######## design 1 ########
`src/rtl/traffic_phase_scheduler.sv`:
```
// traffic_phase_scheduler
//   Timed phase sequencer for a 3-road junction. Each road is served as
//   GREEN -> YELLOW -> ALL_RED. The green length of a road is sized from its
//   waiting-vehicle count when that green starts. Roads with a zero count are
//   skipped, and an emergency request preempts service toward the busiest road.
//
// Ports
//   clk          clock; all state changes on the rising edge
//   rst          asynchronous reset, active low
//   emerg        emergency request (level), sampled every clock
//   traffic1..3  waiting-vehicle counts for road0..road2
//   red          red lamp per road (bit i = road i)
//   green        green lamp per road
//   yellow       yellow lamp per road
//   active_road  road in GREEN/YELLOW; holds its last value during ALL_RED
//   phase        00 GREEN, 01 YELLOW, 10 ALL_RED
//   out          count of active_road in GREEN/YELLOW, 0 in ALL_RED
module traffic_phase_scheduler #(
  parameter int unsigned W         = 16,
  parameter int unsigned MIN_GREEN = 8,
  parameter int unsigned MAX_GREEN = 32,
  parameter int unsigned YELLOW_T  = 3,
  parameter int unsigned ALLRED_T  = 2,
  parameter int unsigned EXT_SHIFT = 2
) (
  input  logic         clk,
  input  logic         rst,
  input  logic         emerg,
  input  logic [W-1:0] traffic1,
  input  logic [W-1:0] traffic2,
  input  logic [W-1:0] traffic3,
  output logic [2:0]   red,
  output logic [2:0]   green,
  output logic [2:0]   yellow,
  output logic [1:0]   active_road,
  output logic [1:0]   phase,
  output logic [W-1:0] out
);

  localparam int unsigned TW  = $clog2(MAX_GREEN + 1);
  localparam int unsigned WP1 = W + 1;

  localparam logic [TW-1:0] YEL_LOAD = TW'(YELLOW_T - 1);
  localparam logic [TW-1:0] ALR_LOAD = TW'(ALLRED_T - 1);
  localparam logic [TW-1:0] T_ONE    = TW'(1);
  localparam logic [W:0]    MIN_G    = WP1'(MIN_GREEN);
  localparam logic [W:0]    MAX_G    = WP1'(MAX_GREEN);
  localparam logic [W:0]    W_ONE    = WP1'(1);

  typedef enum logic [1:0] {
    PH_GREEN  = 2'b00,
    PH_YELLOW = 2'b01,
    PH_ALLRED = 2'b10
  } phase_t;

  phase_t        phase_q, phase_d;
  logic [TW-1:0] timer_q, timer_d;
  logic [1:0]    road_q, road_d;
  logic [1:0]    last_q, last_d;
  logic          pend_q, pend_d;

  logic [W-1:0]  cnt [3];
  logic [1:0]    target;
  logic [1:0]    rr_c0, rr_c1, rr_c2, rr_pick, sel;
  logic [W-1:0]  max01;
  logic          gt10;
  logic [W:0]    ext, gsum, glen, glen_m1;
  logic [TW-1:0] green_load;

  function automatic logic [1:0] inc_road(input logic [1:0] r);
    return (r == 2'd2) ? 2'd0 : r + 2'd1;
  endfunction

  always_comb begin
    cnt[0] = traffic1;
    cnt[1] = traffic2;
    cnt[2] = traffic3;
  end

  // Busiest road; strict compares keep ties on the lowest index.
  always_comb begin
    gt10   = cnt[1] > cnt[0];
    max01  = gt10 ? cnt[1] : cnt[0];
    target = (cnt[2] > max01) ? 2'd2 : (gt10 ? 2'd1 : 2'd0);
  end

  // Round-robin candidates after last_served; the served road itself is last.
  always_comb begin
    rr_c0 = inc_road(last_q);
    rr_c1 = inc_road(rr_c0);
    rr_c2 = last_q;
    if (cnt[rr_c0] != '0)      rr_pick = rr_c0;
    else if (cnt[rr_c1] != '0) rr_pick = rr_c1;
    else if (cnt[rr_c2] != '0) rr_pick = rr_c2;
    else                       rr_pick = rr_c0;
    sel = (pend_q | emerg) ? target : rr_pick;
  end

  // Green length of the selected road, computed one bit wider than the counts.
  always_comb begin
    ext        = {1'b0, cnt[sel]} >> EXT_SHIFT;
    gsum       = MIN_G + ext;
    glen       = (gsum > MAX_G) ? MAX_G : gsum;
    glen_m1    = glen - W_ONE;
    green_load = glen_m1[TW-1:0];
  end

  always_ff @(posedge clk or negedge rst) begin
    if (!rst) begin
      phase_q <= PH_ALLRED;
      timer_q <= ALR_LOAD;
      road_q  <= 2'd0;
      last_q  <= 2'd2;
      pend_q  <= 1'b0;
    end else begin
      phase_q <= phase_d;
      timer_q <= timer_d;
      road_q  <= road_d;
      last_q  <= last_d;
      pend_q  <= pend_d;
    end
  end

  always_comb begin
    phase_d = phase_q;
    timer_d = timer_q;
    road_d  = road_q;
    last_d  = last_q;
    pend_d  = pend_q;
    unique case (phase_q)
      PH_GREEN: begin
        if (emerg && (road_q != target)) begin
          // Abort this green in favour of the busiest road.
          phase_d = PH_YELLOW;
          timer_d = YEL_LOAD;
          pend_d  = 1'b1;
        end else if (emerg) begin
          // Busiest road already green: hold, timer frozen.
          timer_d = timer_q;
        end else if (timer_q == '0) begin
          phase_d = PH_YELLOW;
          timer_d = YEL_LOAD;
        end else begin
          timer_d = timer_q - T_ONE;
        end
      end
      PH_YELLOW: begin
        if (emerg) pend_d = 1'b1;
        if (timer_q == '0) begin
          phase_d = PH_ALLRED;
          timer_d = ALR_LOAD;
        end else begin
          timer_d = timer_q - T_ONE;
        end
      end
      PH_ALLRED: begin
        if (emerg) pend_d = 1'b1;
        if (timer_q == '0) begin
          phase_d = PH_GREEN;
          timer_d = green_load;
          road_d  = sel;
          last_d  = sel;
          pend_d  = 1'b0;
        end else begin
          timer_d = timer_q - T_ONE;
        end
      end
      default: begin
        phase_d = PH_ALLRED;
        timer_d = ALR_LOAD;
      end
    endcase
  end

  always_comb begin
    red    = '1;
    green  = '0;
    yellow = '0;
    unique case (phase_q)
      PH_GREEN: begin
        green[road_q] = 1'b1;
        red[road_q]   = 1'b0;
      end
      PH_YELLOW: begin
        yellow[road_q] = 1'b1;
        red[road_q]    = 1'b0;
      end
      default: ;
    endcase
    out         = (phase_q == PH_ALLRED) ? '0 : cnt[road_q];
    active_road = road_q;
    phase       = phase_q;
  end

endmodule
```
`config.mk`:
```
export PLATFORM = sky130hd
export DESIGN_NAME = traffic_phase_scheduler
export DESIGN_NICKNAME = d
export VERILOG_FILES = /design/src/rtl/traffic_phase_scheduler.sv
export SDC_FILE = /design/constraint.sdc
export NUM_CORES = 1
export LEC_CHECK = 0
export CAP_MARGIN = 15
export CORE_AREA = 8 8 112 83
export DETAILED_ROUTE_END_ITERATION = 16
export DIE_AREA = 0 0 120 91
export GPL_TIMING_DRIVEN = 0
export PLACE_DENSITY = 0.82
export SYNTH_ARGS = -nofsm -noshare
export SYNTH_HDL_FRONTEND = slang
export SYNTH_SLANG_ARGS = --single-unit
```
`constraint.sdc`:
```
create_clock -name clk -period 3.8 [get_ports clk]
set_input_delay 0.57 -clock clk [delete_from_list [all_inputs] [get_ports clk]]
set_output_delay 0.57 -clock clk [all_outputs]
set_load 0.02 [all_outputs]
```
######## design 2 ########
## src/rtl/debug_display_sequencer_pkg.sv

```systemverilog
// Shared package for the debug display sequencer.
// Holds the display mode encoding, the "display error" word, and the index of
// each probe channel. Whoever packs the flattened ch_data bus uses the channel
// indices below, so the channel numbers on the HEX display stay consistent
// across builds.
package dbg_pkg;

    // Encoding of the 2-bit mode input.
    typedef enum logic [1:0] {
        DBG_MANUAL  = 2'd0,
        DBG_SCAN    = 2'd1,
        DBG_FREEZE  = 2'd2,
        DBG_HISTORY = 2'd3
    } dbg_mode_e;

    // Shown for an invalid selection or an empty history slot ("dEdE").
    localparam logic [31:0] DBG_DEFAULT_VAL = 32'h0000_DEDE;

    // Probe channel map.
    localparam int CH_STAGE  = 0;   // pipeline stage counter
    localparam int CH_PC     = 1;   // program counter
    localparam int CH_IR     = 2;   // instruction register
    localparam int CH_RA     = 3;
    localparam int CH_RB     = 4;
    localparam int CH_RZ     = 5;
    localparam int CH_RM     = 6;
    localparam int CH_RY     = 7;
    localparam int CH_CCR    = 8;   // condition code register
    localparam int CH_EN     = 9;   // packed datapath enables
    localparam int CH_MUXSEL = 10;  // packed mux selects
    localparam int CH_CCR_IN = 11;  // condition codes feeding the CCR

endpackage

```

## src/rtl/debug_history_buffer.sv

```systemverilog
// Circular history of captured probe words.
// Each write lands at wr_ptr, which then advances and wraps at HIST_DEPTH.
// hist_count tracks how many entries hold data and saturates at HIST_DEPTH.
// The read port is indexed relative to the newest entry: rd_idx = 0 is the
// last word written, rd_idx = 1 the one before it, and so on.
// Ports:
//   clock, reset_n   clock and asynchronous active-low reset
//   wr_en, wr_data   capture strobe and word to store
//   rd_idx           entry to read, 0 = newest
//   rd_data          word at rd_idx (combinational)
//   rd_valid         1 when rd_idx refers to a written entry
//   hist_count       number of valid entries, 0..HIST_DEPTH
module debug_history_buffer #(
    parameter int DATA_W     = 32,
    parameter int HIST_DEPTH = 8,
    localparam int HI_W      = $clog2(HIST_DEPTH)
) (
    input  logic              clock,
    input  logic              reset_n,
    input  logic              wr_en,
    input  logic [DATA_W-1:0] wr_data,
    input  logic [HI_W-1:0]   rd_idx,
    output logic [DATA_W-1:0] rd_data,
    output logic              rd_valid,
    output logic [HI_W:0]     hist_count
);

    localparam logic [HI_W:0] COUNT_FULL = (HI_W+1)'(HIST_DEPTH);

    logic [DATA_W-1:0] mem [HIST_DEPTH];
    logic [HI_W-1:0]   wr_ptr;
    logic [HI_W-1:0]   rd_addr;

    // Storage has no reset: hist_count gates what is visible.
    always_ff @(posedge clock) begin
        if (wr_en)
            mem[wr_ptr] <= wr_data;
    end

    always_ff @(posedge clock or negedge reset_n) begin
        if (!reset_n) begin
            wr_ptr     <= '0;
            hist_count <= '0;
        end else if (wr_en) begin
            wr_ptr <= wr_ptr + 1'b1;   // HIST_DEPTH is a power of two: natural wrap
            if (hist_count != COUNT_FULL)
                hist_count <= hist_count + 1'b1;
        end
    end

    // Newest entry sits one behind wr_ptr; the subtraction wraps modulo HIST_DEPTH.
    assign rd_addr  = wr_ptr - HI_W'(1) - rd_idx;
    assign rd_data  = mem[rd_addr];
    assign rd_valid = ({1'b0, rd_idx} < hist_count);

endmodule

```

## src/rtl/debug_display_sequencer.sv

```systemverilog
// Debug display sequencer: picks one probe word for the 32-bit HEX display.
// Modes: MANUAL (manual_sel), SCAN (step through enabled channels, SCAN_DWELL
// clocks each), FREEZE (hold the word shown on entry), HISTORY (view words
// captured on step pulses). override_en beats every mode for the display word
// only; scan, freeze and history state keep evolving underneath it.
// Every output is registered: display_out reflects inputs from the previous edge.
// Ports:
//   clock, reset_n   clock and asynchronous active-low reset
//   ch_data          flattened probes, channel k at [k*DATA_W +: DATA_W]
//   ch_en_mask       per-channel enable for scan/manual display
//   mode             0 MANUAL, 1 SCAN, 2 FREEZE, 3 HISTORY
//   manual_sel       channel for MANUAL mode and for history capture
//   step             stage-advance pulse, captures history outside HISTORY mode
//   hist_idx         history entry to view, 0 = newest
//   override_en/data highest-priority display source
//   display_out      registered display word
//   display_sel      channel being shown (scan_sel in SCAN, else manual_sel)
//   frozen           1 while FREEZE holds its captured word
//   hist_count       valid history entries, saturating at HIST_DEPTH
module debug_display_sequencer
    import dbg_pkg::*;
#(
    parameter int NUM_CH      = 32,
    parameter int DATA_W      = 32,
    parameter int SEL_W       = 5,
    parameter int SCAN_DWELL  = 50_000_000,
    parameter int HIST_DEPTH  = 8,
    parameter logic [DATA_W-1:0] DEFAULT_VAL = DATA_W'(DBG_DEFAULT_VAL),
    localparam int HI_W       = $clog2(HIST_DEPTH)
) (
    input  logic                     clock,
    input  logic                     reset_n,
    input  logic [NUM_CH*DATA_W-1:0] ch_data,
    input  logic [NUM_CH-1:0]        ch_en_mask,
    input  logic [1:0]               mode,
    input  logic [SEL_W-1:0]         manual_sel,
    input  logic                     step,
    input  logic [HI_W-1:0]          hist_idx,
    input  logic                     override_en,
    input  logic [DATA_W-1:0]        override_data,
    output logic [DATA_W-1:0]        display_out,
    output logic [SEL_W-1:0]         display_sel,
    output logic                     frozen,
    output logic [HI_W:0]            hist_count
);

    // Channels padded out to the full select range so any select value can
    // index directly; padded slots have a zero mask bit and so read as invalid.
    localparam int CH_PAD = 1 << SEL_W;
    localparam int DW_W   = (SCAN_DWELL > 1) ? $clog2(SCAN_DWELL) : 1;
    localparam logic [DW_W-1:0] DWELL_LAST = DW_W'(SCAN_DWELL - 1);

    logic [DATA_W-1:0] ch_arr [CH_PAD];
    logic [CH_PAD-1:0] mask_ext;

    dbg_mode_e          cur_mode;
    dbg_mode_e          prev_mode;
    logic [SEL_W-1:0]   scan_sel;
    logic [SEL_W-1:0]   next_sel;
    logic [SEL_W-1:0]   cand;
    logic               found;
    logic [DW_W-1:0]    dwell;
    logic [DATA_W-1:0]  freeze_val;

    logic [DATA_W-1:0]  manual_word;
    logic [DATA_W-1:0]  scan_word;
    logic [DATA_W-1:0]  hist_word;
    logic [DATA_W-1:0]  hist_rd_data;
    logic               hist_rd_valid;
    logic               hist_wr_en;
    logic               mode_changed;
    logic               freeze_entry;
    logic               scan_sel_ok;

    for (genvar k = 0; k < CH_PAD; k++) begin : g_ch
        if (k < NUM_CH) begin : g_real
            assign ch_arr[k] = ch_data[k*DATA_W +: DATA_W];
        end else begin : g_pad
            assign ch_arr[k] = '0;
        end
    end

    assign mask_ext = CH_PAD'(ch_en_mask);
    assign cur_mode = dbg_mode_e'(mode);

    assign mode_changed = (cur_mode != prev_mode);
    assign freeze_entry = (cur_mode == DBG_FREEZE) && (prev_mode != DBG_FREEZE);
    assign scan_sel_ok  = mask_ext[scan_sel];

    assign manual_word = mask_ext[manual_sel] ? ch_arr[manual_sel] : DEFAULT_VAL;
    assign scan_word   = scan_sel_ok          ? ch_arr[scan_sel]   : DEFAULT_VAL;
    assign hist_word   = hist_rd_valid        ? hist_rd_data       : DEFAULT_VAL;

    // Step is gated by the mode currently presented, so a step arriving on the
    // same cycle HISTORY is selected does not disturb the buffer being viewed.
    assign hist_wr_en = step && (cur_mode != DBG_HISTORY);

    // Next enabled channel above scan_sel, wrapping NUM_CH-1 -> 0. The search
    // covers the full ring, so a single enabled channel finds itself again.
    always_comb begin
        next_sel = scan_sel;
        cand     = scan_sel;
        found    = 1'b0;
        for (int i = 1; i <= NUM_CH; i++) begin
            cand = SEL_W'((int'(scan_sel) + i) % NUM_CH);
            if (!found && mask_ext[cand]) begin
                found    = 1'b1;
                next_sel = cand;
            end
        end
    end

    debug_history_buffer #(
        .DATA_W     (DATA_W),
        .HIST_DEPTH (HIST_DEPTH)
    ) u_hist (
        .clock      (clock),
        .reset_n    (reset_n),
        .wr_en      (hist_wr_en),
        .wr_data    (manual_word),
        .rd_idx     (hist_idx),
        .rd_data    (hist_rd_data),
        .rd_valid   (hist_rd_valid),
        .hist_count (hist_count)
    );

    always_ff @(posedge clock or negedge reset_n) begin
        if (!reset_n) begin
            display_out <= '0;
            display_sel <= '0;
            frozen      <= 1'b0;
            scan_sel    <= '0;
            dwell       <= '0;
            prev_mode   <= DBG_MANUAL;
            freeze_val  <= '0;
        end else begin
            prev_mode <= cur_mode;
            frozen    <= (cur_mode == DBG_FREEZE);

            // Scan state runs whether or not override is active.
            if (mode_changed) begin
                dwell <= '0;
            end else if (cur_mode == DBG_SCAN) begin
                if (mask_ext == '0) begin
                    dwell <= '0;                  // nothing to scan: hold scan_sel
                end else if (!scan_sel_ok || dwell == DWELL_LAST) begin
                    scan_sel <= next_sel;         // disabled channel skips at once
                    dwell    <= '0;
                end else begin
                    dwell <= dwell + 1'b1;
                end
            end

            // Snapshot kept apart from display_out so an override during
            // FREEZE does not replace the held word.
            if (freeze_entry)
                freeze_val <= display_out;

            display_sel <= (cur_mode == DBG_SCAN) ? scan_sel : manual_sel;

            if (override_en) begin
                display_out <= override_data;
            end else begin
                case (cur_mode)
                    DBG_MANUAL:  display_out <= manual_word;
                    DBG_SCAN:    display_out <= scan_word;
                    DBG_FREEZE:  display_out <= freeze_entry ? display_out : freeze_val;
                    DBG_HISTORY: display_out <= hist_word;
                    default:     display_out <= DEFAULT_VAL;
                endcase
            end
        end
    end

endmodule

```

## config.mk

```make
export PLATFORM = sky130hd
export DESIGN_NAME = debug_display_sequencer
export DESIGN_NICKNAME = d
export VERILOG_FILES = /design/src/rtl/debug_display_sequencer_pkg.sv /design/src/rtl/debug_history_buffer.sv /design/src/rtl/debug_display_sequencer.sv
export SDC_FILE = /design/constraint.sdc
export NUM_CORES = 2
export LEC_CHECK = 0
export CORE_AREA = 2 2 442 444
export CTS_BUF_LIST = sky130_fd_sc_hd__clkbuf_8
export DETAILED_ROUTE_END_ITERATION = 10
export DIE_AREA = 0 0 444 446
export GPL_ROUTABILITY_DRIVEN = 0
export RECOVER_POWER = 100
export SETUP_SLACK_MARGIN = 0.2
export SLEW_MARGIN = 10
export SYNTH_ARGS = -nofsm -noshare
export SYNTH_HDL_FRONTEND = slang
export SYNTH_SLANG_ARGS = --single-unit
```

## constraint.sdc

```tcl
create_clock -name clock -period 10.5 [get_ports clock]
set_input_delay 1.05 -clock clock [delete_from_list [all_inputs] [get_ports clock]]
set_output_delay 1.05 -clock clock [all_outputs]
set_load 0.05 [all_outputs]
```

######## design 3 ########
### src/rtl/encap_uart_tx_streamer.sv
`timescale 1ns/1ps
// encap_uart_tx_streamer: reads the C0, C1 and K result words and sends them LSB-byte first as 8N1 UART frames.
// Define UART_TX_CHECKSUM_EN to append one XOR-of-all-data-bytes frame after the last K byte.
module encap_uart_tx_streamer #(
    parameter int DBITS    = 8,
    parameter int SB_TICK  = 16,
    parameter int C0_WORDS = 24,
    parameter int C1_WORDS = 8,
    parameter int K_WORDS  = 8,
    parameter int ADDR_W   = 5
) (
    input  logic              clk,
    input  logic              rst,
    input  logic              tick,
    input  logic              start,
    output logic              rd_en,
    output logic [1:0]        rd_sel,
    output logic [ADDR_W-1:0] rd_addr,
    input  logic [31:0]       rd_data,
    output logic              o_uart_tx,
    output logic              busy,
    output logic              done
);

    localparam int TW = $clog2(SB_TICK);
    localparam int BW = (DBITS > 1) ? $clog2(DBITS) : 1;
    localparam logic [TW-1:0]     TICK_LAST = TW'(SB_TICK - 1);
    localparam logic [BW-1:0]     BIT_LAST  = BW'(DBITS - 1);
    localparam logic [ADDR_W-1:0] C0_LAST   = ADDR_W'(C0_WORDS - 1);
    localparam logic [ADDR_W-1:0] C1_LAST   = ADDR_W'(C1_WORDS - 1);
    localparam logic [ADDR_W-1:0] K_LAST    = ADDR_W'(K_WORDS - 1);

    localparam logic [2:0] W_IDLE  = 3'd0;
    localparam logic [2:0] W_FETCH = 3'd1;
    localparam logic [2:0] W_WAIT  = 3'd2;
    localparam logic [2:0] W_SEND  = 3'd3;
    localparam logic [2:0] W_FIN   = 3'd4;
`ifdef UART_TX_CHECKSUM_EN
    localparam logic [2:0] W_CSUM  = 3'd5;
`endif

    localparam logic [1:0] S_IDLE  = 2'd0;
    localparam logic [1:0] S_START = 2'd1;
    localparam logic [1:0] S_DATA  = 2'd2;
    localparam logic [1:0] S_STOP  = 2'd3;

    logic [2:0]        w_state_q, w_state_d;
    logic              rd_en_q, rd_en_d;
    logic [1:0]        rd_sel_q, rd_sel_d;
    logic [ADDR_W-1:0] rd_addr_q, rd_addr_d;
    logic              busy_q, busy_d;
    logic              done_q, done_d;
    logic [23:0]       word_q, word_d;
    logic [1:0]        byte_idx_q, byte_idx_d;
    logic [1:0]        s_state_q, s_state_d;
    logic [TW-1:0]     tcnt_q, tcnt_d;
    logic [BW-1:0]     bit_q, bit_d;
    logic [DBITS-1:0]  sh_q, sh_d;
    logic              tx_q, tx_d;
`ifdef UART_TX_CHECKSUM_EN
    logic [7:0]        csum_q, csum_d;
`endif

    logic              load_s;
    logic [7:0]        load_byte_s;
    logic              byte_done_s;
    logic [ADDR_W-1:0] sec_last_s;

    // Last stop tick of the current frame; lets the next byte start with no idle gap.
    assign byte_done_s = (s_state_q == S_STOP) && tick && (tcnt_q == TICK_LAST);

    // Last word address of the section currently being read.
    always_comb begin
        case (rd_sel_q)
            2'd0:    sec_last_s = C0_LAST;
            2'd1:    sec_last_s = C1_LAST;
            default: sec_last_s = K_LAST;
        endcase
    end

    // Word sequencer: fetch, latch, hand bytes to the serializer, walk sections.
    always_comb begin
        w_state_d   = w_state_q;
        rd_en_d     = 1'b0;
        rd_sel_d    = rd_sel_q;
        rd_addr_d   = rd_addr_q;
        busy_d      = busy_q;
        done_d      = 1'b0;
        word_d      = word_q;
        byte_idx_d  = byte_idx_q;
        load_s      = 1'b0;
        load_byte_s = 8'h00;
`ifdef UART_TX_CHECKSUM_EN
        csum_d      = csum_q;
`endif
        case (w_state_q)
            W_IDLE: begin
                if (start) begin
                    busy_d    = 1'b1;
                    rd_sel_d  = 2'd0;
                    rd_addr_d = '0;
                    rd_en_d   = 1'b1;
                    w_state_d = W_FETCH;
`ifdef UART_TX_CHECKSUM_EN
                    csum_d    = 8'h00;
`endif
                end else begin
                    w_state_d = W_IDLE;
                end
            end
            W_FETCH: w_state_d = W_WAIT;
            W_WAIT: begin
                // rd_data is valid only in this cycle; byte 0 goes straight to the serializer.
                word_d      = rd_data[31:8];
                byte_idx_d  = 2'd0;
                load_s      = 1'b1;
                load_byte_s = rd_data[7:0];
`ifdef UART_TX_CHECKSUM_EN
                csum_d      = csum_q ^ rd_data[7:0];
`endif
                w_state_d   = W_SEND;
            end
            W_SEND: begin
                if (!byte_done_s) begin
                    w_state_d = W_SEND;
                end else if (byte_idx_q != 2'd3) begin
                    byte_idx_d  = byte_idx_q + 2'd1;
                    load_s      = 1'b1;
                    load_byte_s = word_q[7:0];
                    word_d      = {8'h00, word_q[23:8]};
`ifdef UART_TX_CHECKSUM_EN
                    csum_d      = csum_q ^ word_q[7:0];
`endif
                end else if (rd_addr_q < sec_last_s) begin
                    rd_addr_d = rd_addr_q + {{(ADDR_W-1){1'b0}}, 1'b1};
                    rd_en_d   = 1'b1;
                    w_state_d = W_FETCH;
                end else if (rd_sel_q < 2'd2) begin
                    rd_sel_d  = rd_sel_q + 2'd1;
                    rd_addr_d = '0;
                    rd_en_d   = 1'b1;
                    w_state_d = W_FETCH;
                end else begin
`ifdef UART_TX_CHECKSUM_EN
                    load_s      = 1'b1;
                    load_byte_s = csum_q;
                    w_state_d   = W_CSUM;
`else
                    done_d      = 1'b1;
                    w_state_d   = W_FIN;
`endif
                end
            end
`ifdef UART_TX_CHECKSUM_EN
            W_CSUM: begin
                if (byte_done_s) begin
                    done_d    = 1'b1;
                    w_state_d = W_FIN;
                end else begin
                    w_state_d = W_CSUM;
                end
            end
`endif
            W_FIN: begin
                busy_d    = 1'b0;
                w_state_d = W_IDLE;
            end
            default: begin
                busy_d    = 1'b0;
                w_state_d = W_IDLE;
            end
        endcase
    end

    // Serializer: start, DBITS data bits LSB first, stop; all timing counted in ticks.
    always_comb begin
        s_state_d = s_state_q;
        tcnt_d    = tcnt_q;
        bit_d     = bit_q;
        sh_d      = sh_q;
        tx_d      = tx_q;
        case (s_state_q)
            S_IDLE: begin
                if (load_s) begin
                    s_state_d = S_START;
                    tcnt_d    = '0;
                    sh_d      = DBITS'(load_byte_s);
                    tx_d      = 1'b0;
                end else begin
                    tx_d = 1'b1;
                end
            end
            S_START: begin
                if (tick && (tcnt_q == TICK_LAST)) begin
                    s_state_d = S_DATA;
                    tcnt_d    = '0;
                    bit_d     = '0;
                    tx_d      = sh_q[0];
                end else if (tick) begin
                    tcnt_d = tcnt_q + 1'b1;
                end else begin
                    tcnt_d = tcnt_q;
                end
            end
            S_DATA: begin
                if (tick && (tcnt_q == TICK_LAST)) begin
                    tcnt_d = '0;
                    if (bit_q == BIT_LAST) begin
                        s_state_d = S_STOP;
                        tx_d      = 1'b1;
                    end else begin
                        bit_d = bit_q + 1'b1;
                        sh_d  = sh_q >> 1;
                        tx_d  = sh_q[1];
                    end
                end else if (tick) begin
                    tcnt_d = tcnt_q + 1'b1;
                end else begin
                    tcnt_d = tcnt_q;
                end
            end
            S_STOP: begin
                if (byte_done_s && load_s) begin
                    s_state_d = S_START;
                    tcnt_d    = '0;
                    sh_d      = DBITS'(load_byte_s);
                    tx_d      = 1'b0;
                end else if (byte_done_s) begin
                    s_state_d = S_IDLE;
                    tcnt_d    = '0;
                    tx_d      = 1'b1;
                end else if (tick) begin
                    tcnt_d = tcnt_q + 1'b1;
                end else begin
                    tcnt_d = tcnt_q;
                end
            end
            default: begin
                s_state_d = S_IDLE;
                tx_d      = 1'b1;
            end
        endcase
    end

    // State registers; reset forces the line high at once, truncating any frame.
    always_ff @(posedge clk or negedge rst) begin
        if (!rst) begin
            w_state_q  <= W_IDLE;
            rd_en_q    <= 1'b0;
            rd_sel_q   <= 2'd0;
            rd_addr_q  <= '0;
            busy_q     <= 1'b0;
            done_q     <= 1'b0;
            word_q     <= 24'h000000;
            byte_idx_q <= 2'd0;
            s_state_q  <= S_IDLE;
            tcnt_q     <= '0;
            bit_q      <= '0;
            sh_q       <= '0;
            tx_q       <= 1'b1;
`ifdef UART_TX_CHECKSUM_EN
            csum_q     <= 8'h00;
`endif
        end else begin
            w_state_q  <= w_state_d;
            rd_en_q    <= rd_en_d;
            rd_sel_q   <= rd_sel_d;
            rd_addr_q  <= rd_addr_d;
            busy_q     <= busy_d;
            done_q     <= done_d;
            word_q     <= word_d;
            byte_idx_q <= byte_idx_d;
            s_state_q  <= s_state_d;
            tcnt_q     <= tcnt_d;
            bit_q      <= bit_d;
            sh_q       <= sh_d;
            tx_q       <= tx_d;
`ifdef UART_TX_CHECKSUM_EN
            csum_q     <= csum_d;
`endif
        end
    end

    assign rd_en     = rd_en_q;
    assign rd_sel    = rd_sel_q;
    assign rd_addr   = rd_addr_q;
    assign o_uart_tx = tx_q;
    assign busy      = busy_q;
    assign done      = done_q;

endmodule

### config.mk
export PLATFORM = sky130hd
export DESIGN_NAME = encap_uart_tx_streamer
export DESIGN_NICKNAME = d
export VERILOG_FILES = /design/src/rtl/encap_uart_tx_streamer.sv
export SDC_FILE = /design/constraint.sdc
export NUM_CORES = 1
export LEC_CHECK = 0
export ABC_CLOCK_PERIOD_IN_PS = 2500
export CORE_MARGIN = 2
export CORE_UTILIZATION = 25
export CTS_CLUSTER_SIZE = 14
export DETAILED_ROUTE_END_ITERATION = 10
export GPL_TIMING_DRIVEN = 0
export HOLD_SLACK_MARGIN = 0.1
export SETUP_SLACK_MARGIN = 0.3
export SYNTH_ARGS = -nofsm -noshare
export SYNTH_HDL_FRONTEND = slang
export SYNTH_SLANG_ARGS = --single-unit
### constraint.sdc
create_clock -name clk -period 2.5 [get_ports clk]
set_input_delay 0.5 -clock clk [delete_from_list [all_inputs] [get_ports clk]]
set_output_delay 0.5 -clock clk [all_outputs]
set_load 0.005 [all_outputs]

==> layout pictures side by side <==
Metal layers overlaid.
(a)
(1 px per um) Two of the layers only.
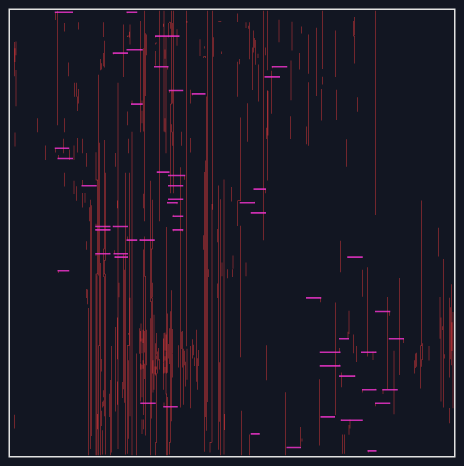
(b)
(3 px per um) Two of the layers only.
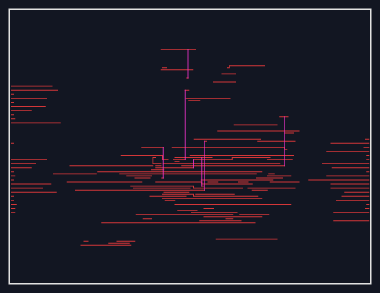
(c)
(3 px per um) Two of the layers only.
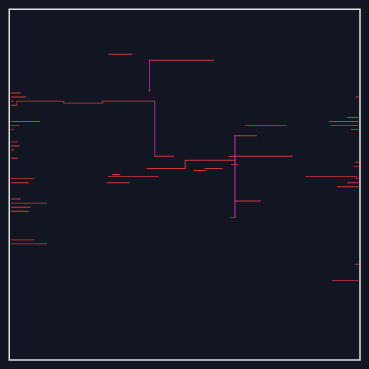
(c) comes from design 3.
(a) comes from design 2.
(b) comes from design 1.

**Design 3: power grid**

(3 px per um) Pins as bars on the die edge.
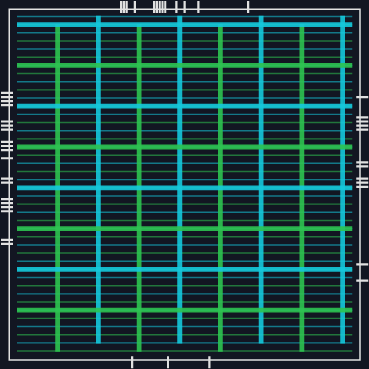
legend:
  cyan:
    net: VDD
  green:
    net: VSS
signal pins: 47
met5 straps: 8
met4 straps: 8

==> results_slide.txt, design 3 <==
Physical Implementation Snapshot

Critical path
  • Worst Setup SP: w_state_q[0]
  • Worst reg-to-reg setup slack: 0.36 ns
  • Crit path DAT: 2.36 ns

Routing
  • Metal-1 WL: 3.71 mm
  • Post-DR vias/cell: 4.76

Place
  • DP Wirelength: 5.65 mm
  • Inst Count DP: 531

Pwr
  • P_seq: 1070 uW
  • Top Consumer: the clock network
  • Cell Int Power: 2260 uW

Global routing
  • Routing usage on met2: 20.7%
  • Largest net degree at the start of global routing: 36

Final timing
  • Max Clk Rate: 0.466 GHz
  • Worst slew pin tran: 0.667 ns
  • Final hold violation count: 0
  • Fin. max-slew vios: 0

Synthesis
  • EDFF count, synth: 0
  • Synth Warn #: 0
  • Ao+oa area frac: 15.9%
  • Syn avg cell area: 10.1 um^2
  • Yosys top cell by area: dfrtp_1
  • Post-synthesis cell count: 312

Finish
  • Register share of the cell area: 32.6%

Outcome
  • Status: finished, final reports clean

Floorplan
  • DIE AREA: 0.0135 mm^2
  • # rows: 41

Clock tree
  • Number of buffers created by CTS: 9
  • Cts hold-fix bufs: 0
  • Htree depth: 3
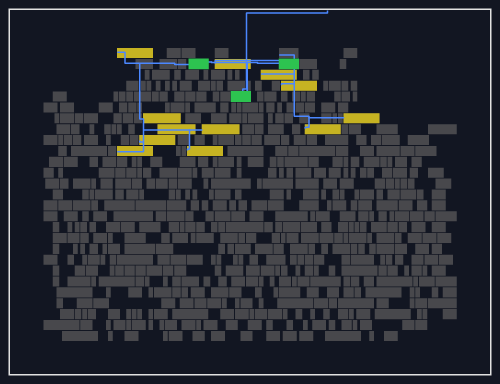
**Above:** design 1 (clock network drawn from the DEF).
(4 px per um)
legend:
  blue:
    item: clock wires
    length: 222 um
  green:
    item: cells driving clock nets
    count: 3
  yellow:
    item: flip-flops
    count: 12
routed clock nets: 4

==> results_slide.txt, design 1 <==
Physical Implementation Snapshot

Final timing
  • Worst setup margin: -2.19 ns
  • Final Cycle Share: 158%
  • Setup Viol. Count Final: 12
  • RSZ-0062 raised after global routing: yes

Min path
  • Worst hold endpoint: timer_q[0]

Finish
  • Sequential cell count: 12
  • Register Area: 304 um^2
  • # fillers: 642
  • Nets: 677
  • Comb_multi_in: 397

Floorplan
  • DIE AREA: 0.0109 mm^2
  • # rows: 27
  • Die H: 91 um

Place
  • Buffers on Ports: 79
  • Inst Count DP: 639

Synthesis
  • Synthesized area: 0.00322 mm^2
  • Count of cell types in the netlist: 67
  • Post-synth top area share: 15.1%
  • Cells taking the most area after synthesis: ha_1, mux2i_1, nor2_1

Outcome
  • Status: finished with violations
  • Violated checks: setup timing

Critical path
  • CP delay by family, top: AND-OR/OR-AND gates
  • Setup crit end: timer_q[1]

Pwr
  • Cell Int Power: 1530 uW
  • P_seq: 256 uW
  • Gate power share: 87.2%
  • Maximum vdd ir drop: 0.422 mV

Routing
  • WL met3: 1.46 mm

Global routing
  • GR Util All Layers: 23.3%
**Design 2: clock network drawn from the DEF**

(1 px per um)
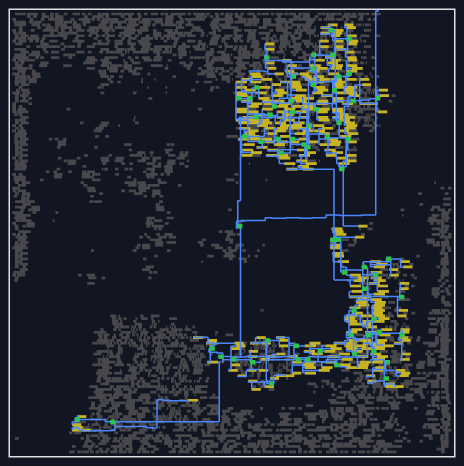
legend:
  blue:
    item: clock wires
    length: 5,960 um
  green:
    item: cells driving clock nets
    count: 66
  yellow:
    item: flip-flops
    count: 366
routed clock nets: 67

==> results_slide.txt, design 2 <==
Physical Implementation Snapshot

Final timing
  • Fin. max-slew vios: 498
  • Setup Viol. Count Final: 0
  • Setup_tns: 0 ns

Pwr
  • Switching pwr: 6260 uW
  • PwrDens: 239 mW/mm^2
  • P_seq: 1980 uW
  • Top Consumer: combinational cells
  • Clock Power Share: 10.7%
  • Sequential power share: 15.6%

Clock tree
  • Post-CTS resize count: 0

Synthesis
  • XORs/XNORs by Area: 1.07%
  • Top post-synthesis cells by count: mux4_2, edfxtp_1, nand2_1
  • Post-synth top area share: 46.7%

Outcome
  • Violated checks: capacitance limit, slew limit
  • Status: finished with violations

Floorplan
  • Num tapcells: 2,542

Job
  • Maxcap violations: 14

Routing
  • WL met3: 33.9 mm

Finish
  • Top reg by flops: u_hist.mem

######## design 4 ########
**Design 4: placement view**

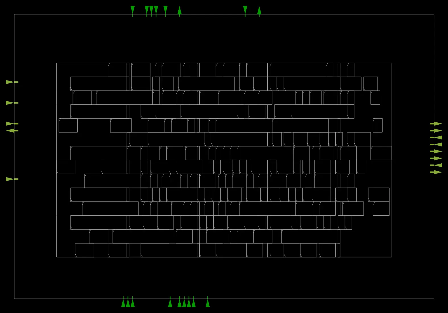

==> config.mk <==
export PLATFORM = sky130hd
export DESIGN_NAME = fwd_hazard_unit
export DESIGN_NICKNAME = d
export VERILOG_FILES = /design/src/rtl/fwd_hazard_unit.sv
export SDC_FILE = /design/constraint.sdc
export NUM_CORES = 1
export LEC_CHECK = 0
export ABC_AREA = 1
export CAP_MARGIN = 0
export CORE_ASPECT_RATIO = 0.6
export CORE_MARGIN = 8
export CORE_UTILIZATION = 49
export CTS_CLUSTER_SIZE = 25
export DETAILED_ROUTE_END_ITERATION = 8
export GPL_TIMING_DRIVEN = 1
export PLACE_DENSITY = 0.79
export SLEW_MARGIN = 20
export SYNTH_ARGS = -nofsm -noshare
export SYNTH_HDL_FRONTEND = slang
export SYNTH_SLANG_ARGS = --single-unit
==> constraint.sdc <==
create_clock -name CLK -period 1.4 [get_ports CLK]
set_input_delay 0.28 -clock CLK [delete_from_list [all_inputs] [get_ports CLK]]
set_output_delay 0.28 -clock CLK [all_outputs]
set_load 0.02 [all_outputs]
==> src/rtl/fwd_hazard_unit.sv <==
// Forwarding select and load-use hazard detection over a DEPTH-stage in-flight destination tracker.
// Optional FWD_STATS_EN adds saturating stall_count / fwd_count outputs.
module fwd_hazard_unit #(
    parameter int REG_W      = 5,
    parameter int NSRC       = 2,
    parameter int DEPTH      = 3,
    parameter int LOAD_READY = 2,
    localparam int SEL_W     = $clog2(DEPTH + 1)
) (
    input  logic                    CLK,
    input  logic                    RST,
    input  logic                    id_valid,
    input  logic [NSRC*REG_W-1:0]   id_src,
    input  logic [REG_W-1:0]        id_rd,
    input  logic                    id_wen,
    input  logic                    id_load,
    input  logic                    freeze,
    input  logic                    flush,
    output logic                    hazard_stall,
    output logic [NSRC*SEL_W-1:0]   fwd_sel,
    output logic [DEPTH-1:0]        stage_valid
`ifdef FWD_STATS_EN
    ,
    output logic [31:0]             stall_count,
    output logic [31:0]             fwd_count
`endif
);

    logic             st_vld  [1:DEPTH];
    logic [REG_W-1:0] st_rd   [1:DEPTH];
    logic             st_wen  [1:DEPTH];
    logic             st_load [1:DEPTH];

    logic [SEL_W-1:0] op_sel  [NSRC];
    logic             op_ld   [NSRC];

    // ID stage: youngest matching producer wins, so scan oldest to youngest and let later hits override
    always_comb begin
        fwd_sel      = '0;
        hazard_stall = 1'b0;
        for (int k = 0; k < NSRC; k++) begin
            op_sel[k] = '0;
            op_ld[k]  = 1'b0;
            for (int s = DEPTH; s >= 1; s--) begin
                if (st_vld[s] && st_wen[s] && st_rd[s] != '0 &&
                    st_rd[s] == id_src[k*REG_W +: REG_W]) begin
                    op_sel[k] = SEL_W'(s);
                    op_ld[k]  = st_load[s];
                end
            end
            fwd_sel[k*SEL_W +: SEL_W] = op_sel[k];
            if (id_valid && op_ld[k] && op_sel[k] != '0 && int'(op_sel[k]) < LOAD_READY)
                hazard_stall = 1'b1;
        end
    end

    always_comb begin
        stage_valid = '0;
        for (int s = 1; s <= DEPTH; s++)
            stage_valid[s-1] = st_vld[s] & st_wen[s];
    end

    // Tracked stages: valid flags carry reset, the rest simply follow the shift
    always_ff @(posedge CLK) begin
        if (RST) begin
            for (int s = 1; s <= DEPTH; s++)
                st_vld[s] <= 1'b0;
        end else if (!freeze) begin
            for (int s = DEPTH; s >= 2; s--)
                st_vld[s] <= st_vld[s-1];
            st_vld[1] <= id_valid && !flush && !hazard_stall;
        end
    end

    always_ff @(posedge CLK) begin
        if (!freeze) begin
            for (int s = DEPTH; s >= 2; s--) begin
                st_rd[s]   <= st_rd[s-1];
                st_wen[s]  <= st_wen[s-1];
                st_load[s] <= st_load[s-1];
            end
            st_rd[1]   <= id_rd;
            st_wen[1]  <= id_wen;
            st_load[1] <= id_load;
        end
    end

`ifdef FWD_STATS_EN
    function automatic logic [31:0] sat_inc(input logic [31:0] v);
        return (v == 32'hFFFF_FFFF) ? v : v + 32'd1;
    endfunction

    always_ff @(posedge CLK) begin
        if (RST) begin
            stall_count <= '0;
            fwd_count   <= '0;
        end else if (!freeze) begin
            if (hazard_stall)
                stall_count <= sat_inc(stall_count);
            else if (id_valid && |fwd_sel)
                fwd_count <= sat_inc(fwd_count);
        end
    end
`endif

endmodule
######## design 5 ########
### config.mk
export PLATFORM = sky130hd
export DESIGN_NAME = d_input_debounce_flat
export DESIGN_NICKNAME = d
export VERILOG_FILES = /design/src/rtl/d_input_debounce_if.sv /design/src/rtl/d_input_debounce.sv /design/src/flat_wrapper.sv
export SDC_FILE = /design/constraint.sdc
export NUM_CORES = 1
export LEC_CHECK = 0
export CAP_MARGIN = 20
export CORE_AREA = 2 2 39 41
export DETAILED_ROUTE_END_ITERATION = 7
export DIE_AREA = 0 0 41 43
export SLEW_MARGIN = 25
export SYNTH_ARGS = -nofsm -noshare
export SYNTH_HDL_FRONTEND = slang
export SYNTH_SLANG_ARGS = --single-unit
### constraint.sdc
create_clock -name clk -period 3.35 [get_ports clk]
set_input_delay 1.005 -clock clk [delete_from_list [all_inputs] [get_ports clk]]
set_output_delay 1.005 -clock clk [all_outputs]
set_load 0.02 [all_outputs]
### src/rtl/d_input_debounce_if.sv
// ============================================================================
// d_input_debounce_if : raw level / qualify tick in, debounced level out
// Rev 1.0
// ============================================================================
`default_nettype none

interface d_input_debounce_if;
  logic i_din_async;
  logic i_en;
  logic o_d_out;
  logic o_rise;
  logic o_fall;
  logic o_busy;

  modport master (
    output i_din_async,
    output i_en,
    input  o_d_out,
    input  o_rise,
    input  o_fall,
    input  o_busy
  );

  modport slave (
    input  i_din_async,
    input  i_en,
    output o_d_out,
    output o_rise,
    output o_fall,
    output o_busy
  );
endinterface

`default_nettype wire

### src/rtl/d_input_debounce.sv
// ============================================================================
// d_input_debounce : synchronise and debounce the flip-flop D input level
// Rev 1.0
// ============================================================================
`default_nettype none

module d_input_debounce #(
  parameter int SYNC_STAGES   = 2,
  parameter int STABLE_CYCLES = 4,
  parameter int CNT_W         = 3
) (
  input  logic                clk,
  input  logic                rst,
  d_input_debounce_if.slave   bus
);

  typedef enum logic [1:0] {
    ST_LOW      = 2'd0,
    ST_CHK_HIGH = 2'd1,
    ST_HIGH     = 2'd2,
    ST_CHK_LOW  = 2'd3
  } state_t;

  localparam logic [CNT_W-1:0] C_CNT_LAST = CNT_W'(STABLE_CYCLES - 1);

  logic [SYNC_STAGES-1:0] r_sync;
  logic [CNT_W-1:0]       r_cnt;
  logic [CNT_W-1:0]       w_cnt_nxt;
  state_t                 r_state;
  state_t                 w_state_nxt;
  logic                   r_d_out;
  logic                   r_rise;
  logic                   r_fall;
  logic                   w_d_out_nxt;
  logic                   w_rise_nxt;
  logic                   w_fall_nxt;
  logic                   w_s;

  // Raw input lands directly in the first flop; nothing precedes it.
  always_ff @(posedge clk) begin
    if (!rst) begin
      r_sync <= '0;
    end else begin
      r_sync <= {r_sync[SYNC_STAGES-2:0], bus.i_din_async};
    end
  end

  assign w_s = r_sync[SYNC_STAGES-1];

  always_ff @(posedge clk) begin
    if (!rst) begin
      r_state <= ST_LOW;
      r_cnt   <= '0;
      r_d_out <= 1'b0;
      r_rise  <= 1'b0;
      r_fall  <= 1'b0;
    end else begin
      r_state <= w_state_nxt;
      r_cnt   <= w_cnt_nxt;
      r_d_out <= w_d_out_nxt;
      r_rise  <= w_rise_nxt;
      r_fall  <= w_fall_nxt;
    end
  end

  // A reversal of s is tested before the count, so an abort always wins.
  always_comb begin
    w_state_nxt = r_state;
    w_cnt_nxt   = r_cnt;
    w_d_out_nxt = r_d_out;
    w_rise_nxt  = 1'b0;
    w_fall_nxt  = 1'b0;
    case (r_state)
      ST_LOW: begin
        if (w_s) begin
          w_state_nxt = ST_CHK_HIGH;
          w_cnt_nxt   = '0;
        end
      end
      ST_CHK_HIGH: begin
        if (!w_s) begin
          w_state_nxt = ST_LOW;
          w_cnt_nxt   = '0;
        end else if (bus.i_en) begin
          if (r_cnt == C_CNT_LAST) begin
            w_state_nxt = ST_HIGH;
            w_d_out_nxt = 1'b1;
            w_rise_nxt  = 1'b1;
            w_cnt_nxt   = '0;
          end else begin
            w_cnt_nxt = r_cnt + 1'b1;
          end
        end
      end
      ST_HIGH: begin
        if (!w_s) begin
          w_state_nxt = ST_CHK_LOW;
          w_cnt_nxt   = '0;
        end
      end
      ST_CHK_LOW: begin
        if (w_s) begin
          w_state_nxt = ST_HIGH;
          w_cnt_nxt   = '0;
        end else if (bus.i_en) begin
          if (r_cnt == C_CNT_LAST) begin
            w_state_nxt = ST_LOW;
            w_d_out_nxt = 1'b0;
            w_fall_nxt  = 1'b1;
            w_cnt_nxt   = '0;
          end else begin
            w_cnt_nxt = r_cnt + 1'b1;
          end
        end
      end
      default: begin
        w_state_nxt = ST_LOW;
        w_cnt_nxt   = '0;
      end
    endcase
  end

  assign bus.o_d_out = r_d_out;
  assign bus.o_rise  = r_rise;
  assign bus.o_fall  = r_fall;
  assign bus.o_busy  = (r_state == ST_CHK_HIGH) || (r_state == ST_CHK_LOW);

endmodule

`default_nettype wire

### src/flat_wrapper.sv
// flat-port wrapper written by rule: the top's interface ports become plain ports
module d_input_debounce_flat 
#(
  parameter int SYNC_STAGES   = 2,
  parameter int STABLE_CYCLES = 4,
  parameter int CNT_W         = 3
)
  (clk, rst, bus_i_din_async, bus_i_en, bus_o_d_out, bus_o_rise, bus_o_fall, bus_o_busy);
  d_input_debounce_if bus_i ();
  input  logic clk;
  input  logic rst;
  input wire logic [$bits(bus_i.i_din_async)-1:0] bus_i_din_async;
  input wire logic [$bits(bus_i.i_en)-1:0] bus_i_en;
  output wire logic [$bits(bus_i.o_d_out)-1:0] bus_o_d_out;
  output wire logic [$bits(bus_i.o_rise)-1:0] bus_o_rise;
  output wire logic [$bits(bus_i.o_fall)-1:0] bus_o_fall;
  output wire logic [$bits(bus_i.o_busy)-1:0] bus_o_busy;
  assign bus_i.i_din_async = bus_i_din_async;
  assign bus_i.i_en = bus_i_en;
  assign bus_o_d_out = bus_i.o_d_out;
  assign bus_o_rise = bus_i.o_rise;
  assign bus_o_fall = bus_i.o_fall;
  assign bus_o_busy = bus_i.o_busy;
  d_input_debounce #(.SYNC_STAGES(SYNC_STAGES), .STABLE_CYCLES(STABLE_CYCLES), .CNT_W(CNT_W)) u_core (.clk(clk), .rst(rst), .bus(bus_i));
endmodule
######## design 6 ########
## config.mk

```make
export PLATFORM = sky130hd
export DESIGN_NAME = tap_scan_ctrl
export DESIGN_NICKNAME = d
export VERILOG_FILES = /design/src/rtl/tap_scan_ctrl.sv
export SDC_FILE = /design/constraint.sdc
export NUM_CORES = 1
export LEC_CHECK = 0
export ABC_AREA = 1
export CORE_UTILIZATION = 30
export DETAILED_ROUTE_END_ITERATION = 10
export SKIP_LAST_GASP = 1
export SLEW_MARGIN = 0
export SYNTH_ARGS = -nofsm -noshare
export SYNTH_HDL_FRONTEND = slang
export SYNTH_SLANG_ARGS = --single-unit
```

## constraint.sdc

```tcl
create_clock -name clk -period 5.2 [get_ports clk]
set_input_delay 1.04 -clock clk [delete_from_list [all_inputs] [get_ports clk]]
set_output_delay 1.04 -clock clk [all_outputs]
set_load 0.01 [all_outputs]
```

## src/rtl/tap_scan_ctrl.sv

```systemverilog
// Input-delay tap sweep for one serial lane: builds the per-tap pass/fail vector
// against a training word, then applies the centre tap returned by the position finder.
//
// state  | meaning
// IDLE   | waiting for start
// LOAD   | present tap_out with a 1-cycle tap_ld strobe
// SETTLE | let the delay element settle, rx_word ignored
// SAMPLE | compare rx_word against PATTERN, sticky fail
// RECORD | write pass/fail bit for current tap, advance or finish
// REPORT | scan_vec complete, waiting for centre tap or restart
// APPLY  | load the clamped centre tap
// LOCKED | centre tap applied
module tap_scan_ctrl #(
    parameter int              WIDTH         = 56,
    parameter int              DW            = 8,
    parameter logic [DW-1:0]   PATTERN       = 8'hA5,
    parameter int              SETTLE_CYCLES = 16,
    parameter int              SAMPLE_CYCLES = 256
) (
    input  logic             clk,
    input  logic             rst,
    input  logic             start,
    input  logic [DW-1:0]    rx_word,
    output logic [6:0]       tap_out,
    output logic             tap_ld,
    output logic [WIDTH-1:0] scan_vec,
    output logic             scan_valid,
    output logic             scan_err,
    input  logic [6:0]       center_tap,
    input  logic             center_valid,
    output logic             busy,
    output logic             locked
);

    localparam int         CMAX     = (SETTLE_CYCLES > SAMPLE_CYCLES) ? SETTLE_CYCLES : SAMPLE_CYCLES;
    localparam int         CW       = $clog2(CMAX) + 1;
    localparam logic [6:0] TAP_LAST = 7'(WIDTH - 1);

    typedef enum logic [2:0] {
        IDLE, LOAD, SETTLE, SAMPLE, RECORD, REPORT, APPLY, LOCKED
    } state_t;

    state_t         state, state_nx;
    logic [6:0]     tap;
    logic [CW-1:0]  cnt;
    logic           fail;
    logic           start_acc;
    logic [6:0]     center_clamped;

    assign center_clamped = (center_tap > TAP_LAST) ? TAP_LAST : center_tap;
    assign tap_out        = tap;
    assign scan_err       = scan_valid && (scan_vec == '0);

    always_ff @(posedge clk or posedge rst) begin
        if (rst) state <= IDLE;
        else     state <= state_nx;
    end

    always_comb begin
        state_nx  = state;
        tap_ld    = 1'b0;
        busy      = 1'b0;
        locked    = 1'b0;
        start_acc = 1'b0;
        case (state)
            IDLE: begin
                if (start) begin
                    start_acc = 1'b1;
                    state_nx  = LOAD;
                end
            end
            LOAD: begin
                tap_ld   = 1'b1;
                busy     = 1'b1;
                state_nx = SETTLE;
            end
            SETTLE: begin
                busy = 1'b1;
                if (cnt == '0) state_nx = SAMPLE;
            end
            SAMPLE: begin
                busy = 1'b1;
                if (cnt == '0) state_nx = RECORD;
            end
            RECORD: begin
                busy     = 1'b1;
                state_nx = (tap == TAP_LAST) ? REPORT : LOAD;
            end
            REPORT: begin
                // a simultaneous restart takes priority over the centre tap
                if (start) begin
                    start_acc = 1'b1;
                    state_nx  = LOAD;
                end else if (center_valid) begin
                    state_nx = APPLY;
                end
            end
            APPLY: begin
                tap_ld   = 1'b1;
                busy     = 1'b1;
                state_nx = LOCKED;
            end
            LOCKED: begin
                locked = 1'b1;
                if (start) begin
                    start_acc = 1'b1;
                    state_nx  = LOAD;
                end
            end
            default: state_nx = IDLE;
        endcase
    end

    always_ff @(posedge clk or posedge rst) begin
        if (rst) begin
            tap        <= '0;
            cnt        <= '0;
            fail       <= 1'b0;
            scan_vec   <= '0;
            scan_valid <= 1'b0;
        end else if (start_acc) begin
            tap        <= '0;
            fail       <= 1'b0;
            scan_vec   <= '0;
            scan_valid <= 1'b0;
        end else begin
            case (state)
                LOAD: cnt <= CW'(SETTLE_CYCLES - 1);
                SETTLE: begin
                    if (cnt == '0) cnt <= CW'(SAMPLE_CYCLES - 1);
                    else           cnt <= cnt - 1'b1;
                end
                SAMPLE: begin
                    if (rx_word != PATTERN) fail <= 1'b1;
                    if (cnt != '0)          cnt  <= cnt - 1'b1;
                end
                RECORD: begin
                    for (int k = 0; k < WIDTH; k++) begin
                        if (tap == 7'(k)) scan_vec[k] <= ~fail;
                    end
                    fail <= 1'b0;
                    if (tap == TAP_LAST) scan_valid <= 1'b1;
                    else                 tap        <= tap + 7'd1;
                end
                REPORT: begin
                    if (center_valid) tap <= center_clamped;
                end
                default: ;
            endcase
        end
    end

endmodule

```


## Gallery

Cell classes on the final placement.
picture 1
(3 px per um) Fill, decap, tap and diode cells in grey.
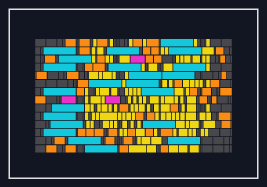
picture 2
(6 px per um) Fill, decap, tap and diode cells in grey.
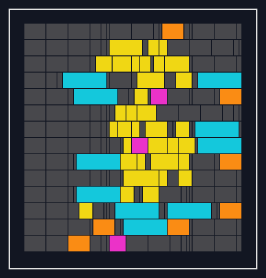
picture 3
(2 px per um) Fill, decap, tap and diode cells in grey.
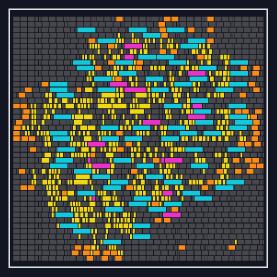
- fewest sequential cells: picture 2
- largest die: picture 3
Design 6 is picture 3.
Design 5 is picture 2.
Design 4 is picture 1.

Key to picture 2:
legend:
  yellow:
    class: all other logic
    cells: 34
  cyan:
    class: flip-flops
    cells: 10
  orange:
    class: other buffers and delay cells
    cells: 7
  magenta:
    class: cells driving clock nets
    cells: 3

**Design 5: placement view**

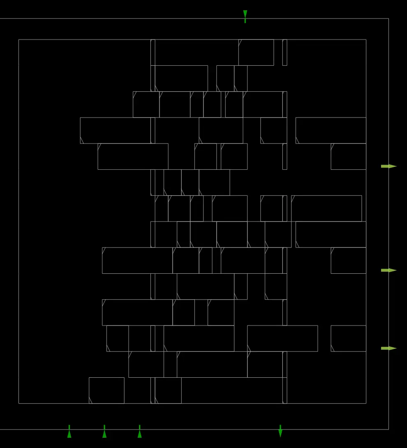
# rows: 14
Layout Cells excl Fill: 70

==> results_slide.txt, design 5 <==
Physical Implementation Snapshot

Global routing
  • Routing usage on met2: 11.6%
  • GR Overflow Total: 0
  • Largest net degree at the start of global routing: 11

Finish
  • Comb_multi_in: 34
  • Commonest Layout Cell: dfxtp_1
  • Layout cells sized above 1: 11.1%
  • Biggest registers after layout: u_core.r_cnt x3, u_core.r_sync x2
  • Nets: 61

Final timing
  • Setup Viol. Count Final: 0
  • Post-layout min period: 2.41 ns

Clock tree
  • Postcts setup bufs: 0
  • Number of buffers created by CTS: 3
  • Worst skew pair latency: 0.26 ns
  • Cts hold-fix bufs: 0

Synthesis
  • Synth Warn #: 0
  • Synth Flop Type: dfxtp_1

Routing
  • Post-DR vias/cell: 4.97
  • DR pass1 iterations: 4
  • Drt initial violations: 7
  • Via count: 348
  • Detail Route Antenna Nets: 0
  • WL met3: 27 um

Place
  • Placement Setup Slack: 1.11 ns

Critical path
  • FF-to-FF path depth: 3
  • Setup crit end: bus_o_busy
  • Crit-path cells: clkdlybuf4s50_1
  • Setup CP Type: flop to output port
  • Worst reg-to-reg setup slack: 2.06 ns
  • Worst Setup Start Kind: flop

Pwr
  • PwrDens: 380 mW/mm^2
  • P_seq: 122 uW
  • Cell Int Power: 168 uW
  • Switching pwr: 42.7 uW
  • Maximum vdd ir drop: 0.139 mV
  • Comb pwr: 11.1 uW
  • Clock Power Share: 36.5%

Outcome
  • Status: finished, final reports clean

Floorplan
  • Die H: 43 um
  • Ports: 8
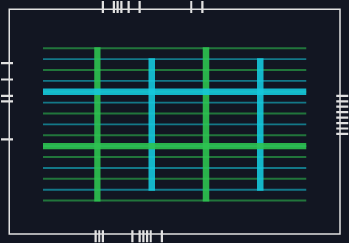
**Above:** design 4 (power grid).
(4 px per um) Pins as bars on the die edge.
legend:
  cyan:
    net: VDD
  green:
    net: VSS
met5 straps: 2
met4 straps: 4
met1 rails: 15
Die H: 55.8 um
Die Width: 82.3 um

**Design 4: metal layers overlaid**

(4 px per um) Two of the layers only.
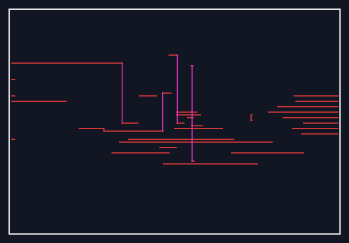
legend:
  magenta:
    layer: met4
    wire_length: 65.3 um
  red:
    layer: met3
    wire_length: 328 um
final wirelength: 3.41 mm
per-cell routed wire length: 14.9 um

About 'placement view' of design 4:
Layout Cells excl Fill: 229
total core area: 0.00250 mm^2
final core occ: 73.0%
# fillers: 186
num tapcells: 32

==> results_slide.txt, design 4 <==
Physical Implementation Snapshot

Finish
  • Commonest Layout Cell: nand2_1
  • Register Area: 661 um^2
  • Top reg by flops: st_rd
  • # diodes: 0
  • Logic share of the area: 31.3%
  • Biggest registers after layout: st_rd x15, st_vld x3, st_wen x3
  • Gate Area: 573 um^2
  • Sequential cell count: 22

Global routing
  • First-pass GRT wire length: 5.39 mm
  • Largest net degree at the start of global routing: 20
  • Antenna violations before repair: 0
  • Met1 Usage GRT: 18.8%
  • Busiest grt layer: met2

Final timing
  • Post-layout min period: 1.89 ns
  • Final Cycle Share: 135%
  • Worst setup margin: -0.486 ns
  • RSZ-0062 raised after global routing: yes
  • Setup Viol. Count Final: 5

Synthesis
  • Most frequent cell after synthesis: nand2_1
  • Adders+Majority by Area: 0%
  • Count of cell types in the netlist: 21
  • Synth flops: 22
  • Main logic family after synthesis: simple AND/OR/NAND/NOR gates
  • Synth Flop Type: edfxtp_1
  • Yosys top cell by area: edfxtp_1
  • Synthesized area: 0.00129 mm^2
  • Post-synth ARST share: 0%
  • Ys cells: 145

Pwr
  • Maximum vdd ir drop: 0.804 mV
  • P_seq: 823 uW
  • Clock Power: 379 uW
  • Comb pwr: 326 uW
  • Sequential power share: 53.8%

Place
  • Placed inst area: 0.00172 mm^2
  • Inst Count DP: 218

Critical path
  • Worst Setup SP: st_rd[0][19]
  • Crit-path cells: xnor2_1 > nand2_1 > nor2_1 > nand3b_1 > inv_1 > nand2_1 > nand2_1 > buf_2
  • Max FO, Critical Path: 3
  • Crit path DAT: 1.61 ns
  • Setup crit end: fwd_sel[2]

Floorplan
  • DIE AREA: 0.00459 mm^2
  • Ports: 30

Outcome
  • Status: finished with violations
  • Violated checks: setup timing
**Design 6: placement view**

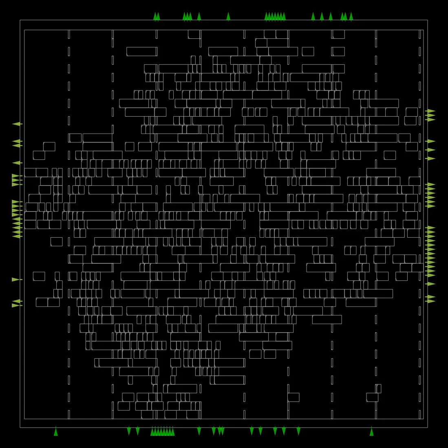
register share of the cell area: 32.4%
Layout Cells excl Fill: 916
# rows: 45
# fillers: 1,594

**Design 6: clock network drawn from the DEF**

(4 px per um)
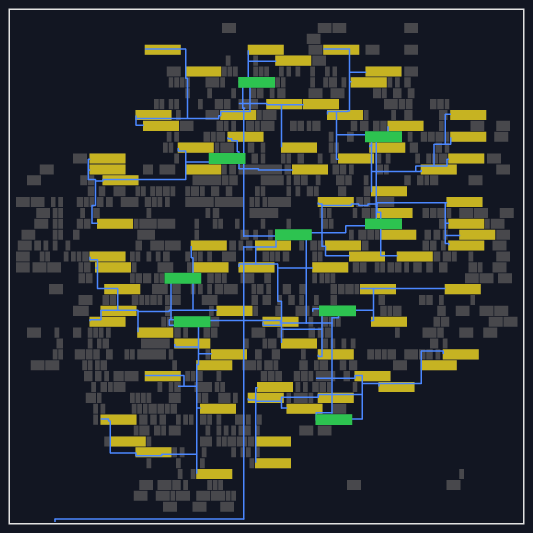
legend:
  yellow:
    item: flip-flops
    count: 77
  green:
    item: cells driving clock nets
    count: 9
  blue:
    item: clock wires
    length: 1,170 um
routed clock nets: 10
Clock Power Share: 28.8%
worst skew pair latency: 0.34 ns
Clock Power: 660 uW

==> results_slide.txt, design 6 <==
Physical Implementation Snapshot

Synthesis
  • Synth Warn #: 0
  • Most frequent cell after synthesis: nand2_1
  • Post-synth top area share: 40.3%
  • Yosys Chip Area: 0.00478 mm^2

Global routing
  • Met1 Usage GRT: 24.0%
  • Antenna violations before repair: 0

Final timing
  • Setup_tns: 0 ns
  • Worst slew pin tran: 1.04 ns
  • Setup Viol. Count Final: 0

Finish
  • Plain + repair buffers: 89
  • Top Layout Cells: nand2_1, nor2_1, clkdlybuf4s50_1
  • Gate Area: 0.00235 mm^2
  • Logic share of the area: 39.5%

Routing
  • # DRC: 0
  • Per-cell routed wire length: 14.6 um
  • DR pass1 iterations: 5
  • Post-DR vias/cell: 4.74

Job
  • Tool warnings: 29

Clock tree
  • Htree depth: 3
  • Number of buffers created by CTS: 9
  • Cts hold-fix bufs: 0

Critical path
  • Worst reg-to-reg setup slack: 3.22 ns
  • Worst Setup Start Kind: flop
  • CP dominant cell by count: nor2_1

Outcome
  • Status: finished, final reports clean

Floorplan
  • Fp util: 31.1%
  • Ports: 87

Min path
  • Worst hold endpoint: cnt[8]

Pwr
  • Top Consumer: combinational cells

######## design 7 ########
**Design 7: metal layers overlaid**

(4 px per um) Two of the layers only.
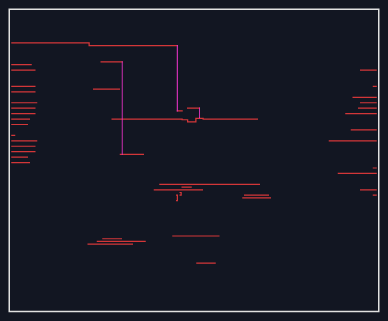

[src/rtl/arith_share_ctrl.sv]
// Two-requester round-robin front end for a shared 4-bit ArithOp datapath.
// One operation in flight at a time: IDLE accepts, EXEC computes, RESP waits for the consumer.

module arith_op (
    input  logic [3:0] in1,
    input  logic [3:0] in2,
    output logic [3:0] res1,
    output logic [3:0] res2,
    output logic [3:0] res3,
    output logic [3:0] res4,
    output logic [3:0] res5
);
    // A zero divisor is replaced by 1 so the divider never produces X.
    // The controller discards that result and reports an error instead.
    logic [3:0] den;
    assign den  = (in2 == 4'd0) ? 4'd1 : in2;
    assign res1 = in1 + in2;
    assign res2 = in1 - in2;
    assign res3 = in1 * in2;
    assign res4 = in1 / den;
    assign res5 = in1 % den;
endmodule

module arith_share_ctrl #(
    parameter int CNT_W = 8
) (
    input  logic             clk,
    input  logic             rst,
    input  logic             req0_valid,
    output logic             req0_ready,
    input  logic [2:0]       req0_op,
    input  logic [3:0]       req0_a,
    input  logic [3:0]       req0_b,
    input  logic             req1_valid,
    output logic             req1_ready,
    input  logic [2:0]       req1_op,
    input  logic [3:0]       req1_a,
    input  logic [3:0]       req1_b,
    output logic             rsp_valid,
    input  logic             rsp_ready,
    output logic             rsp_id,
    output logic [3:0]       rsp_data,
    output logic             rsp_err,
    output logic             busy,
    output logic [CNT_W-1:0] op_count
);
    // Handshakes: a transfer happens on a rising edge where valid && ready.
    // Request ready is combinational and only ever high in IDLE; rsp_valid
    // is high for the whole of RESP and the payload is frozen until rsp_ready.

    typedef enum logic [1:0] {
        IDLE = 2'd0,
        EXEC = 2'd1,
        RESP = 2'd2
    } state_t;

    state_t     state, state_nx;
    logic       ptr;
    logic [2:0] op_r;
    logic [3:0] a_r, b_r;
    logic       id_r;
    logic       grant0, grant1;
    logic [3:0] res1, res2, res3, res4, res5;
    logic [3:0] res_data;
    logic       res_err;

    // Pointer names the requester that wins when both are valid.
    assign grant0 = req0_valid && (!req1_valid || !ptr);
    assign grant1 = req1_valid && (!req0_valid ||  ptr);

    arith_op u_arith (
        .in1  (a_r),
        .in2  (b_r),
        .res1 (res1),
        .res2 (res2),
        .res3 (res3),
        .res4 (res4),
        .res5 (res5)
    );

    always_comb begin
        state_nx   = state;
        req0_ready = 1'b0;
        req1_ready = 1'b0;
        case (state)
            IDLE: begin
                req0_ready = grant0;
                req1_ready = grant1;
                if (grant0 || grant1) state_nx = EXEC;
            end
            EXEC: state_nx = RESP;
            RESP: if (rsp_ready) state_nx = IDLE;
            default: state_nx = IDLE;
        endcase
    end

    always_comb begin
        res_data = 4'd0;
        res_err  = 1'b0;
        case (op_r)
            3'd0: res_data = res1;
            3'd1: res_data = res2;
            3'd2: res_data = res3;
            3'd3: if (b_r == 4'd0) res_err = 1'b1; else res_data = res4;
            3'd4: if (b_r == 4'd0) res_err = 1'b1; else res_data = res5;
            default: res_err = 1'b1;
        endcase
    end

    always_ff @(posedge clk or posedge rst) begin
        if (rst) begin
            state    <= IDLE;
            ptr      <= 1'b0;
            op_r     <= 3'd0;
            a_r      <= 4'd0;
            b_r      <= 4'd0;
            id_r     <= 1'b0;
            rsp_id   <= 1'b0;
            rsp_data <= 4'd0;
            rsp_err  <= 1'b0;
            op_count <= '0;
        end else begin
            state <= state_nx;
            if (state == IDLE && (grant0 || grant1)) begin
                op_r <= grant1 ? req1_op : req0_op;
                a_r  <= grant1 ? req1_a  : req0_a;
                b_r  <= grant1 ? req1_b  : req0_b;
                id_r <= grant1;
                ptr  <= !grant1;
            end
            if (state == EXEC) begin
                rsp_data <= res_data;
                rsp_err  <= res_err;
                rsp_id   <= id_r;
            end
            if (state == RESP && rsp_ready) op_count <= op_count + 1'b1;
        end
    end

    assign rsp_valid = (state == RESP);
    assign busy      = (state != IDLE);
endmodule

[config.mk]
export PLATFORM = sky130hd
export DESIGN_NAME = arith_share_ctrl
export DESIGN_NICKNAME = d
export VERILOG_FILES = /design/src/rtl/arith_share_ctrl.sv
export SDC_FILE = /design/constraint.sdc
export NUM_CORES = 1
export LEC_CHECK = 0
export CORE_ASPECT_RATIO = 0.8
export CORE_MARGIN = 4
export CORE_UTILIZATION = 40
export CTS_BUF_LIST = sky130_fd_sc_hd__clkbuf_4
export CTS_CLUSTER_DIAMETER = 200
export DETAILED_ROUTE_END_ITERATION = 10
export HOLD_SLACK_MARGIN = 0.08
export PLACE_DENSITY_LB_ADDON = 0.1
export SLEW_MARGIN = 0
export SYNTH_ARGS = -nofsm -noshare
export SYNTH_HDL_FRONTEND = slang
export SYNTH_SLANG_ARGS = --single-unit
[constraint.sdc]
create_clock -name clk -period 15.2 [get_ports clk]
set_clock_uncertainty 0.2 [all_clocks]
set_input_delay 4.56 -clock clk [delete_from_list [all_inputs] [get_ports clk]]
set_output_delay 4.56 -clock clk [all_outputs]
set_load 0.01 [all_outputs]
######## design 8 ########
File: src/rtl/alu_seq_core.sv
// Multi-cycle ALU core: single-cycle add/and/xor/sub/nop and a fixed-latency
// multiply behind a start/done handshake, all outputs registered.
module alu_seq_core #(
  parameter int unsigned WIDTH    = 32,
  parameter int unsigned MULT_LAT = 3
) (
  input  logic                 clk,
  input  logic                 reset,
  input  logic                 start,
  input  logic [2:0]           op,
  input  logic [WIDTH-1:0]     A,
  input  logic [WIDTH-1:0]     B,
  output logic                 busy,
  output logic                 done,
  output logic [2*WIDTH-1:0]   result,
  output logic                 err
);

  localparam int unsigned RW = 2 * WIDTH;
  localparam int unsigned CW = $clog2(MULT_LAT);

  localparam logic [2:0] OP_NOP = 3'b000;
  localparam logic [2:0] OP_ADD = 3'b001;
  localparam logic [2:0] OP_AND = 3'b010;
  localparam logic [2:0] OP_XOR = 3'b011;
  localparam logic [2:0] OP_MUL = 3'b100;
  localparam logic [2:0] OP_SUB = 3'b101;

  typedef enum logic {S_IDLE, S_MUL} state_t;

  state_t            state_q, state_nxt;
  logic [CW-1:0]     cnt_q, cnt_nxt;
  logic [WIDTH-1:0]  a_q, a_nxt, b_q, b_nxt;
  logic [RW-1:0]     result_nxt;
  logic              done_nxt, err_nxt, busy_nxt;

  logic [WIDTH:0]    diff;
  logic [RW-1:0]     sum, sub_ext, product;

  // Subtract in WIDTH+1 bits so the borrow becomes the sign bit.
  assign diff    = {1'b0, A} - {1'b0, B};
  assign sub_ext = {{(WIDTH-1){diff[WIDTH]}}, diff};
  assign sum     = RW'(A) + RW'(B);
  assign product = RW'(a_q) * RW'(b_q);

  always_ff @(posedge clk or posedge reset) begin
    if (reset) begin
      state_q <= S_IDLE;
      cnt_q   <= '0;
      a_q     <= '0;
      b_q     <= '0;
      result  <= '0;
      done    <= 1'b0;
      err     <= 1'b0;
      busy    <= 1'b0;
    end else begin
      state_q <= state_nxt;
      cnt_q   <= cnt_nxt;
      a_q     <= a_nxt;
      b_q     <= b_nxt;
      result  <= result_nxt;
      done    <= done_nxt;
      err     <= err_nxt;
      busy    <= busy_nxt;
    end
  end

  always_comb begin
    state_nxt  = state_q;
    cnt_nxt    = cnt_q;
    a_nxt      = a_q;
    b_nxt      = b_q;
    result_nxt = result;
    done_nxt   = 1'b0;
    err_nxt    = 1'b0;
    busy_nxt   = 1'b0;
    case (state_q)
      S_IDLE: begin
        if (start) begin
          if (op == OP_MUL) begin
            a_nxt     = A;
            b_nxt     = B;
            cnt_nxt   = CW'(MULT_LAT - 1);
            busy_nxt  = 1'b1;
            state_nxt = S_MUL;
          end else begin
            done_nxt = 1'b1;
            case (op)
              OP_NOP:  result_nxt = result;
              OP_ADD:  result_nxt = sum;
              OP_AND:  result_nxt = RW'(A & B);
              OP_XOR:  result_nxt = RW'(A ^ B);
              OP_SUB:  result_nxt = sub_ext;
              default: begin
                result_nxt = '0;
                err_nxt    = 1'b1;
              end
            endcase
          end
        end
      end
      S_MUL: begin
        // Counter hits zero on the edge that publishes the product.
        if (cnt_q == CW'(1)) begin
          result_nxt = product;
          done_nxt   = 1'b1;
          cnt_nxt    = '0;
          state_nxt  = S_IDLE;
        end else begin
          cnt_nxt  = cnt_q - CW'(1);
          busy_nxt = 1'b1;
        end
      end
      default: state_nxt = S_IDLE;
    endcase
  end

endmodule

File: config.mk
export PLATFORM = sky130hd
export DESIGN_NAME = alu_seq_core
export DESIGN_NICKNAME = d
export VERILOG_FILES = /design/src/rtl/alu_seq_core.sv
export SDC_FILE = /design/constraint.sdc
export NUM_CORES = 2
export LEC_CHECK = 0
export CAP_MARGIN = 20
export CORE_MARGIN = 5
export CORE_UTILIZATION = 63
export CTS_BUF_LIST = sky130_fd_sc_hd__clkbuf_8
export CTS_CLUSTER_DIAMETER = 150
export DETAILED_ROUTE_END_ITERATION = 10
export GPL_TIMING_DRIVEN = 0
export PLACE_DENSITY = 0.86
export SYNTH_ARGS = -nofsm -noshare
export SYNTH_HDL_FRONTEND = slang
export SYNTH_SLANG_ARGS = --single-unit
File: constraint.sdc
create_clock -name clk -period 21.3 [get_ports clk]
set_input_delay 5.325 -clock clk [delete_from_list [all_inputs] [get_ports clk]]
set_output_delay 5.325 -clock clk [all_outputs]
set_load 0.005 [all_outputs]
######## design 9 ########
===== config.mk =====
export PLATFORM = sky130hd
export DESIGN_NAME = aes_round_ctrl
export DESIGN_NICKNAME = d
export VERILOG_FILES = /design/src/rtl/aes_round_ctrl.sv
export SDC_FILE = /design/constraint.sdc
export NUM_CORES = 1
export LEC_CHECK = 0
export CAP_MARGIN = 20
export CORE_MARGIN = 4
export CORE_UTILIZATION = 45
export DETAILED_ROUTE_END_ITERATION = 10
export MAX_ROUTING_LAYER = met4
export PLACE_DENSITY_LB_ADDON = 0.1
export SETUP_SLACK_MARGIN = 0.02
export SYNTH_ARGS = -nofsm -noshare
export SYNTH_HDL_FRONTEND = slang
export SYNTH_SLANG_ARGS = --single-unit

===== constraint.sdc =====
create_clock -name clk -period 3.95 [get_ports clk]
set_clock_uncertainty 0.1 [all_clocks]
set_input_delay 1.185 -clock clk [delete_from_list [all_inputs] [get_ports clk]]
set_output_delay 1.185 -clock clk [all_outputs]
set_load 0.01 [all_outputs]

===== src/rtl/aes_round_ctrl.sv =====
// aes_round_ctrl: round sequencer for the AES datapath core.
// Walks one block through rounds 0..NR. Each round holds its controls steady
// for an N-cycle window so the core's N-deep feedback chain can carry the
// round result back to its input at the next round's issue cycle (ph==0).
// All control outputs are decoded combinationally from the registered state.
module aes_round_ctrl #(
  parameter int N  = 4,   // feedback chain depth of the core, 1..16
  parameter int NR = 10   // number of rounds, 1..15
) (
  input  logic       clk,
  input  logic       rstn,
  input  logic       start,
  output logic       busy,
  output logic       done,
  output logic       accept,
  output logic [3:0] rndNo,
  output logic       enbSB,
  output logic       enbSR,
  output logic       enbMC,
  output logic       enbAR,
  output logic       enbKS
);

  // Phase counter needs at least one bit even when N==1.
  localparam int             PW       = (N > 1) ? $clog2(N) : 1;
  localparam logic [PW-1:0]  PH_LAST  = PW'(N - 1);
  localparam logic [3:0]     RND_LAST = 4'(NR);

  typedef enum logic [1:0] {
    IDLE = 2'd0,
    RUN  = 2'd1,
    DONE = 2'd2
  } state_t;

  state_t          state, state_nxt;
  logic [3:0]      rnd, rnd_nxt;
  logic [PW-1:0]   ph, ph_nxt;

  // State, round and phase registers; async active-low clear.
  always_ff @(posedge clk or negedge rstn) begin
    if (!rstn) begin
      state <= IDLE;
      rnd   <= '0;
      ph    <= '0;
    end else begin
      state <= state_nxt;
      rnd   <= rnd_nxt;
      ph    <= ph_nxt;
    end
  end

  // Next-state sequencing and control decode from the registered state.
  always_comb begin
    state_nxt = state;
    rnd_nxt   = rnd;
    ph_nxt    = ph;
    busy      = 1'b0;
    done      = 1'b0;
    accept    = 1'b0;
    rndNo     = '0;
    enbSB     = 1'b0;
    enbSR     = 1'b0;
    enbMC     = 1'b0;
    enbAR     = 1'b0;
    enbKS     = 1'b0;

    unique case (state)
      IDLE: begin
        if (start) begin
          state_nxt = RUN;
          rnd_nxt   = '0;
          ph_nxt    = '0;
        end
      end

      RUN: begin
        busy  = 1'b1;
        rndNo = rnd;
        if (rnd == '0) begin
          // Round 0: load plain_text/key and do the initial AddRoundKey only.
          accept = 1'b1;
          enbAR  = 1'b1;
        end else begin
          enbSB = 1'b1;
          enbSR = 1'b1;
          enbAR = 1'b1;
          enbKS = 1'b1;
          // The last round skips MixColumns.
          enbMC = (rnd != RND_LAST);
        end

        if (ph == PH_LAST) begin
          ph_nxt = '0;
          if (rnd == RND_LAST) begin
            state_nxt = DONE;
            rnd_nxt   = '0;
          end else begin
            rnd_nxt = rnd + 4'd1;
          end
        end else begin
          ph_nxt = ph + 1'b1;
        end
      end

      DONE: begin
        // cipher_text is final in this cycle; start is ignored here too.
        busy      = 1'b1;
        done      = 1'b1;
        state_nxt = IDLE;
      end

      default: begin
        state_nxt = IDLE;
        rnd_nxt   = '0;
        ph_nxt    = '0;
      end
    endcase
  end

endmodule


######## design 10 ########
===== config.mk =====
export PLATFORM = sky130hd
export DESIGN_NAME = multicycle_ctrl
export DESIGN_NICKNAME = d
export VERILOG_FILES = /design/src/rtl/multicycle_ctrl.sv
export SDC_FILE = /design/constraint.sdc
export NUM_CORES = 1
export LEC_CHECK = 0
export ABC_AREA = 1
export CELL_PAD_IN_SITES_DETAIL_PLACEMENT = 1
export CELL_PAD_IN_SITES_GLOBAL_PLACEMENT = 2
export CORE_MARGIN = 5
export CORE_UTILIZATION = 24
export DETAILED_ROUTE_END_ITERATION = 6
export HOLD_SLACK_MARGIN = 0.1
export PLACE_DENSITY = 0.87
export SKIP_CTS_REPAIR_TIMING = 1
export SLEW_MARGIN = 20
export SYNTH_ARGS = -nofsm -noshare
export SYNTH_HDL_FRONTEND = slang
export SYNTH_SLANG_ARGS = --single-unit

===== constraint.sdc =====
create_clock -name clk -period 1.6 [get_ports clk]
set_input_delay 0.16 -clock clk [delete_from_list [all_inputs] [get_ports clk]]
set_output_delay 0.16 -clock clk [all_outputs]
set_load 0.1 [all_outputs]

===== src/rtl/multicycle_ctrl.sv =====
// Multi-cycle CPU control unit: FETCH/DECODE/EXEC/MEM/WB sequencing with memory
// ready handshakes, wait timeout, illegal-opcode trap and retired-instruction count.
module multicycle_ctrl #(
  parameter int IW        = 32,
  parameter int ALU_SEL_W = 5,
  parameter int MAX_WAIT  = 15,
  parameter int CNT_W     = 32
) (
  input  logic                 clk,
  input  logic                 rst,
  input  logic [IW-1:0]        ir_in,
  input  logic                 IM_ready,
  input  logic                 DM_ready,
  output logic                 IM_enable,
  output logic                 IM_read,
  output logic                 DM_enable,
  output logic                 DM_read,
  output logic                 DM_write,
  output logic                 reg_enable,
  output logic                 reg_read,
  output logic                 reg_write,
  output logic                 alu_enable,
  output logic [ALU_SEL_W-1:0] alu_sel,
  output logic [1:0]           sv,
  output logic [1:0]           mux4to1_sel,
  output logic [1:0]           mux2to1_sel,
  output logic [1:0]           imm_reg_sel,
  output logic                 PC_enable,
  output logic                 B_enable,
  output logic                 J_enable,
  output logic [IW-1:0]        ir_q,
  output logic                 illegal,
  output logic                 bus_err,
  output logic                 halted,
  output logic [CNT_W-1:0]     retired
);

  localparam int WAIT_W = $clog2(MAX_WAIT + 1);

  localparam logic [5:0] OP_ALU    = 6'b100000;
  localparam logic [5:0] OP_ADDI   = 6'b101000;
  localparam logic [5:0] OP_IMM4   = 6'b101100;
  localparam logic [5:0] OP_IMM3   = 6'b101011;
  localparam logic [5:0] OP_MOVI   = 6'b100010;
  localparam logic [5:0] OP_LWSW   = 6'b011100;
  localparam logic [5:0] OP_LWI    = 6'b000010;
  localparam logic [5:0] OP_SWI    = 6'b001010;
  localparam logic [5:0] OP_BR_A   = 6'b100110;
  localparam logic [5:0] OP_BR_B   = 6'b100111;
  localparam logic [5:0] OP_JMP    = 6'b100100;

  typedef enum logic [2:0] {
    S_FETCH, S_DECODE, S_EXEC, S_MEM, S_WB, S_HALT
  } state_t;

  state_t             state_q, state_d;
  logic [IW-1:0]      instr_q, instr_d;
  logic [CNT_W-1:0]   retired_q, retired_d;
  logic               illegal_q, illegal_d;
  logic               bus_err_q, bus_err_d;
  logic [WAIT_W-1:0]  wait_q, wait_d;

  logic [5:0]           opcode;
  logic [4:0]           sub5;
  logic [7:0]           sub8;
  logic                 is_legal, is_mem, mem_rd, mem_wr;
  logic                 ex_alu_en;
  logic [ALU_SEL_W-1:0] ex_alu_sel;
  logic [1:0]           ex_mux4, ex_mux2;
  logic                 wb_reg_wr, wb_b, wb_j;
  logic [1:0]           wb_imm;
  logic                 wait_expired;

  assign opcode       = instr_q[IW-2:IW-7];
  assign sub5         = instr_q[4:0];
  assign sub8         = instr_q[7:0];
  assign wait_expired = (wait_q == WAIT_W'(MAX_WAIT - 1));

  always_comb begin
    is_legal   = 1'b1;
    is_mem     = 1'b0;
    mem_rd     = 1'b0;
    mem_wr     = 1'b0;
    ex_alu_en  = 1'b1;
    ex_alu_sel = '0;
    ex_mux4    = 2'b00;
    ex_mux2    = 2'b00;
    wb_reg_wr  = 1'b0;
    wb_imm     = 2'b11;
    wb_b       = 1'b0;
    wb_j       = 1'b0;
    case (opcode)
      OP_ALU: begin
        ex_alu_sel = ALU_SEL_W'(sub5);
        ex_mux2    = (sub5 == 5'b01000 || sub5 == 5'b01001 || sub5 == 5'b01011) ? 2'b01 : 2'b00;
        wb_reg_wr  = 1'b1;
        wb_imm     = 2'b01;
      end
      OP_ADDI: begin
        ex_mux4   = 2'b01;
        ex_mux2   = 2'b01;
        wb_reg_wr = 1'b1;
        wb_imm    = 2'b01;
      end
      OP_IMM4, OP_IMM3: begin
        ex_alu_sel = (opcode == OP_IMM4) ? ALU_SEL_W'(5'b00100) : ALU_SEL_W'(5'b00011);
        ex_mux4    = 2'b10;
        ex_mux2    = 2'b01;
        wb_reg_wr  = 1'b1;
        wb_imm     = 2'b01;
      end
      OP_MOVI: begin
        ex_alu_en = 1'b0;
        ex_mux4   = 2'b11;
        ex_mux2   = 2'b01;
        wb_reg_wr = 1'b1;
        wb_imm    = 2'b00;
      end
      OP_LWSW: begin
        // Only the LW/SW sub-functions are defined for this opcode
        is_legal   = (sub8 == 8'h02) || (sub8 == 8'h0A);
        is_mem     = 1'b1;
        mem_rd     = (sub8 == 8'h02);
        mem_wr     = (sub8 == 8'h0A);
        ex_alu_sel = ALU_SEL_W'(5'b10000);
        wb_reg_wr  = mem_rd;
        wb_imm     = mem_rd ? 2'b10 : 2'b11;
      end
      OP_LWI, OP_SWI: begin
        is_mem     = 1'b1;
        mem_rd     = (opcode == OP_LWI);
        mem_wr     = (opcode == OP_SWI);
        ex_alu_sel = ALU_SEL_W'(5'b10001);
        ex_mux4    = 2'b01;
        ex_mux2    = 2'b01;
        wb_reg_wr  = mem_rd;
        wb_imm     = mem_rd ? 2'b10 : 2'b11;
      end
      OP_BR_A, OP_BR_B, OP_JMP: begin
        ex_alu_sel = (opcode == OP_BR_A) ? ALU_SEL_W'(5'b00001) : ALU_SEL_W'(5'b10010);
        ex_mux4    = 2'b01;
        ex_mux2    = 2'b10;
        wb_b       = (opcode != OP_JMP);
        wb_j       = (opcode == OP_JMP);
      end
      default: is_legal = 1'b0;
    endcase
  end

  always_comb begin
    state_d   = state_q;
    instr_d   = instr_q;
    retired_d = retired_q;
    illegal_d = illegal_q;
    bus_err_d = bus_err_q;
    wait_d    = wait_q;
    case (state_q)
      S_FETCH: begin
        // A ready on the last allowed cycle takes priority over the timeout
        if (IM_ready) begin
          instr_d = ir_in;
          state_d = S_DECODE;
        end else if (wait_expired) begin
          state_d   = S_HALT;
          bus_err_d = 1'b1;
        end else begin
          wait_d = wait_q + WAIT_W'(1);
        end
      end
      S_DECODE: begin
        if (is_legal) begin
          state_d = S_EXEC;
        end else begin
          state_d   = S_HALT;
          illegal_d = 1'b1;
        end
      end
      S_EXEC: begin
        wait_d  = '0;
        state_d = is_mem ? S_MEM : S_WB;
      end
      S_MEM: begin
        if (DM_ready) begin
          state_d = S_WB;
        end else if (wait_expired) begin
          state_d   = S_HALT;
          bus_err_d = 1'b1;
        end else begin
          wait_d = wait_q + WAIT_W'(1);
        end
      end
      S_WB: begin
        retired_d = retired_q + CNT_W'(1);
        wait_d    = '0;
        state_d   = S_FETCH;
      end
      default: state_d = S_HALT;
    endcase
  end

  always_ff @(posedge clk) begin
    if (!rst) begin
      state_q   <= S_FETCH;
      instr_q   <= '0;
      retired_q <= '0;
      illegal_q <= 1'b0;
      bus_err_q <= 1'b0;
      wait_q    <= '0;
    end else begin
      state_q   <= state_d;
      instr_q   <= instr_d;
      retired_q <= retired_d;
      illegal_q <= illegal_d;
      bus_err_q <= bus_err_d;
      wait_q    <= wait_d;
    end
  end

  // Every output, including the register views, reads as zero while reset is asserted
  assign ir_q    = rst ? instr_q : '0;
  assign retired = rst ? retired_q : '0;
  assign illegal = rst & illegal_q;
  assign bus_err = rst & bus_err_q;
  assign sv      = ir_q[9:8];

  always_comb begin
    IM_enable   = 1'b0;
    IM_read     = 1'b0;
    DM_enable   = 1'b0;
    DM_read     = 1'b0;
    DM_write    = 1'b0;
    reg_enable  = 1'b0;
    reg_read    = 1'b0;
    reg_write   = 1'b0;
    alu_enable  = 1'b0;
    alu_sel     = '0;
    mux4to1_sel = 2'b00;
    mux2to1_sel = 2'b00;
    imm_reg_sel = 2'b00;
    PC_enable   = 1'b0;
    B_enable    = 1'b0;
    J_enable    = 1'b0;
    halted      = 1'b0;
    if (rst) begin
      case (state_q)
        S_FETCH: begin
          IM_enable = 1'b1;
          IM_read   = 1'b1;
        end
        S_DECODE: begin
          reg_enable = 1'b1;
          reg_read   = 1'b1;
        end
        S_EXEC, S_MEM: begin
          alu_enable  = ex_alu_en;
          alu_sel     = ex_alu_sel;
          mux4to1_sel = ex_mux4;
          mux2to1_sel = ex_mux2;
          DM_enable   = (state_q == S_MEM);
          DM_read     = (state_q == S_MEM) & mem_rd;
          DM_write    = (state_q == S_MEM) & mem_wr;
        end
        S_WB: begin
          PC_enable   = 1'b1;
          reg_enable  = wb_reg_wr;
          reg_write   = wb_reg_wr;
          imm_reg_sel = wb_imm;
          B_enable    = wb_b;
          J_enable    = wb_j;
        end
        S_HALT: halted = 1'b1;
        default: halted = 1'b0;
      endcase
    end
  end

endmodule


**Design 10: cell classes on the final placement**

(2 px per um) Fill, decap, tap and diode cells in grey.
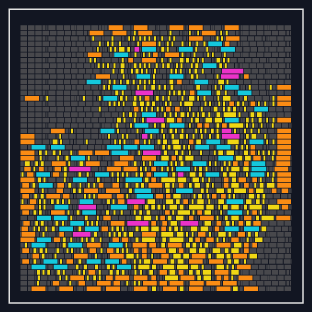
legend:
  magenta:
    class: clock drivers and dummy loads
    cells: 16
  cyan:
    class: flip-flops
    cells: 73
  orange:
    class: other buffers and delay cells
    cells: 208
  yellow:
    class: all other logic
    cells: 641
register share of the cell area: 17.6%
final core occ: 46.9%

==> results_slide.txt, design 10 <==
Physical Implementation Snapshot

Floorplan
  • Num tapcells: 229
  • # rows: 49

Synthesis
  • Yosys Chip Area: 0.00445 mm^2
  • Post-synth top area share: 32.8%
  • Mux share: 0%
  • Synthesized area: 0.00445 mm^2

Clock tree
  • Number of clock sinks: 73

Job
  • Tool warnings: 29

Final timing
  • Worst setup margin: -0.388 ns
  • Setup Viol. Count Final: 30
  • Worst Clk Skew: 0.00662 ns

Routing
  • Metal-1 WL: 7.98 mm

Place
  • Inst Count DP: 1,125
  • Final Wtd Congestion: 0.813
  • Placement Setup Slack: -0.0443 ns

Outcome
  • Violated checks: setup timing
  • Status: finished with violations

Critical path
  • Setup CP Type: flop to output port
  • FF-to-FF path depth: 10
  • Reg2reg end: retired_q[30]

Finish
  • Nets: 972
  • Synthesis-to-layout area growth: 90.7%
  • Non-clock buffer share: 34.1%

Global routing
  • Met3 Track Usage GR: 3.50%
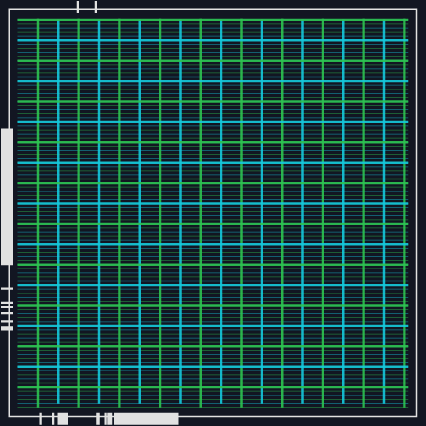
**Above:** design 8 (power grid).
(1.5 px per um) Pins as bars on the die edge.
legend:
  cyan:
    net: VDD
  green:
    net: VSS
met4 straps: 19
rows: 95
met5 straps: 19
signal pins: 137
met1 rails: 96
total core area: 0.0673 mm^2
Die H: 270 um
Die Width: 270 um

==> results_slide.txt, design 8 <==
Physical Implementation Snapshot

Final timing
  • Setup Viol. Count Final: 0
  • Worst slew pin tran: 1.30 ns
  • Final Cycle Share: 48.2%
  • Final hold slack: 0.493 ns
  • Worst setup margin: 11.03 ns

Global routing
  • Antenna violations before repair: 8
  • GR Overflow Total: 0
  • Met3 Track Usage GR: 15.8%

Synthesis
  • Ys cells: 4,813
  • Cells taking the most area after synthesis: fa_1, ha_1, and2_1
  • Post-synth ARST share: 100%

Min path
  • Worst hold stages: 2

Routing
  • Per-cell routed wire length: 27.6 um
  • Max layer used: met5
  • Detail Route Antenna Nets: 0

Critical path
  • Crit path DRT: 21.63 ns
  • CP delay by family, top: adder cells
  • Slowest CP cell: a2111oi_0

Clock tree
  • CTS tree: yes
  • Reg clk slew, reported paths: 0.08 ns
  • Clock Tree Root: clkbuf_8
  • Number of clock sinks: 133

Finish
  • Top Layout Cells: inv_1, fa_1, and2_1

Outcome
  • Status: finished, final reports clean
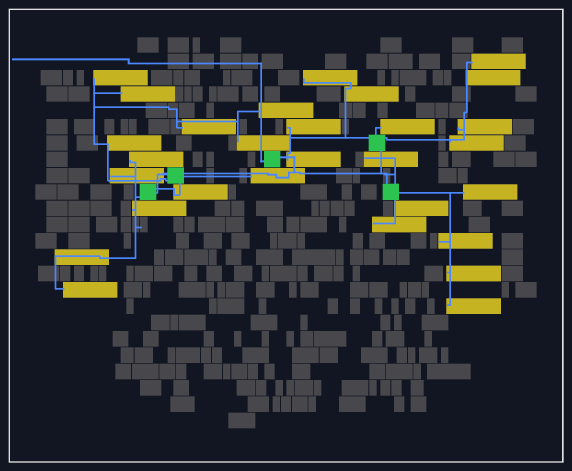
**Above:** design 7 (clock network drawn from the DEF).
(6 px per um)
legend:
  blue:
    item: clock wires
    length: 388 um
  green:
    item: cells driving clock nets
    count: 5
  yellow:
    item: flip-flops
    count: 29
routed clock nets: 6
worst skew pair latency: 0.31 ns

## Picture notes: 'metal layers overlaid' of design 7
legend:
  red:
    layer: met3
    wire_length: 334 um
  magenta:
    layer: met4
    wire_length: 41.8 um
per-cell routed wire length: 13.4 um
via count: 1,977

==> results_slide.txt, design 7 <==
Physical Implementation Snapshot

Clock tree
  • Clock tree buffer depth: 2
  • Post-CTS resize count: 0
  • CTS tree: yes
  • Reg clk slew, reported paths: 0.08 ns
  • Htree depth: 2

Finish
  • Nets: 349
  • Commonest Layout Cell: clkdlybuf4s50_1
  • Max reg flops: 8

Global routing
  • Routing usage on met2: 23.0%
  • Met3 Track Usage GR: 4.60%

Synthesis
  • Main logic family after synthesis: simple AND/OR/NAND/NOR gates
  • Yosys simple share: 19.0%
  • Cells taking the most area after synthesis: dfrtp_1, ha_1, o21ai_0
  • Synth flops: 29
  • Syn avg cell area: 8.72 um^2
  • Count of cell types in the netlist: 53

Routing
  • Max layer used: met4

Critical path
  • Crit path buf inv count: 2
  • Worst Setup Start Kind: primary input

Final timing
  • Setup Viol. Count Final: 0
  • Final hold slack: 0.273 ns
  • Worst setup margin: 4.16 ns
  • Final Cycle Share: 72.7%

Outcome
  • Status: finished, final reports clean

Place
  • Inst Count DP: 373
**Design 9: power grid**

(8 px per um) Pins as bars on the die edge.
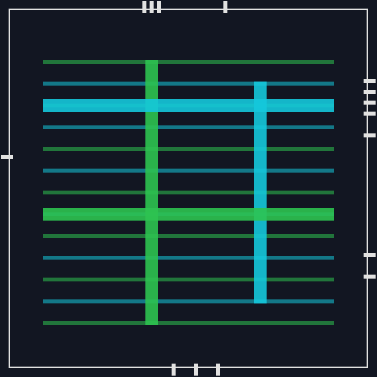
legend:
  cyan:
    net: VDD
  green:
    net: VSS
signal pins: 15
met1 rails: 13
met4 straps: 2
met5 straps: 2

==> results_slide.txt, design 9 <==
Physical Implementation Snapshot

Outcome
  • Status: finished, final reports clean

Critical path
  • Reg2reg end: state[0]
  • Setup crit end: enbSB
  • Crit path DAT: 1.99 ns
  • Worst reg-to-reg setup slack: 2.08 ns
  • Worst Setup SP: state[1]
  • Crit-path cells: inv_1 > ha_1 > nor2b_1 > clkdlybuf4s50_1
  • CP Depth: 4

Synthesis
  • Register share after synthesis: 33.3%
  • Yosys simple share: 26.0%
  • Post-synth ARST share: 100%
  • Post-synthesis cell count: 62
  • EDFF count, synth: 0
  • Yosys top cell by area: dfrtp_1

Routing
  • Max layer used: met3
  • Via count: 459
  • # DRC: 0
  • Post-DR vias/cell: 5.10
  • Detail Route Antenna Nets: 0
  • WL met3: 81 um

Final timing
  • RSZ-0062 raised after global routing: no
  • Worst setup margin: 0.679 ns
  • Final hold slack: 0.421 ns

Finish
  • Register Area: 200 um^2
  • Sequential cell count: 8
  • Register share of the cell area: 26.4%
  • Final core occ: 64.0%
  • # fillers: 113
  • Plain + repair buffers: 14

Clock tree
  • CTS tree: yes

Global routing
  • Busiest grt layer: met2
  • Largest net degree at the start of global routing: 13
  • Number of global-route vias before repair: 407
  • GR Util All Layers: 12.8%

Min path
  • Hold Path Origin: ph[1]
  • Worst hold stages: 2
  • Worst hold endpoint: ph[1]

Place
  • Inst Count DP: 87

Floorplan
  • Die H: 44.6 um
  • Total core area: 0.00119 mm^2

==> notes/layouts.md <==
Pictures saved along the way, in no particular order.

Metal layers overlaid.
image #1
(8 px per um) Two of the layers only.
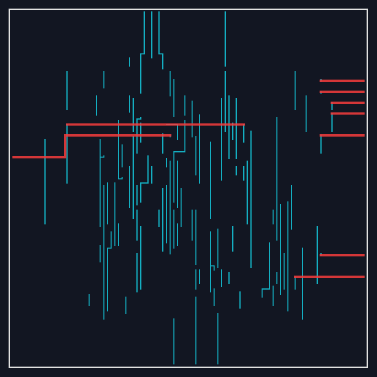
image #2
(1.5 px per um) Two of the layers only.
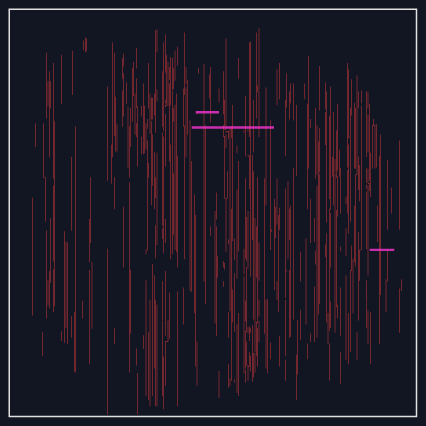
image #3
(2 px per um) Two of the layers only.
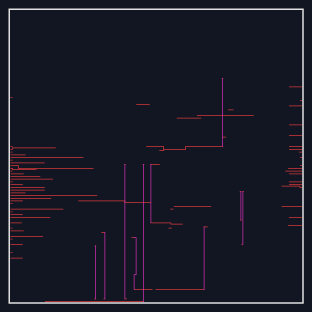
| from | picture |
|---|---|
| design 8 | image #2 |
| design 9 | image #1 |
| design 10 | image #3 |
- most wire: image #2
- largest die: image #2

Key to image #3:
legend:
  magenta:
    layer: met4
    wire_length: 359 um
  red:
    layer: met3
    wire_length: 763 um


######## design 11 ########
**Design 11: placement view**

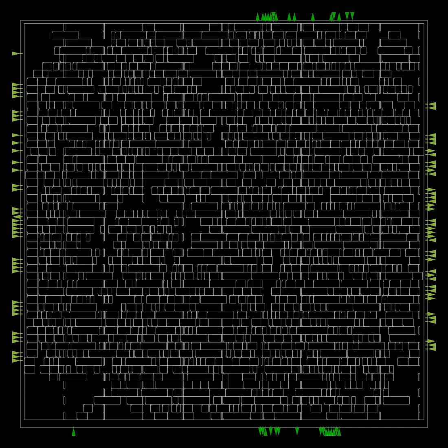

File: config.mk
export PLATFORM = sky130hd
export DESIGN_NAME = intdiv_seq_flat
export DESIGN_NICKNAME = d
export VERILOG_FILES = /design/src/rtl/intdiv_seq_pkg.sv /design/src/rtl/intdiv_seq_if.sv /design/src/rtl/intdiv_seq_step.sv /design/src/rtl/intdiv_seq.sv /design/src/flat_wrapper.sv
export SDC_FILE = /design/constraint.sdc
export NUM_CORES = 1
export LEC_CHECK = 0
export CORE_UTILIZATION = 59
export DETAILED_ROUTE_END_ITERATION = 8
export HOLD_SLACK_MARGIN = 0.1
export PLACE_DENSITY = 0.78
export SLEW_MARGIN = 20
export SYNTH_ARGS = -nofsm -noshare
export SYNTH_HDL_FRONTEND = slang
export SYNTH_HIERARCHICAL = 1
export SYNTH_SLANG_ARGS = --single-unit
File: constraint.sdc
create_clock -name clk_i -period 6.25 [get_ports clk_i]
set_clock_uncertainty 0.1 [all_clocks]
set_input_delay 1.5625 -clock clk_i [delete_from_list [all_inputs] [get_ports clk_i]]
set_output_delay 1.5625 -clock clk_i [all_outputs]
set_load 0.1 [all_outputs]
File: src/rtl/intdiv_seq_pkg.sv
// Shared types for the sequential divide/modulo unit: ALU function codes and divider FSM states.
package intdiv_seq_pkg;

  typedef enum logic [3:0] {
    INT_ADD  = 4'h0,
    INT_SUB  = 4'h1,
    INT_MUL  = 4'h2,
    INT_AND  = 4'h3,
    INT_OR   = 4'h4,
    INT_XOR  = 4'h5,
    INT_DIV  = 4'h6,
    INT_MOD  = 4'h7,
    INT_DIVU = 4'h8,
    INT_MODU = 4'h9
  } intfunc_t;

  typedef enum logic [1:0] {
    DIV_IDLE = 2'd0,
    DIV_CALC = 2'd1,
    DIV_FIX  = 2'd2,
    DIV_DONE = 2'd3
  } div_state_t;

  function automatic logic is_div(intfunc_t f);
    return (f == INT_DIV) || (f == INT_MOD) || (f == INT_DIVU) || (f == INT_MODU);
  endfunction

  function automatic logic is_signed_func(intfunc_t f);
    return (f == INT_DIV) || (f == INT_MOD);
  endfunction

  function automatic logic is_mod(intfunc_t f);
    return (f == INT_MOD) || (f == INT_MODU);
  endfunction

endpackage

File: src/rtl/intdiv_seq_if.sv
// Request/response handshake between the execute stage (master) and the divider (slave).
interface intdiv_seq_if
  import intdiv_seq_pkg::*;
#(
  parameter int WIDTH = 32
) ();

  logic             in_valid;
  logic             in_ready;
  intfunc_t         func;
  logic [WIDTH-1:0] a;
  logic [WIDTH-1:0] b;
  logic             out_valid;
  logic             out_ready;
  logic [WIDTH-1:0] result;
  logic             div0;

  modport master (
    output in_valid, func, a, b, out_ready,
    input  in_ready, out_valid, result, div0
  );

  modport slave (
    input  in_valid, func, a, b, out_ready,
    output in_ready, out_valid, result, div0
  );

endinterface

File: src/rtl/intdiv_seq_step.sv
// One radix-2 restoring division step: shift the next dividend bit into the partial remainder,
// subtract the divisor when it fits and record the quotient bit.
module intdiv_step #(
  parameter int WIDTH = 32
) (
  input  logic [WIDTH:0]   rem_i,
  input  logic [WIDTH-1:0] q_i,
  input  logic [WIDTH-1:0] d_i,
  output logic [WIDTH:0]   rem_o,
  output logic [WIDTH-1:0] q_o
);

  logic [WIDTH:0] shifted;
  logic           fits;
  // The partial remainder is always below the divisor, so its top bit is never set on entry.
  logic           unused_carry;

  assign unused_carry = rem_i[WIDTH];

  // NOTE: combinational block uses blocking '=' so each line sees the value computed just above.
  always_comb begin
    shifted = {rem_i[WIDTH-1:0], q_i[WIDTH-1]};
    fits    = (shifted >= {1'b0, d_i});
    rem_o   = fits ? (shifted - {1'b0, d_i}) : shifted;
    q_o     = {q_i[WIDTH-2:0], fits};
  end

endmodule

File: src/rtl/intdiv_seq.sv
// Multi-cycle signed/unsigned integer divide and modulo, one quotient bit per clock,
// with valid/ready on both request and result sides.
module intdiv_seq
  import intdiv_seq_pkg::*;
#(
  parameter int WIDTH = 32
) (
  input  logic          clk_i,
  input  logic          rst_i,
  intdiv_seq_if.slave   bus
);

  localparam int CW = $clog2(WIDTH);

  div_state_t       state_q, state_d;
  intfunc_t         func_q, func_d;
  logic             neg_quo_q, neg_quo_d;
  logic             neg_rem_q, neg_rem_d;
  logic [WIDTH:0]   rem_q, rem_d;
  logic [WIDTH-1:0] quo_q, quo_d;
  logic [WIDTH-1:0] dvs_q, dvs_d;
  logic [CW-1:0]    cnt_q, cnt_d;
  logic [WIDTH-1:0] result_q, result_d;
  logic             div0_q, div0_d;

  logic [WIDTH:0]   step_rem;
  logic [WIDTH-1:0] step_quo;
  logic [WIDTH-1:0] quo_fix, rem_fix;
  logic             sgn_in;

  intdiv_step #(.WIDTH(WIDTH)) u_step (
    .rem_i (rem_q),
    .q_i   (quo_q),
    .d_i   (dvs_q),
    .rem_o (step_rem),
    .q_o   (step_quo)
  );

  // Magnitude of the most negative value reads back as itself, which is the correct unsigned magnitude.
  assign sgn_in  = is_signed_func(bus.func);
  assign quo_fix = neg_quo_q ? -quo_q : quo_q;
  assign rem_fix = neg_rem_q ? -rem_q[WIDTH-1:0] : rem_q[WIDTH-1:0];

  // NOTE: every signal written here gets a default first, so no path can infer a latch.
  always_comb begin
    state_d   = state_q;
    func_d    = func_q;
    neg_quo_d = neg_quo_q;
    neg_rem_d = neg_rem_q;
    rem_d     = rem_q;
    quo_d     = quo_q;
    dvs_d     = dvs_q;
    cnt_d     = cnt_q;
    result_d  = result_q;
    div0_d    = div0_q;

    unique case (state_q)
      DIV_IDLE: begin
        if (bus.in_valid) begin
          func_d = bus.func;
          rem_d  = '0;
          cnt_d  = '0;
          if (!is_div(bus.func)) begin
            result_d = '0;
            div0_d   = 1'b0;
            state_d  = DIV_DONE;
          end else if (bus.b == '0) begin
            result_d = is_mod(bus.func) ? bus.a : '1;
            div0_d   = 1'b1;
            state_d  = DIV_DONE;
          end else begin
            neg_quo_d = sgn_in & (bus.a[WIDTH-1] ^ bus.b[WIDTH-1]);
            neg_rem_d = sgn_in & bus.a[WIDTH-1];
            quo_d     = (sgn_in && bus.a[WIDTH-1]) ? -bus.a : bus.a;
            dvs_d     = (sgn_in && bus.b[WIDTH-1]) ? -bus.b : bus.b;
            div0_d    = 1'b0;
            state_d   = DIV_CALC;
          end
        end
      end
      DIV_CALC: begin
        rem_d = step_rem;
        quo_d = step_quo;
        cnt_d = cnt_q + 1'b1;
        if (cnt_q == CW'(WIDTH - 1)) state_d = DIV_FIX;
      end
      DIV_FIX: begin
        result_d = is_mod(func_q) ? rem_fix : quo_fix;
        state_d  = DIV_DONE;
      end
      DIV_DONE: begin
        if (bus.out_ready) state_d = DIV_IDLE;
      end
      default: state_d = DIV_IDLE;
    endcase
  end

  // NOTE: sequential state uses non-blocking '<=' so all registers update together on the edge.
  always_ff @(posedge clk_i or posedge rst_i) begin
    if (rst_i) begin
      state_q   <= DIV_IDLE;
      func_q    <= INT_ADD;
      neg_quo_q <= 1'b0;
      neg_rem_q <= 1'b0;
      rem_q     <= '0;
      quo_q     <= '0;
      dvs_q     <= '0;
      cnt_q     <= '0;
      result_q  <= '0;
      div0_q    <= 1'b0;
    end else begin
      state_q   <= state_d;
      func_q    <= func_d;
      neg_quo_q <= neg_quo_d;
      neg_rem_q <= neg_rem_d;
      rem_q     <= rem_d;
      quo_q     <= quo_d;
      dvs_q     <= dvs_d;
      cnt_q     <= cnt_d;
      result_q  <= result_d;
      div0_q    <= div0_d;
    end
  end

  assign bus.in_ready  = (state_q == DIV_IDLE);
  assign bus.out_valid = (state_q == DIV_DONE);
  assign bus.result    = result_q;
  assign bus.div0      = div0_q;

endmodule

File: src/flat_wrapper.sv
// flat-port wrapper written by rule: the top's interface ports become plain ports
module intdiv_seq_flat import intdiv_seq_pkg::*;
#(
  parameter int WIDTH = 32
)
  (clk_i, rst_i, bus_in_valid, bus_func, bus_a, bus_b, bus_out_ready, bus_in_ready, bus_out_valid, bus_result, bus_div0);
  intdiv_seq_if #(.WIDTH(WIDTH)) bus_i ();
  input  logic clk_i;
  input  logic rst_i;
  input wire logic [$bits(bus_i.in_valid)-1:0] bus_in_valid;
  input wire logic [$bits(bus_i.func)-1:0] bus_func;
  input wire logic [$bits(bus_i.a)-1:0] bus_a;
  input wire logic [$bits(bus_i.b)-1:0] bus_b;
  input wire logic [$bits(bus_i.out_ready)-1:0] bus_out_ready;
  output wire logic [$bits(bus_i.in_ready)-1:0] bus_in_ready;
  output wire logic [$bits(bus_i.out_valid)-1:0] bus_out_valid;
  output wire logic [$bits(bus_i.result)-1:0] bus_result;
  output wire logic [$bits(bus_i.div0)-1:0] bus_div0;
  assign bus_i.in_valid = bus_in_valid;
  assign bus_i.func = bus_func;
  assign bus_i.a = bus_a;
  assign bus_i.b = bus_b;
  assign bus_i.out_ready = bus_out_ready;
  assign bus_in_ready = bus_i.in_ready;
  assign bus_out_valid = bus_i.out_valid;
  assign bus_result = bus_i.result;
  assign bus_div0 = bus_i.div0;
  intdiv_seq #(.WIDTH(WIDTH)) u_core (.clk_i(clk_i), .rst_i(rst_i), .bus(bus_i));
endmodule
######## design 12 ########
--- src/rtl/thermo_encoder_sync.sv ---
// thermo_encoder_sync
// Debounced thermometer-to-binary encoder with a valid/ready output handshake.
// A 7-bit thermometer code must stay unchanged for STABLE_CYCLES sampled cycles
// before it is accepted. An accepted code is emitted only if it differs from the
// previously emitted one. Non-contiguous (bubble) codes are flagged on d_err.
//
// Optional feature macro: BUBBLE_CORRECT_EN
//   defined   : a bubble code reports d_out = popcount of the code, d_err = 1
//   undefined : a bubble code reports d_out = 0, d_err = 1
module thermo_encoder_sync #(
  parameter int STABLE_CYCLES = 4
) (
  input  logic       clk,
  input  logic       rst,
  input  logic       en,
  input  logic [6:0] d_in,
  output logic [2:0] d_out,
  output logic       d_err,
  output logic       d_valid,
  input  logic       d_ready
);

  localparam logic [3:0] STABLE_N = 4'(STABLE_CYCLES);

  typedef enum logic [1:0] {
    IDLE     = 2'd0,
    SETTLE   = 2'd1,
    WAIT_ACK = 2'd2
  } state_t;

  state_t     state_q;
  state_t     state_d;

  logic [6:0] s_reg;
  logic [3:0] cnt;
  logic [6:0] last_code;
  logic       last_vld;    // low means "no code emitted since reset"

  logic       load_first;  // IDLE -> SETTLE edge: fresh capture, counter cleared
  logic       sample;      // running capture while active
  logic       emit;        // load a new result into the output registers
  logic       xfer;        // consumer takes the current result

  // Number of ones in a 7-bit code.
  function automatic logic [2:0] popcount7(input logic [6:0] v);
    logic [2:0] n;
    n = 3'd0;
    for (int i = 0; i < 7; i++) begin
      n = n + {2'b00, v[i]};
    end
    return n;
  endfunction

  // A legal thermometer code is a run of ones starting at bit 0 (zero allowed).
  function automatic logic is_thermo(input logic [6:0] v);
    return ((v & (v + 7'd1)) == 7'd0);
  endfunction

  // Stability counter increment that stops at the acceptance threshold.
  function automatic logic [3:0] sat_inc(input logic [3:0] c);
    return (c >= STABLE_N) ? STABLE_N : (c + 4'd1);
  endfunction

  // Binary value reported for a code, including the bubble policy.
  function automatic logic [2:0] encode(input logic [6:0] v);
    logic [2:0] r;
    if (is_thermo(v)) begin
      r = popcount7(v);
    end else begin
`ifdef BUBBLE_CORRECT_EN
      r = popcount7(v);
`else
      r = 3'd0;
`endif
    end
    return r;
  endfunction

  // State register.
  always_ff @(posedge clk) begin
    if (rst) begin
      state_q <= IDLE;
    end else begin
      state_q <= state_d;
    end
  end

  // Next-state and datapath control strobes.
  always_comb begin
    state_d    = state_q;
    load_first = 1'b0;
    sample     = 1'b0;
    emit       = 1'b0;
    xfer       = 1'b0;
    case (state_q)
      IDLE: begin
        if (en) begin
          load_first = 1'b1;
          state_d    = SETTLE;
        end
      end
      SETTLE: begin
        if (!en) begin
          state_d = IDLE;
        end else begin
          sample = 1'b1;
          if ((cnt == STABLE_N) && (!last_vld || (s_reg != last_code))) begin
            emit    = 1'b1;
            state_d = WAIT_ACK;
          end
        end
      end
      WAIT_ACK: begin
        // Sampling continues so a code can settle while the consumer stalls;
        // dropping en does not abort the pending result.
        sample = en;
        if (d_ready) begin
          xfer    = 1'b1;
          state_d = en ? SETTLE : IDLE;
        end
      end
      default: begin
        state_d = IDLE;
      end
    endcase
  end

  // Input sampling and stability counting.
  always_ff @(posedge clk) begin
    if (rst) begin
      s_reg <= 7'd0;
      cnt   <= 4'd0;
    end else if (load_first) begin
      s_reg <= d_in;
      cnt   <= 4'd0;
    end else if (sample) begin
      s_reg <= d_in;
      cnt   <= (d_in != s_reg) ? 4'd0 : sat_inc(cnt);
    end
  end

  // Result registers and memory of the last emitted code.
  always_ff @(posedge clk) begin
    if (rst) begin
      d_out     <= 3'd0;
      d_err     <= 1'b0;
      d_valid   <= 1'b0;
      last_code <= 7'd0;
      last_vld  <= 1'b0;
    end else if (emit) begin
      d_out     <= encode(s_reg);
      d_err     <= ~is_thermo(s_reg);
      d_valid   <= 1'b1;
      last_code <= s_reg;
      last_vld  <= 1'b1;
    end else if (xfer) begin
      d_valid   <= 1'b0;
    end
  end

endmodule
--- config.mk ---
export PLATFORM = sky130hd
export DESIGN_NAME = thermo_encoder_sync
export DESIGN_NICKNAME = d
export VERILOG_FILES = /design/src/rtl/thermo_encoder_sync.sv
export SDC_FILE = /design/constraint.sdc
export NUM_CORES = 1
export LEC_CHECK = 0
export CAP_MARGIN = 40
export CORE_ASPECT_RATIO = 0.8
export CORE_MARGIN = 3
export CORE_UTILIZATION = 46
export CTS_CLUSTER_SIZE = 40
export DETAILED_ROUTE_END_ITERATION = 8
export HOLD_SLACK_MARGIN = 0.02
export MAX_ROUTING_LAYER = met4
export PLACE_DENSITY = 0.75
export SLEW_MARGIN = 20
export SYNTH_ARGS = -nofsm -noshare
export SYNTH_HDL_FRONTEND = slang
export SYNTH_SLANG_ARGS = --single-unit
--- constraint.sdc ---
create_clock -name clk -period 4.4 [get_ports clk]
set_clock_uncertainty 0.2 [all_clocks]
set_input_delay 0.66 -clock clk [delete_from_list [all_inputs] [get_ports clk]]
set_output_delay 0.66 -clock clk [all_outputs]
set_load 0.03 [all_outputs]
######## design 13 ########
**src/rtl/uart_pkg.sv**
```systemverilog
// Shared UART definitions: transmit word type, transmit-buffer FSM states,
// and the serializer word width.
package uart_pkg;

   localparam int UART_WORD_W = 9;

   typedef logic [UART_WORD_W-1:0] uart_word_t;

   typedef enum logic [1:0] {
      IDLE = 2'd0,
      SEND = 2'd1,
      BUSY = 2'd2
   } tx_buf_state_t;

endpackage

```
**src/rtl/sync_fifo.sv**
```systemverilog
// Synchronous FIFO with registered read data, registered occupancy flags and
// a synchronous flush. A push is refused when full, a pop is refused when
// empty, and flush overrides both in the cycle it is asserted.
module sync_fifo #(
   parameter  int DEPTH = 16,
   parameter  int WIDTH = 9,
   localparam int PTR_W = $clog2(DEPTH),
   localparam int CNT_W = $clog2(DEPTH + 1)
) (
   input  logic             clock,
   input  logic             reset,
   input  logic             wr_en,
   input  logic [WIDTH-1:0] wr_data,
   input  logic             rd_en,
   output logic [WIDTH-1:0] rd_data,
   input  logic             flush,
   output logic [CNT_W-1:0] count,
   output logic             full,
   output logic             empty
);

   localparam logic [PTR_W-1:0] PTR_ONE  = PTR_W'(1);
   localparam logic [PTR_W-1:0] PTR_LAST = PTR_W'(DEPTH - 1);
   localparam logic [CNT_W-1:0] CNT_ONE  = CNT_W'(1);
   localparam logic [CNT_W-1:0] CNT_FULL = CNT_W'(DEPTH);

   logic [WIDTH-1:0] r_mem [DEPTH];
   logic [PTR_W-1:0] r_wrPtr;
   logic [PTR_W-1:0] r_rdPtr;
   logic [CNT_W-1:0] r_count;
   logic             r_full;
   logic             r_empty;
   logic [WIDTH-1:0] r_rdData;

   logic             w_push;
   logic             w_pop;
   logic [CNT_W-1:0] w_countNext;

   assign w_push = wr_en && !r_full && !flush;
   assign w_pop  = rd_en && !r_empty && !flush;

   // Next occupancy: flush empties the queue, otherwise push and pop cancel.
   always_comb begin
      w_countNext = r_count;
      if (flush) begin
         w_countNext = '0;
      end else if (w_push && !w_pop) begin
         w_countNext = r_count + CNT_ONE;
      end else if (!w_push && w_pop) begin
         w_countNext = r_count - CNT_ONE;
      end
   end

   // Read and write pointers, wrapping at DEPTH and cleared by flush.
   always_ff @(posedge clock or posedge reset) begin
      if (reset) begin
         r_wrPtr <= '0;
         r_rdPtr <= '0;
      end else if (flush) begin
         r_wrPtr <= '0;
         r_rdPtr <= '0;
      end else begin
         if (w_push) begin
            r_wrPtr <= (r_wrPtr == PTR_LAST) ? '0 : r_wrPtr + PTR_ONE;
         end
         if (w_pop) begin
            r_rdPtr <= (r_rdPtr == PTR_LAST) ? '0 : r_rdPtr + PTR_ONE;
         end
      end
   end

   // Storage array; contents need no reset because the flags gate every read.
   always_ff @(posedge clock) begin
      if (w_push) begin
         r_mem[r_wrPtr] <= wr_data;
      end
   end

   // Registered head word, updated only on a pop so it holds between pops.
   always_ff @(posedge clock or posedge reset) begin
      if (reset) begin
         r_rdData <= '0;
      end else if (w_pop) begin
         r_rdData <= r_mem[r_rdPtr];
      end
   end

   // Occupancy and flags registered together from the next count.
   always_ff @(posedge clock or posedge reset) begin
      if (reset) begin
         r_count <= '0;
         r_full  <= 1'b0;
         r_empty <= 1'b1;
      end else begin
         r_count <= w_countNext;
         r_full  <= (w_countNext == CNT_FULL);
         r_empty <= (w_countNext == '0);
      end
   end

   assign rd_data = r_rdData;
   assign count   = r_count;
   assign full    = r_full;
   assign empty   = r_empty;

endmodule

```
**src/rtl/uart_tx_buffer.sv**
```systemverilog
// Transmit queue in front of the uart_tx serializer. Words are buffered in a
// FIFO and handed to uart_tx one at a time through its send/data/ready
// handshake. tx_send is a registered pulse that never depends
// combinationally on tx_ready, since uart_tx drops ready while send is high.
module uart_tx_buffer
   import uart_pkg::*;
#(
   parameter  int DEPTH = 16,
   parameter  int WIDTH = UART_WORD_W,
   localparam int CNT_W = $clog2(DEPTH + 1)
) (
   input  logic             clock,
   input  logic             reset,
   input  logic             wr_en,
   input  logic [WIDTH-1:0] wr_data,
   input  logic             flush,
   input  logic             clear_overflow,
   output logic             full,
   output logic             empty,
   output logic [CNT_W-1:0] count,
   output logic             overflow,
   output logic             tx_send,
   output logic [WIDTH-1:0] tx_data,
   input  logic             tx_ready
);

   tx_buf_state_t    r_state;
   tx_buf_state_t    w_stateNext;
   logic             r_txSend;
   logic             r_overflow;
   logic             w_pop;
   logic             w_sendNext;
   logic             w_fifoFull;
   logic             w_fifoEmpty;
   logic [CNT_W-1:0] w_fifoCount;
   logic [WIDTH-1:0] w_fifoData;

   // The FIFO's registered read port doubles as the tx_data holding register.
   sync_fifo #(
      .DEPTH (DEPTH),
      .WIDTH (WIDTH)
   ) u_fifo (
      .clock   (clock),
      .reset   (reset),
      .wr_en   (wr_en),
      .wr_data (wr_data),
      .rd_en   (w_pop),
      .rd_data (w_fifoData),
      .flush   (flush),
      .count   (w_fifoCount),
      .full    (w_fifoFull),
      .empty   (w_fifoEmpty)
   );

   // Handshake state register.
   always_ff @(posedge clock or posedge reset) begin
      if (reset) begin
         r_state <= IDLE;
      end else begin
         r_state <= w_stateNext;
      end
   end

   // Next state: launch from IDLE, one SEND cycle, then wait in BUSY for ready.
   always_comb begin
      w_stateNext = r_state;
      case (r_state)
         IDLE: begin
            if (!w_fifoEmpty && tx_ready && !flush) begin
               w_stateNext = SEND;
            end
         end
         SEND: begin
            w_stateNext = BUSY;
         end
         BUSY: begin
            if (tx_ready) begin
               w_stateNext = IDLE;
            end
         end
         default: begin
            w_stateNext = IDLE;
         end
      endcase
   end

   // Pop the head when leaving IDLE, and request the send pulse for SEND.
   always_comb begin
      w_pop      = 1'b0;
      w_sendNext = 1'b0;
      if (r_state == IDLE && !w_fifoEmpty && tx_ready && !flush) begin
         w_pop      = 1'b1;
         w_sendNext = 1'b1;
      end
   end

   // Registered single-cycle send pulse aligned with the SEND state.
   always_ff @(posedge clock or posedge reset) begin
      if (reset) begin
         r_txSend <= 1'b0;
      end else begin
         r_txSend <= w_sendNext;
      end
   end

   // Sticky overflow: a push against a full queue sets it and beats a clear.
   always_ff @(posedge clock or posedge reset) begin
      if (reset) begin
         r_overflow <= 1'b0;
      end else if (wr_en && w_fifoFull) begin
         r_overflow <= 1'b1;
      end else if (clear_overflow) begin
         r_overflow <= 1'b0;
      end
   end

   assign full     = w_fifoFull;
   assign empty    = w_fifoEmpty;
   assign count    = w_fifoCount;
   assign overflow = r_overflow;
   assign tx_send  = r_txSend;
   assign tx_data  = w_fifoData;

endmodule

```
**config.mk**
```make
export PLATFORM = sky130hd
export DESIGN_NAME = uart_tx_buffer
export DESIGN_NICKNAME = d
export VERILOG_FILES = /design/src/rtl/uart_pkg.sv /design/src/rtl/sync_fifo.sv /design/src/rtl/uart_tx_buffer.sv
export SDC_FILE = /design/constraint.sdc
export NUM_CORES = 1
export LEC_CHECK = 0
export CAP_MARGIN = 40
export CORE_ASPECT_RATIO = 1.2
export CORE_UTILIZATION = 39
export DETAILED_ROUTE_END_ITERATION = 10
export SYNTH_ARGS = -nofsm -noshare
export SYNTH_HDL_FRONTEND = slang
export SYNTH_HIERARCHICAL = 1
export SYNTH_SLANG_ARGS = --single-unit
```
**constraint.sdc**
```tcl
create_clock -name clock -period 2.8 [get_ports clock]
set_input_delay 0.56 -clock clock [delete_from_list [all_inputs] [get_ports clock]]
set_output_delay 0.56 -clock clock [all_outputs]
set_load 0.1 [all_outputs]
```
######## design 14 ########
`config.mk`:
```
export PLATFORM = sky130hd
export DESIGN_NAME = regfile_8_scoreboard
export DESIGN_NICKNAME = d
export VERILOG_FILES = /design/src/rtl/regfile_8_scoreboard_pkg.sv /design/src/rtl/regfile_8_scoreboard_wb_decode_8.sv /design/src/rtl/regfile_8_scoreboard.sv
export SDC_FILE = /design/constraint.sdc
export NUM_CORES = 1
export LEC_CHECK = 0
export ABC_AREA = 1
export CORE_ASPECT_RATIO = 0.8
export CORE_MARGIN = 1.5
export CORE_UTILIZATION = 50
export CTS_BUF_LIST = sky130_fd_sc_hd__clkbuf_16
export DETAILED_ROUTE_END_ITERATION = 6
export GPL_ROUTABILITY_DRIVEN = 1
export PLACE_DENSITY = 0.85
export SLEW_MARGIN = 20
export SYNTH_ARGS = -nofsm -noshare
export SYNTH_HDL_FRONTEND = slang
export SYNTH_SLANG_ARGS = --single-unit
```
`constraint.sdc`:
```
create_clock -name clk -period 4.1 [get_ports clk]
set_input_delay 0.82 -clock clk [delete_from_list [all_inputs] [get_ports clk]]
set_output_delay 0.82 -clock clk [all_outputs]
set_load 0.01 [all_outputs]
```
`src/rtl/regfile_8_scoreboard_pkg.sv`:
```
// Shared constants and types for the 8-entry register file with scoreboard.
package regfile_8_scoreboard_pkg;
  localparam int REG_ADDR_W = 3;
  localparam int NREG       = 8;
  localparam int DATA_W     = 16;

  typedef logic [REG_ADDR_W-1:0] reg_addr_t;

  localparam reg_addr_t REG_ZERO = 3'd0;
endpackage

```
`src/rtl/regfile_8_scoreboard_wb_decode_8.sv`:
```
// 3-to-8 write-back decode: wb_en/wb_addr to one-hot write enables.
// Shared by the data write enables and the scoreboard clear.
module wb_decode_8
  import regfile_8_scoreboard_pkg::*;
(
  input  logic            wb_en_i,
  input  reg_addr_t       wb_addr_i,
  output logic [NREG-1:0] we_o
);
  // one-hot decode, all zero when the strobe is low
  always_comb begin
    we_o = '0;
    for (int i = 0; i < NREG; i++)
      we_o[i] = wb_en_i & (wb_addr_i == reg_addr_t'(i));
  end
endmodule

```
`src/rtl/regfile_8_scoreboard.sv`:
```
// Eight-entry register file (R0 hardwired to zero) with a per-register
// pending-write scoreboard and two combinational read ports.
// Optional macro REGFILE_WB_BYPASS_EN forwards same-cycle write-back data
// to the read ports and masks the matching pending bit.
module regfile_8_scoreboard
  import regfile_8_scoreboard_pkg::*;
#(
  parameter int WIDTH = DATA_W
) (
  input  logic             clk,
  input  logic             rst,
  input  reg_addr_t        rs1_addr,
  input  reg_addr_t        rs2_addr,
  output logic [WIDTH-1:0] rs1_data,
  output logic [WIDTH-1:0] rs2_data,
  output logic             rs1_pending,
  output logic             rs2_pending,
  output logic             stall,
  input  logic             issue_en,
  input  reg_addr_t        issue_rd,
  input  logic             wb_en,
  input  reg_addr_t        wb_addr,
  input  logic [WIDTH-1:0] wb_data,
  output logic [NREG-1:0]  pending_vec
);
  logic [NREG-1:0]  we;
  logic [WIDTH-1:0] regs_q [NREG];
  logic [NREG-1:0]  pend_q, pend_d;
  logic [WIDTH-1:0] rd1, rd2;
  logic             pnd1, pnd2;

  wb_decode_8 u_dec (
    .wb_en_i   (wb_en),
    .wb_addr_i (wb_addr),
    .we_o      (we)
  );

  // register storage; entry 0 is cleared on reset and never written
  always_ff @(posedge clk or posedge rst) begin
    if (rst) begin
      for (int i = 0; i < NREG; i++) regs_q[i] <= '0;
    end else begin
      for (int i = 1; i < NREG; i++)
        if (we[i]) regs_q[i] <= wb_data;
    end
  end

  // scoreboard next state: issue sets (wins over same-cycle write-back), wb clears
  always_comb begin
    pend_d = pend_q;
    for (int i = 1; i < NREG; i++) begin
      if (issue_en && (issue_rd == reg_addr_t'(i))) pend_d[i] = 1'b1;
      else if (we[i])                               pend_d[i] = 1'b0;
    end
    pend_d[0] = 1'b0;
  end

  // scoreboard state
  always_ff @(posedge clk or posedge rst) begin
    if (rst) pend_q <= '0;
    else     pend_q <= pend_d;
  end

  // stored-value reads; index 0 forced to zero
  always_comb begin
    rd1  = (rs1_addr == REG_ZERO) ? '0 : regs_q[rs1_addr];
    rd2  = (rs2_addr == REG_ZERO) ? '0 : regs_q[rs2_addr];
    pnd1 = pend_q[rs1_addr];
    pnd2 = pend_q[rs2_addr];
  end

`ifdef REGFILE_WB_BYPASS_EN
  logic hit1, hit2;

  // forward write-back data to a matching read port in the same cycle
  always_comb begin
    hit1        = wb_en && (wb_addr == rs1_addr) && (rs1_addr != REG_ZERO);
    hit2        = wb_en && (wb_addr == rs2_addr) && (rs2_addr != REG_ZERO);
    rs1_data    = hit1 ? wb_data : rd1;
    rs2_data    = hit2 ? wb_data : rd2;
    rs1_pending = hit1 ? 1'b0 : pnd1;
    rs2_pending = hit2 ? 1'b0 : pnd2;
  end
`else
  // no forwarding: stored value until the write edge, pending until cleared
  always_comb begin
    rs1_data    = rd1;
    rs2_data    = rd2;
    rs1_pending = pnd1;
    rs2_pending = pnd2;
  end
`endif

  assign stall       = rs1_pending | rs2_pending;
  assign pending_vec = pend_q;
endmodule

```

==> screenshots <==
Clock network drawn from the DEF.
Plate I
(4 px per um)
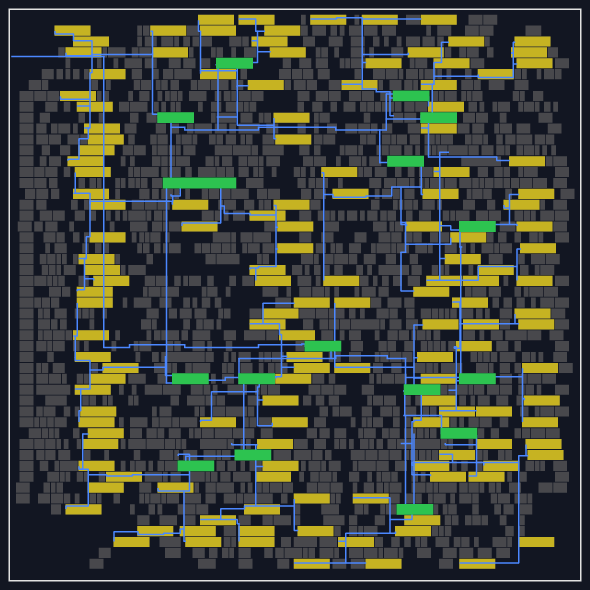
Plate II
(4 px per um)
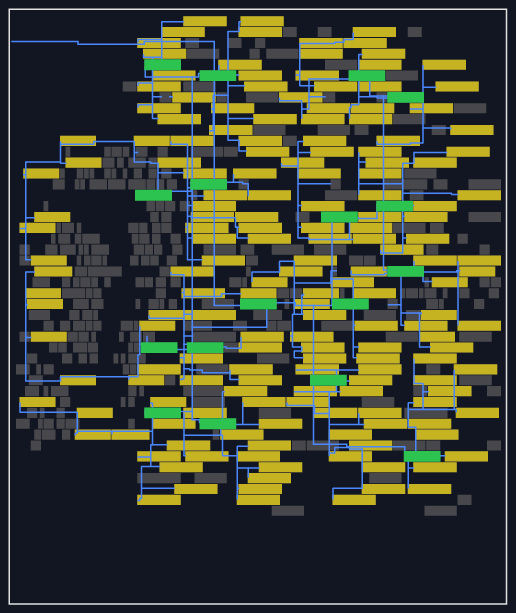
Plate III
(8 px per um)
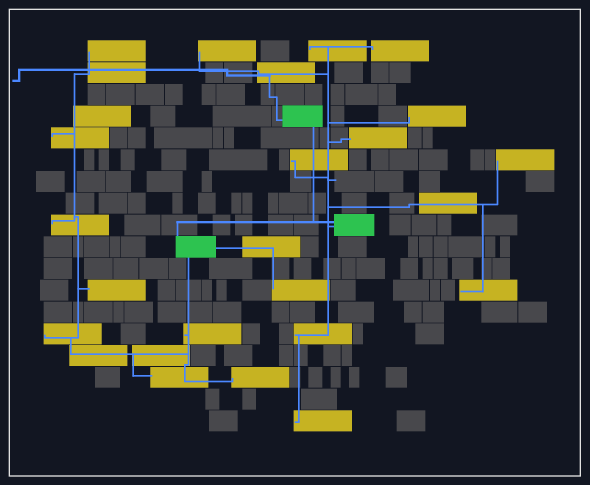
Plate IV
(4 px per um)
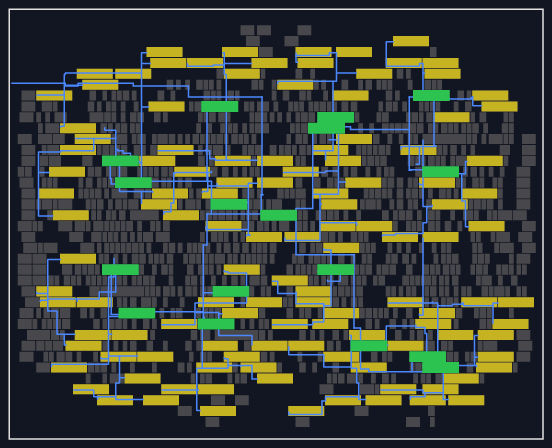
Plate IV: design 14
Plate I: design 11
Plate II: design 13
Plate III: design 12

Key to Plate III:
legend:
  blue:
    item: clock wires
    length: 335 um
  yellow:
    item: flip-flops
    count: 26
  green:
    item: cells driving clock nets
    count: 3
flops lie: all over the die
routed clock nets: 4

**Design 13: metal layers overlaid**

(2 px per um) Two of the layers only.
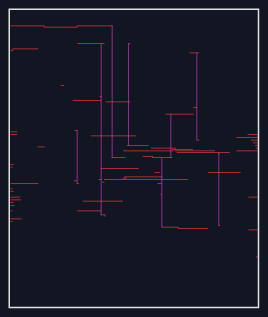
legend:
  magenta:
    layer: met4
    wire_length: 365 um
  red:
    layer: met3
    wire_length: 528 um

**Design 13: power grid**

(2 px per um) Pins as bars on the die edge.
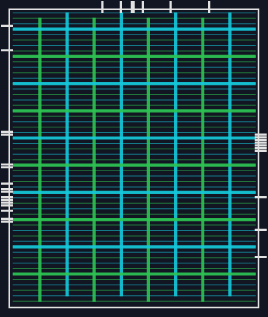
legend:
  green:
    net: VSS
  cyan:
    net: VDD
met5 straps: 10
met4 straps: 8
signal pins: 33
rows: 53
met1 rails: 54

==> results_slide.txt, design 13 <==
Physical Implementation Snapshot

Finish
  • Final Cell Area: 0.00831 mm^2
  • # diodes: 0
  • Clock buffer count: 18
  • Register share of the cell area: 60.5%
  • Synthesis-to-layout area growth: 19.4%

Routing
  • # DRC: 0

Critical path
  • Slowest CP cell: clkdlybuf4s50_1
  • Worst R2R Start: r_state[0]
  • Crit path buf inv count: 1
  • Setup crit end: u_fifo/full

Global routing
  • Routing usage on met2: 27.1%

Final timing
  • Max Clk Rate: 0.430 GHz
  • Worst setup margin: 0.472 ns

Pwr
  • Switching pwr: 1610 uW
  • Maximum vdd ir drop: 0.504 mV

Synthesis
  • Syn avg cell area: 18.6 um^2
  • Post-synth top area share: 62.1%

Outcome
  • Status: finished, final reports clean

Floorplan
  • DIE AREA: 0.0184 mm^2
  • Die H: 148 um

Clock tree
  • Number of clock sinks: 172
**Design 11: cell classes on the final placement**

(2 px per um) Fill, decap, tap and diode cells in grey.
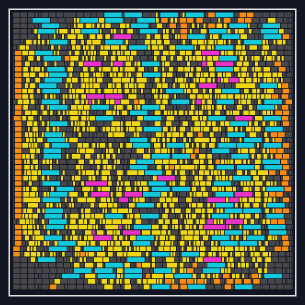
legend:
  magenta:
    class: clock drivers and dummy loads
    cells: 32
  orange:
    class: other buffers and delay cells
    cells: 117
  cyan:
    class: flip-flops
    cells: 142
  yellow:
    class: all other logic
    cells: 1,164

About 'placement view' of design 11:
# fillers: 1,732
# rows: 51
total core area: 0.0194 mm^2
Layout Cells excl Fill: 1,720

==> results_slide.txt, design 11 <==
Physical Implementation Snapshot

Outcome
  • Status: finished, final reports clean

Routing
  • Met2 WL: 14.8 mm
  • Per-cell routed wire length: 18.4 um
  • Via count: 10,800
  • WL met3: 2.05 mm

Finish
  • Top Layout Cells: nand2_1, dfrtp_1, o21ai_0
  • Logic share of the area: 55.3%
  • Non-CTS inverters: 67
  • Commonest Layout Cell: nand2_1

Floorplan
  • Fp util: 60.1%
  • Ports: 107
  • Die H: 143 um
  • Num tapcells: 265

Pwr
  • Maximum vdd ir drop: 0.288 mV
  • Top Consumer: combinational cells
  • Clock Power Share: 13.0%

Place
  • Placement Setup Slack: 1.09 ns
  • Inst Count DP: 1,688

Final timing
  • Final hold violation count: 0
  • Worst relative slew slack: 30.9%
  • Final Cycle Share: 76.5%

Critical path
  • Crit path DAT: 5.03 ns
  • Crit path buf inv count: 2

Clock tree
  • Reg clk slew, reported paths: 0.06 ns
  • Htree depth: 4
  • Clock Tree Root: clkbuf_16

Global routing
  • Busiest grt layer: met2
  • GR Overflow Total: 0

Synthesis
  • Synthesized area: 0.0116 mm^2

Job
  • Tool warnings: 30
  • Maxcap violations: 0

Min path
  • Worst hold stages: 2
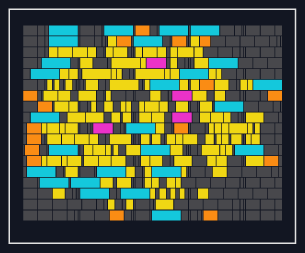
**Above:** design 12 (cell classes on the final placement).
(4 px per um) Fill, decap, tap and diode cells in grey.
legend:
  orange:
    class: other buffers and delay cells
    cells: 16
  cyan:
    class: flip-flops
    cells: 26
  magenta:
    class: clock drivers and dummy loads
    cells: 4
  yellow:
    class: all other logic
    cells: 137

==> results_slide.txt, design 12 <==
Physical Implementation Snapshot

Routing
  • Final wirelength: 3.05 mm

Clock tree
  • Worst skew pair latency: 0.27 ns
  • Reg clk slew, reported paths: 0.09 ns
  • Clock Tree Root: clkbuf_8

Synthesis
  • Post-synthesis cell count: 171
  • Yosys simple share: 22.1%
  • XORs/XNORs by Area: 7.84%
  • EDFF count, synth: 0
  • Ao+oa area frac: 8.56%
  • Synth Warn #: 0

Critical path
  • Crit path DRT: 4.41 ns
  • CP Depth: 8

Global routing
  • Busiest grt layer: met2
  • Antenna violations before repair: 0

Finish
  • Non-CTS inverters: 12
  • Sequential cell count: 26
  • Register share of the cell area: 29.1%
  • Plain + repair buffers: 16
  • Non-clock buffer share: 8.80%

Floorplan
  • DIE AREA: 0.00414 mm^2
  • Fp util: 49.3%

Place
  • DP Wirelength: 2.36 mm

Pwr
  • Switching pwr: 154 uW
  • Maximum vdd ir drop: 0.187 mV

Outcome
  • Status: finished, final reports clean

Job
  • Tool warnings: 32
**Design 14: placement view**

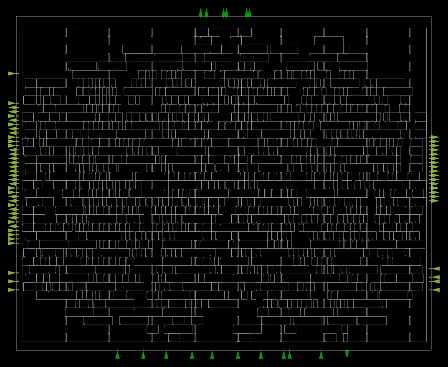
sequential cell count: 119
# rows: 37
# fillers: 1,134
total core area: 0.0131 mm^2

**Design 14: metal layers overlaid**

(3 px per um) Two of the layers only.
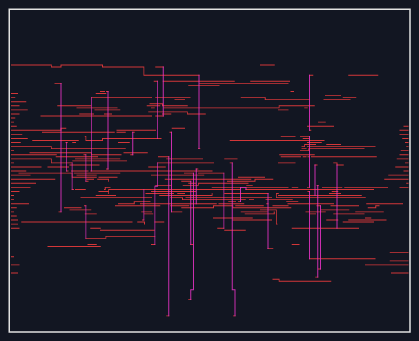
legend:
  red:
    layer: met3
    wire_length: 2,190 um
  magenta:
    layer: met4
    wire_length: 629 um

==> results_slide.txt, design 14 <==
Physical Implementation Snapshot

Global routing
  • GR Overflow Total: 0
  • Number of global-route vias before repair: 6,786
  • GR Util All Layers: 30.4%
  • Busiest grt layer: met2
  • Largest net degree at the start of global routing: 60

Synthesis
  • Mux share: 0%
  • Synth Flop Type: dfrtp_1
  • Post-synth top area share: 44.0%
  • EDFF count, synth: 0
  • Post-synth ARST share: 100%
  • Synth Warn #: 16
  • Post-Syn Nets: 1,028
  • Cells taking the most area after synthesis: dfrtp_1, nand2_1, o21ai_0

Pwr
  • PwrDens: 482 mW/mm^2
  • Sequential power share: 39.6%
  • Maximum vdd ir drop: 0.312 mV

Critical path
  • Crit path DAT: 3.01 ns
  • CP dominant cell by count: nand2_1
  • FF-to-FF path depth: 2
  • Worst reg-to-reg setup slack: 3.29 ns
  • Slowest CP cell: clkdlybuf4s50_1
  • Worst R2R Start: pending_vec[7]
  • Crit path DRT: 3.28 ns

Place
  • Inst Count DP: 1,204
  • Final Wtd Congestion: 0.926

Final timing
  • Final Cycle Share: 93.4%
  • Worst setup margin: 0.269 ns
  • Worst relative slew slack: 50.9%
  • Setup_tns: 0 ns

Routing
  • # DRC: 0
  • Max layer used: met4
  • DR pass1 iterations: 6
  • WL met3: 2.19 mm
  • Per-cell routed wire length: 16.5 um

Clock tree
  • Postcts setup bufs: 0

Finish
  • Dominant kind of cell: multi-input combinational cells
  • Clk cell area share: 6.99%
  • Clock buffer count: 17
  • Non-CTS inverters: 120
  • Register share of the cell area: 36.6%

Outcome
  • Status: finished, final reports clean

######## design 15 ########
**Design 15: metal layers overlaid**

(4 px per um) Two of the layers only.
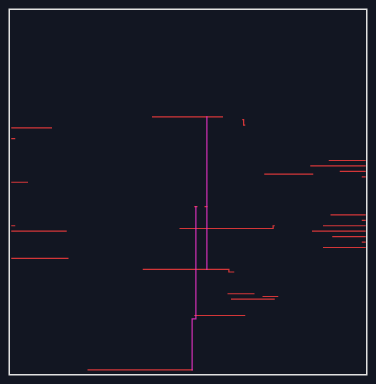

**src/rtl/hazard_pkg.sv**
```systemverilog
// Shared types and helpers for the operand-fetch data-hazard controller.
package hazard_pkg;

  // Scoreboard fields are sized for the widest supported configuration;
  // narrower register addresses are zero-extended on entry and on compare.
  localparam int unsigned MaxRegW = 16;
  localparam int unsigned MaxLatW = 4;

  localparam int unsigned FWD_RF = 0;

  typedef struct packed {
    logic               valid;
    logic [MaxRegW-1:0] dst;
    logic [MaxLatW-1:0] lat;
  } sb_entry_t;

  function automatic int unsigned sel_width(input int unsigned depth);
    return $clog2(depth + 1);
  endfunction

endpackage

```
**src/rtl/hazard_cmp.sv**
```systemverilog
// Single-operand scoreboard comparator with youngest-match priority.
module hazard_cmp
  import hazard_pkg::*;
#(
  parameter int unsigned REG_W    = 6,
  parameter int unsigned DEPTH    = 3,
  parameter int unsigned SW       = sel_width(DEPTH),
  parameter bit          FWD_EN   = 1'b1,
  parameter bit          ZERO_REG = 1'b1
) (
  input  sb_entry_t [DEPTH-1:0] sb,
  input  logic [REG_W-1:0]      src,
  input  logic                  src_en,
  output logic                  hold_req,
  output logic [SW-1:0]         sel
);

  logic               found;
  logic               hit_ready;
  logic               active;
  logic [SW-1:0]      hit_sel;
  logic [MaxRegW-1:0] src_ext;

  assign src_ext = MaxRegW'(src);

  always_comb begin
    found     = 1'b0;
    hit_ready = 1'b0;
    hit_sel   = '0;
    // Walk oldest to youngest so the lowest-index match is the one that sticks.
    for (int k = int'(DEPTH) - 1; k >= 0; k--) begin
      if (sb[k].valid && (sb[k].dst == src_ext)) begin
        found     = 1'b1;
        hit_ready = (sb[k].lat == '0);
        hit_sel   = SW'(k + 1);
      end
    end
  end

  always_comb begin
    active   = src_en && !(ZERO_REG && (src == '0)) && found;
    hold_req = active && (!FWD_EN || !hit_ready);
    sel      = (active && !hold_req) ? hit_sel : SW'(FWD_RF);
  end

endmodule

```
**src/rtl/hazard_unit.sv**
```systemverilog
// Data-hazard controller: in-flight write scoreboard, forwarding select,
// front-end hold and saturating stall counter.
module hazard_unit
  import hazard_pkg::*;
#(
  parameter int unsigned REG_W    = 6,
  parameter int unsigned N_SRC    = 2,
  parameter int unsigned DEPTH    = 3,
  parameter int unsigned LOAD_LAT = 2,
  parameter bit          FWD_EN   = 1'b1,
  parameter bit          ZERO_REG = 1'b1,
  localparam int unsigned SW      = sel_width(DEPTH)
) (
  input  logic                   clk,
  input  logic                   reset_n,
  input  logic                   issue_valid,
  input  logic [N_SRC*REG_W-1:0] issue_src,
  input  logic [N_SRC-1:0]       issue_src_rd,
  input  logic                   issue_wr,
  input  logic [REG_W-1:0]       issue_dst,
  input  logic                   issue_is_load,
  input  logic                   flush,
  output logic                   hold_registers,
  output logic [N_SRC*SW-1:0]    fwd_sel,
  output logic [15:0]            stall_cycles
);

  sb_entry_t [DEPTH-1:0]      sb_q, sb_d;
  logic [N_SRC-1:0]           hold_req;
  logic [N_SRC-1:0][SW-1:0]   sel_vec;
  logic [15:0]                stall_q, stall_d;

  for (genvar i = 0; i < N_SRC; i++) begin : g_cmp
    hazard_cmp #(
      .REG_W    (REG_W),
      .DEPTH    (DEPTH),
      .SW       (SW),
      .FWD_EN   (FWD_EN),
      .ZERO_REG (ZERO_REG)
    ) u_cmp (
      .sb       (sb_q),
      .src      (issue_src[i*REG_W +: REG_W]),
      .src_en   (issue_valid & issue_src_rd[i]),
      .hold_req (hold_req[i]),
      .sel      (sel_vec[i])
    );
  end

  always_comb begin
    hold_registers = (|hold_req) & ~flush;
    fwd_sel        = hold_registers ? '0 : sel_vec;
  end

  always_comb begin
    sb_d = '0;
    if (!flush) begin
      // A held instruction enters as a bubble so it cannot match itself later.
      sb_d[0].valid = issue_valid & issue_wr & ~hold_registers;
      sb_d[0].dst   = MaxRegW'(issue_dst);
      sb_d[0].lat   = issue_is_load ? MaxLatW'(LOAD_LAT - 1) : '0;
      for (int k = 1; k < int'(DEPTH); k++) begin
        sb_d[k]     = sb_q[k-1];
        sb_d[k].lat = (sb_q[k-1].lat != '0) ? sb_q[k-1].lat - 1'b1 : '0;
      end
    end
  end

  always_comb begin
    stall_d = stall_q;
    if (hold_registers && (stall_q != 16'hFFFF)) begin
      stall_d = stall_q + 16'd1;
    end
  end

  always_ff @(posedge clk or negedge reset_n) begin
    if (!reset_n) begin
      sb_q    <= '0;
      stall_q <= '0;
    end else begin
      sb_q    <= sb_d;
      stall_q <= stall_d;
    end
  end

  assign stall_cycles = stall_q;

endmodule

```
**config.mk**
```make
export PLATFORM = sky130hd
export DESIGN_NAME = hazard_unit
export DESIGN_NICKNAME = d
export VERILOG_FILES = /design/src/rtl/hazard_pkg.sv /design/src/rtl/hazard_cmp.sv /design/src/rtl/hazard_unit.sv
export SDC_FILE = /design/constraint.sdc
export NUM_CORES = 1
export LEC_CHECK = 0
export CAP_MARGIN = 5
export CORE_AREA = 2 2 87 89
export CTS_CLUSTER_DIAMETER = 100
export DETAILED_ROUTE_END_ITERATION = 8
export DIE_AREA = 0 0 89 91
export GPL_ROUTABILITY_DRIVEN = 0
export HOLD_SLACK_MARGIN = 0.15
export PLACE_DENSITY = 0.63
export SETUP_SLACK_MARGIN = 0.1
export SLEW_MARGIN = 15
export SYNTH_ARGS = -nofsm -noshare
export SYNTH_HDL_FRONTEND = slang
export SYNTH_SLANG_ARGS = --single-unit
```
**constraint.sdc**
```tcl
create_clock -name clk -period 6 [get_ports clk]
set_input_delay 1.2 -clock clk [delete_from_list [all_inputs] [get_ports clk]]
set_output_delay 1.2 -clock clk [all_outputs]
set_load 0.02 [all_outputs]
```
######## design 16 ########
File: src/rtl/mt_sched.sv
// mt_sched: shares one MTwister core between NREQ requesters, owning its reset/seed pins and trig timing.
// Optional feature macro: MT_SCHED_STATS_EN adds the stat_count delivered-number counter.
module mt_sched #(
  parameter int          NREQ         = 4,
  parameter logic [31:0] DEFAULT_SEED = 32'd5489,
  parameter int          SETTLE       = 2
) (
  input  logic            clk,
  input  logic            rst,
  input  logic [NREQ-1:0] req,
  output logic [NREQ-1:0] ack,
  output logic [31:0]     num_out,
  input  logic            reseed_valid,
  input  logic [31:0]     reseed_seed,
  output logic            reseed_ready,
  output logic            busy,
  output logic            mt_rst,
  output logic [31:0]     mt_seed,
  output logic            mt_trig,
  input  logic [31:0]     mt_num,
  input  logic            mt_ready,
`ifdef MT_SCHED_STATS_EN
  output logic [31:0]     stat_count,
`endif
  output logic [1:0]      dbg_state
);

  // Handshakes: req[i] (and reseed_valid) are held by the source until the
  // matching one-cycle ack[i] (reseed_ready) pulse; data transfers in that cycle.
  localparam int IW = (NREQ > 1) ? $clog2(NREQ) : 1;
  localparam int CW = $clog2(SETTLE + 1);

  localparam logic [1:0] S_SEED = 2'd0;
  localparam logic [1:0] S_WAIT = 2'd1;
  localparam logic [1:0] S_ARB  = 2'd2;
  localparam logic [1:0] S_COOL = 2'd3;

  logic [1:0]    state;
  logic [CW-1:0] settle_cnt;
  logic [31:0]   seed_reg;
  logic [IW-1:0] last_grant;
  logic [IW-1:0] winner;
  logic [IW-1:0] idx_b;
  logic          any_req;
  logic          grant;
  int            idx;

  // Round-robin search from last_grant+1; descending loop so the nearest candidate wins.
  always_comb begin
    any_req = 1'b0;
    winner  = '0;
    idx     = 0;
    idx_b   = '0;
    for (int k = NREQ; k >= 1; k--) begin
      idx   = (int'(last_grant) + k) % NREQ;
      idx_b = IW'(idx);
      if (req[idx_b]) begin
        any_req = 1'b1;
        winner  = idx_b;
      end
    end
  end

  assign grant        = (state == S_ARB) && !reseed_valid && mt_ready && any_req;
  assign reseed_ready = (state == S_ARB) && reseed_valid;
  assign mt_trig      = grant;
  assign mt_rst       = rst || (state == S_SEED);
  assign mt_seed      = seed_reg;
  assign busy         = (state != S_ARB);
  assign dbg_state    = state;

  // last_grant doubles as the winner register during COOL.
  always_comb begin
    ack = '0;
    for (int i = 0; i < NREQ; i++)
      ack[i] = (state == S_COOL) && (last_grant == IW'(i));
  end

  always_ff @(posedge clk or posedge rst) begin
    if (rst) begin
      state      <= S_SEED;
      settle_cnt <= '0;
      seed_reg   <= DEFAULT_SEED;
      last_grant <= IW'(NREQ - 1);
      num_out    <= '0;
    end else begin
      case (state)
        S_SEED: begin
          settle_cnt <= '0;
          state      <= S_WAIT;
        end
        S_WAIT: begin
          if (!mt_ready) begin
            settle_cnt <= '0;
          end else if (settle_cnt == CW'(SETTLE - 1)) begin
            settle_cnt <= '0;
            state      <= S_ARB;
          end else begin
            settle_cnt <= settle_cnt + CW'(1);
          end
        end
        S_ARB: begin
          if (reseed_valid) begin
            seed_reg <= reseed_seed;
            state    <= S_SEED;
          end else if (!mt_ready) begin
            settle_cnt <= '0;
            state      <= S_WAIT;
          end else if (any_req) begin
            num_out    <= mt_num;
            last_grant <= winner;
            state      <= S_COOL;
          end
        end
        S_COOL: state <= S_ARB;
        default: state <= S_SEED;
      endcase
    end
  end

`ifdef MT_SCHED_STATS_EN
  always_ff @(posedge clk or posedge rst) begin
    if (rst)
      stat_count <= '0;
    else if (reseed_ready)
      stat_count <= '0;
    else if (state == S_COOL)
      stat_count <= stat_count + 32'd1;
  end
`endif

endmodule

File: config.mk
export PLATFORM = sky130hd
export DESIGN_NAME = mt_sched
export DESIGN_NICKNAME = d
export VERILOG_FILES = /design/src/rtl/mt_sched.sv
export SDC_FILE = /design/constraint.sdc
export NUM_CORES = 1
export LEC_CHECK = 0
export ABC_CLOCK_PERIOD_IN_PS = 6600
export CORE_ASPECT_RATIO = 1.75
export CORE_MARGIN = 4
export CORE_UTILIZATION = 25
export DETAILED_ROUTE_END_ITERATION = 8
export PLACE_DENSITY_LB_ADDON = 0.08
export REMOVE_ABC_BUFFERS = 1
export SKIP_CTS_REPAIR_TIMING = 1
export SLEW_MARGIN = 5
export SYNTH_ARGS = -nofsm -noshare
export SYNTH_HDL_FRONTEND = slang
export SYNTH_SLANG_ARGS = --single-unit
File: constraint.sdc
create_clock -name clk -period 6.6 [get_ports clk]
set_clock_uncertainty 0.1 [all_clocks]
set_input_delay 1.98 -clock clk [delete_from_list [all_inputs] [get_ports clk]]
set_output_delay 1.98 -clock clk [all_outputs]
set_load 0.005 [all_outputs]
**Design 15: clock network drawn from the DEF**

(6 px per um)
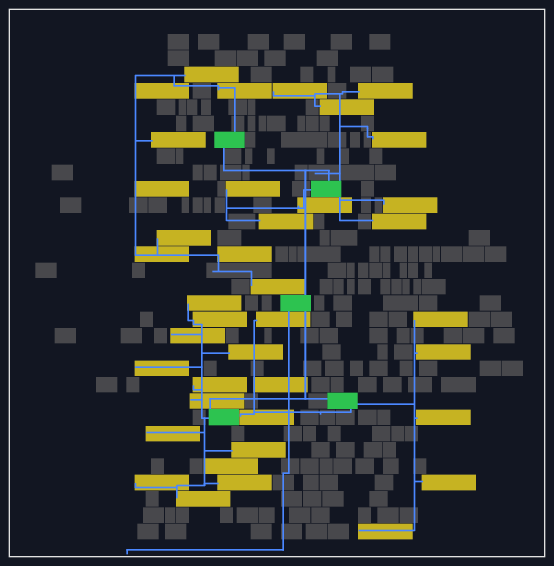
legend:
  green:
    item: cells driving clock nets
    count: 5
  blue:
    item: clock wires
    length: 541 um
  yellow:
    item: flip-flops
    count: 39
routed clock nets: 6

## Picture notes: 'metal layers overlaid' of design 15
legend:
  red:
    layer: met3
    wire_length: 262 um
  magenta:
    layer: met4
    wire_length: 79.8 um

==> results_slide.txt, design 15 <==
Physical Implementation Snapshot

Synthesis
  • Ys cells: 202
  • Adders+Majority by Area: 0.592%
  • XORs/XNORs by Area: 20.7%
  • Register share after synthesis: 46.2%
  • Synth flops: 39
  • Yosys top cell by area: dfrtp_1
  • Post-synth top area share: 46.2%

Pwr
  • PwrDens: 211 mW/mm^2
  • P_seq: 276 uW
  • Comb pwr: 57.7 uW
  • Sequential power share: 46.2%
  • Clock Power: 264 uW

Floorplan
  • Ports: 47
  • Die Width: 89 um

Finish
  • Synthesis-to-layout area growth: 33.7%
  • Top reg by flops: sb_q
  • Layout cells sized above 1: 9.41%
  • Commonest Layout Cell: clkdlybuf4s50_1
  • Final Cell Area: 0.00283 mm^2

Critical path
  • Slowest cell delay on critical path: 0.67 ns
  • Crit path DAT: 4.17 ns
  • Worst Setup SP: issue_src[0]
  • CP delay by family, top: buffers and inverters

Clock tree
  • Htree depth: 2
  • CTS tree: yes
  • Cts hold-fix bufs: 0
  • Reg clk slew, reported paths: 0.08 ns
  • Worst skew pair latency: 0.30 ns

Outcome
  • Status: finished, final reports clean

Global routing
  • First-pass GRT wire length: 8.18 mm

Final timing
  • Max Clk Rate: 0.186 GHz

Place
  • DP Wirelength: 3.72 mm

Min path
  • Worst hold endpoint: stall_cycles[9]

Routing
  • Via count: 1,623
**Design 16: cell classes on the final placement**

(2 px per um) Fill, decap, tap and diode cells in grey.
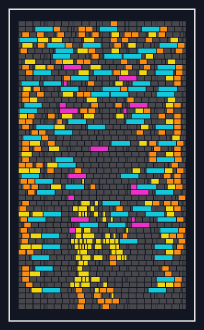
legend:
  orange:
    class: other buffers and delay cells
    cells: 148
  cyan:
    class: flip-flops
    cells: 70
  magenta:
    class: clock drivers and dummy loads
    cells: 16
  yellow:
    class: all other logic
    cells: 126

**Design 16: metal layers overlaid**

(3 px per um) Two of the layers only.
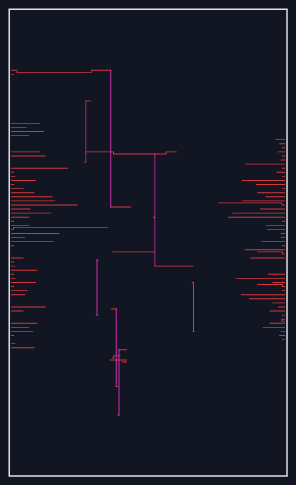
legend:
  red:
    layer: met3
    wire_length: 733 um
  magenta:
    layer: met4
    wire_length: 186 um
via count: 2,210
per-cell routed wire length: 16.1 um
GR Util All Layers: 12.2%
final wirelength: 8.45 mm

==> results_slide.txt, design 16 <==
Physical Implementation Snapshot

Clock tree
  • Clock Tree Root: clkbuf_16
  • Htree depth: 3

Min path
  • Hold/Removal Path Class: flop to flop
  • Hold Path Origin: mt_seed[29]

Final timing
  • Final Cycle Share: 85.2%
  • Worst slew pin tran: 0.907 ns
  • Final hold violation count: 0
  • Fin. max-slew vios: 0
  • Worst setup margin: 0.974 ns

Finish
  • Top Layout Cells: clkdlybuf4s50_1, dfrtp_1, mux2_2
  • Final Cell Area: 0.00498 mm^2
  • Logic share of the area: 24.6%
  • # diodes: 0
  • Clock buffer count: 9
  • Dominant kind of cell: registers
  • Register share of the cell area: 35.4%
  • Layout cells sized above 1: 27.2%
  • Register Area: 0.00176 mm^2

Job
  • Tool warnings: 28

Synthesis
  • Synthesized area: 0.00309 mm^2
  • Count of cell types in the netlist: 34
  • EDFF count, synth: 0
  • Yosys top cell by area: dfrtp_1

Critical path
  • Crit path DAT: 3.55 ns
  • CP Depth: 5
  • Max FO, Critical Path: 5
  • Reg2reg end: num_out[18]

Routing
  • Detail Route Antenna Nets: 0

Global routing
  • GR Overflow Total: 0
  • Routing usage on met2: 22.3%

Floorplan
  • # rows: 53
  • DIE AREA: 0.0143 mm^2
  • Total core area: 0.0121 mm^2

Outcome
  • Status: finished, final reports clean

Pwr
  • Clock Power Share: 20.9%
  • Cell Int Power: 1540 uW

Place
  • Placed inst area: 0.00470 mm^2

######## design 17 ########
**Design 17: metal layers overlaid**

(4 px per um) Two of the layers only.
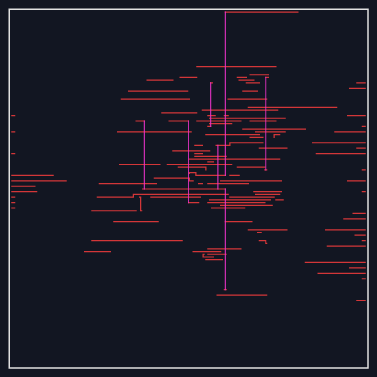

**src/rtl/alu_sequencer_if.sv**
```systemverilog
// ---------------------------------------------------------------------------
// alu_sequencer_if
// Bundles the three interfaces of the ALU sequencer:
//   cmd_*  : command handshake (valid/ready) with op code and operands A/B
//   alu_*  : drive to the external ALU (op, in1, in2) and its results
//            (out, equal, less)
//   rsp_*  : response handshake (valid/ready) with result, flags and error
// Modports:
//   slave  : the sequencer's view (consumes commands, drives ALU, produces
//            responses)
//   master : the environment's view (issues commands, models the ALU,
//            consumes responses)
// ---------------------------------------------------------------------------
interface alu_sequencer_if #(
  parameter int WIDTH = 8,
  parameter int OPW   = 5
);
  logic             cmd_valid;
  logic             cmd_ready;
  logic [OPW-1:0]   cmd_op;
  logic [WIDTH-1:0] cmd_a;
  logic [WIDTH-1:0] cmd_b;

  logic [OPW-1:0]   alu_op;
  logic [WIDTH-1:0] alu_in1;
  logic [WIDTH-1:0] alu_in2;
  logic [WIDTH-1:0] alu_out;
  logic             alu_equal;
  logic             alu_less;

  logic             rsp_valid;
  logic             rsp_ready;
  logic [WIDTH-1:0] rsp_data;
  logic             rsp_equal;
  logic             rsp_less;
  logic             rsp_err;

  modport slave (
    input  cmd_valid, cmd_op, cmd_a, cmd_b,
    output cmd_ready,
    output alu_op, alu_in1, alu_in2,
    input  alu_out, alu_equal, alu_less,
    output rsp_valid, rsp_data, rsp_equal, rsp_less, rsp_err,
    input  rsp_ready
  );

  modport master (
    output cmd_valid, cmd_op, cmd_a, cmd_b,
    input  cmd_ready,
    input  alu_op, alu_in1, alu_in2,
    output alu_out, alu_equal, alu_less,
    input  rsp_valid, rsp_data, rsp_equal, rsp_less, rsp_err,
    output rsp_ready
  );
endinterface

```
**src/rtl/alu_sequencer.sv**
```systemverilog
// ---------------------------------------------------------------------------
// alu_sequencer
// Command-side controller for an external 8-bit ALU. Accepts one command at a
// time, drives the ALU, captures its result/flags and returns them over a
// response handshake. Plain ALU codes take a single execute cycle; MUL_OP is
// computed as a fixed-length shift-add loop (WIDTH iterations of ADD + LSL)
// that reuses the same ALU. Unsupported codes are still sent to the ALU and
// flagged with rsp_err.
// Ports:
//   clk    : rising-edge clock
//   reset  : asynchronous active-high reset
//   bus    : alu_sequencer_if.slave (cmd_*, alu_*, rsp_* signal groups)
// All ALU drive and response outputs come straight from flops; cmd_ready is
// decoded from the state register and forced low while reset is asserted.
// ---------------------------------------------------------------------------
module alu_sequencer #(
  parameter int             WIDTH  = 8,
  parameter int             OPW    = 5,
  parameter logic [OPW-1:0] MUL_OP = 5'b11000
) (
  input  logic            clk,
  input  logic            reset,
  alu_sequencer_if.slave  bus
);

  localparam logic [OPW-1:0] OP_LSL = 5'b10000;
  localparam logic [OPW-1:0] OP_LSR = 5'b10001;
  localparam logic [OPW-1:0] OP_AND = 5'b00000;
  localparam logic [OPW-1:0] OP_OR  = 5'b00001;
  localparam logic [OPW-1:0] OP_NOT = 5'b00010;
  localparam logic [OPW-1:0] OP_XOR = 5'b00011;
  localparam logic [OPW-1:0] OP_ADD = 5'b00100;
  localparam logic [OPW-1:0] OP_SUB = 5'b00101;

  localparam int               CW        = $clog2(WIDTH + 1);
  localparam logic [CW-1:0]    LAST_ITER = CW'(WIDTH - 1);
  localparam logic [WIDTH-1:0] ONE       = {{(WIDTH-1){1'b0}}, 1'b1};

  typedef enum logic [1:0] {
    ST_IDLE = 2'b00,
    ST_EXEC = 2'b01,
    ST_MUL  = 2'b10,
    ST_RESP = 2'b11
  } state_t;

  // True for op codes the ALU implements directly.
  function automatic logic op_is_legal(input logic [OPW-1:0] op);
    logic legal;
    case (op)
      OP_LSL, OP_LSR, OP_AND, OP_OR,
      OP_NOT, OP_XOR, OP_ADD, OP_SUB: legal = 1'b1;
      default:                        legal = 1'b0;
    endcase
    return legal;
  endfunction

  state_t           state_q,     state_d;
  logic [OPW-1:0]   op_q,        op_d;
  logic [WIDTH-1:0] acc_q,       acc_d;
  logic [WIDTH-1:0] m_q,         m_d;
  logic [WIDTH-1:0] q_q,         q_d;
  logic [CW-1:0]    count_q,     count_d;
  logic             phase_q,     phase_d;      // 0: ADD phase, 1: SHIFT phase
  logic [OPW-1:0]   alu_op_q,    alu_op_d;
  logic [WIDTH-1:0] alu_in1_q,   alu_in1_d;
  logic [WIDTH-1:0] alu_in2_q,   alu_in2_d;
  logic             rsp_valid_q, rsp_valid_d;
  logic [WIDTH-1:0] rsp_data_q,  rsp_data_d;
  logic             rsp_equal_q, rsp_equal_d;
  logic             rsp_less_q,  rsp_less_d;
  logic             rsp_err_q,   rsp_err_d;
  logic             cmd_ready_s;
  logic             accept_s;

  assign cmd_ready_s = (state_q == ST_IDLE) && !reset;
  assign accept_s    = bus.cmd_valid && cmd_ready_s;

  assign bus.cmd_ready = cmd_ready_s;
  assign bus.alu_op    = alu_op_q;
  assign bus.alu_in1   = alu_in1_q;
  assign bus.alu_in2   = alu_in2_q;
  assign bus.rsp_valid = rsp_valid_q;
  assign bus.rsp_data  = rsp_data_q;
  assign bus.rsp_equal = rsp_equal_q;
  assign bus.rsp_less  = rsp_less_q;
  assign bus.rsp_err   = rsp_err_q;

  // Next-state and next-output logic. The ALU drive registers are loaded with
  // the values the ALU must see in the *next* state, so they default to 0 and
  // only the transitions into EXEC/MUL phases set them.
  always_comb begin
    state_d     = state_q;
    op_d        = op_q;
    acc_d       = acc_q;
    m_d         = m_q;
    q_d         = q_q;
    count_d     = count_q;
    phase_d     = phase_q;
    alu_op_d    = '0;
    alu_in1_d   = '0;
    alu_in2_d   = '0;
    rsp_valid_d = rsp_valid_q;
    rsp_data_d  = rsp_data_q;
    rsp_equal_d = rsp_equal_q;
    rsp_less_d  = rsp_less_q;
    rsp_err_d   = rsp_err_q;

    case (state_q)
      ST_IDLE: begin
        if (accept_s) begin
          op_d = bus.cmd_op;
          if (bus.cmd_op == MUL_OP) begin
            state_d   = ST_MUL;
            acc_d     = '0;
            m_d       = bus.cmd_a;
            q_d       = bus.cmd_b;
            count_d   = '0;
            phase_d   = 1'b0;
            // First ADD phase: acc (0) + (b[0] ? a : 0)
            alu_op_d  = OP_ADD;
            alu_in1_d = '0;
            alu_in2_d = bus.cmd_b[0] ? bus.cmd_a : '0;
          end else begin
            state_d   = ST_EXEC;
            alu_op_d  = bus.cmd_op;
            alu_in1_d = bus.cmd_a;
            alu_in2_d = bus.cmd_b;
          end
        end else begin
          state_d = ST_IDLE;
        end
      end

      ST_EXEC: begin
        rsp_data_d  = bus.alu_out;
        rsp_equal_d = bus.alu_equal;
        rsp_less_d  = bus.alu_less;
        rsp_err_d   = !op_is_legal(op_q);
        rsp_valid_d = 1'b1;
        state_d     = ST_RESP;
      end

      ST_MUL: begin
        if (!phase_q) begin
          // ADD result becomes the new accumulator; next: shift m left by 1.
          acc_d     = bus.alu_out;
          phase_d   = 1'b1;
          alu_op_d  = OP_LSL;
          alu_in1_d = m_q;
          alu_in2_d = ONE;
        end else begin
          m_d     = bus.alu_out;
          q_d     = q_q >> 1;
          count_d = count_q + {{(CW-1){1'b0}}, 1'b1};
          phase_d = 1'b0;
          if (count_q == LAST_ITER) begin
            state_d     = ST_RESP;
            rsp_valid_d = 1'b1;
            rsp_data_d  = acc_q;
            rsp_equal_d = 1'b0;
            rsp_less_d  = 1'b0;
            rsp_err_d   = 1'b0;
          end else begin
            // Next ADD uses the freshly shifted m and the next multiplier bit
            // (q_q[1] is bit 0 of q after this shift).
            alu_op_d  = OP_ADD;
            alu_in1_d = acc_q;
            alu_in2_d = q_q[1] ? bus.alu_out : '0;
          end
        end
      end

      ST_RESP: begin
        if (bus.rsp_ready) begin
          rsp_valid_d = 1'b0;
          state_d     = ST_IDLE;
        end else begin
          state_d = ST_RESP;
        end
      end

      default: begin
        state_d     = ST_IDLE;
        rsp_valid_d = 1'b0;
      end
    endcase
  end

  // State and output registers with asynchronous reset.
  always_ff @(posedge clk or posedge reset) begin
    if (reset) begin
      state_q     <= ST_IDLE;
      op_q        <= '0;
      acc_q       <= '0;
      m_q         <= '0;
      q_q         <= '0;
      count_q     <= '0;
      phase_q     <= 1'b0;
      alu_op_q    <= '0;
      alu_in1_q   <= '0;
      alu_in2_q   <= '0;
      rsp_valid_q <= 1'b0;
      rsp_data_q  <= '0;
      rsp_equal_q <= 1'b0;
      rsp_less_q  <= 1'b0;
      rsp_err_q   <= 1'b0;
    end else begin
      state_q     <= state_d;
      op_q        <= op_d;
      acc_q       <= acc_d;
      m_q         <= m_d;
      q_q         <= q_d;
      count_q     <= count_d;
      phase_q     <= phase_d;
      alu_op_q    <= alu_op_d;
      alu_in1_q   <= alu_in1_d;
      alu_in2_q   <= alu_in2_d;
      rsp_valid_q <= rsp_valid_d;
      rsp_data_q  <= rsp_data_d;
      rsp_equal_q <= rsp_equal_d;
      rsp_less_q  <= rsp_less_d;
      rsp_err_q   <= rsp_err_d;
    end
  end

endmodule

```
**src/flat_wrapper.sv**
```systemverilog
// flat-port wrapper written by rule: the top's interface ports become plain ports
module alu_sequencer_flat 
#(
  parameter int             WIDTH  = 8,
  parameter int             OPW    = 5,
  parameter logic [OPW-1:0] MUL_OP = 5'b11000
)
  (clk, reset, bus_cmd_valid, bus_cmd_op, bus_cmd_a, bus_cmd_b, bus_cmd_ready, bus_alu_op, bus_alu_in1, bus_alu_in2, bus_alu_out, bus_alu_equal, bus_alu_less, bus_rsp_valid, bus_rsp_data, bus_rsp_equal, bus_rsp_less, bus_rsp_err, bus_rsp_ready);
  alu_sequencer_if #(.WIDTH(WIDTH), .OPW(OPW)) bus_i ();
  input  logic clk;
  input  logic reset;
  input wire logic [$bits(bus_i.cmd_valid)-1:0] bus_cmd_valid;
  input wire logic [$bits(bus_i.cmd_op)-1:0] bus_cmd_op;
  input wire logic [$bits(bus_i.cmd_a)-1:0] bus_cmd_a;
  input wire logic [$bits(bus_i.cmd_b)-1:0] bus_cmd_b;
  output wire logic [$bits(bus_i.cmd_ready)-1:0] bus_cmd_ready;
  output wire logic [$bits(bus_i.alu_op)-1:0] bus_alu_op;
  output wire logic [$bits(bus_i.alu_in1)-1:0] bus_alu_in1;
  output wire logic [$bits(bus_i.alu_in2)-1:0] bus_alu_in2;
  input wire logic [$bits(bus_i.alu_out)-1:0] bus_alu_out;
  input wire logic [$bits(bus_i.alu_equal)-1:0] bus_alu_equal;
  input wire logic [$bits(bus_i.alu_less)-1:0] bus_alu_less;
  output wire logic [$bits(bus_i.rsp_valid)-1:0] bus_rsp_valid;
  output wire logic [$bits(bus_i.rsp_data)-1:0] bus_rsp_data;
  output wire logic [$bits(bus_i.rsp_equal)-1:0] bus_rsp_equal;
  output wire logic [$bits(bus_i.rsp_less)-1:0] bus_rsp_less;
  output wire logic [$bits(bus_i.rsp_err)-1:0] bus_rsp_err;
  input wire logic [$bits(bus_i.rsp_ready)-1:0] bus_rsp_ready;
  assign bus_i.cmd_valid = bus_cmd_valid;
  assign bus_i.cmd_op = bus_cmd_op;
  assign bus_i.cmd_a = bus_cmd_a;
  assign bus_i.cmd_b = bus_cmd_b;
  assign bus_cmd_ready = bus_i.cmd_ready;
  assign bus_alu_op = bus_i.alu_op;
  assign bus_alu_in1 = bus_i.alu_in1;
  assign bus_alu_in2 = bus_i.alu_in2;
  assign bus_i.alu_out = bus_alu_out;
  assign bus_i.alu_equal = bus_alu_equal;
  assign bus_i.alu_less = bus_alu_less;
  assign bus_rsp_valid = bus_i.rsp_valid;
  assign bus_rsp_data = bus_i.rsp_data;
  assign bus_rsp_equal = bus_i.rsp_equal;
  assign bus_rsp_less = bus_i.rsp_less;
  assign bus_rsp_err = bus_i.rsp_err;
  assign bus_i.rsp_ready = bus_rsp_ready;
  alu_sequencer #(.WIDTH(WIDTH), .OPW(OPW), .MUL_OP(MUL_OP)) u_core (.clk(clk), .reset(reset), .bus(bus_i));
endmodule
```
**config.mk**
```make
export PLATFORM = sky130hd
export DESIGN_NAME = alu_sequencer_flat
export DESIGN_NICKNAME = d
export VERILOG_FILES = /design/src/rtl/alu_sequencer_if.sv /design/src/rtl/alu_sequencer.sv /design/src/flat_wrapper.sv
export SDC_FILE = /design/constraint.sdc
export NUM_CORES = 1
export LEC_CHECK = 0
export CORE_MARGIN = 2
export CORE_UTILIZATION = 46
export DETAILED_ROUTE_END_ITERATION = 8
export HOLD_SLACK_MARGIN = 0.15
export PLACE_DENSITY = 0.76
export SLEW_MARGIN = 10
export SYNTH_ARGS = -nofsm -noshare
export SYNTH_HDL_FRONTEND = slang
export SYNTH_SLANG_ARGS = --single-unit
```
**constraint.sdc**
```tcl
create_clock -name clk -period 2.1 [get_ports clk]
set_clock_uncertainty 0.05 [all_clocks]
set_input_delay 0.315 -clock clk [delete_from_list [all_inputs] [get_ports clk]]
set_output_delay 0.315 -clock clk [all_outputs]
set_load 0.005 [all_outputs]
```
######## design 18 ########
### config.mk
export PLATFORM = sky130hd
export DESIGN_NAME = move_sequence_packer_flat
export DESIGN_NICKNAME = d
export VERILOG_FILES = /design/src/rtl/rbot_moves_pkg.sv /design/src/rtl/move_sequence_packer_if.sv /design/src/rtl/move_code_check.sv /design/src/rtl/move_sequence_packer.sv /design/src/flat_wrapper.sv
export SDC_FILE = /design/constraint.sdc
export NUM_CORES = 1
export LEC_CHECK = 0
export CAP_MARGIN = 20
export CORE_MARGIN = 10
export CORE_UTILIZATION = 49
export CTS_CLUSTER_SIZE = 30
export DETAILED_ROUTE_END_ITERATION = 6
export PLACE_DENSITY_LB_ADDON = 0.15
export REMOVE_ABC_BUFFERS = 1
export SLEW_MARGIN = 20
export SYNTH_ARGS = -nofsm -noshare
export SYNTH_HDL_FRONTEND = slang
export SYNTH_SLANG_ARGS = --single-unit
### constraint.sdc
create_clock -name clock -period 4.25 [get_ports clock]
set_input_delay 0.85 -clock clock [delete_from_list [all_inputs] [get_ports clock]]
set_output_delay 0.85 -clock clock [all_outputs]
set_load 0.03 [all_outputs]
### src/rtl/rbot_moves_pkg.sv
// Shared move-code definitions for the packer, update_state and solver blocks.
// Slot geometry, packer state encoding and the inverse-move helper.
package rbot_moves_pkg;

  localparam int MAX_MOVES = 50;
  localparam int MOVE_W    = 4;
  localparam int VEC_W     = MAX_MOVES * MOVE_W;
  localparam int CNT_W     = 6;

  localparam logic [MOVE_W-1:0] MV_NULL = 4'd0;
  localparam logic [MOVE_W-1:0] MV_R    = 4'd2;
  localparam logic [MOVE_W-1:0] MV_RI   = 4'd3;
  localparam logic [MOVE_W-1:0] MV_U    = 4'd4;
  localparam logic [MOVE_W-1:0] MV_UI   = 4'd5;
  localparam logic [MOVE_W-1:0] MV_F    = 4'd6;
  localparam logic [MOVE_W-1:0] MV_FI   = 4'd7;
  localparam logic [MOVE_W-1:0] MV_L    = 4'd8;
  localparam logic [MOVE_W-1:0] MV_LI   = 4'd9;
  localparam logic [MOVE_W-1:0] MV_B    = 4'd10;
  localparam logic [MOVE_W-1:0] MV_BI   = 4'd11;
  localparam logic [MOVE_W-1:0] MV_D    = 4'd12;
  localparam logic [MOVE_W-1:0] MV_DI   = 4'd13;

  typedef enum logic [1:0] {
    ST_COLLECT,
    ST_PUBLISH,
    ST_WAIT
  } pack_state_t;

  // Each face turn and its inverse differ only in bit 0.
  function automatic logic [MOVE_W-1:0] inverse_move(
    input logic [MOVE_W-1:0] m
  );
    return {m[MOVE_W-1:1], ~m[0]};
  endfunction

endpackage

### src/rtl/move_sequence_packer_if.sv
// Handshake bundle between the move source / update_state and the packer.
// master = source and downstream side, slave = packer.
interface move_sequence_packer_if;
  import rbot_moves_pkg::*;

  logic [MOVE_W-1:0] move_in;
  logic              move_valid;
  logic              seq_done;
  logic              move_ready;
  logic              state_updated;
  logic [VEC_W-1:0]  moves;
  logic              new_moves_ready;
  logic [CNT_W-1:0]  batch_len;
  logic              bad_move;

  modport master (
    output move_in, move_valid, seq_done, state_updated,
    input  move_ready, moves, new_moves_ready, batch_len, bad_move
  );

  modport slave (
    input  move_in, move_valid, seq_done, state_updated,
    output move_ready, moves, new_moves_ready, batch_len, bad_move
  );

endinterface

### src/rtl/move_code_check.sv
// Classifies an offered move code; MOVE_CANCEL_EN enables
// inverse-of-last-stored detection (otherwise o_cancel stays 0).
module move_code_check
  import rbot_moves_pkg::*;
(
  input  logic [MOVE_W-1:0] i_move,
  input  logic [MOVE_W-1:0] i_last,
  input  logic              i_has_last,
  output logic              o_null,
  output logic              o_legal,
  output logic              o_illegal,
  output logic              o_cancel
);

`ifdef MOVE_CANCEL_EN
  localparam bit CancelEn = 1'b1;
`else
  localparam bit CancelEn = 1'b0;
`endif

  always_comb begin
    o_null    = (i_move == MV_NULL);
    o_legal   = (i_move >= MV_R) && (i_move <= MV_DI);
    o_illegal = !o_null && !o_legal;
    o_cancel  = CancelEn && o_legal && i_has_last
             && (inverse_move(i_move) == i_last);
  end

endmodule

### src/rtl/move_sequence_packer.sv
// Packs accepted move codes into the 50-slot vector for update_state.
// Build option: MOVE_CANCEL_EN (adjacent inverse moves cancel out).
module move_sequence_packer
  import rbot_moves_pkg::*;
(
  input  logic                  clock,
  input  logic                  reset,
  move_sequence_packer_if.slave bus
);

  pack_state_t       r_state;
  logic [VEC_W-1:0]  r_moves;
  logic [CNT_W-1:0]  r_count;
  logic              r_pulse;
  logic              r_bad;

  logic              w_ready;
  logic              w_acc;
  logic              w_store;
  logic              w_pop;
  logic              w_trig;
  logic [CNT_W-1:0]  w_cnt_nxt;
  logic [MOVE_W-1:0] w_last;
  logic              w_null;
  logic              w_legal;
  logic              w_illegal;
  logic              w_cancel;

  always_comb begin
    w_last = '0;
    for (int i = 0; i < MAX_MOVES; i++) begin
      if (CNT_W'(i) == r_count - CNT_W'(1))
        w_last = r_moves[VEC_W-1-i*MOVE_W -: MOVE_W];
    end
  end

  move_code_check u_check (
    .i_move     (bus.move_in),
    .i_last     (w_last),
    .i_has_last (r_count != '0),
    .o_null     (w_null),
    .o_legal    (w_legal),
    .o_illegal  (w_illegal),
    .o_cancel   (w_cancel)
  );

  always_comb begin
    w_ready   = (r_state == ST_COLLECT)
             && (r_count < CNT_W'(MAX_MOVES));
    w_acc     = bus.move_valid && w_ready;
    w_store   = w_acc && w_legal && !w_cancel;
    w_pop     = w_acc && w_cancel;
    w_cnt_nxt = r_count + CNT_W'(w_store) - CNT_W'(w_pop);
    // Count after this cycle's accept decides the publish.
    w_trig    = (bus.seq_done && (w_cnt_nxt != '0))
             || (w_cnt_nxt == CNT_W'(MAX_MOVES));
  end

  always_ff @(posedge clock) begin
    if (reset) begin
      r_state <= ST_COLLECT;
      r_moves <= '0;
      r_count <= '0;
      r_pulse <= 1'b0;
      r_bad   <= 1'b0;
    end else begin
      unique case (r_state)
        ST_COLLECT: begin
          if (w_acc && w_illegal)
            r_bad <= 1'b1;
          for (int i = 0; i < MAX_MOVES; i++) begin
            if (w_store && CNT_W'(i) == r_count)
              r_moves[VEC_W-1-i*MOVE_W -: MOVE_W] <= bus.move_in;
            if (w_pop && CNT_W'(i) == r_count - CNT_W'(1))
              r_moves[VEC_W-1-i*MOVE_W -: MOVE_W] <= MV_NULL;
          end
          r_count <= w_cnt_nxt;
          if (w_trig) begin
            r_pulse <= 1'b1;
            r_state <= ST_PUBLISH;
          end
        end
        ST_PUBLISH: begin
          r_pulse <= 1'b0;
          r_state <= ST_WAIT;
        end
        ST_WAIT: begin
          if (bus.state_updated) begin
            r_moves <= '0;
            r_count <= '0;
            r_state <= ST_COLLECT;
          end
        end
        default: r_state <= ST_COLLECT;
      endcase
    end
  end

  assign bus.move_ready      = w_ready;
  assign bus.moves           = r_moves;
  assign bus.new_moves_ready = r_pulse;
  assign bus.batch_len       = r_count;
  assign bus.bad_move        = r_bad;

endmodule

### src/flat_wrapper.sv
// flat-port wrapper written by rule: the top's interface ports become plain ports
module move_sequence_packer_flat import rbot_moves_pkg::*;
  (clock, reset, bus_move_in, bus_move_valid, bus_seq_done, bus_state_updated, bus_move_ready, bus_moves, bus_new_moves_ready, bus_batch_len, bus_bad_move);
  move_sequence_packer_if bus_i ();
  input  logic clock;
  input  logic reset;
  input wire logic [$bits(bus_i.move_in)-1:0] bus_move_in;
  input wire logic [$bits(bus_i.move_valid)-1:0] bus_move_valid;
  input wire logic [$bits(bus_i.seq_done)-1:0] bus_seq_done;
  input wire logic [$bits(bus_i.state_updated)-1:0] bus_state_updated;
  output wire logic [$bits(bus_i.move_ready)-1:0] bus_move_ready;
  output wire logic [$bits(bus_i.moves)-1:0] bus_moves;
  output wire logic [$bits(bus_i.new_moves_ready)-1:0] bus_new_moves_ready;
  output wire logic [$bits(bus_i.batch_len)-1:0] bus_batch_len;
  output wire logic [$bits(bus_i.bad_move)-1:0] bus_bad_move;
  assign bus_i.move_in = bus_move_in;
  assign bus_i.move_valid = bus_move_valid;
  assign bus_i.seq_done = bus_seq_done;
  assign bus_i.state_updated = bus_state_updated;
  assign bus_move_ready = bus_i.move_ready;
  assign bus_moves = bus_i.moves;
  assign bus_new_moves_ready = bus_i.new_moves_ready;
  assign bus_batch_len = bus_i.batch_len;
  assign bus_bad_move = bus_i.bad_move;
  move_sequence_packer u_core (.clock(clock), .reset(reset), .bus(bus_i));
endmodule
######## design 19 ########
--- src/rtl/gmii_word_packer.sv ---
// GMII receive byte packer: strips preamble/SFD and packs payload bytes into DATA_W-bit words.
// Define GMII_PACKER_FRAME_CNT_EN to add saturating good-frame and error counters.
module gmii_word_packer #(
    parameter int DATA_W = 32
) (
    input  logic                clk,
    input  logic                rst,
    input  logic [7:0]          gmii_rxd_i,
    input  logic                gmii_rx_dv_i,
    input  logic                gmii_rx_er_i,
    output logic [DATA_W-1:0]   data_o,
    output logic [DATA_W/8+3:0] status_o
`ifdef GMII_PACKER_FRAME_CNT_EN
    ,
    output logic [15:0]         frame_cnt_o,
    output logic [15:0]         err_cnt_o
`endif
);

    localparam int LANES    = DATA_W / 8;
    localparam int STATUS_W = LANES + 4;
    localparam int LW       = (LANES > 1) ? $clog2(LANES) : 1;
    localparam logic [LW-1:0] LAST_LANE = LW'(LANES - 1);

    typedef enum logic [1:0] {
        DROP,
        IDLE,
        PREAMBLE,
        PAYLOAD
    } state_t;

    state_t              state_q, state_d;
    logic [3:0]          pre_cnt_q, pre_cnt_d;
    logic [LW-1:0]       lane_q, lane_d;
    logic                full_q, full_d;
    logic                sof_q, sof_d;
    logic                err_q, err_d;
    logic [DATA_W-1:0]   acc_q, acc_d;

    logic                vld_p0;
    logic                eof_p0;
    logic                pre_drop_p0;
    logic [LANES-1:0]    keep_p0;
    logic [STATUS_W-1:0] status_p0;

    logic [DATA_W-1:0]   data_p1;
    logic [STATUS_W-1:0] status_p1;

    // Stage p0: frame FSM, lane accumulation and emit decision
    always_comb begin
        state_d     = state_q;
        pre_cnt_d   = pre_cnt_q;
        lane_d      = lane_q;
        full_d      = full_q;
        sof_d       = sof_q;
        err_d       = err_q;
        acc_d       = acc_q;
        vld_p0      = 1'b0;
        eof_p0      = 1'b0;
        pre_drop_p0 = 1'b0;

        case (state_q)
            DROP: begin
                if (!gmii_rx_dv_i) begin
                    state_d = IDLE;
                end
            end

            IDLE: begin
                if (gmii_rx_dv_i) begin
                    if (gmii_rxd_i == 8'h55) begin
                        state_d   = PREAMBLE;
                        pre_cnt_d = 4'd1;
                    end else begin
                        state_d = DROP;
                    end
                end
            end

            PREAMBLE: begin
                if (!gmii_rx_dv_i) begin
                    state_d = IDLE;
                end else if (gmii_rxd_i == 8'h55) begin
                    if (pre_cnt_q >= 4'd7) begin
                        state_d     = DROP;
                        pre_drop_p0 = 1'b1;
                    end else begin
                        pre_cnt_d = pre_cnt_q + 4'd1;
                    end
                end else if (gmii_rxd_i == 8'hD5) begin
                    state_d = PAYLOAD;
                    lane_d  = '0;
                    full_d  = 1'b0;
                    sof_d   = 1'b1;
                    err_d   = 1'b0;
                    acc_d   = '0;
                end else begin
                    state_d     = DROP;
                    pre_drop_p0 = 1'b1;
                end
            end

            PAYLOAD: begin
                if (!gmii_rx_dv_i) begin
                    // An SFD immediately followed by dv=0 has nothing buffered and emits nothing
                    if (full_q || (lane_q != '0)) begin
                        vld_p0 = 1'b1;
                        eof_p0 = 1'b1;
                    end
                    state_d = IDLE;
                    lane_d  = '0;
                    full_d  = 1'b0;
                end else begin
                    // A completed word waits here until the next byte proves it is not the last
                    if (full_q) begin
                        vld_p0 = 1'b1;
                        sof_d  = 1'b0;
                        full_d = 1'b0;
                        acc_d  = '0;
                    end
                    acc_d[{lane_q, 3'b000} +: 8] = gmii_rxd_i;
                    if (gmii_rx_er_i) begin
                        err_d = 1'b1;
                    end
                    if (lane_q == LAST_LANE) begin
                        lane_d = '0;
                        full_d = 1'b1;
                    end else begin
                        lane_d = lane_q + LW'(1);
                    end
                end
            end

            default: state_d = DROP;
        endcase

        keep_p0   = (eof_p0 && !full_q) ? LANES'((1 << lane_q) - 1) : '1;
        status_p0 = vld_p0 ? {keep_p0, err_q & eof_p0, eof_p0, sof_q, 1'b1} : '0;
    end

    always_ff @(posedge clk or negedge rst) begin
        if (!rst) begin
            state_q   <= DROP;
            pre_cnt_q <= '0;
            lane_q    <= '0;
            full_q    <= 1'b0;
            sof_q     <= 1'b0;
            err_q     <= 1'b0;
        end else begin
            state_q   <= state_d;
            pre_cnt_q <= pre_cnt_d;
            lane_q    <= lane_d;
            full_q    <= full_d;
            sof_q     <= sof_d;
            err_q     <= err_d;
        end
    end

    always_ff @(posedge clk) begin
        acc_q <= acc_d;
    end

    // Stage p1: registered word and status
    always_ff @(posedge clk or negedge rst) begin
        if (!rst) begin
            data_p1   <= '0;
            status_p1 <= '0;
        end else begin
            status_p1 <= status_p0;
            if (vld_p0) begin
                data_p1 <= acc_q;
            end
        end
    end

    assign data_o   = data_p1;
    assign status_o = status_p1;

`ifdef GMII_PACKER_FRAME_CNT_EN
    function automatic logic [15:0] sat_inc(input logic [15:0] v);
        return (v == 16'hFFFF) ? v : v + 16'd1;
    endfunction

    logic [15:0] frame_cnt_q;
    logic [15:0] err_cnt_q;

    always_ff @(posedge clk or negedge rst) begin
        if (!rst) begin
            frame_cnt_q <= '0;
            err_cnt_q   <= '0;
        end else begin
            if (vld_p0 && eof_p0 && !err_q) begin
                frame_cnt_q <= sat_inc(frame_cnt_q);
            end
            if ((vld_p0 && eof_p0 && err_q) || pre_drop_p0) begin
                err_cnt_q <= sat_inc(err_cnt_q);
            end
        end
    end

    assign frame_cnt_o = frame_cnt_q;
    assign err_cnt_o   = err_cnt_q;
`endif

endmodule

--- config.mk ---
export PLATFORM = sky130hd
export DESIGN_NAME = gmii_word_packer
export DESIGN_NICKNAME = d
export VERILOG_FILES = /design/src/rtl/gmii_word_packer.sv
export SDC_FILE = /design/constraint.sdc
export NUM_CORES = 1
export LEC_CHECK = 0
export CORE_MARGIN = 3
export CORE_UTILIZATION = 42
export CTS_BUF_LIST = sky130_fd_sc_hd__clkbuf_4
export CTS_CLUSTER_SIZE = 14
export DETAILED_ROUTE_END_ITERATION = 8
export GPL_TIMING_DRIVEN = 0
export MAX_ROUTING_LAYER = met4
export SLEW_MARGIN = 20
export SYNTH_ARGS = -nofsm -noshare
export SYNTH_HDL_FRONTEND = slang
export SYNTH_SLANG_ARGS = --single-unit
--- constraint.sdc ---
create_clock -name clk -period 10.3 [get_ports clk]
set_clock_uncertainty 0.2 [all_clocks]
set_input_delay 3.09 -clock clk [delete_from_list [all_inputs] [get_ports clk]]
set_output_delay 3.09 -clock clk [all_outputs]
set_load 0.1 [all_outputs]
**Design 17: clock network drawn from the DEF**

(6 px per um)
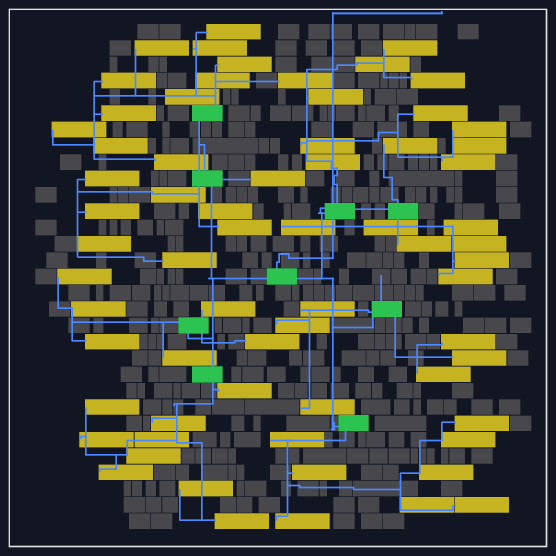
legend:
  blue:
    item: clock wires
    length: 850 um
  green:
    item: cells driving clock nets
    count: 9
  yellow:
    item: flip-flops
    count: 67
routed clock nets: 10
flops lie: all over the die

## Picture notes: 'metal layers overlaid' of design 17
legend:
  magenta:
    layer: met4
    wire_length: 148 um
  red:
    layer: met3
    wire_length: 853 um
GR Util All Layers: 24.9%
final wirelength: 9.44 mm

==> results_slide.txt, design 17 <==
Physical Implementation Snapshot

Job
  • Tool warnings: 30

Final timing
  • Final hold violation count: 0
  • Final hold slack: 0.380 ns
  • Fin. max-slew vios: 0

Routing
  • DR pass1 iterations: 5
  • Via count: 3,177
  • # DRC: 0
  • Detail Route Antenna Nets: 0
  • Met2 WL: 4.51 mm

Pwr
  • Gate power share: 46.2%
  • Maximum vdd ir drop: 0.587 mV
  • Leakage: 0.00207 uW

Synthesis
  • Post-synth ARST share: 100%
  • Post-synth top area share: 50.1%
  • XORs/XNORs by Area: 0%

Global routing
  • GR Overflow Total: 0
  • Number of global-route vias before repair: 2,974
  • Antenna violations before repair: 0

Clock tree
  • Number of clock sinks: 67
  • Number of buffers created by CTS: 9

Floorplan
  • Die H: 89.3 um

Outcome
  • Status: finished, final reports clean

Finish
  • Final Cell Area: 0.00457 mm^2
  • Clk cell area share: 5.48%
  • Nets: 469

Critical path
  • Setup crit end kind: output port
**Design 19: placement view**

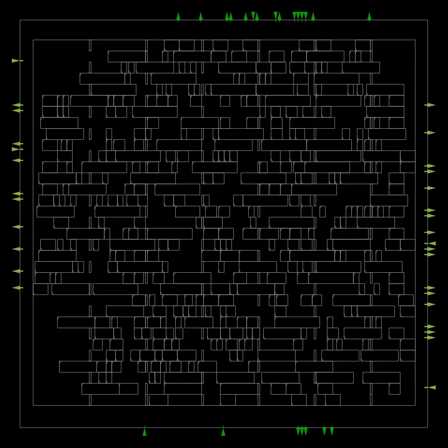
# rows: 33
num tapcells: 105
register share of the cell area: 49.4%

**Design 19: clock network drawn from the DEF**

(6 px per um)
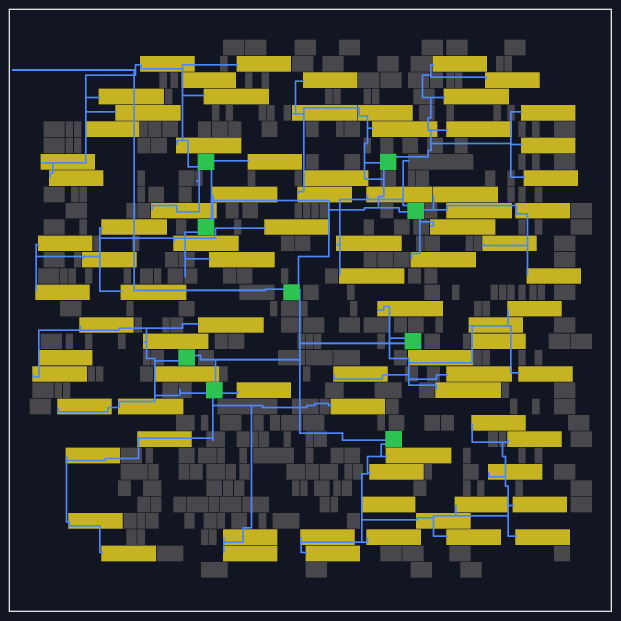
legend:
  green:
    item: cells driving clock nets
    count: 9
  blue:
    item: clock wires
    length: 1,040 um
  yellow:
    item: flip-flops
    count: 83
flops lie: all over the die
routed clock nets: 10
worst skew pair latency: 0.42 ns
Clock Power: 193 uW

==> results_slide.txt, design 19 <==
Physical Implementation Snapshot

Outcome
  • Status: finished, final reports clean

Routing
  • Met2 WL: 3.67 mm
  • Detail Route Antenna Nets: 0
  • Via count: 2,745
  • WL met3: 504 um

Critical path
  • Worst reg-to-reg setup slack: 7.77 ns
  • Worst R2R Start: state_q[0]
  • Worst Setup SP: data_o[31]
  • FF-to-FF path depth: 5
  • Setup CP Type: flop to output port
  • Slowest CP cell: clkdlybuf4s50_1
  • Max FO, Critical Path: 2
  • Worst Setup Start Kind: flop

Pwr
  • P_seq: 455 uW
  • Top Consumer: combinational cells
  • Cell Int Power: 672 uW
  • Leakage: 0.00201 uW

Finish
  • Clk cell area share: 3.01%
  • Layout Cells excl Fill: 520
  • Final Cell Area: 0.00453 mm^2
  • Nets: 432

Synthesis
  • EDFF count, synth: 32
  • Register share after synthesis: 60.2%
  • Syn avg cell area: 10.7 um^2
  • Main logic family after synthesis: simple AND/OR/NAND/NOR gates
  • Top post-synthesis cells by count: nand2_1, dfrtp_1, nor2b_1
  • Count of cell types in the netlist: 38
  • Cells taking the most area after synthesis: dfrtp_1, edfxtp_1, nand2_1
  • Mux share: 0.269%
  • Yosys Chip Area: 0.00372 mm^2
  • Yosys top cell by area: dfrtp_1
  • Post-synth ARST share: 61.4%

Place
  • DP Wirelength: 5.59 mm

Floorplan
  • Fp util: 44.1%

Clock tree
  • Post-CTS resize count: 0
  • Cts hold-fix bufs: 0
  • Clock tree buffer depth: 2

Job
  • Maxcap violations: 0
  • Tool warnings: 33

Final timing
  • Post-layout min period: 5.26 ns
  • Setup Viol. Count Final: 0

Global routing
  • Routing usage on met2: 26.0%

Min path
  • Hold Path Origin: acc_q[31]
**Design 18: cell classes on the final placement**

(2 px per um) Fill, decap, tap and diode cells in grey.
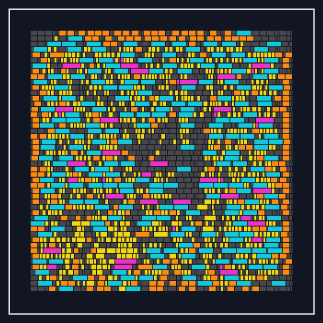
legend:
  magenta:
    class: clock drivers and dummy loads
    cells: 39
  orange:
    class: other buffers and delay cells
    cells: 236
  cyan:
    class: flip-flops
    cells: 210
  yellow:
    class: all other logic
    cells: 821

**Design 18: clock network drawn from the DEF**

(4 px per um)
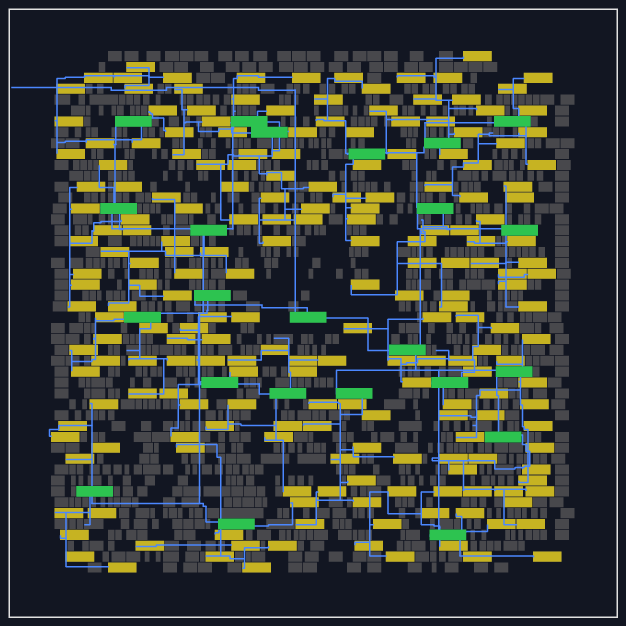
legend:
  blue:
    item: clock wires
    length: 2,500 um
  yellow:
    item: flip-flops
    count: 210
  green:
    item: cells driving clock nets
    count: 23
flops lie: all over the die
routed clock nets: 24
Worst Clk Skew: 0.0152 ns
Clock Power Share: 43.8%
worst skew pair latency: 0.50 ns

==> results_slide.txt, design 18 <==
Physical Implementation Snapshot

Outcome
  • Status: finished, final reports clean

Routing
  • Met2 WL: 13.5 mm
  • Drt initial violations: 579
  • Via count: 8,679
  • Per-cell routed wire length: 19.0 um

Critical path
  • Crit path DRT: 4.63 ns
  • Slowest cell delay on critical path: 0.47 ns
  • Slowest CP cell: clkdlybuf4s50_1
  • Setup crit end: u_core.r_state[0]
  • FF-to-FF path depth: 10
  • Worst Setup Start Kind: primary input
  • Reg2reg end: u_core.r_state[0]
  • Worst reg-to-reg setup slack: 0.80 ns

Finish
  • Max reg flops: 200
  • Gate Area: 0.00397 mm^2
  • Plain + repair buffers: 236
  • Non-clock buffer share: 20.4%
  • Logic share of the area: 34.4%

Final timing
  • RSZ-0062 raised after global routing: no
  • Worst setup margin: 0.700 ns
  • Fin. max-slew vios: 0
  • Post-layout min period: 3.55 ns

Pwr
  • Pwr Total: 4350 uW
  • Switching pwr: 1120 uW
  • Comb pwr: 439 uW

Floorplan
  • Die H: 152 um
  • Ports: 218
  • # rows: 48
  • DIE AREA: 0.0230 mm^2

Global routing
  • Busiest grt layer: met2
  • Met1 Usage GRT: 29.7%

Synthesis
  • Yosys Chip Area: 0.00849 mm^2
  • Main logic family after synthesis: simple AND/OR/NAND/NOR gates

Job
  • Maxcap violations: 0
  • Tool warnings: 30

Place
  • DP Wirelength: 18.5 mm

Clock tree
  • Cts hold-fix bufs: 0

######## design 20 ########
File: config.mk
export PLATFORM = sky130hd
export DESIGN_NAME = serial_add_arb
export DESIGN_NICKNAME = d
export VERILOG_FILES = /design/src/rtl/serial_add_pkg.sv /design/src/rtl/serial_add_arb_fa_bit.sv /design/src/rtl/serial_add_arb.sv
export SDC_FILE = /design/constraint.sdc
export NUM_CORES = 1
export LEC_CHECK = 0
export CAP_MARGIN = 15
export CORE_ASPECT_RATIO = 0.75
export CORE_MARGIN = 1.5
export CORE_UTILIZATION = 35
export DETAILED_ROUTE_END_ITERATION = 16
export GPL_ROUTABILITY_DRIVEN = 0
export MAX_ROUTING_LAYER = met4
export SLEW_MARGIN = 30
export SYNTH_ARGS = -nofsm -noshare
export SYNTH_HDL_FRONTEND = slang
export SYNTH_SLANG_ARGS = --single-unit
File: constraint.sdc
create_clock -name clock -period 1.6 [get_ports clock]
set_clock_uncertainty 0.05 [all_clocks]
set_input_delay 0.4 -clock clock [delete_from_list [all_inputs] [get_ports clock]]
set_output_delay 0.4 -clock clock [all_outputs]
set_load 0.01 [all_outputs]
File: src/rtl/serial_add_pkg.sv
// Shared types and constants for the bit-serial adder front end.
package serial_add_pkg;

    typedef enum logic [1:0] {
        IDLE  = 2'd0,
        SHIFT = 2'd1,
        DONE  = 2'd2
    } state_t;

    localparam logic REQ0 = 1'b0;
    localparam logic REQ1 = 1'b1;

    localparam int WIDTH_MIN = 2;
    localparam int WIDTH_MAX = 32;

endpackage

File: src/rtl/serial_add_arb_fa_bit.sv
// Combinational 1-bit full adder cell shared by all requesters.
module fa_bit (
    input  logic a,
    input  logic b,
    input  logic cin,
    output logic s,
    output logic cout
);

    assign s    = a ^ b ^ cin;
    assign cout = (a & b) | (cin & (a ^ b));

endmodule

File: src/rtl/serial_add_arb.sv
// Two-requester round-robin front end driving one full-adder cell LSB-first
// over WIDTH cycles; results are returned with the issuing requester id.
module serial_add_arb
    import serial_add_pkg::*;
#(
    parameter int WIDTH = 8
) (
    input  logic             clock,
    input  logic             rst_n,
    input  logic             req0_valid,
    output logic             req0_ready,
    input  logic [WIDTH-1:0] req0_a,
    input  logic [WIDTH-1:0] req0_b,
    input  logic             req0_cin,
    input  logic             req1_valid,
    output logic             req1_ready,
    input  logic [WIDTH-1:0] req1_a,
    input  logic [WIDTH-1:0] req1_b,
    input  logic             req1_cin,
    output logic             res_valid,
    input  logic             res_ready,
    output logic [WIDTH-1:0] res_sum,
    output logic             res_cout,
    output logic             res_id,
    output logic             busy
);

    localparam int CNT_W = $clog2(WIDTH);
    localparam logic [CNT_W-1:0] CNT_LAST = CNT_W'(WIDTH - 1);

    generate
        if (WIDTH < WIDTH_MIN || WIDTH > WIDTH_MAX) begin : g_width_check
            $error("serial_add_arb: WIDTH out of range");
        end
    endgenerate

    state_t           state_reg;
    logic [WIDTH-1:0] a_reg;
    logic [WIDTH-1:0] b_reg;
    logic [WIDTH-1:0] sum_reg;
    logic [CNT_W-1:0] cnt_reg;
    logic             carry_reg;
    logic             id_reg;
    logic             last_grant_reg;
    logic             res_valid_reg;
    logic             busy_reg;

    logic             grant;
    logic             can_issue;
    logic             fa_s;
    logic             fa_cout;

    // Contention goes to whoever was not served last; a lone requester always wins.
    always_comb begin
        grant = ~last_grant_reg;
        if (req0_valid && !req1_valid) begin
            grant = REQ0;
        end else if (req1_valid && !req0_valid) begin
            grant = REQ1;
        end
    end

    assign can_issue  = rst_n && (state_reg == IDLE);
    assign req0_ready = can_issue && req0_valid && (grant == REQ0);
    assign req1_ready = can_issue && req1_valid && (grant == REQ1);

    fa_bit u_fa (
        .a    (a_reg[0]),
        .b    (b_reg[0]),
        .cin  (carry_reg),
        .s    (fa_s),
        .cout (fa_cout)
    );

    always_ff @(posedge clock) begin
        if (!rst_n) begin
            state_reg      <= IDLE;
            a_reg          <= '0;
            b_reg          <= '0;
            sum_reg        <= '0;
            cnt_reg        <= '0;
            carry_reg      <= 1'b0;
            id_reg         <= REQ0;
            last_grant_reg <= REQ1;
            res_valid_reg  <= 1'b0;
            busy_reg       <= 1'b0;
        end else begin
            case (state_reg)
                IDLE: begin
                    if (req0_ready || req1_ready) begin
                        a_reg          <= (grant == REQ1) ? req1_a : req0_a;
                        b_reg          <= (grant == REQ1) ? req1_b : req0_b;
                        carry_reg      <= (grant == REQ1) ? req1_cin : req0_cin;
                        id_reg         <= grant;
                        last_grant_reg <= grant;
                        cnt_reg        <= '0;
                        busy_reg       <= 1'b1;
                        state_reg      <= SHIFT;
                    end
                end
                SHIFT: begin
                    // Sum bits enter at the MSB so after WIDTH shifts bit 0 sits at the LSB.
                    a_reg     <= a_reg >> 1;
                    b_reg     <= b_reg >> 1;
                    sum_reg   <= {fa_s, sum_reg[WIDTH-1:1]};
                    carry_reg <= fa_cout;
                    cnt_reg   <= cnt_reg + 1'b1;
                    if (cnt_reg == CNT_LAST) begin
                        res_valid_reg <= 1'b1;
                        state_reg     <= DONE;
                    end
                end
                DONE: begin
                    if (res_ready) begin
                        res_valid_reg <= 1'b0;
                        busy_reg      <= 1'b0;
                        state_reg     <= IDLE;
                    end
                end
                default: begin
                    state_reg <= IDLE;
                end
            endcase
        end
    end

    assign res_valid = res_valid_reg;
    assign res_sum   = sum_reg;
    assign res_cout  = carry_reg;
    assign res_id    = id_reg;
    assign busy      = busy_reg;

endmodule

######## design 21 ########
===== config.mk =====
export PLATFORM = sky130hd
export DESIGN_NAME = uart_rx_datapath_flat
export DESIGN_NICKNAME = d
export VERILOG_FILES = /design/src/rtl/uart_rx_datapath_if.sv /design/src/rtl/uart_rx_datapath.sv /design/src/flat_wrapper.sv
export SDC_FILE = /design/constraint.sdc
export NUM_CORES = 1
export LEC_CHECK = 0
export ABC_AREA = 0
export CAP_MARGIN = 10
export CORE_UTILIZATION = 58
export CTS_BUF_LIST = sky130_fd_sc_hd__clkbuf_8
export CTS_CLUSTER_SIZE = 40
export DETAILED_ROUTE_END_ITERATION = 16
export MAX_ROUTING_LAYER = met4
export PLACE_DENSITY = 0.89
export SLEW_MARGIN = 20
export SYNTH_ARGS = -nofsm -noshare
export SYNTH_HDL_FRONTEND = slang
export SYNTH_SLANG_ARGS = --single-unit

===== constraint.sdc =====
create_clock -name clk -period 3.4 [get_ports clk]
set_input_delay 0.68 -clock clk [delete_from_list [all_inputs] [get_ports clk]]
set_output_delay 0.68 -clock clk [all_outputs]
set_load 0.03 [all_outputs]

===== src/rtl/uart_rx_datapath_if.sv =====
// Signal bundle between the RX bit-timing controller/processor side and the RX datapath.
// The master drives the line, strobes and frame format. The slave returns the character and its status.
interface uart_rx_datapath_if;
  logic       RX;
  logic       BTU;
  logic       START;
  logic       DONE;
  logic       EIGHT;
  logic       PEN;
  logic       OHEL;
  logic       READ_ACK;
  logic [7:0] DATA;
  logic       RXRDY;
  logic       PERR;
  logic       FERR;
  logic       OVF;

  modport master (
    output RX, BTU, START, DONE, EIGHT, PEN, OHEL, READ_ACK,
    input  DATA, RXRDY, PERR, FERR, OVF
  );

  modport slave (
    input  RX, BTU, START, DONE, EIGHT, PEN, OHEL, READ_ACK,
    output DATA, RXRDY, PERR, FERR, OVF
  );
endinterface


===== src/rtl/uart_rx_datapath.sv =====
// UART receive datapath: shifts the line in at mid-bit, then latches the character
// together with parity, framing and overrun status on the rising edge of DONE.
module uart_rx_datapath (
  input  logic                 clk,
  input  logic                 rst,
  uart_rx_datapath_if.slave    rx_if
);

  logic [9:0] sr;
  logic       done_q;
  logic [7:0] data_q;
  logic       rxrdy_q;
  logic       perr_q;
  logic       ferr_q;
  logic       ovf_q;

  logic [7:0] data_c;
  logic       par_c;
  logic       stop_c;
  logic       perr_c;
  logic       done_rise;

  assign done_rise = rx_if.DONE & ~done_q;

  // The last bit shifted in always sits at sr[9], so the stop bit never moves.
  always_comb begin
    data_c = 8'h00;
    par_c  = 1'b0;
    stop_c = sr[9];
    unique case ({rx_if.EIGHT, rx_if.PEN})
      2'b00: data_c = {1'b0, sr[8:2]};
      2'b01: begin
        data_c = {1'b0, sr[7:1]};
        par_c  = sr[8];
      end
      2'b10: data_c = sr[8:1];
      2'b11: begin
        data_c = sr[7:0];
        par_c  = sr[8];
      end
      default: data_c = 8'h00;
    endcase
    perr_c = rx_if.PEN & (^data_c ^ par_c ^ rx_if.OHEL);
  end

  always_ff @(posedge clk or posedge rst) begin
    if (rst) begin
      sr     <= 10'h000;
      done_q <= 1'b0;
    end else begin
      done_q <= rx_if.DONE;
      if (rx_if.START)
        sr <= 10'h000;
      else if (rx_if.BTU)
        sr <= {rx_if.RX, sr[9:1]};
    end
  end

  // A new character takes priority over a read in the same cycle.
  // Overrun is then cleared because the old character was consumed.
  always_ff @(posedge clk or posedge rst) begin
    if (rst) begin
      data_q  <= 8'h00;
      rxrdy_q <= 1'b0;
      perr_q  <= 1'b0;
      ferr_q  <= 1'b0;
      ovf_q   <= 1'b0;
    end else if (done_rise) begin
      data_q  <= data_c;
      rxrdy_q <= 1'b1;
      perr_q  <= perr_c;
      ferr_q  <= ~stop_c;
      ovf_q   <= rxrdy_q & ~rx_if.READ_ACK;
    end else if (rx_if.READ_ACK) begin
      rxrdy_q <= 1'b0;
      perr_q  <= 1'b0;
      ferr_q  <= 1'b0;
      ovf_q   <= 1'b0;
    end
  end

  assign rx_if.DATA  = data_q;
  assign rx_if.RXRDY = rxrdy_q;
  assign rx_if.PERR  = perr_q;
  assign rx_if.FERR  = ferr_q;
  assign rx_if.OVF   = ovf_q;

endmodule


===== src/flat_wrapper.sv =====
// flat-port wrapper written by rule: the top's interface ports become plain ports
module uart_rx_datapath_flat 
  (clk, rst, rx_if_RX, rx_if_BTU, rx_if_START, rx_if_DONE, rx_if_EIGHT, rx_if_PEN, rx_if_OHEL, rx_if_READ_ACK, rx_if_DATA, rx_if_RXRDY, rx_if_PERR, rx_if_FERR, rx_if_OVF);
  uart_rx_datapath_if rx_if_i ();
  input  logic clk;
  input  logic rst;
  input wire logic [$bits(rx_if_i.RX)-1:0] rx_if_RX;
  input wire logic [$bits(rx_if_i.BTU)-1:0] rx_if_BTU;
  input wire logic [$bits(rx_if_i.START)-1:0] rx_if_START;
  input wire logic [$bits(rx_if_i.DONE)-1:0] rx_if_DONE;
  input wire logic [$bits(rx_if_i.EIGHT)-1:0] rx_if_EIGHT;
  input wire logic [$bits(rx_if_i.PEN)-1:0] rx_if_PEN;
  input wire logic [$bits(rx_if_i.OHEL)-1:0] rx_if_OHEL;
  input wire logic [$bits(rx_if_i.READ_ACK)-1:0] rx_if_READ_ACK;
  output wire logic [$bits(rx_if_i.DATA)-1:0] rx_if_DATA;
  output wire logic [$bits(rx_if_i.RXRDY)-1:0] rx_if_RXRDY;
  output wire logic [$bits(rx_if_i.PERR)-1:0] rx_if_PERR;
  output wire logic [$bits(rx_if_i.FERR)-1:0] rx_if_FERR;
  output wire logic [$bits(rx_if_i.OVF)-1:0] rx_if_OVF;
  assign rx_if_i.RX = rx_if_RX;
  assign rx_if_i.BTU = rx_if_BTU;
  assign rx_if_i.START = rx_if_START;
  assign rx_if_i.DONE = rx_if_DONE;
  assign rx_if_i.EIGHT = rx_if_EIGHT;
  assign rx_if_i.PEN = rx_if_PEN;
  assign rx_if_i.OHEL = rx_if_OHEL;
  assign rx_if_i.READ_ACK = rx_if_READ_ACK;
  assign rx_if_DATA = rx_if_i.DATA;
  assign rx_if_RXRDY = rx_if_i.RXRDY;
  assign rx_if_PERR = rx_if_i.PERR;
  assign rx_if_FERR = rx_if_i.FERR;
  assign rx_if_OVF = rx_if_i.OVF;
  uart_rx_datapath u_core (.clk(clk), .rst(rst), .rx_if(rx_if_i));
endmodule

######## design 22 ########
<file path="src/rtl/det_sched_pkg.sv">
// rtl/det_sched_pkg.sv - shared types and constants for the detector scheduler
package det_sched_pkg;

   typedef enum logic [1:0] {
      IDLE = 2'd0,
      CLR  = 2'd1,
      RUN  = 2'd2,
      HOLD = 2'd3
   } state_t;

   localparam logic [1:0] CODE_NONE  = 2'b00;
   localparam logic [1:0] CODE_010   = 2'b01;
   localparam logic [1:0] CODE_0110  = 2'b10;
   localparam logic [1:0] CODE_01110 = 2'b11;

   localparam int DEFAULT_TIMEOUT = 32;

   // RUN cycle counter is at least 8 bits, wider only if TIMEOUT needs it
   function automatic int cnt_width(input int timeout);
      cnt_width = ($clog2(timeout + 1) > 8) ? $clog2(timeout + 1) : 8;
   endfunction

endpackage

</file>
<file path="src/rtl/det_scheduler_if.sv">
// rtl/det_scheduler_if.sv - requester, detector and result signals of the scheduler
interface det_sched_if #(
   parameter int N_CH = 4,
   parameter int CH_W = $clog2(N_CH)
);
   logic [N_CH-1:0] req;
   logic [N_CH-1:0] x_in;
   logic [N_CH-1:0] gnt;
   logic            det_x;
   logic            det_rst;
   logic [1:0]      det_y;
   logic            res_valid;
   logic [1:0]      res_code;
   logic [CH_W-1:0] res_ch;
   logic            res_timeout;
   logic            res_ready;

   modport master (
      input  req, x_in, det_y, res_ready,
      output gnt, det_x, det_rst, res_valid, res_code, res_ch, res_timeout
   );

   modport slave (
      output req, x_in, det_y, res_ready,
      input  gnt, det_x, det_rst, res_valid, res_code, res_ch, res_timeout
   );
endinterface

</file>
<file path="src/rtl/det_scheduler_rr_arbiter.sv">
// rtl/det_scheduler_rr_arbiter.sv - combinational round-robin arbiter
// First set request at or after the pointer wins, wrapping N_CH-1 to 0.
module rr_arbiter #(
   parameter int N_CH = 4,
   parameter int CH_W = $clog2(N_CH)
) (
   input  logic [N_CH-1:0] req,
   input  logic [CH_W-1:0] pointer,
   input  logic            enable,
   output logic [N_CH-1:0] grant,
   output logic [CH_W-1:0] index
);

   logic [N_CH-1:0] rot;
   logic [CH_W:0]   j;
   logic [CH_W:0]   sum;
   logic [CH_W-1:0] pos;
   logic            found;

   always_comb begin
      rot   = '0;
      j     = '0;
      pos   = '0;
      found = 1'b0;
      // rotate so the pointer position lands on bit 0
      for (int i = 0; i < N_CH; i++) begin
         j = {1'b0, pointer} + (CH_W+1)'(i);
         if (j >= (CH_W+1)'(N_CH))
            j = j - (CH_W+1)'(N_CH);
         rot[i] = req[j[CH_W-1:0]];
      end
      for (int i = 0; i < N_CH; i++) begin
         if (!found && rot[i]) begin
            found = 1'b1;
            pos   = CH_W'(i);
         end
      end
      sum = {1'b0, pos} + {1'b0, pointer};
      if (sum >= (CH_W+1)'(N_CH))
         sum = sum - (CH_W+1)'(N_CH);
      index = '0;
      grant = '0;
      if (enable && found) begin
         index        = sum[CH_W-1:0];
         grant[index] = 1'b1;
      end
   end

endmodule

</file>
<file path="src/rtl/det_scheduler.sv">
// rtl/det_scheduler.sv - round-robin scheduler sharing one serial pattern detector
// Optional RUN-state timeout is enabled by defining DET_TIMEOUT_EN.
module det_scheduler
   import det_sched_pkg::*;
#(
   parameter int N_CH    = 4,
   parameter int CH_W    = $clog2(N_CH),
   parameter int TIMEOUT = DEFAULT_TIMEOUT
) (
   input logic         clk,
   input logic         rst,
   det_sched_if.master bus
);

   if (N_CH < 2 || N_CH > 8 || TIMEOUT < 1) begin : g_cfg_err
      $error("det_scheduler: unsupported N_CH or TIMEOUT");
   end

   state_t          state, state_nxt;
   logic [N_CH-1:0] gnt_q, gnt_nxt, arb_gnt;
   logic [CH_W-1:0] idx_q, idx_nxt, arb_idx;
   logic [CH_W-1:0] ptr_q, ptr_nxt, idx_inc;
   logic            det_x_q, det_x_nxt;
   logic            det_rst_q, det_rst_nxt;
   logic            res_valid_q, res_valid_nxt;
   logic [1:0]      res_code_q, res_code_nxt;
   logic [CH_W-1:0] res_ch_q, res_ch_nxt;
   logic            req_lost, hit, timeout_hit;

   assign req_lost = ~bus.req[idx_q];
   assign hit      = (bus.det_y != CODE_NONE);
   assign idx_inc  = (idx_q == CH_W'(N_CH - 1)) ? '0 : idx_q + CH_W'(1);

   rr_arbiter #(.N_CH(N_CH), .CH_W(CH_W)) u_arb (
      .req     (bus.req),
      .pointer (ptr_q),
      .enable  (state == IDLE),
      .grant   (arb_gnt),
      .index   (arb_idx)
   );

   always_ff @(posedge clk or posedge rst) begin
      if (rst) begin
         state       <= IDLE;
         gnt_q       <= '0;
         idx_q       <= '0;
         ptr_q       <= '0;
         det_x_q     <= 1'b0;
         det_rst_q   <= 1'b1;
         res_valid_q <= 1'b0;
         res_code_q  <= CODE_NONE;
         res_ch_q    <= '0;
      end else begin
         state       <= state_nxt;
         gnt_q       <= gnt_nxt;
         idx_q       <= idx_nxt;
         ptr_q       <= ptr_nxt;
         det_x_q     <= det_x_nxt;
         det_rst_q   <= det_rst_nxt;
         res_valid_q <= res_valid_nxt;
         res_code_q  <= res_code_nxt;
         res_ch_q    <= res_ch_nxt;
      end
   end

   always_comb begin
      state_nxt = state;
      case (state)
         IDLE: if (|arb_gnt) state_nxt = CLR;
         CLR:  state_nxt = req_lost ? IDLE : RUN;
         RUN: begin
            if (req_lost)
               state_nxt = IDLE;
            else if (hit || timeout_hit)
               state_nxt = HOLD;
         end
         HOLD: if (bus.res_ready) state_nxt = IDLE;
         default: state_nxt = IDLE;
      endcase
   end

   always_comb begin
      gnt_nxt       = gnt_q;
      idx_nxt       = idx_q;
      ptr_nxt       = ptr_q;
      det_x_nxt     = 1'b0;
      det_rst_nxt   = (state_nxt == IDLE) || (state_nxt == CLR);
      res_valid_nxt = res_valid_q;
      res_code_nxt  = res_code_q;
      res_ch_nxt    = res_ch_q;
      case (state)
         IDLE: begin
            if (|arb_gnt) begin
               gnt_nxt = arb_gnt;
               idx_nxt = arb_idx;
            end
         end
         CLR: begin
            if (req_lost) begin
               gnt_nxt = '0;
               ptr_nxt = idx_inc;
            end
         end
         RUN: begin
            if (req_lost) begin
               gnt_nxt = '0;
               ptr_nxt = idx_inc;
            end else begin
               det_x_nxt = bus.x_in[idx_q];
               // det_y is only trusted here; in CLR it still reflects the previous channel
               if (hit || timeout_hit) begin
                  res_valid_nxt = 1'b1;
                  res_code_nxt  = bus.det_y;
                  res_ch_nxt    = idx_q;
               end
            end
         end
         HOLD: begin
            if (bus.res_ready) begin
               res_valid_nxt = 1'b0;
               gnt_nxt       = '0;
               ptr_nxt       = idx_inc;
            end
         end
         default: ;
      endcase
   end

`ifdef DET_TIMEOUT_EN
   localparam int CNT_W = cnt_width(TIMEOUT);

   logic [CNT_W-1:0] run_cnt;
   logic             res_to_q;

   always_ff @(posedge clk or posedge rst) begin
      if (rst) begin
         run_cnt  <= '0;
         res_to_q <= 1'b0;
      end else begin
         run_cnt <= (state == RUN) ? run_cnt + CNT_W'(1) : '0;
         // leaving RUN for HOLD without a detector hit can only mean timeout
         if (state == RUN && state_nxt == HOLD)
            res_to_q <= ~hit;
      end
   end

   assign timeout_hit     = (state == RUN) && (run_cnt == CNT_W'(TIMEOUT - 1));
   assign bus.res_timeout = res_to_q;
`else
   assign timeout_hit     = 1'b0;
   assign bus.res_timeout = 1'b0;
`endif

   assign bus.gnt       = gnt_q;
   assign bus.det_x     = det_x_q;
   assign bus.det_rst   = det_rst_q;
   assign bus.res_valid = res_valid_q;
   assign bus.res_code  = res_code_q;
   assign bus.res_ch    = res_ch_q;

endmodule

</file>
<file path="src/flat_wrapper.sv">
// flat-port wrapper written by rule: the top's interface ports become plain ports
module det_scheduler_flat import det_sched_pkg::*;
#(
   parameter int N_CH    = 4,
   parameter int CH_W    = $clog2(N_CH),
   parameter int TIMEOUT = DEFAULT_TIMEOUT
)
  (clk, rst, bus_req, bus_x_in, bus_det_y, bus_res_ready, bus_gnt, bus_det_x, bus_det_rst, bus_res_valid, bus_res_code, bus_res_ch, bus_res_timeout);
  det_sched_if #(.N_CH(N_CH), .CH_W(CH_W)) bus_i ();
  input logic clk;
  input logic rst;
  input wire logic [$bits(bus_i.req)-1:0] bus_req;
  input wire logic [$bits(bus_i.x_in)-1:0] bus_x_in;
  input wire logic [$bits(bus_i.det_y)-1:0] bus_det_y;
  input wire logic [$bits(bus_i.res_ready)-1:0] bus_res_ready;
  output wire logic [$bits(bus_i.gnt)-1:0] bus_gnt;
  output wire logic [$bits(bus_i.det_x)-1:0] bus_det_x;
  output wire logic [$bits(bus_i.det_rst)-1:0] bus_det_rst;
  output wire logic [$bits(bus_i.res_valid)-1:0] bus_res_valid;
  output wire logic [$bits(bus_i.res_code)-1:0] bus_res_code;
  output wire logic [$bits(bus_i.res_ch)-1:0] bus_res_ch;
  output wire logic [$bits(bus_i.res_timeout)-1:0] bus_res_timeout;
  assign bus_i.req = bus_req;
  assign bus_i.x_in = bus_x_in;
  assign bus_i.det_y = bus_det_y;
  assign bus_i.res_ready = bus_res_ready;
  assign bus_gnt = bus_i.gnt;
  assign bus_det_x = bus_i.det_x;
  assign bus_det_rst = bus_i.det_rst;
  assign bus_res_valid = bus_i.res_valid;
  assign bus_res_code = bus_i.res_code;
  assign bus_res_ch = bus_i.res_ch;
  assign bus_res_timeout = bus_i.res_timeout;
  det_scheduler #(.N_CH(N_CH), .CH_W(CH_W), .TIMEOUT(TIMEOUT)) u_core (.clk(clk), .rst(rst), .bus(bus_i));
endmodule
</file>
<file path="config.mk">
export PLATFORM = sky130hd
export DESIGN_NAME = det_scheduler_flat
export DESIGN_NICKNAME = d
export VERILOG_FILES = /design/src/rtl/det_sched_pkg.sv /design/src/rtl/det_scheduler_if.sv /design/src/rtl/det_scheduler_rr_arbiter.sv /design/src/rtl/det_scheduler.sv /design/src/flat_wrapper.sv
export SDC_FILE = /design/constraint.sdc
export NUM_CORES = 1
export LEC_CHECK = 0
export CORE_UTILIZATION = 35
export DETAILED_ROUTE_END_ITERATION = 10
export PLACE_DENSITY = 0.65
export SKIP_LAST_GASP = 1
export SLEW_MARGIN = 15
export SYNTH_ARGS = -nofsm -noshare
export SYNTH_HDL_FRONTEND = slang
export SYNTH_HIERARCHICAL = 1
export SYNTH_SLANG_ARGS = --single-unit
export TNS_END_PERCENT = 5
</file>
<file path="constraint.sdc">
create_clock -name clk -period 2.77 [get_ports clk]
set_input_delay 0.6925 -clock clk [delete_from_list [all_inputs] [get_ports clk]]
set_output_delay 0.6925 -clock clk [all_outputs]
set_load 0.01 [all_outputs]
</file>
######## design 23 ########
==> src/rtl/max_event_logger.sv <==
// Event logger for the terminal-state pulse of an upstream 4-state FSM.
// Timestamps rising edges of i_max into a show-ahead FIFO with statistics.
module max_event_logger #(
  parameter int TS_W  = 8,
  parameter int DEPTH = 4
) (
  input  logic            i_clk,
  input  logic            i_rst_n,
  input  logic            i_max,
  input  logic [1:0]      i_state,
  input  logic            i_clr,
  input  logic            i_ready,
  output logic            o_valid,
  output logic [TS_W-1:0] o_data,
  output logic [7:0]      o_count,
  output logic            o_overflow,
  output logic            o_seq_err
);

  localparam int AW = (DEPTH > 1) ? $clog2(DEPTH) : 1;
  localparam logic [AW:0]   OCC_FULL = (AW+1)'(DEPTH);
  localparam logic [AW:0]   OCC_ONE  = (AW+1)'(1);
  localparam logic [AW-1:0] PTR_ONE  = AW'(1);

  logic [TS_W-1:0] ts;
  logic            max_d;
  logic [1:0]      prev_state;

  logic [TS_W-1:0] mem [DEPTH];
  logic [AW-1:0]   wr_ptr;
  logic [AW-1:0]   rd_ptr;
  logic [AW:0]     occ;

  logic            evt;
  logic            push;
  logic            pop;
  logic            full;
  logic            accept;
  logic            drop;
  logic [1:0]      next_legal;
  logic            seq_bad;

  // Event detection, FIFO handshake and sequence check
  always_comb begin
    evt        = i_max & ~max_d;
    full       = (occ == OCC_FULL);
    push       = evt & ~i_clr;
    pop        = o_valid & i_ready & ~i_clr;
    accept     = push & (~full | pop);
    drop       = push & full & ~pop;
    next_legal = prev_state + 2'd1;
    seq_bad    = (i_state != prev_state) &&
                 (i_state != next_legal);
  end

  // Free-running timestamp, unaffected by clear
  always_ff @(posedge i_clk or negedge i_rst_n) begin
    if (!i_rst_n) begin
      ts <= '0;
    end else begin
      ts <= ts + TS_W'(1);
    end
  end

  // Edge history of i_max and of the upstream state
  always_ff @(posedge i_clk or negedge i_rst_n) begin
    if (!i_rst_n) begin
      max_d      <= 1'b0;
      prev_state <= 2'd0;
    end else begin
      max_d      <= i_max;
      prev_state <= i_state;
    end
  end

  // Storage array; head slot may be rewritten as it is popped
  always_ff @(posedge i_clk) begin
    if (accept) begin
      mem[wr_ptr] <= ts;
    end
  end

  // FIFO pointers and occupancy
  always_ff @(posedge i_clk or negedge i_rst_n) begin
    if (!i_rst_n) begin
      wr_ptr <= '0;
      rd_ptr <= '0;
      occ    <= '0;
    end else if (i_clr) begin
      wr_ptr <= '0;
      rd_ptr <= '0;
      occ    <= '0;
    end else begin
      if (accept) wr_ptr <= wr_ptr + PTR_ONE;
      if (pop)    rd_ptr <= rd_ptr + PTR_ONE;
      unique case ({accept, pop})
        2'b10:   occ <= occ + OCC_ONE;
        2'b01:   occ <= occ - OCC_ONE;
        default: occ <= occ;
      endcase
    end
  end

  // Saturating event count, counts dropped events too
  always_ff @(posedge i_clk or negedge i_rst_n) begin
    if (!i_rst_n) begin
      o_count <= '0;
    end else if (i_clr) begin
      o_count <= '0;
    end else if (evt && o_count != 8'hff) begin
      o_count <= o_count + 8'd1;
    end
  end

  // Sticky overflow and sequence-error flags
  always_ff @(posedge i_clk or negedge i_rst_n) begin
    if (!i_rst_n) begin
      o_overflow <= 1'b0;
      o_seq_err  <= 1'b0;
    end else if (i_clr) begin
      o_overflow <= 1'b0;
      o_seq_err  <= 1'b0;
    end else begin
      if (drop)    o_overflow <= 1'b1;
      if (seq_bad) o_seq_err  <= 1'b1;
    end
  end

  // Show-ahead head, forced to zero when empty
  always_comb begin
    o_valid = (occ != '0);
    o_data  = o_valid ? mem[rd_ptr] : '0;
  end

endmodule

==> config.mk <==
export PLATFORM = sky130hd
export DESIGN_NAME = max_event_logger
export DESIGN_NICKNAME = d
export VERILOG_FILES = /design/src/rtl/max_event_logger.sv
export SDC_FILE = /design/constraint.sdc
export NUM_CORES = 1
export LEC_CHECK = 0
export ABC_AREA = 1
export CAP_MARGIN = 40
export CELL_PAD_IN_SITES_DETAIL_PLACEMENT = 1
export CELL_PAD_IN_SITES_GLOBAL_PLACEMENT = 1
export CORE_MARGIN = 2
export CORE_UTILIZATION = 44
export CTS_CLUSTER_SIZE = 8
export DETAILED_ROUTE_END_ITERATION = 7
export PLACE_DENSITY = 0.84
export SYNTH_ARGS = -nofsm -noshare
export SYNTH_HDL_FRONTEND = slang
export SYNTH_SLANG_ARGS = --single-unit
==> constraint.sdc <==
create_clock -name i_clk -period 1.99 [get_ports i_clk]
set_input_delay 0.2985 -clock i_clk [delete_from_list [all_inputs] [get_ports i_clk]]
set_output_delay 0.2985 -clock i_clk [all_outputs]
set_load 0.03 [all_outputs]
**Design 22: power grid**

(6 px per um) Pins as bars on the die edge.
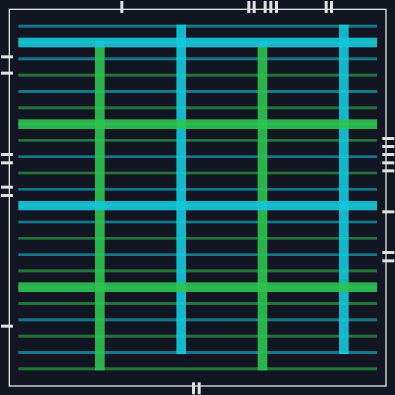
legend:
  cyan:
    net: VDD
  green:
    net: VSS
met4 straps: 4
signal pins: 25
met1 rails: 22
rows: 21
met5 straps: 4

==> results_slide.txt, design 22 <==
Physical Implementation Snapshot

Synthesis
  • Post-synth ARST share: 100%
  • Ys cells: 128
  • Most frequent cell after synthesis: dfrtp_1
  • Yosys Chip Area: 0.00128 mm^2
  • Post-synthesis cell count: 128

Finish
  • Layout cells sized above 1: 38.0%
  • Layout Cells excl Fill: 217
  • Logic share of the area: 48.1%
  • Clock buffer count: 3
  • Commonest Layout Cell: buf_4
  • Non-CTS inverters: 13
  • Register share of the cell area: 23.4%

Routing
  • WL met3: 100 um
  • # DRC: 0
  • Detail Route Antenna Nets: 0
  • Metal-1 WL: 1.31 mm

Floorplan
  • Die Width: 62.5 um
  • Ports: 25
  • Total core area: 0.00342 mm^2

Outcome
  • Status: finished, final reports clean

Critical path
  • Worst reg-to-reg setup slack: 0.14 ns
  • Slowest CP cell: or4_4

Final timing
  • Worst slew pin tran: 0.615 ns
  • Post-layout min period: 2.67 ns
  • Setup Viol. Count Final: 0
  • Worst relative slew slack: 59.0%
  • Max Clk Rate: 0.375 GHz

Place
  • Buffers on Ports: 23
  • Final Wtd Congestion: 0.743

Clock tree
  • Number of clock sinks: 17

Pwr
  • Cell Int Power: 1240 uW

Global routing
  • Antenna violations before repair: 0
  • Largest net degree at the start of global routing: 18
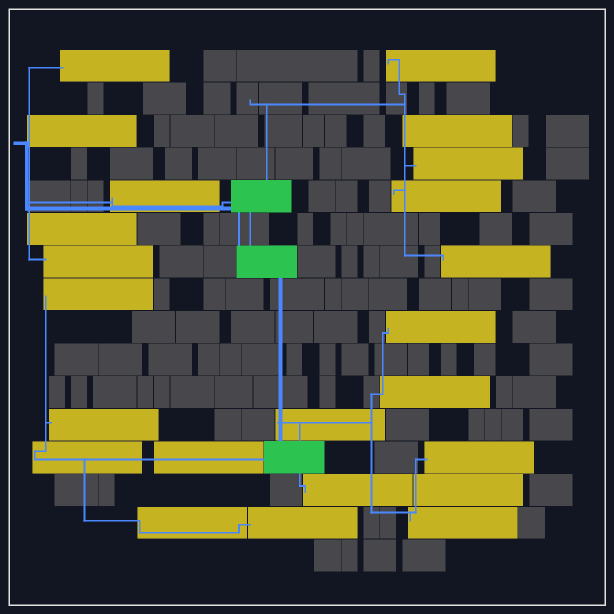
**Above:** design 21 (clock network drawn from the DEF).
(12 px per um)
legend:
  yellow:
    item: flip-flops
    count: 23
  green:
    item: cells driving clock nets
    count: 3
  blue:
    item: clock wires
    length: 242 um
flops lie: all over the die
routed clock nets: 4
worst skew pair latency: 0.26 ns
Worst Clk Skew: 0.00185 ns
Clock Power Share: 27.5%
Clock Power: 166 uW

**Design 21: power grid**

(8 px per um) Pins as bars on the die edge.
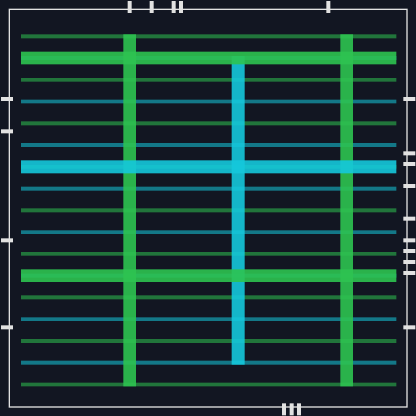
legend:
  cyan:
    net: VDD
  green:
    net: VSS
met1 rails: 17
rows: 16
maximum vdd ir drop: 0.331 mV
Die Width: 49.5 um
total core area: 0.00204 mm^2
Die H: 49.5 um

==> results_slide.txt, design 21 <==
Physical Implementation Snapshot

Synthesis
  • Cells taking the most area after synthesis: dfrtp_1, mux2i_1, nor2_1
  • EDFF count, synth: 0
  • Main logic family after synthesis: AND-OR/OR-AND gates
  • Yosys Chip Area: 0.00131 mm^2
  • Post-synthesis cell count: 132
  • Syn avg cell area: 9.92 um^2
  • Yosys top cell by area: dfrtp_1
  • Yosys simple share: 13.3%

Routing
  • Metal-1 WL: 987 um
  • Per-cell routed wire length: 14.0 um
  • # DRC: 0
  • WL met3: 115 um
  • DR pass1 iterations: 4
  • Met2 WL: 1.22 mm
  • Post-DR vias/cell: 5.64

Pwr
  • Sequential power share: 49.6%

Outcome
  • Status: finished, final reports clean

Min path
  • Worst hold stages: 2
  • Worst hold endpoint: u_core.rx_if.DATA[0]

Global routing
  • Antenna violations before repair: 0
  • GR Util All Layers: 22.3%
  • Busiest grt layer: met2

Finish
  • Max reg flops: 10
  • Nets: 155
  • Layout cells sized above 1: 8.33%
  • Register share of the cell area: 38.5%
  • Final Cell Area: 0.00150 mm^2

Clock tree
  • Post-CTS resize count: 0
  • CTS tree: yes
  • Cts hold-fix bufs: 0
  • Reg clk slew, reported paths: 0.08 ns

Critical path
  • Setup crit end: u_core.rx_if.PERR
  • Crit path DAT: 2.51 ns
  • Crit path DRT: 3.53 ns
  • FF-to-FF path depth: 6
  • Crit path buf inv count: 1
  • Worst Setup SP: rx_if_EIGHT

Floorplan
  • Ports: 22
  • # rows: 16

Job
  • Maxcap violations: 0

Final timing
  • RSZ-0062 raised after global routing: no
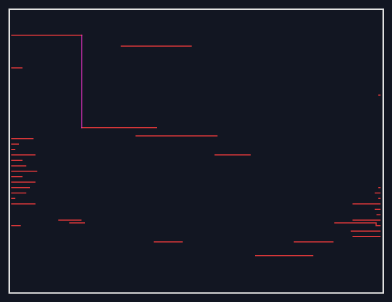
**Above:** design 20 (metal layers overlaid).
(4 px per um) Two of the layers only.
legend:
  red:
    layer: met3
    wire_length: 218 um
  magenta:
    layer: met4
    wire_length: 23.1 um

**Design 20: clock network drawn from the DEF**

(6 px per um)
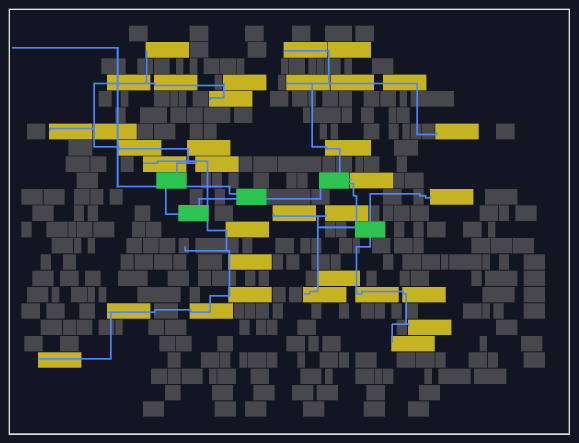
legend:
  blue:
    item: clock wires
    length: 432 um
  yellow:
    item: flip-flops
    count: 34
  green:
    item: cells driving clock nets
    count: 5
routed clock nets: 6

==> results_slide.txt, design 20 <==
Physical Implementation Snapshot

Global routing
  • Routing usage on met2: 27.3%
  • Number of global-route vias before repair: 1,958
  • First-pass GRT wire length: 9.15 mm
  • Busiest grt layer: met2

Job
  • Tool warnings: 27
  • Maxcap violations: 0

Routing
  • Metal-1 WL: 2.81 mm
  • Via count: 1,989

Critical path
  • Crit path DAT: 1.11 ns
  • FF-to-FF path depth: 6
  • Crit path DRT: 1.15 ns
  • Slowest cell delay on critical path: 0.27 ns
  • Slowest CP cell: dlygate4sd2_1

Floorplan
  • Total core area: 0.00586 mm^2
  • DIE AREA: 0.00657 mm^2

Outcome
  • Status: finished, final reports clean

Finish
  • Comb_multi_in: 198
  • Non-CTS inverters: 1
  • Final Cell Area: 0.00290 mm^2
  • Gate Area: 0.00130 mm^2

Synthesis
  • Syn avg cell area: 8.39 um^2
  • Yosys top cell by area: dfxtp_1
  • Synth Flop Type: dfxtp_1
  • Synth flops: 34
  • Post-synthesis cell count: 254
  • Post-synth ARST share: 0%
  • Post-Syn Nets: 296

Min path
  • Hold/Removal Path Class: flop to flop

Clock tree
  • Reg clk slew, reported paths: 0.06 ns

Final timing
  • Final Cycle Share: 97.6%

Pwr
  • Leakage: 0.00117 uW
  • Sequential power share: 43.6%
  • Net Sw Frac: 27.3%
  • PwrDens: 744 mW/mm^2
**Design 23: clock network drawn from the DEF**

(6 px per um)
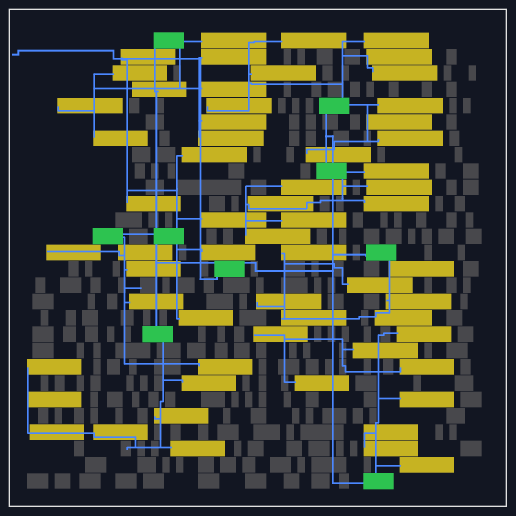
legend:
  green:
    item: cells driving clock nets
    count: 9
  yellow:
    item: flip-flops
    count: 60
  blue:
    item: clock wires
    length: 791 um
routed clock nets: 10

==> results_slide.txt, design 23 <==
Physical Implementation Snapshot

Outcome
  • Status: finished, final reports clean

Critical path
  • Setup CP Type: flop to output port
  • Worst Setup SP: rd_ptr[1]
  • Crit path buf inv count: 2
  • Reg2reg end: occ[2]
  • Setup crit end: o_data[3]

Clock tree
  • Htree depth: 3
  • Clock Tree Root: clkbuf_8
  • Post-CTS resize count: 2

Synthesis
  • Yosys simple share: 19.8%
  • Post-synth top area share: 35.4%
  • Most frequent cell after synthesis: nor2_1
  • Yosys Chip Area: 0.00272 mm^2
  • Synthesized area: 0.00272 mm^2
  • Top post-synthesis cells by count: nor2_1, edfxtp_1, nand2_1
  • Synth Warn #: 0
  • Adders+Majority by Area: 3.50%
  • Main logic family after synthesis: simple AND/OR/NAND/NOR gates

Finish
  • Top reg by flops: mem
  • Sequential cell count: 60
  • Commonest Layout Cell: nor2_1
  • Synthesis-to-layout area growth: 23.7%

Final timing
  • Final hold violation count: 0
  • Setup Viol. Count Final: 0
  • Worst slew pin tran: 0.361 ns

Floorplan
  • Fp util: 45.6%
  • Total core area: 0.00596 mm^2

Routing
  • WL met3: 242 um
  • Drt initial violations: 107
  • DR pass1 iterations: 4

Pwr
  • Gate power share: 27.2%
  • Net Sw Frac: 33.4%

Global routing
  • Met3 Track Usage GR: 4.13%
  • Met1 Usage GRT: 26.0%

Place
  • Placed inst area: 0.00313 mm^2

######## design 24 ########
**Design 24: cell classes on the final placement**

(1 px per um) Fill, decap, tap and diode cells in grey.
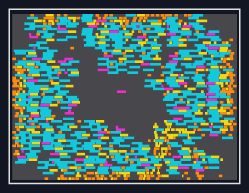

File: config.mk
export PLATFORM = sky130hd
export DESIGN_NAME = inst_fetch_queue_flat
export DESIGN_NICKNAME = d
export VERILOG_FILES = /design/src/rtl/npc_pkg.sv /design/src/rtl/inst_fetch_queue_if.sv /design/src/rtl/fq_ptr.sv /design/src/rtl/inst_fetch_queue.sv /design/src/flat_wrapper.sv
export SDC_FILE = /design/constraint.sdc
export NUM_CORES = 1
export LEC_CHECK = 0
export CORE_ASPECT_RATIO = 0.75
export CORE_MARGIN = 2
export CORE_UTILIZATION = 40
export DETAILED_ROUTE_END_ITERATION = 10
export PLACE_DENSITY = 0.71
export SYNTH_ARGS = -nofsm -noshare
export SYNTH_HDL_FRONTEND = slang
export SYNTH_HIERARCHICAL = 1
export SYNTH_SLANG_ARGS = --single-unit
File: constraint.sdc
create_clock -name clock -period 18 [get_ports clock]
set_input_delay 1.8 -clock clock [delete_from_list [all_inputs] [get_ports clock]]
set_output_delay 1.8 -clock clock [all_outputs]
set_load 0.02 [all_outputs]
File: src/rtl/npc_pkg.sv
// Shared fetch-path types and constants.
// Imported by the fetch queue, its pointer sub-module and its interface.
package npc_pkg;

  localparam int XLEN = 64;
  localparam int ILEN = 32;

  localparam logic [XLEN-1:0] RESET_PC = 64'h8000_0000;
  localparam logic [ILEN-1:0] INST_NOP = 32'h0000_0013;

  typedef struct packed {
    logic [XLEN-1:0] pc;
    logic [ILEN-1:0] inst;
  } fetch_pkt_t;

endpackage

File: src/rtl/inst_fetch_queue_if.sv
// Fetch-to-decode queue bus: enqueue side, dequeue side, flush, occupancy.
// slave is the queue itself, master is the fetch/decode/execute side.
interface inst_fetch_queue_if
  import npc_pkg::*;
#(
  parameter int DEPTH = 4
);

  localparam int CW = $clog2(DEPTH) + 1;

  logic            in_valid;
  logic            in_ready;
  logic [XLEN-1:0] in_pc;
  logic [ILEN-1:0] in_inst;
  logic            out_valid;
  logic            out_ready;
  logic [XLEN-1:0] out_pc;
  logic [ILEN-1:0] out_inst;
  logic            flush;
  logic [CW-1:0]   count;

  modport slave (
    input  in_valid,
    input  in_pc,
    input  in_inst,
    input  out_ready,
    input  flush,
    output in_ready,
    output out_valid,
    output out_pc,
    output out_inst,
    output count
  );

  modport master (
    output in_valid,
    output in_pc,
    output in_inst,
    output out_ready,
    output flush,
    input  in_ready,
    input  out_valid,
    input  out_pc,
    input  out_inst,
    input  count
  );

endinterface

File: src/rtl/fq_ptr.sv
// Wrap-bit queue pointer: clear beats load beats increment.
// The extra MSB distinguishes full from empty when indices match.
module fq_ptr #(
  parameter int AW = 2
) (
  input  logic        clock,
  input  logic        reset_n,
  input  logic        inc,
  input  logic        load,
  input  logic [AW:0] load_val,
  input  logic        clear,
  output logic [AW:0] ptr
);

  always_ff @(posedge clock or negedge reset_n) begin
    if (!reset_n) begin
      ptr <= '0;
    end else if (clear) begin
      ptr <= '0;
    end else if (load) begin
      ptr <= load_val;
    end else if (inc) begin
      ptr <= ptr + 1'b1;
    end
  end

endmodule

File: src/rtl/inst_fetch_queue.sv
// Decoupling FIFO between fetch and decode, flushed on redirect.
// Head is read combinationally from storage; no enqueue bypass.
module inst_fetch_queue
  import npc_pkg::*;
#(
  parameter int DEPTH = 4
) (
  input logic               clock,
  input logic               reset_n,
  inst_fetch_queue_if.slave bus
);

  localparam int AW = $clog2(DEPTH);

  logic [AW:0] rd_ptr;
  logic [AW:0] wr_ptr;
  logic        empty;
  logic        full;
  logic        push;
  logic        pop;
  fetch_pkt_t  head;
  fetch_pkt_t  mem [DEPTH];

  assign empty = rd_ptr == wr_ptr;
  assign full  = (rd_ptr[AW-1:0] == wr_ptr[AW-1:0])
              && (rd_ptr[AW] != wr_ptr[AW]);

  // Flush wins: anything offered alongside it is dropped.
  assign push = bus.in_valid && !full && !bus.flush;
  assign pop  = bus.out_ready && !empty && !bus.flush;

  assign head = mem[rd_ptr[AW-1:0]];

  assign bus.in_ready  = !full;
  assign bus.out_valid = !empty;
  assign bus.out_pc    = empty ? '0 : head.pc;
  assign bus.out_inst  = empty ? INST_NOP : head.inst;
  assign bus.count     = wr_ptr - rd_ptr;

  fq_ptr #(.AW(AW)) u_rd (
    .clock    (clock),
    .reset_n  (reset_n),
    .inc      (pop),
    .load     (bus.flush),
    .load_val (wr_ptr),
    .clear    (1'b0),
    .ptr      (rd_ptr)
  );

  fq_ptr #(.AW(AW)) u_wr (
    .clock    (clock),
    .reset_n  (reset_n),
    .inc      (push),
    .load     (1'b0),
    .load_val (wr_ptr),
    .clear    (1'b0),
    .ptr      (wr_ptr)
  );

  always_ff @(posedge clock) begin
    if (push) begin
      mem[wr_ptr[AW-1:0]] <= '{pc: bus.in_pc, inst: bus.in_inst};
    end
  end

endmodule

File: src/flat_wrapper.sv
// flat-port wrapper written by rule: the top's interface ports become plain ports
module inst_fetch_queue_flat import npc_pkg::*;
#(
  parameter int DEPTH = 4
)
  (clock, reset_n, bus_in_valid, bus_in_pc, bus_in_inst, bus_out_ready, bus_flush, bus_in_ready, bus_out_valid, bus_out_pc, bus_out_inst, bus_count);
  inst_fetch_queue_if #(.DEPTH(DEPTH)) bus_i ();
  input logic clock;
  input logic reset_n;
  input wire logic [$bits(bus_i.in_valid)-1:0] bus_in_valid;
  input wire logic [$bits(bus_i.in_pc)-1:0] bus_in_pc;
  input wire logic [$bits(bus_i.in_inst)-1:0] bus_in_inst;
  input wire logic [$bits(bus_i.out_ready)-1:0] bus_out_ready;
  input wire logic [$bits(bus_i.flush)-1:0] bus_flush;
  output wire logic [$bits(bus_i.in_ready)-1:0] bus_in_ready;
  output wire logic [$bits(bus_i.out_valid)-1:0] bus_out_valid;
  output wire logic [$bits(bus_i.out_pc)-1:0] bus_out_pc;
  output wire logic [$bits(bus_i.out_inst)-1:0] bus_out_inst;
  output wire logic [$bits(bus_i.count)-1:0] bus_count;
  assign bus_i.in_valid = bus_in_valid;
  assign bus_i.in_pc = bus_in_pc;
  assign bus_i.in_inst = bus_in_inst;
  assign bus_i.out_ready = bus_out_ready;
  assign bus_i.flush = bus_flush;
  assign bus_in_ready = bus_i.in_ready;
  assign bus_out_valid = bus_i.out_valid;
  assign bus_out_pc = bus_i.out_pc;
  assign bus_out_inst = bus_i.out_inst;
  assign bus_count = bus_i.count;
  inst_fetch_queue #(.DEPTH(DEPTH)) u_core (.clock(clock), .reset_n(reset_n), .bus(bus_i));
endmodule
######## design 25 ########
`src/rtl/cla_chunk_seq.sv`:
```
// Wide adder sequencer: feeds 5-bit slices, LSB first, through an
// external registered 5-bit CLA stage and chains the carry between passes.
module cla_chunk_seq #(
    parameter int NCHUNK = 4,
    parameter int LAT    = 2
) (
    input  logic                  CLK,
    input  logic                  RST,
    input  logic                  start_in,
    input  logic [5*NCHUNK-1:0]   A_in,
    input  logic [5*NCHUNK-1:0]   B_in,
    input  logic                  Cin_in,
    input  logic [4:0]            cla_S_in,
    input  logic                  cla_Cout_in,
    output logic [4:0]            cla_A_out,
    output logic [4:0]            cla_B_out,
    output logic                  cla_Cin_out,
    output logic [5*NCHUNK-1:0]   S_out,
    output logic                  Cout_out,
    output logic                  ovf_out,
    output logic                  busy_out,
    output logic                  done_out
);

    localparam int W  = 5 * NCHUNK;
    localparam int CW = (NCHUNK > 1) ? $clog2(NCHUNK) : 1;
    localparam int WW = (LAT > 0) ? $clog2(LAT + 1) : 1;

    typedef enum logic {
        IDLE,
        RUN
    } state_t;

    state_t         state, state_d;
    logic [CW-1:0]  chunk, chunk_d;
    logic [WW-1:0]  wcnt, wcnt_d;
    logic [W-1:0]   a_q, a_d;
    logic [W-1:0]   b_q, b_d;
    logic [W-1:0]   s_acc, s_acc_d;
    logic           carry, carry_d;
    logic [4:0]     cla_a_d, cla_b_d;
    logic           cla_cin_d;
    logic [W-1:0]   s_d;
    logic           cout_d, ovf_d, busy_d, done_d;

    always_ff @(posedge CLK) begin
        if (RST) begin
            state       <= IDLE;
            chunk       <= '0;
            wcnt        <= '0;
            a_q         <= '0;
            b_q         <= '0;
            s_acc       <= '0;
            carry       <= 1'b0;
            cla_A_out   <= '0;
            cla_B_out   <= '0;
            cla_Cin_out <= 1'b0;
            S_out       <= '0;
            Cout_out    <= 1'b0;
            ovf_out     <= 1'b0;
            busy_out    <= 1'b0;
            done_out    <= 1'b0;
        end else begin
            state       <= state_d;
            chunk       <= chunk_d;
            wcnt        <= wcnt_d;
            a_q         <= a_d;
            b_q         <= b_d;
            s_acc       <= s_acc_d;
            carry       <= carry_d;
            cla_A_out   <= cla_a_d;
            cla_B_out   <= cla_b_d;
            cla_Cin_out <= cla_cin_d;
            S_out       <= s_d;
            Cout_out    <= cout_d;
            ovf_out     <= ovf_d;
            busy_out    <= busy_d;
            done_out    <= done_d;
        end
    end

    always_comb begin
        state_d   = state;
        chunk_d   = chunk;
        wcnt_d    = wcnt;
        a_d       = a_q;
        b_d       = b_q;
        s_acc_d   = s_acc;
        carry_d   = carry;
        cla_a_d   = cla_A_out;
        cla_b_d   = cla_B_out;
        cla_cin_d = cla_Cin_out;
        s_d       = S_out;
        cout_d    = Cout_out;
        ovf_d     = ovf_out;
        busy_d    = busy_out;
        done_d    = 1'b0;

        case (state)
            IDLE: begin
                if (start_in) begin
                    a_d       = A_in;
                    b_d       = B_in;
                    s_acc_d   = '0;
                    chunk_d   = '0;
                    wcnt_d    = '0;
                    cla_a_d   = A_in[4:0];
                    cla_b_d   = B_in[4:0];
                    cla_cin_d = Cin_in;
                    busy_d    = 1'b1;
                    state_d   = RUN;
                end
            end
            RUN: begin
                if (wcnt != WW'(LAT)) begin
                    wcnt_d = wcnt + 1'b1;
                end else begin
                    s_acc_d[chunk*5 +: 5] = cla_S_in;
                    carry_d = cla_Cout_in;
                    if (chunk != CW'(NCHUNK - 1)) begin
                        chunk_d   = chunk + 1'b1;
                        wcnt_d    = '0;
                        cla_a_d   = a_q[chunk_d*5 +: 5];
                        cla_b_d   = b_q[chunk_d*5 +: 5];
                        cla_cin_d = cla_Cout_in;
                    end else begin
                        // Overflow judged on the completed sum, not S_out.
                        s_d       = s_acc_d;
                        cout_d    = cla_Cout_in;
                        ovf_d     = (a_q[W-1] == b_q[W-1]) &&
                                    (s_acc_d[W-1] != a_q[W-1]);
                        done_d    = 1'b1;
                        busy_d    = 1'b0;
                        state_d   = IDLE;
                        cla_a_d   = '0;
                        cla_b_d   = '0;
                        cla_cin_d = 1'b0;
                    end
                end
            end
            default: state_d = IDLE;
        endcase
    end

endmodule

```
`config.mk`:
```
export PLATFORM = sky130hd
export DESIGN_NAME = cla_chunk_seq
export DESIGN_NICKNAME = d
export VERILOG_FILES = /design/src/rtl/cla_chunk_seq.sv
export SDC_FILE = /design/constraint.sdc
export NUM_CORES = 1
export LEC_CHECK = 0
export CAP_MARGIN = 0
export CORE_MARGIN = 2
export CORE_UTILIZATION = 40
export CTS_BUF_LIST = sky130_fd_sc_hd__clkbuf_2
export DETAILED_ROUTE_END_ITERATION = 7
export MAX_ROUTING_LAYER = met4
export PLACE_DENSITY = 0.67
export SETUP_SLACK_MARGIN = 0.4
export SLEW_MARGIN = 20
export SYNTH_ARGS = -nofsm -noshare
export SYNTH_HDL_FRONTEND = slang
export SYNTH_SLANG_ARGS = --single-unit
```
`constraint.sdc`:
```
create_clock -name CLK -period 5.2 [get_ports CLK]
set_input_delay 1.04 -clock CLK [delete_from_list [all_inputs] [get_ports CLK]]
set_output_delay 1.04 -clock CLK [all_outputs]
set_load 0.05 [all_outputs]
```
######## design 26 ########
===== src/rtl/mc_main_control.sv =====
// Multicycle main control FSM for the MIPS-subset datapath.
// Drives PC/IR/memory/register-file strobes and ALUOp; memory accesses stall on mem_ready.
//
// state  | meaning
// IDLE   | post-reset, all outputs 0
// FETCH  | read instruction at PC, PC += 4 when memory is ready
// DECODE | register read, branch target precompute, opcode dispatch
// MEMADR | effective address for lw/sw
// MEMRD  | data memory read (waits for mem_ready)
// MEMWB  | load write-back from MDR
// MEMWR  | data memory write (waits for mem_ready)
// EXEC   | R-type ALU operation
// ALUWB  | R-type write-back to rd
// BRANCH | beq compare and conditional PC load
// ADDIEX | addi ALU operation
// ADDIWB | addi write-back to rt
// JUMP   | PC load from jump target
module mc_main_control #(
    parameter logic [5:0] OP_RTYPE = 6'b000000,
    parameter logic [5:0] OP_LW    = 6'b100011,
    parameter logic [5:0] OP_SW    = 6'b101011,
    parameter logic [5:0] OP_BEQ   = 6'b000100,
    parameter logic [5:0] OP_ADDI  = 6'b001000,
    parameter logic [5:0] OP_J     = 6'b000010
) (
    input  logic       clk,
    input  logic       rst_n,
    input  logic [5:0] op,
    input  logic       mem_ready,
    output logic       pc_write,
    output logic       pc_write_cond,
    output logic       i_or_d,
    output logic       mem_read,
    output logic       mem_write,
    output logic       ir_write,
    output logic       mem_to_reg,
    output logic       reg_dst,
    output logic       reg_write,
    output logic       alu_src_a,
    output logic [1:0] alu_src_b,
    output logic [1:0] pc_src,
    output logic [3:0] alu_op,
    output logic       illegal_op,
    output logic [3:0] state
);

    typedef enum logic [3:0] {
        S_IDLE   = 4'd0,
        S_FETCH  = 4'd1,
        S_DECODE = 4'd2,
        S_MEMADR = 4'd3,
        S_MEMRD  = 4'd4,
        S_MEMWB  = 4'd5,
        S_MEMWR  = 4'd6,
        S_EXEC   = 4'd7,
        S_ALUWB  = 4'd8,
        S_BRANCH = 4'd9,
        S_ADDIEX = 4'd10,
        S_ADDIWB = 4'd11,
        S_JUMP   = 4'd12
    } state_t;

    state_t cur_state;
    state_t next_state;
    logic   op_known;

    assign state = cur_state;
    assign op_known = (op == OP_RTYPE) || (op == OP_LW) || (op == OP_SW) ||
                      (op == OP_BEQ) || (op == OP_ADDI) || (op == OP_J);

    always_ff @(posedge clk or negedge rst_n) begin
        if (!rst_n) begin
            cur_state  <= S_IDLE;
            illegal_op <= 1'b0;
        end else begin
            cur_state  <= next_state;
            illegal_op <= (cur_state == S_DECODE) && !op_known;
        end
    end

    always_comb begin
        next_state    = cur_state;
        pc_write      = 1'b0;
        pc_write_cond = 1'b0;
        i_or_d        = 1'b0;
        mem_read      = 1'b0;
        mem_write     = 1'b0;
        ir_write      = 1'b0;
        mem_to_reg    = 1'b0;
        reg_dst       = 1'b0;
        reg_write     = 1'b0;
        alu_src_a     = 1'b0;
        alu_src_b     = 2'b00;
        pc_src        = 2'b00;
        alu_op        = 4'b0000;
        case (cur_state)
            S_IDLE: next_state = S_FETCH;
            S_FETCH: begin
                mem_read  = 1'b1;
                alu_src_b = 2'b01;
                ir_write  = mem_ready;
                pc_write  = mem_ready;
                if (mem_ready) next_state = S_DECODE;
            end
            S_DECODE: begin
                alu_src_b = 2'b11;
                if (op == OP_LW || op == OP_SW) next_state = S_MEMADR;
                else if (op == OP_RTYPE)        next_state = S_EXEC;
                else if (op == OP_BEQ)          next_state = S_BRANCH;
                else if (op == OP_ADDI)         next_state = S_ADDIEX;
                else if (op == OP_J)            next_state = S_JUMP;
                else                            next_state = S_FETCH;
            end
            S_MEMADR: begin
                alu_src_a  = 1'b1;
                alu_src_b  = 2'b10;
                next_state = (op == OP_LW) ? S_MEMRD : S_MEMWR;
            end
            S_MEMRD: begin
                mem_read = 1'b1;
                i_or_d   = 1'b1;
                if (mem_ready) next_state = S_MEMWB;
            end
            S_MEMWB: begin
                reg_write  = 1'b1;
                mem_to_reg = 1'b1;
                next_state = S_FETCH;
            end
            S_MEMWR: begin
                mem_write = 1'b1;
                i_or_d    = 1'b1;
                if (mem_ready) next_state = S_FETCH;
            end
            S_EXEC: begin
                alu_src_a  = 1'b1;
                alu_op     = 4'b0010;
                next_state = S_ALUWB;
            end
            S_ALUWB: begin
                reg_write  = 1'b1;
                reg_dst    = 1'b1;
                next_state = S_FETCH;
            end
            S_BRANCH: begin
                alu_src_a     = 1'b1;
                alu_op        = 4'b0001;
                pc_write_cond = 1'b1;
                pc_src        = 2'b01;
                next_state    = S_FETCH;
            end
            S_ADDIEX: begin
                alu_src_a  = 1'b1;
                alu_src_b  = 2'b10;
                next_state = S_ADDIWB;
            end
            S_ADDIWB: begin
                reg_write  = 1'b1;
                next_state = S_FETCH;
            end
            S_JUMP: begin
                pc_write   = 1'b1;
                pc_src     = 2'b10;
                next_state = S_FETCH;
            end
            default: next_state = S_IDLE;
        endcase
    end

endmodule


===== config.mk =====
export PLATFORM = sky130hd
export DESIGN_NAME = mc_main_control
export DESIGN_NICKNAME = d
export VERILOG_FILES = /design/src/rtl/mc_main_control.sv
export SDC_FILE = /design/constraint.sdc
export NUM_CORES = 1
export LEC_CHECK = 0
export CAP_MARGIN = 15
export CORE_MARGIN = 2
export CORE_UTILIZATION = 41
export CTS_BUF_LIST = sky130_fd_sc_hd__clkbuf_4
export CTS_CLUSTER_DIAMETER = 120
export DETAILED_ROUTE_END_ITERATION = 16
export PLACE_DENSITY = 0.87
export SLEW_MARGIN = 20
export SYNTH_ARGS = -nofsm -noshare
export SYNTH_HDL_FRONTEND = slang
export SYNTH_SLANG_ARGS = --single-unit

===== constraint.sdc =====
create_clock -name clk -period 3.4 [get_ports clk]
set_input_delay 0.68 -clock clk [delete_from_list [all_inputs] [get_ports clk]]
set_output_delay 0.68 -clock clk [all_outputs]
set_load 0.02 [all_outputs]

**Design 25: cell classes on the final placement**

(2 px per um) Fill, decap, tap and diode cells in grey.
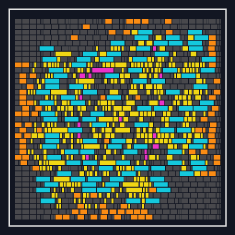
legend:
  yellow:
    class: all other logic
    cells: 362
  magenta:
    class: clock drivers and dummy loads
    cells: 15
  orange:
    class: other buffers and delay cells
    cells: 88
  cyan:
    class: flip-flops
    cells: 100
# rows: 37
total core area: 0.0104 mm^2
final core occ: 50.7%
register share of the cell area: 38.1%

==> results_slide.txt, design 25 <==
Physical Implementation Snapshot

Global routing
  • Busiest grt layer: met2
  • Antenna violations before repair: 0
  • Routing usage on met2: 28.3%

Critical path
  • FF-to-FF path depth: 6
  • Setup crit end kind: output port
  • Reg2reg end: s_acc[12]
  • Slowest CP cell: clkdlybuf4s50_1
  • Worst Setup SP: cla_Cin_out

Routing
  • Metal-1 WL: 4.91 mm
  • Post-DR vias/cell: 5.23
  • # DRC: 0

Pwr
  • Switching pwr: 368 uW

Outcome
  • Status: finished, final reports clean

Synthesis
  • Yosys top cell by area: dfxtp_1
  • Post-synth ARST share: 0%
  • Main logic family after synthesis: simple AND/OR/NAND/NOR gates
  • Synth flops: 100

Final timing
  • Worst slew pin tran: 0.931 ns
  • Worst setup margin: 2.37 ns
  • Final Cycle Share: 54.5%

Clock tree
  • Reg clk slew, reported paths: 0.27 ns
  • Clock Tree Root: clkbuf_2

Finish
  • Final Cell Area: 0.00525 mm^2
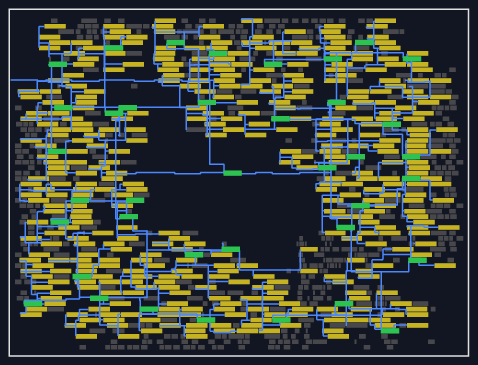
**Above:** design 24 (clock network drawn from the DEF).
(2 px per um)
legend:
  blue:
    item: clock wires
    length: 4,390 um
  green:
    item: cells driving clock nets
    count: 38
  yellow:
    item: flip-flops
    count: 390
flops lie: all over the die
routed clock nets: 39

**Design 24: placement view**

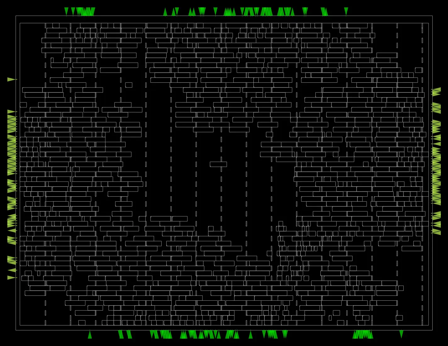
register share of the cell area: 61.4%
total core area: 0.0372 mm^2

## Picture notes: 'cell classes on the final placement' of design 24
legend:
  cyan:
    class: flip-flops
    cells: 390
  orange:
    class: other buffers and delay cells
    cells: 215
  yellow:
    class: all other logic
    cells: 250
  magenta:
    class: clock drivers and dummy loads
    cells: 70
final core occ: 51.1%
Final Cell Area: 0.0190 mm^2
# rows: 61

==> results_slide.txt, design 24 <==
Physical Implementation Snapshot

Outcome
  • Status: finished, final reports clean

Finish
  • Clk cell area share: 6.69%
  • # fillers: 3,037
  • Register Area: 0.0117 mm^2
  • # diodes: 1
  • Layout Cells excl Fill: 1,430
  • Max reg flops: 384
  • Clock buffer count: 44

Critical path
  • CP delay by family, top: buffers and inverters
  • Crit path DRT: 16.20 ns
  • Crit path buf inv count: 3
  • Setup crit end: bus_out_pc[3]
  • Setup crit end kind: output port
  • Worst Setup Start Kind: flop
  • Slowest cell delay on critical path: 0.94 ns
  • Worst reg-to-reg setup slack: 14.06 ns

Synthesis
  • Top post-synthesis cells by count: edfxtp_1, mux4_2, a21boi_0
  • Syn avg cell area: 22.6 um^2
  • Post-synth top area share: 76.0%
  • Synth flops: 390
  • Synth Warn #: 6
  • Register share after synthesis: 77.0%
  • Synth Flop Type: edfxtp_1

Floorplan
  • Ports: 202

Min path
  • Worst hold endpoint: u_core/u_rd/ptr[2]

Place
  • Placed inst area: 0.0178 mm^2
  • Buffers on Ports: 201

Routing
  • Drt initial violations: 557
  • Met2 WL: 15.0 mm
  • DR pass1 iterations: 4
  • Detail Route Antenna Nets: 0

Final timing
  • Final Cycle Share: 31.5%
  • Worst slew pin tran: 0.934 ns

Clock tree
  • Clock tree buffer depth: 3
  • Postcts setup bufs: 0
  • Cts hold-fix bufs: 0

Pwr
  • Gate power share: 14.0%
  • PwrDens: 112 mW/mm^2
  • Cell Int Power: 1640 uW
  • Sequential power share: 48.3%

Job
  • Maxcap violations: 0

Global routing
  • Met1 Usage GRT: 21.6%
  • GR Overflow Total: 0
**Design 26: clock network drawn from the DEF**

(12 px per um)
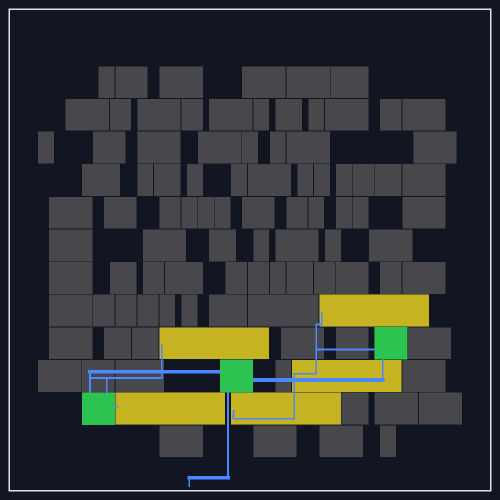
legend:
  green:
    item: cells driving clock nets
    count: 3
  blue:
    item: clock wires
    length: 78.3 um
  yellow:
    item: flip-flops
    count: 5
routed clock nets: 4
Clock Power: 77.3 uW
Clock Power Share: 10.8%
worst skew pair latency: 0.24 ns

**Design 26: metal layers overlaid**

(10 px per um) Two of the layers only.
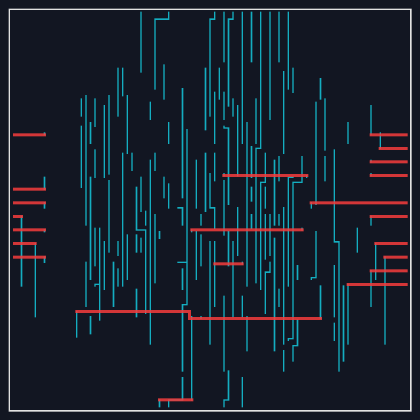
legend:
  cyan:
    layer: met2
    wire_length: 731 um
  red:
    layer: met3
    wire_length: 109 um
final wirelength: 1.43 mm
per-cell routed wire length: 12.4 um
via count: 638
GR Util All Layers: 20.6%

==> results_slide.txt, design 26 <==
Physical Implementation Snapshot

Critical path
  • Worst R2R Start: state[1]
  • Setup crit end kind: output port
  • Crit path DRT: 2.72 ns
  • CP delay by family, top: buffers and inverters
  • Slowest CP cell: clkdlybuf4s50_1

Finish
  • Commonest Layout Cell: clkdlybuf4s50_1
  • Final core occ: 71.9%
  • # fillers: 99
  • Synthesis-to-layout area growth: 56.2%
  • Sequential cell count: 5

Outcome
  • Status: finished, final reports clean

Synthesis
  • Register share after synthesis: 23.5%
  • Mux share: 3.76%
  • EDFF count, synth: 0

Floorplan
  • Ports: 32
  • Fp util: 46.0%
  • Die Width: 40.0 um

Final timing
  • Final Cycle Share: 83.7%

Place
  • Buffers on Ports: 29
  • Final Wtd Congestion: 0.860

Routing
  • Post-DR vias/cell: 5.50
  • Detail Route Antenna Nets: 0

Pwr
  • P_seq: 159 uW

Clock tree
  • Number of buffers created by CTS: 3

######## design 27 ########
**Design 27: power grid**

(4 px per um) Pins as bars on the die edge.
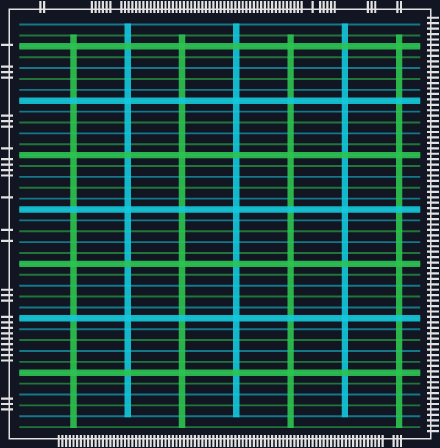
**Design 27: cell classes on the final placement**

(2 px per um) Fill, decap, tap and diode cells in grey.
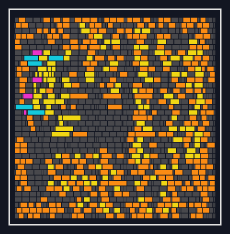
File: config.mk
export PLATFORM = sky130hd
export DESIGN_NAME = mem_port_arbiter
export DESIGN_NICKNAME = d
export VERILOG_FILES = /design/src/rtl/mem_port_arbiter.sv
export SDC_FILE = /design/constraint.sdc
export NUM_CORES = 1
export LEC_CHECK = 0
export CORE_AREA = 2 2 103 105
export CTS_CLUSTER_SIZE = 12
export DETAILED_ROUTE_END_ITERATION = 10
export DIE_AREA = 0 0 105 107
export GPL_TIMING_DRIVEN = 0
export PLACE_DENSITY_LB_ADDON = 0.05
export SLEW_MARGIN = 15
export SYNTH_ARGS = -nofsm -noshare
export SYNTH_HDL_FRONTEND = slang
export SYNTH_SLANG_ARGS = --single-unit
File: constraint.sdc
create_clock -name clk -period 1.22 [get_ports clk]
set_input_delay 0.122 -clock clk [delete_from_list [all_inputs] [get_ports clk]]
set_output_delay 0.122 -clock clk [all_outputs]
set_load 0.02 [all_outputs]
File: src/rtl/mem_port_arbiter.sv
// Shares the single external memory port between I-cache and D-cache requests.
// D side wins arbitration; I side is forced through after MAX_D_STREAK consecutive D grants.
//
// state | meaning
// IDLE  | port free, arbitrate pending requests
// IBUSY | I-cache owns the port until m_ready or strobe drop
// DBUSY | D-cache owns the port until m_ready or strobe drop
module mem_port_arbiter #(
    parameter int MAX_D_STREAK = 4,
    parameter int CNT_W        = 3
) (
    input  logic        clk,
    input  logic        clr,
    input  logic [31:0] i_a,
    input  logic        i_strobe,
    output logic [31:0] i_dout,
    output logic        i_ready,
    input  logic [31:0] d_a,
    input  logic [31:0] d_din,
    input  logic        d_rw,
    input  logic        d_strobe,
    output logic [31:0] d_dout,
    output logic        d_ready,
    output logic [31:0] m_a,
    output logic [31:0] m_din,
    output logic        m_rw,
    output logic        m_strobe,
    input  logic [31:0] m_dout,
    input  logic        m_ready,
    output logic [1:0]  owner
);

    typedef enum logic [1:0] {
        IDLE  = 2'b00,
        IBUSY = 2'b01,
        DBUSY = 2'b10
    } state_t;

    localparam logic [CNT_W-1:0] STREAK_MAX = CNT_W'(MAX_D_STREAK);

    state_t           state, state_nxt;
    logic [CNT_W-1:0] streak, streak_nxt;
    logic             starve;

    assign starve = i_strobe && (streak == STREAK_MAX);
    assign owner  = state;
    assign i_dout = m_dout;
    assign d_dout = m_dout;

    always_ff @(posedge clk) begin
        if (clr) begin
            state  <= IDLE;
            streak <= '0;
        end else begin
            state  <= state_nxt;
            streak <= streak_nxt;
        end
    end

    always_comb begin
        state_nxt  = state;
        streak_nxt = streak;
        m_a        = '0;
        m_din      = '0;
        m_rw       = 1'b0;
        m_strobe   = 1'b0;
        i_ready    = 1'b0;
        d_ready    = 1'b0;
        case (state)
            IDLE: begin
                if (d_strobe && !starve) begin
                    state_nxt = DBUSY;
                    // streak only grows while the I side is actually waiting
                    if (!i_strobe)
                        streak_nxt = '0;
                    else if (streak < STREAK_MAX)
                        streak_nxt = streak + CNT_W'(1);
                end else if (i_strobe) begin
                    state_nxt  = IBUSY;
                    streak_nxt = '0;
                end
            end
            IBUSY: begin
                m_a      = i_a;
                m_strobe = i_strobe;
                if (!i_strobe) begin
                    state_nxt = IDLE;
                end else if (m_ready) begin
                    i_ready   = 1'b1;
                    state_nxt = IDLE;
                end
            end
            DBUSY: begin
                m_a      = d_a;
                m_din    = d_din;
                m_rw     = d_rw;
                m_strobe = d_strobe;
                if (!d_strobe) begin
                    state_nxt = IDLE;
                end else if (m_ready) begin
                    d_ready   = 1'b1;
                    state_nxt = IDLE;
                end
            end
            default: state_nxt = IDLE;
        endcase
        // reset must silence the port immediately, not one cycle later
        if (clr) begin
            m_strobe = 1'b0;
            i_ready  = 1'b0;
            d_ready  = 1'b0;
        end
    end

endmodule

==> results_slide.txt <==
Physical Implementation Snapshot

Outcome
  • Status: finished with violations
  • Violated checks: setup timing

Critical path
  • Reg2reg end: owner[0]
  • Worst reg-to-reg setup slack: -0.14 ns
  • Crit path buf inv count: 4

Synthesis
  • Main logic family after synthesis: buffers and inverters
  • Synthesized area: 0.00155 mm^2

Place
  • Placed inst area: 0.00437 mm^2

Final timing
  • Post-layout min period: 1.63 ns
  • Setup Viol. Count Final: 71
  • Final Cycle Share: 133%
  • Worst setup margin: -0.405 ns

Finish
  • Non-CTS inverters: 4
  • Dominant kind of cell: buffers
  • Clk cell area share: 0.909%

Min path
  • Worst hold endpoint: streak[0]
  • Worst hold stages: 2

Job
  • Maxcap violations: 0

Clock tree
  • Postcts setup bufs: 5
  • Number of buffers created by CTS: 3
  • Reg clk slew, reported paths: 0.03 ns

Global routing
  • Met1 Usage GRT: 16.5%

Pwr
  • Clock Power Share: 11.9%
  • Sequential power share: 7.4%

Routing
  • DR pass1 iterations: 4
## Picture notes: 'power grid' of design 27
legend:
  green:
    net: VSS
  cyan:
    net: VDD
met4 straps: 7
signal pins: 268
met5 straps: 7
Die Width: 105 um
Die H: 107 um
maximum vdd ir drop: 0.475 mV
total core area: 0.0101 mm^2

## Picture notes: 'cell classes on the final placement' of design 27
legend:
  cyan:
    class: flip-flops
    cells: 5
  magenta:
    class: clock drivers and dummy loads
    cells: 4
  yellow:
    class: all other logic
    cells: 130
  orange:
    class: other buffers and delay cells
    cells: 327
Final Cell Area: 0.00496 mm^2
# rows: 37
final core occ: 49.1%



==> gallery <==
Cell classes on the final placement.
shot_01.png
(6 px per um) Fill, decap, tap and diode cells in grey.
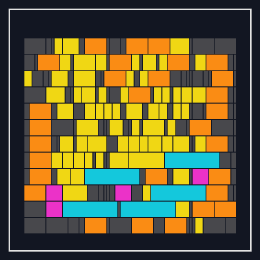
shot_02.png
(1 px per um) Fill, decap, tap and diode cells in grey.
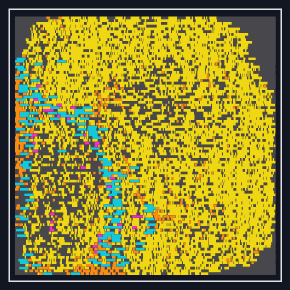
shot_03.png
(3 px per um) Fill, decap, tap and diode cells in grey.
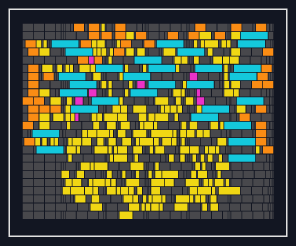
shot_04.png
(2 px per um) Fill, decap, tap and diode cells in grey.
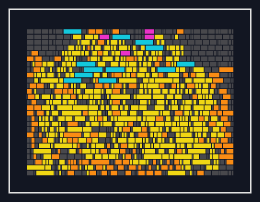
shot_05.png
(6 px per um) Fill, decap, tap and diode cells in grey.
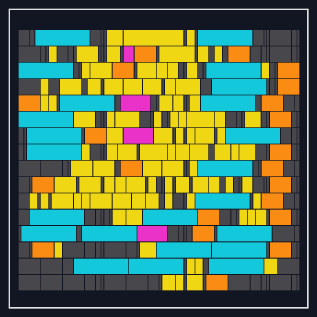
shot_06.png
(3 px per um) Fill, decap, tap and diode cells in grey.
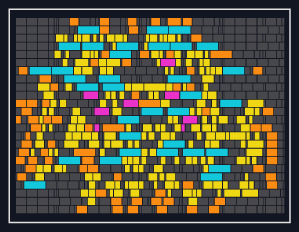
Design 7 is shot_03.png.
Design 26 is shot_01.png.
Design 8 is shot_02.png.
Design 21 is shot_05.png.
Design 20 is shot_06.png.
Design 1 is shot_04.png.
- smallest die: shot_01.png
- fewest sequential cells: shot_01.png


==> gallery <==
Placement view.
panel A
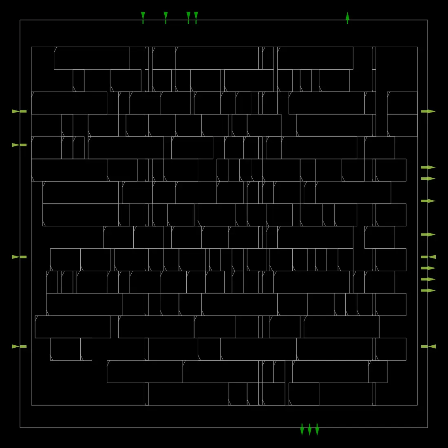
panel B
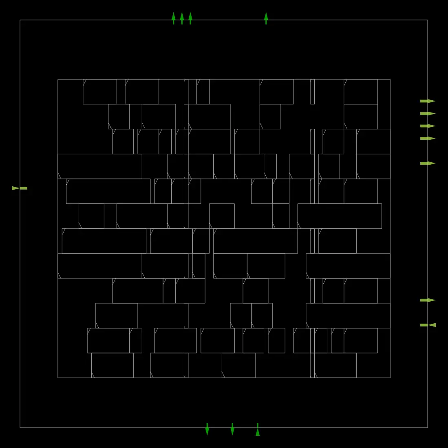
panel C
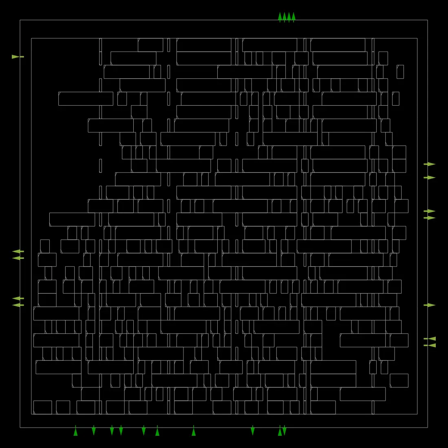
panel D
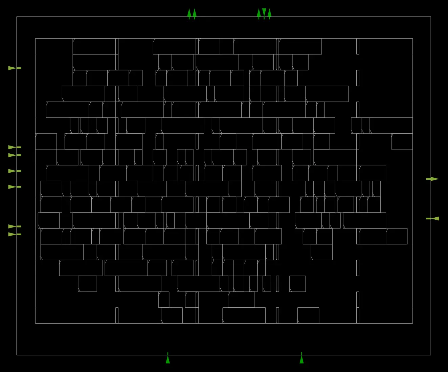
panel E
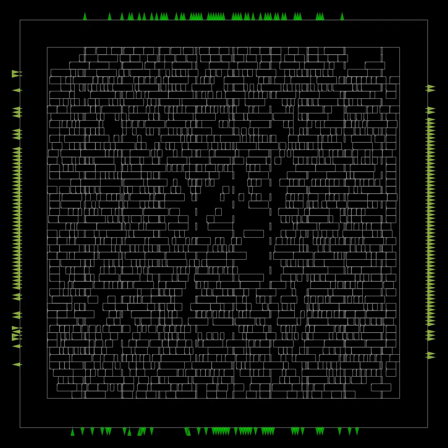
panel F
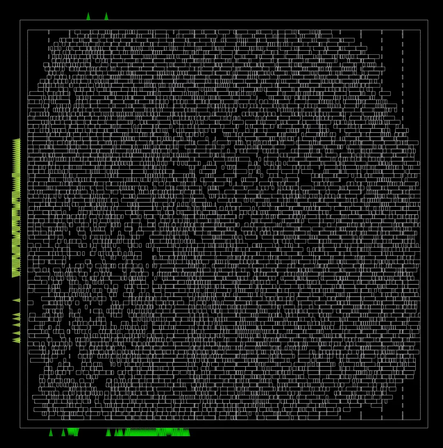
Of these, fewest sequential cells: panel B
- panel A = design 21
- panel F = design 8
- panel C = design 23
- panel B = design 9
- panel E = design 18
- panel D = design 12

Power figures rest on the tool's default switching activity, not on a simulated workload.
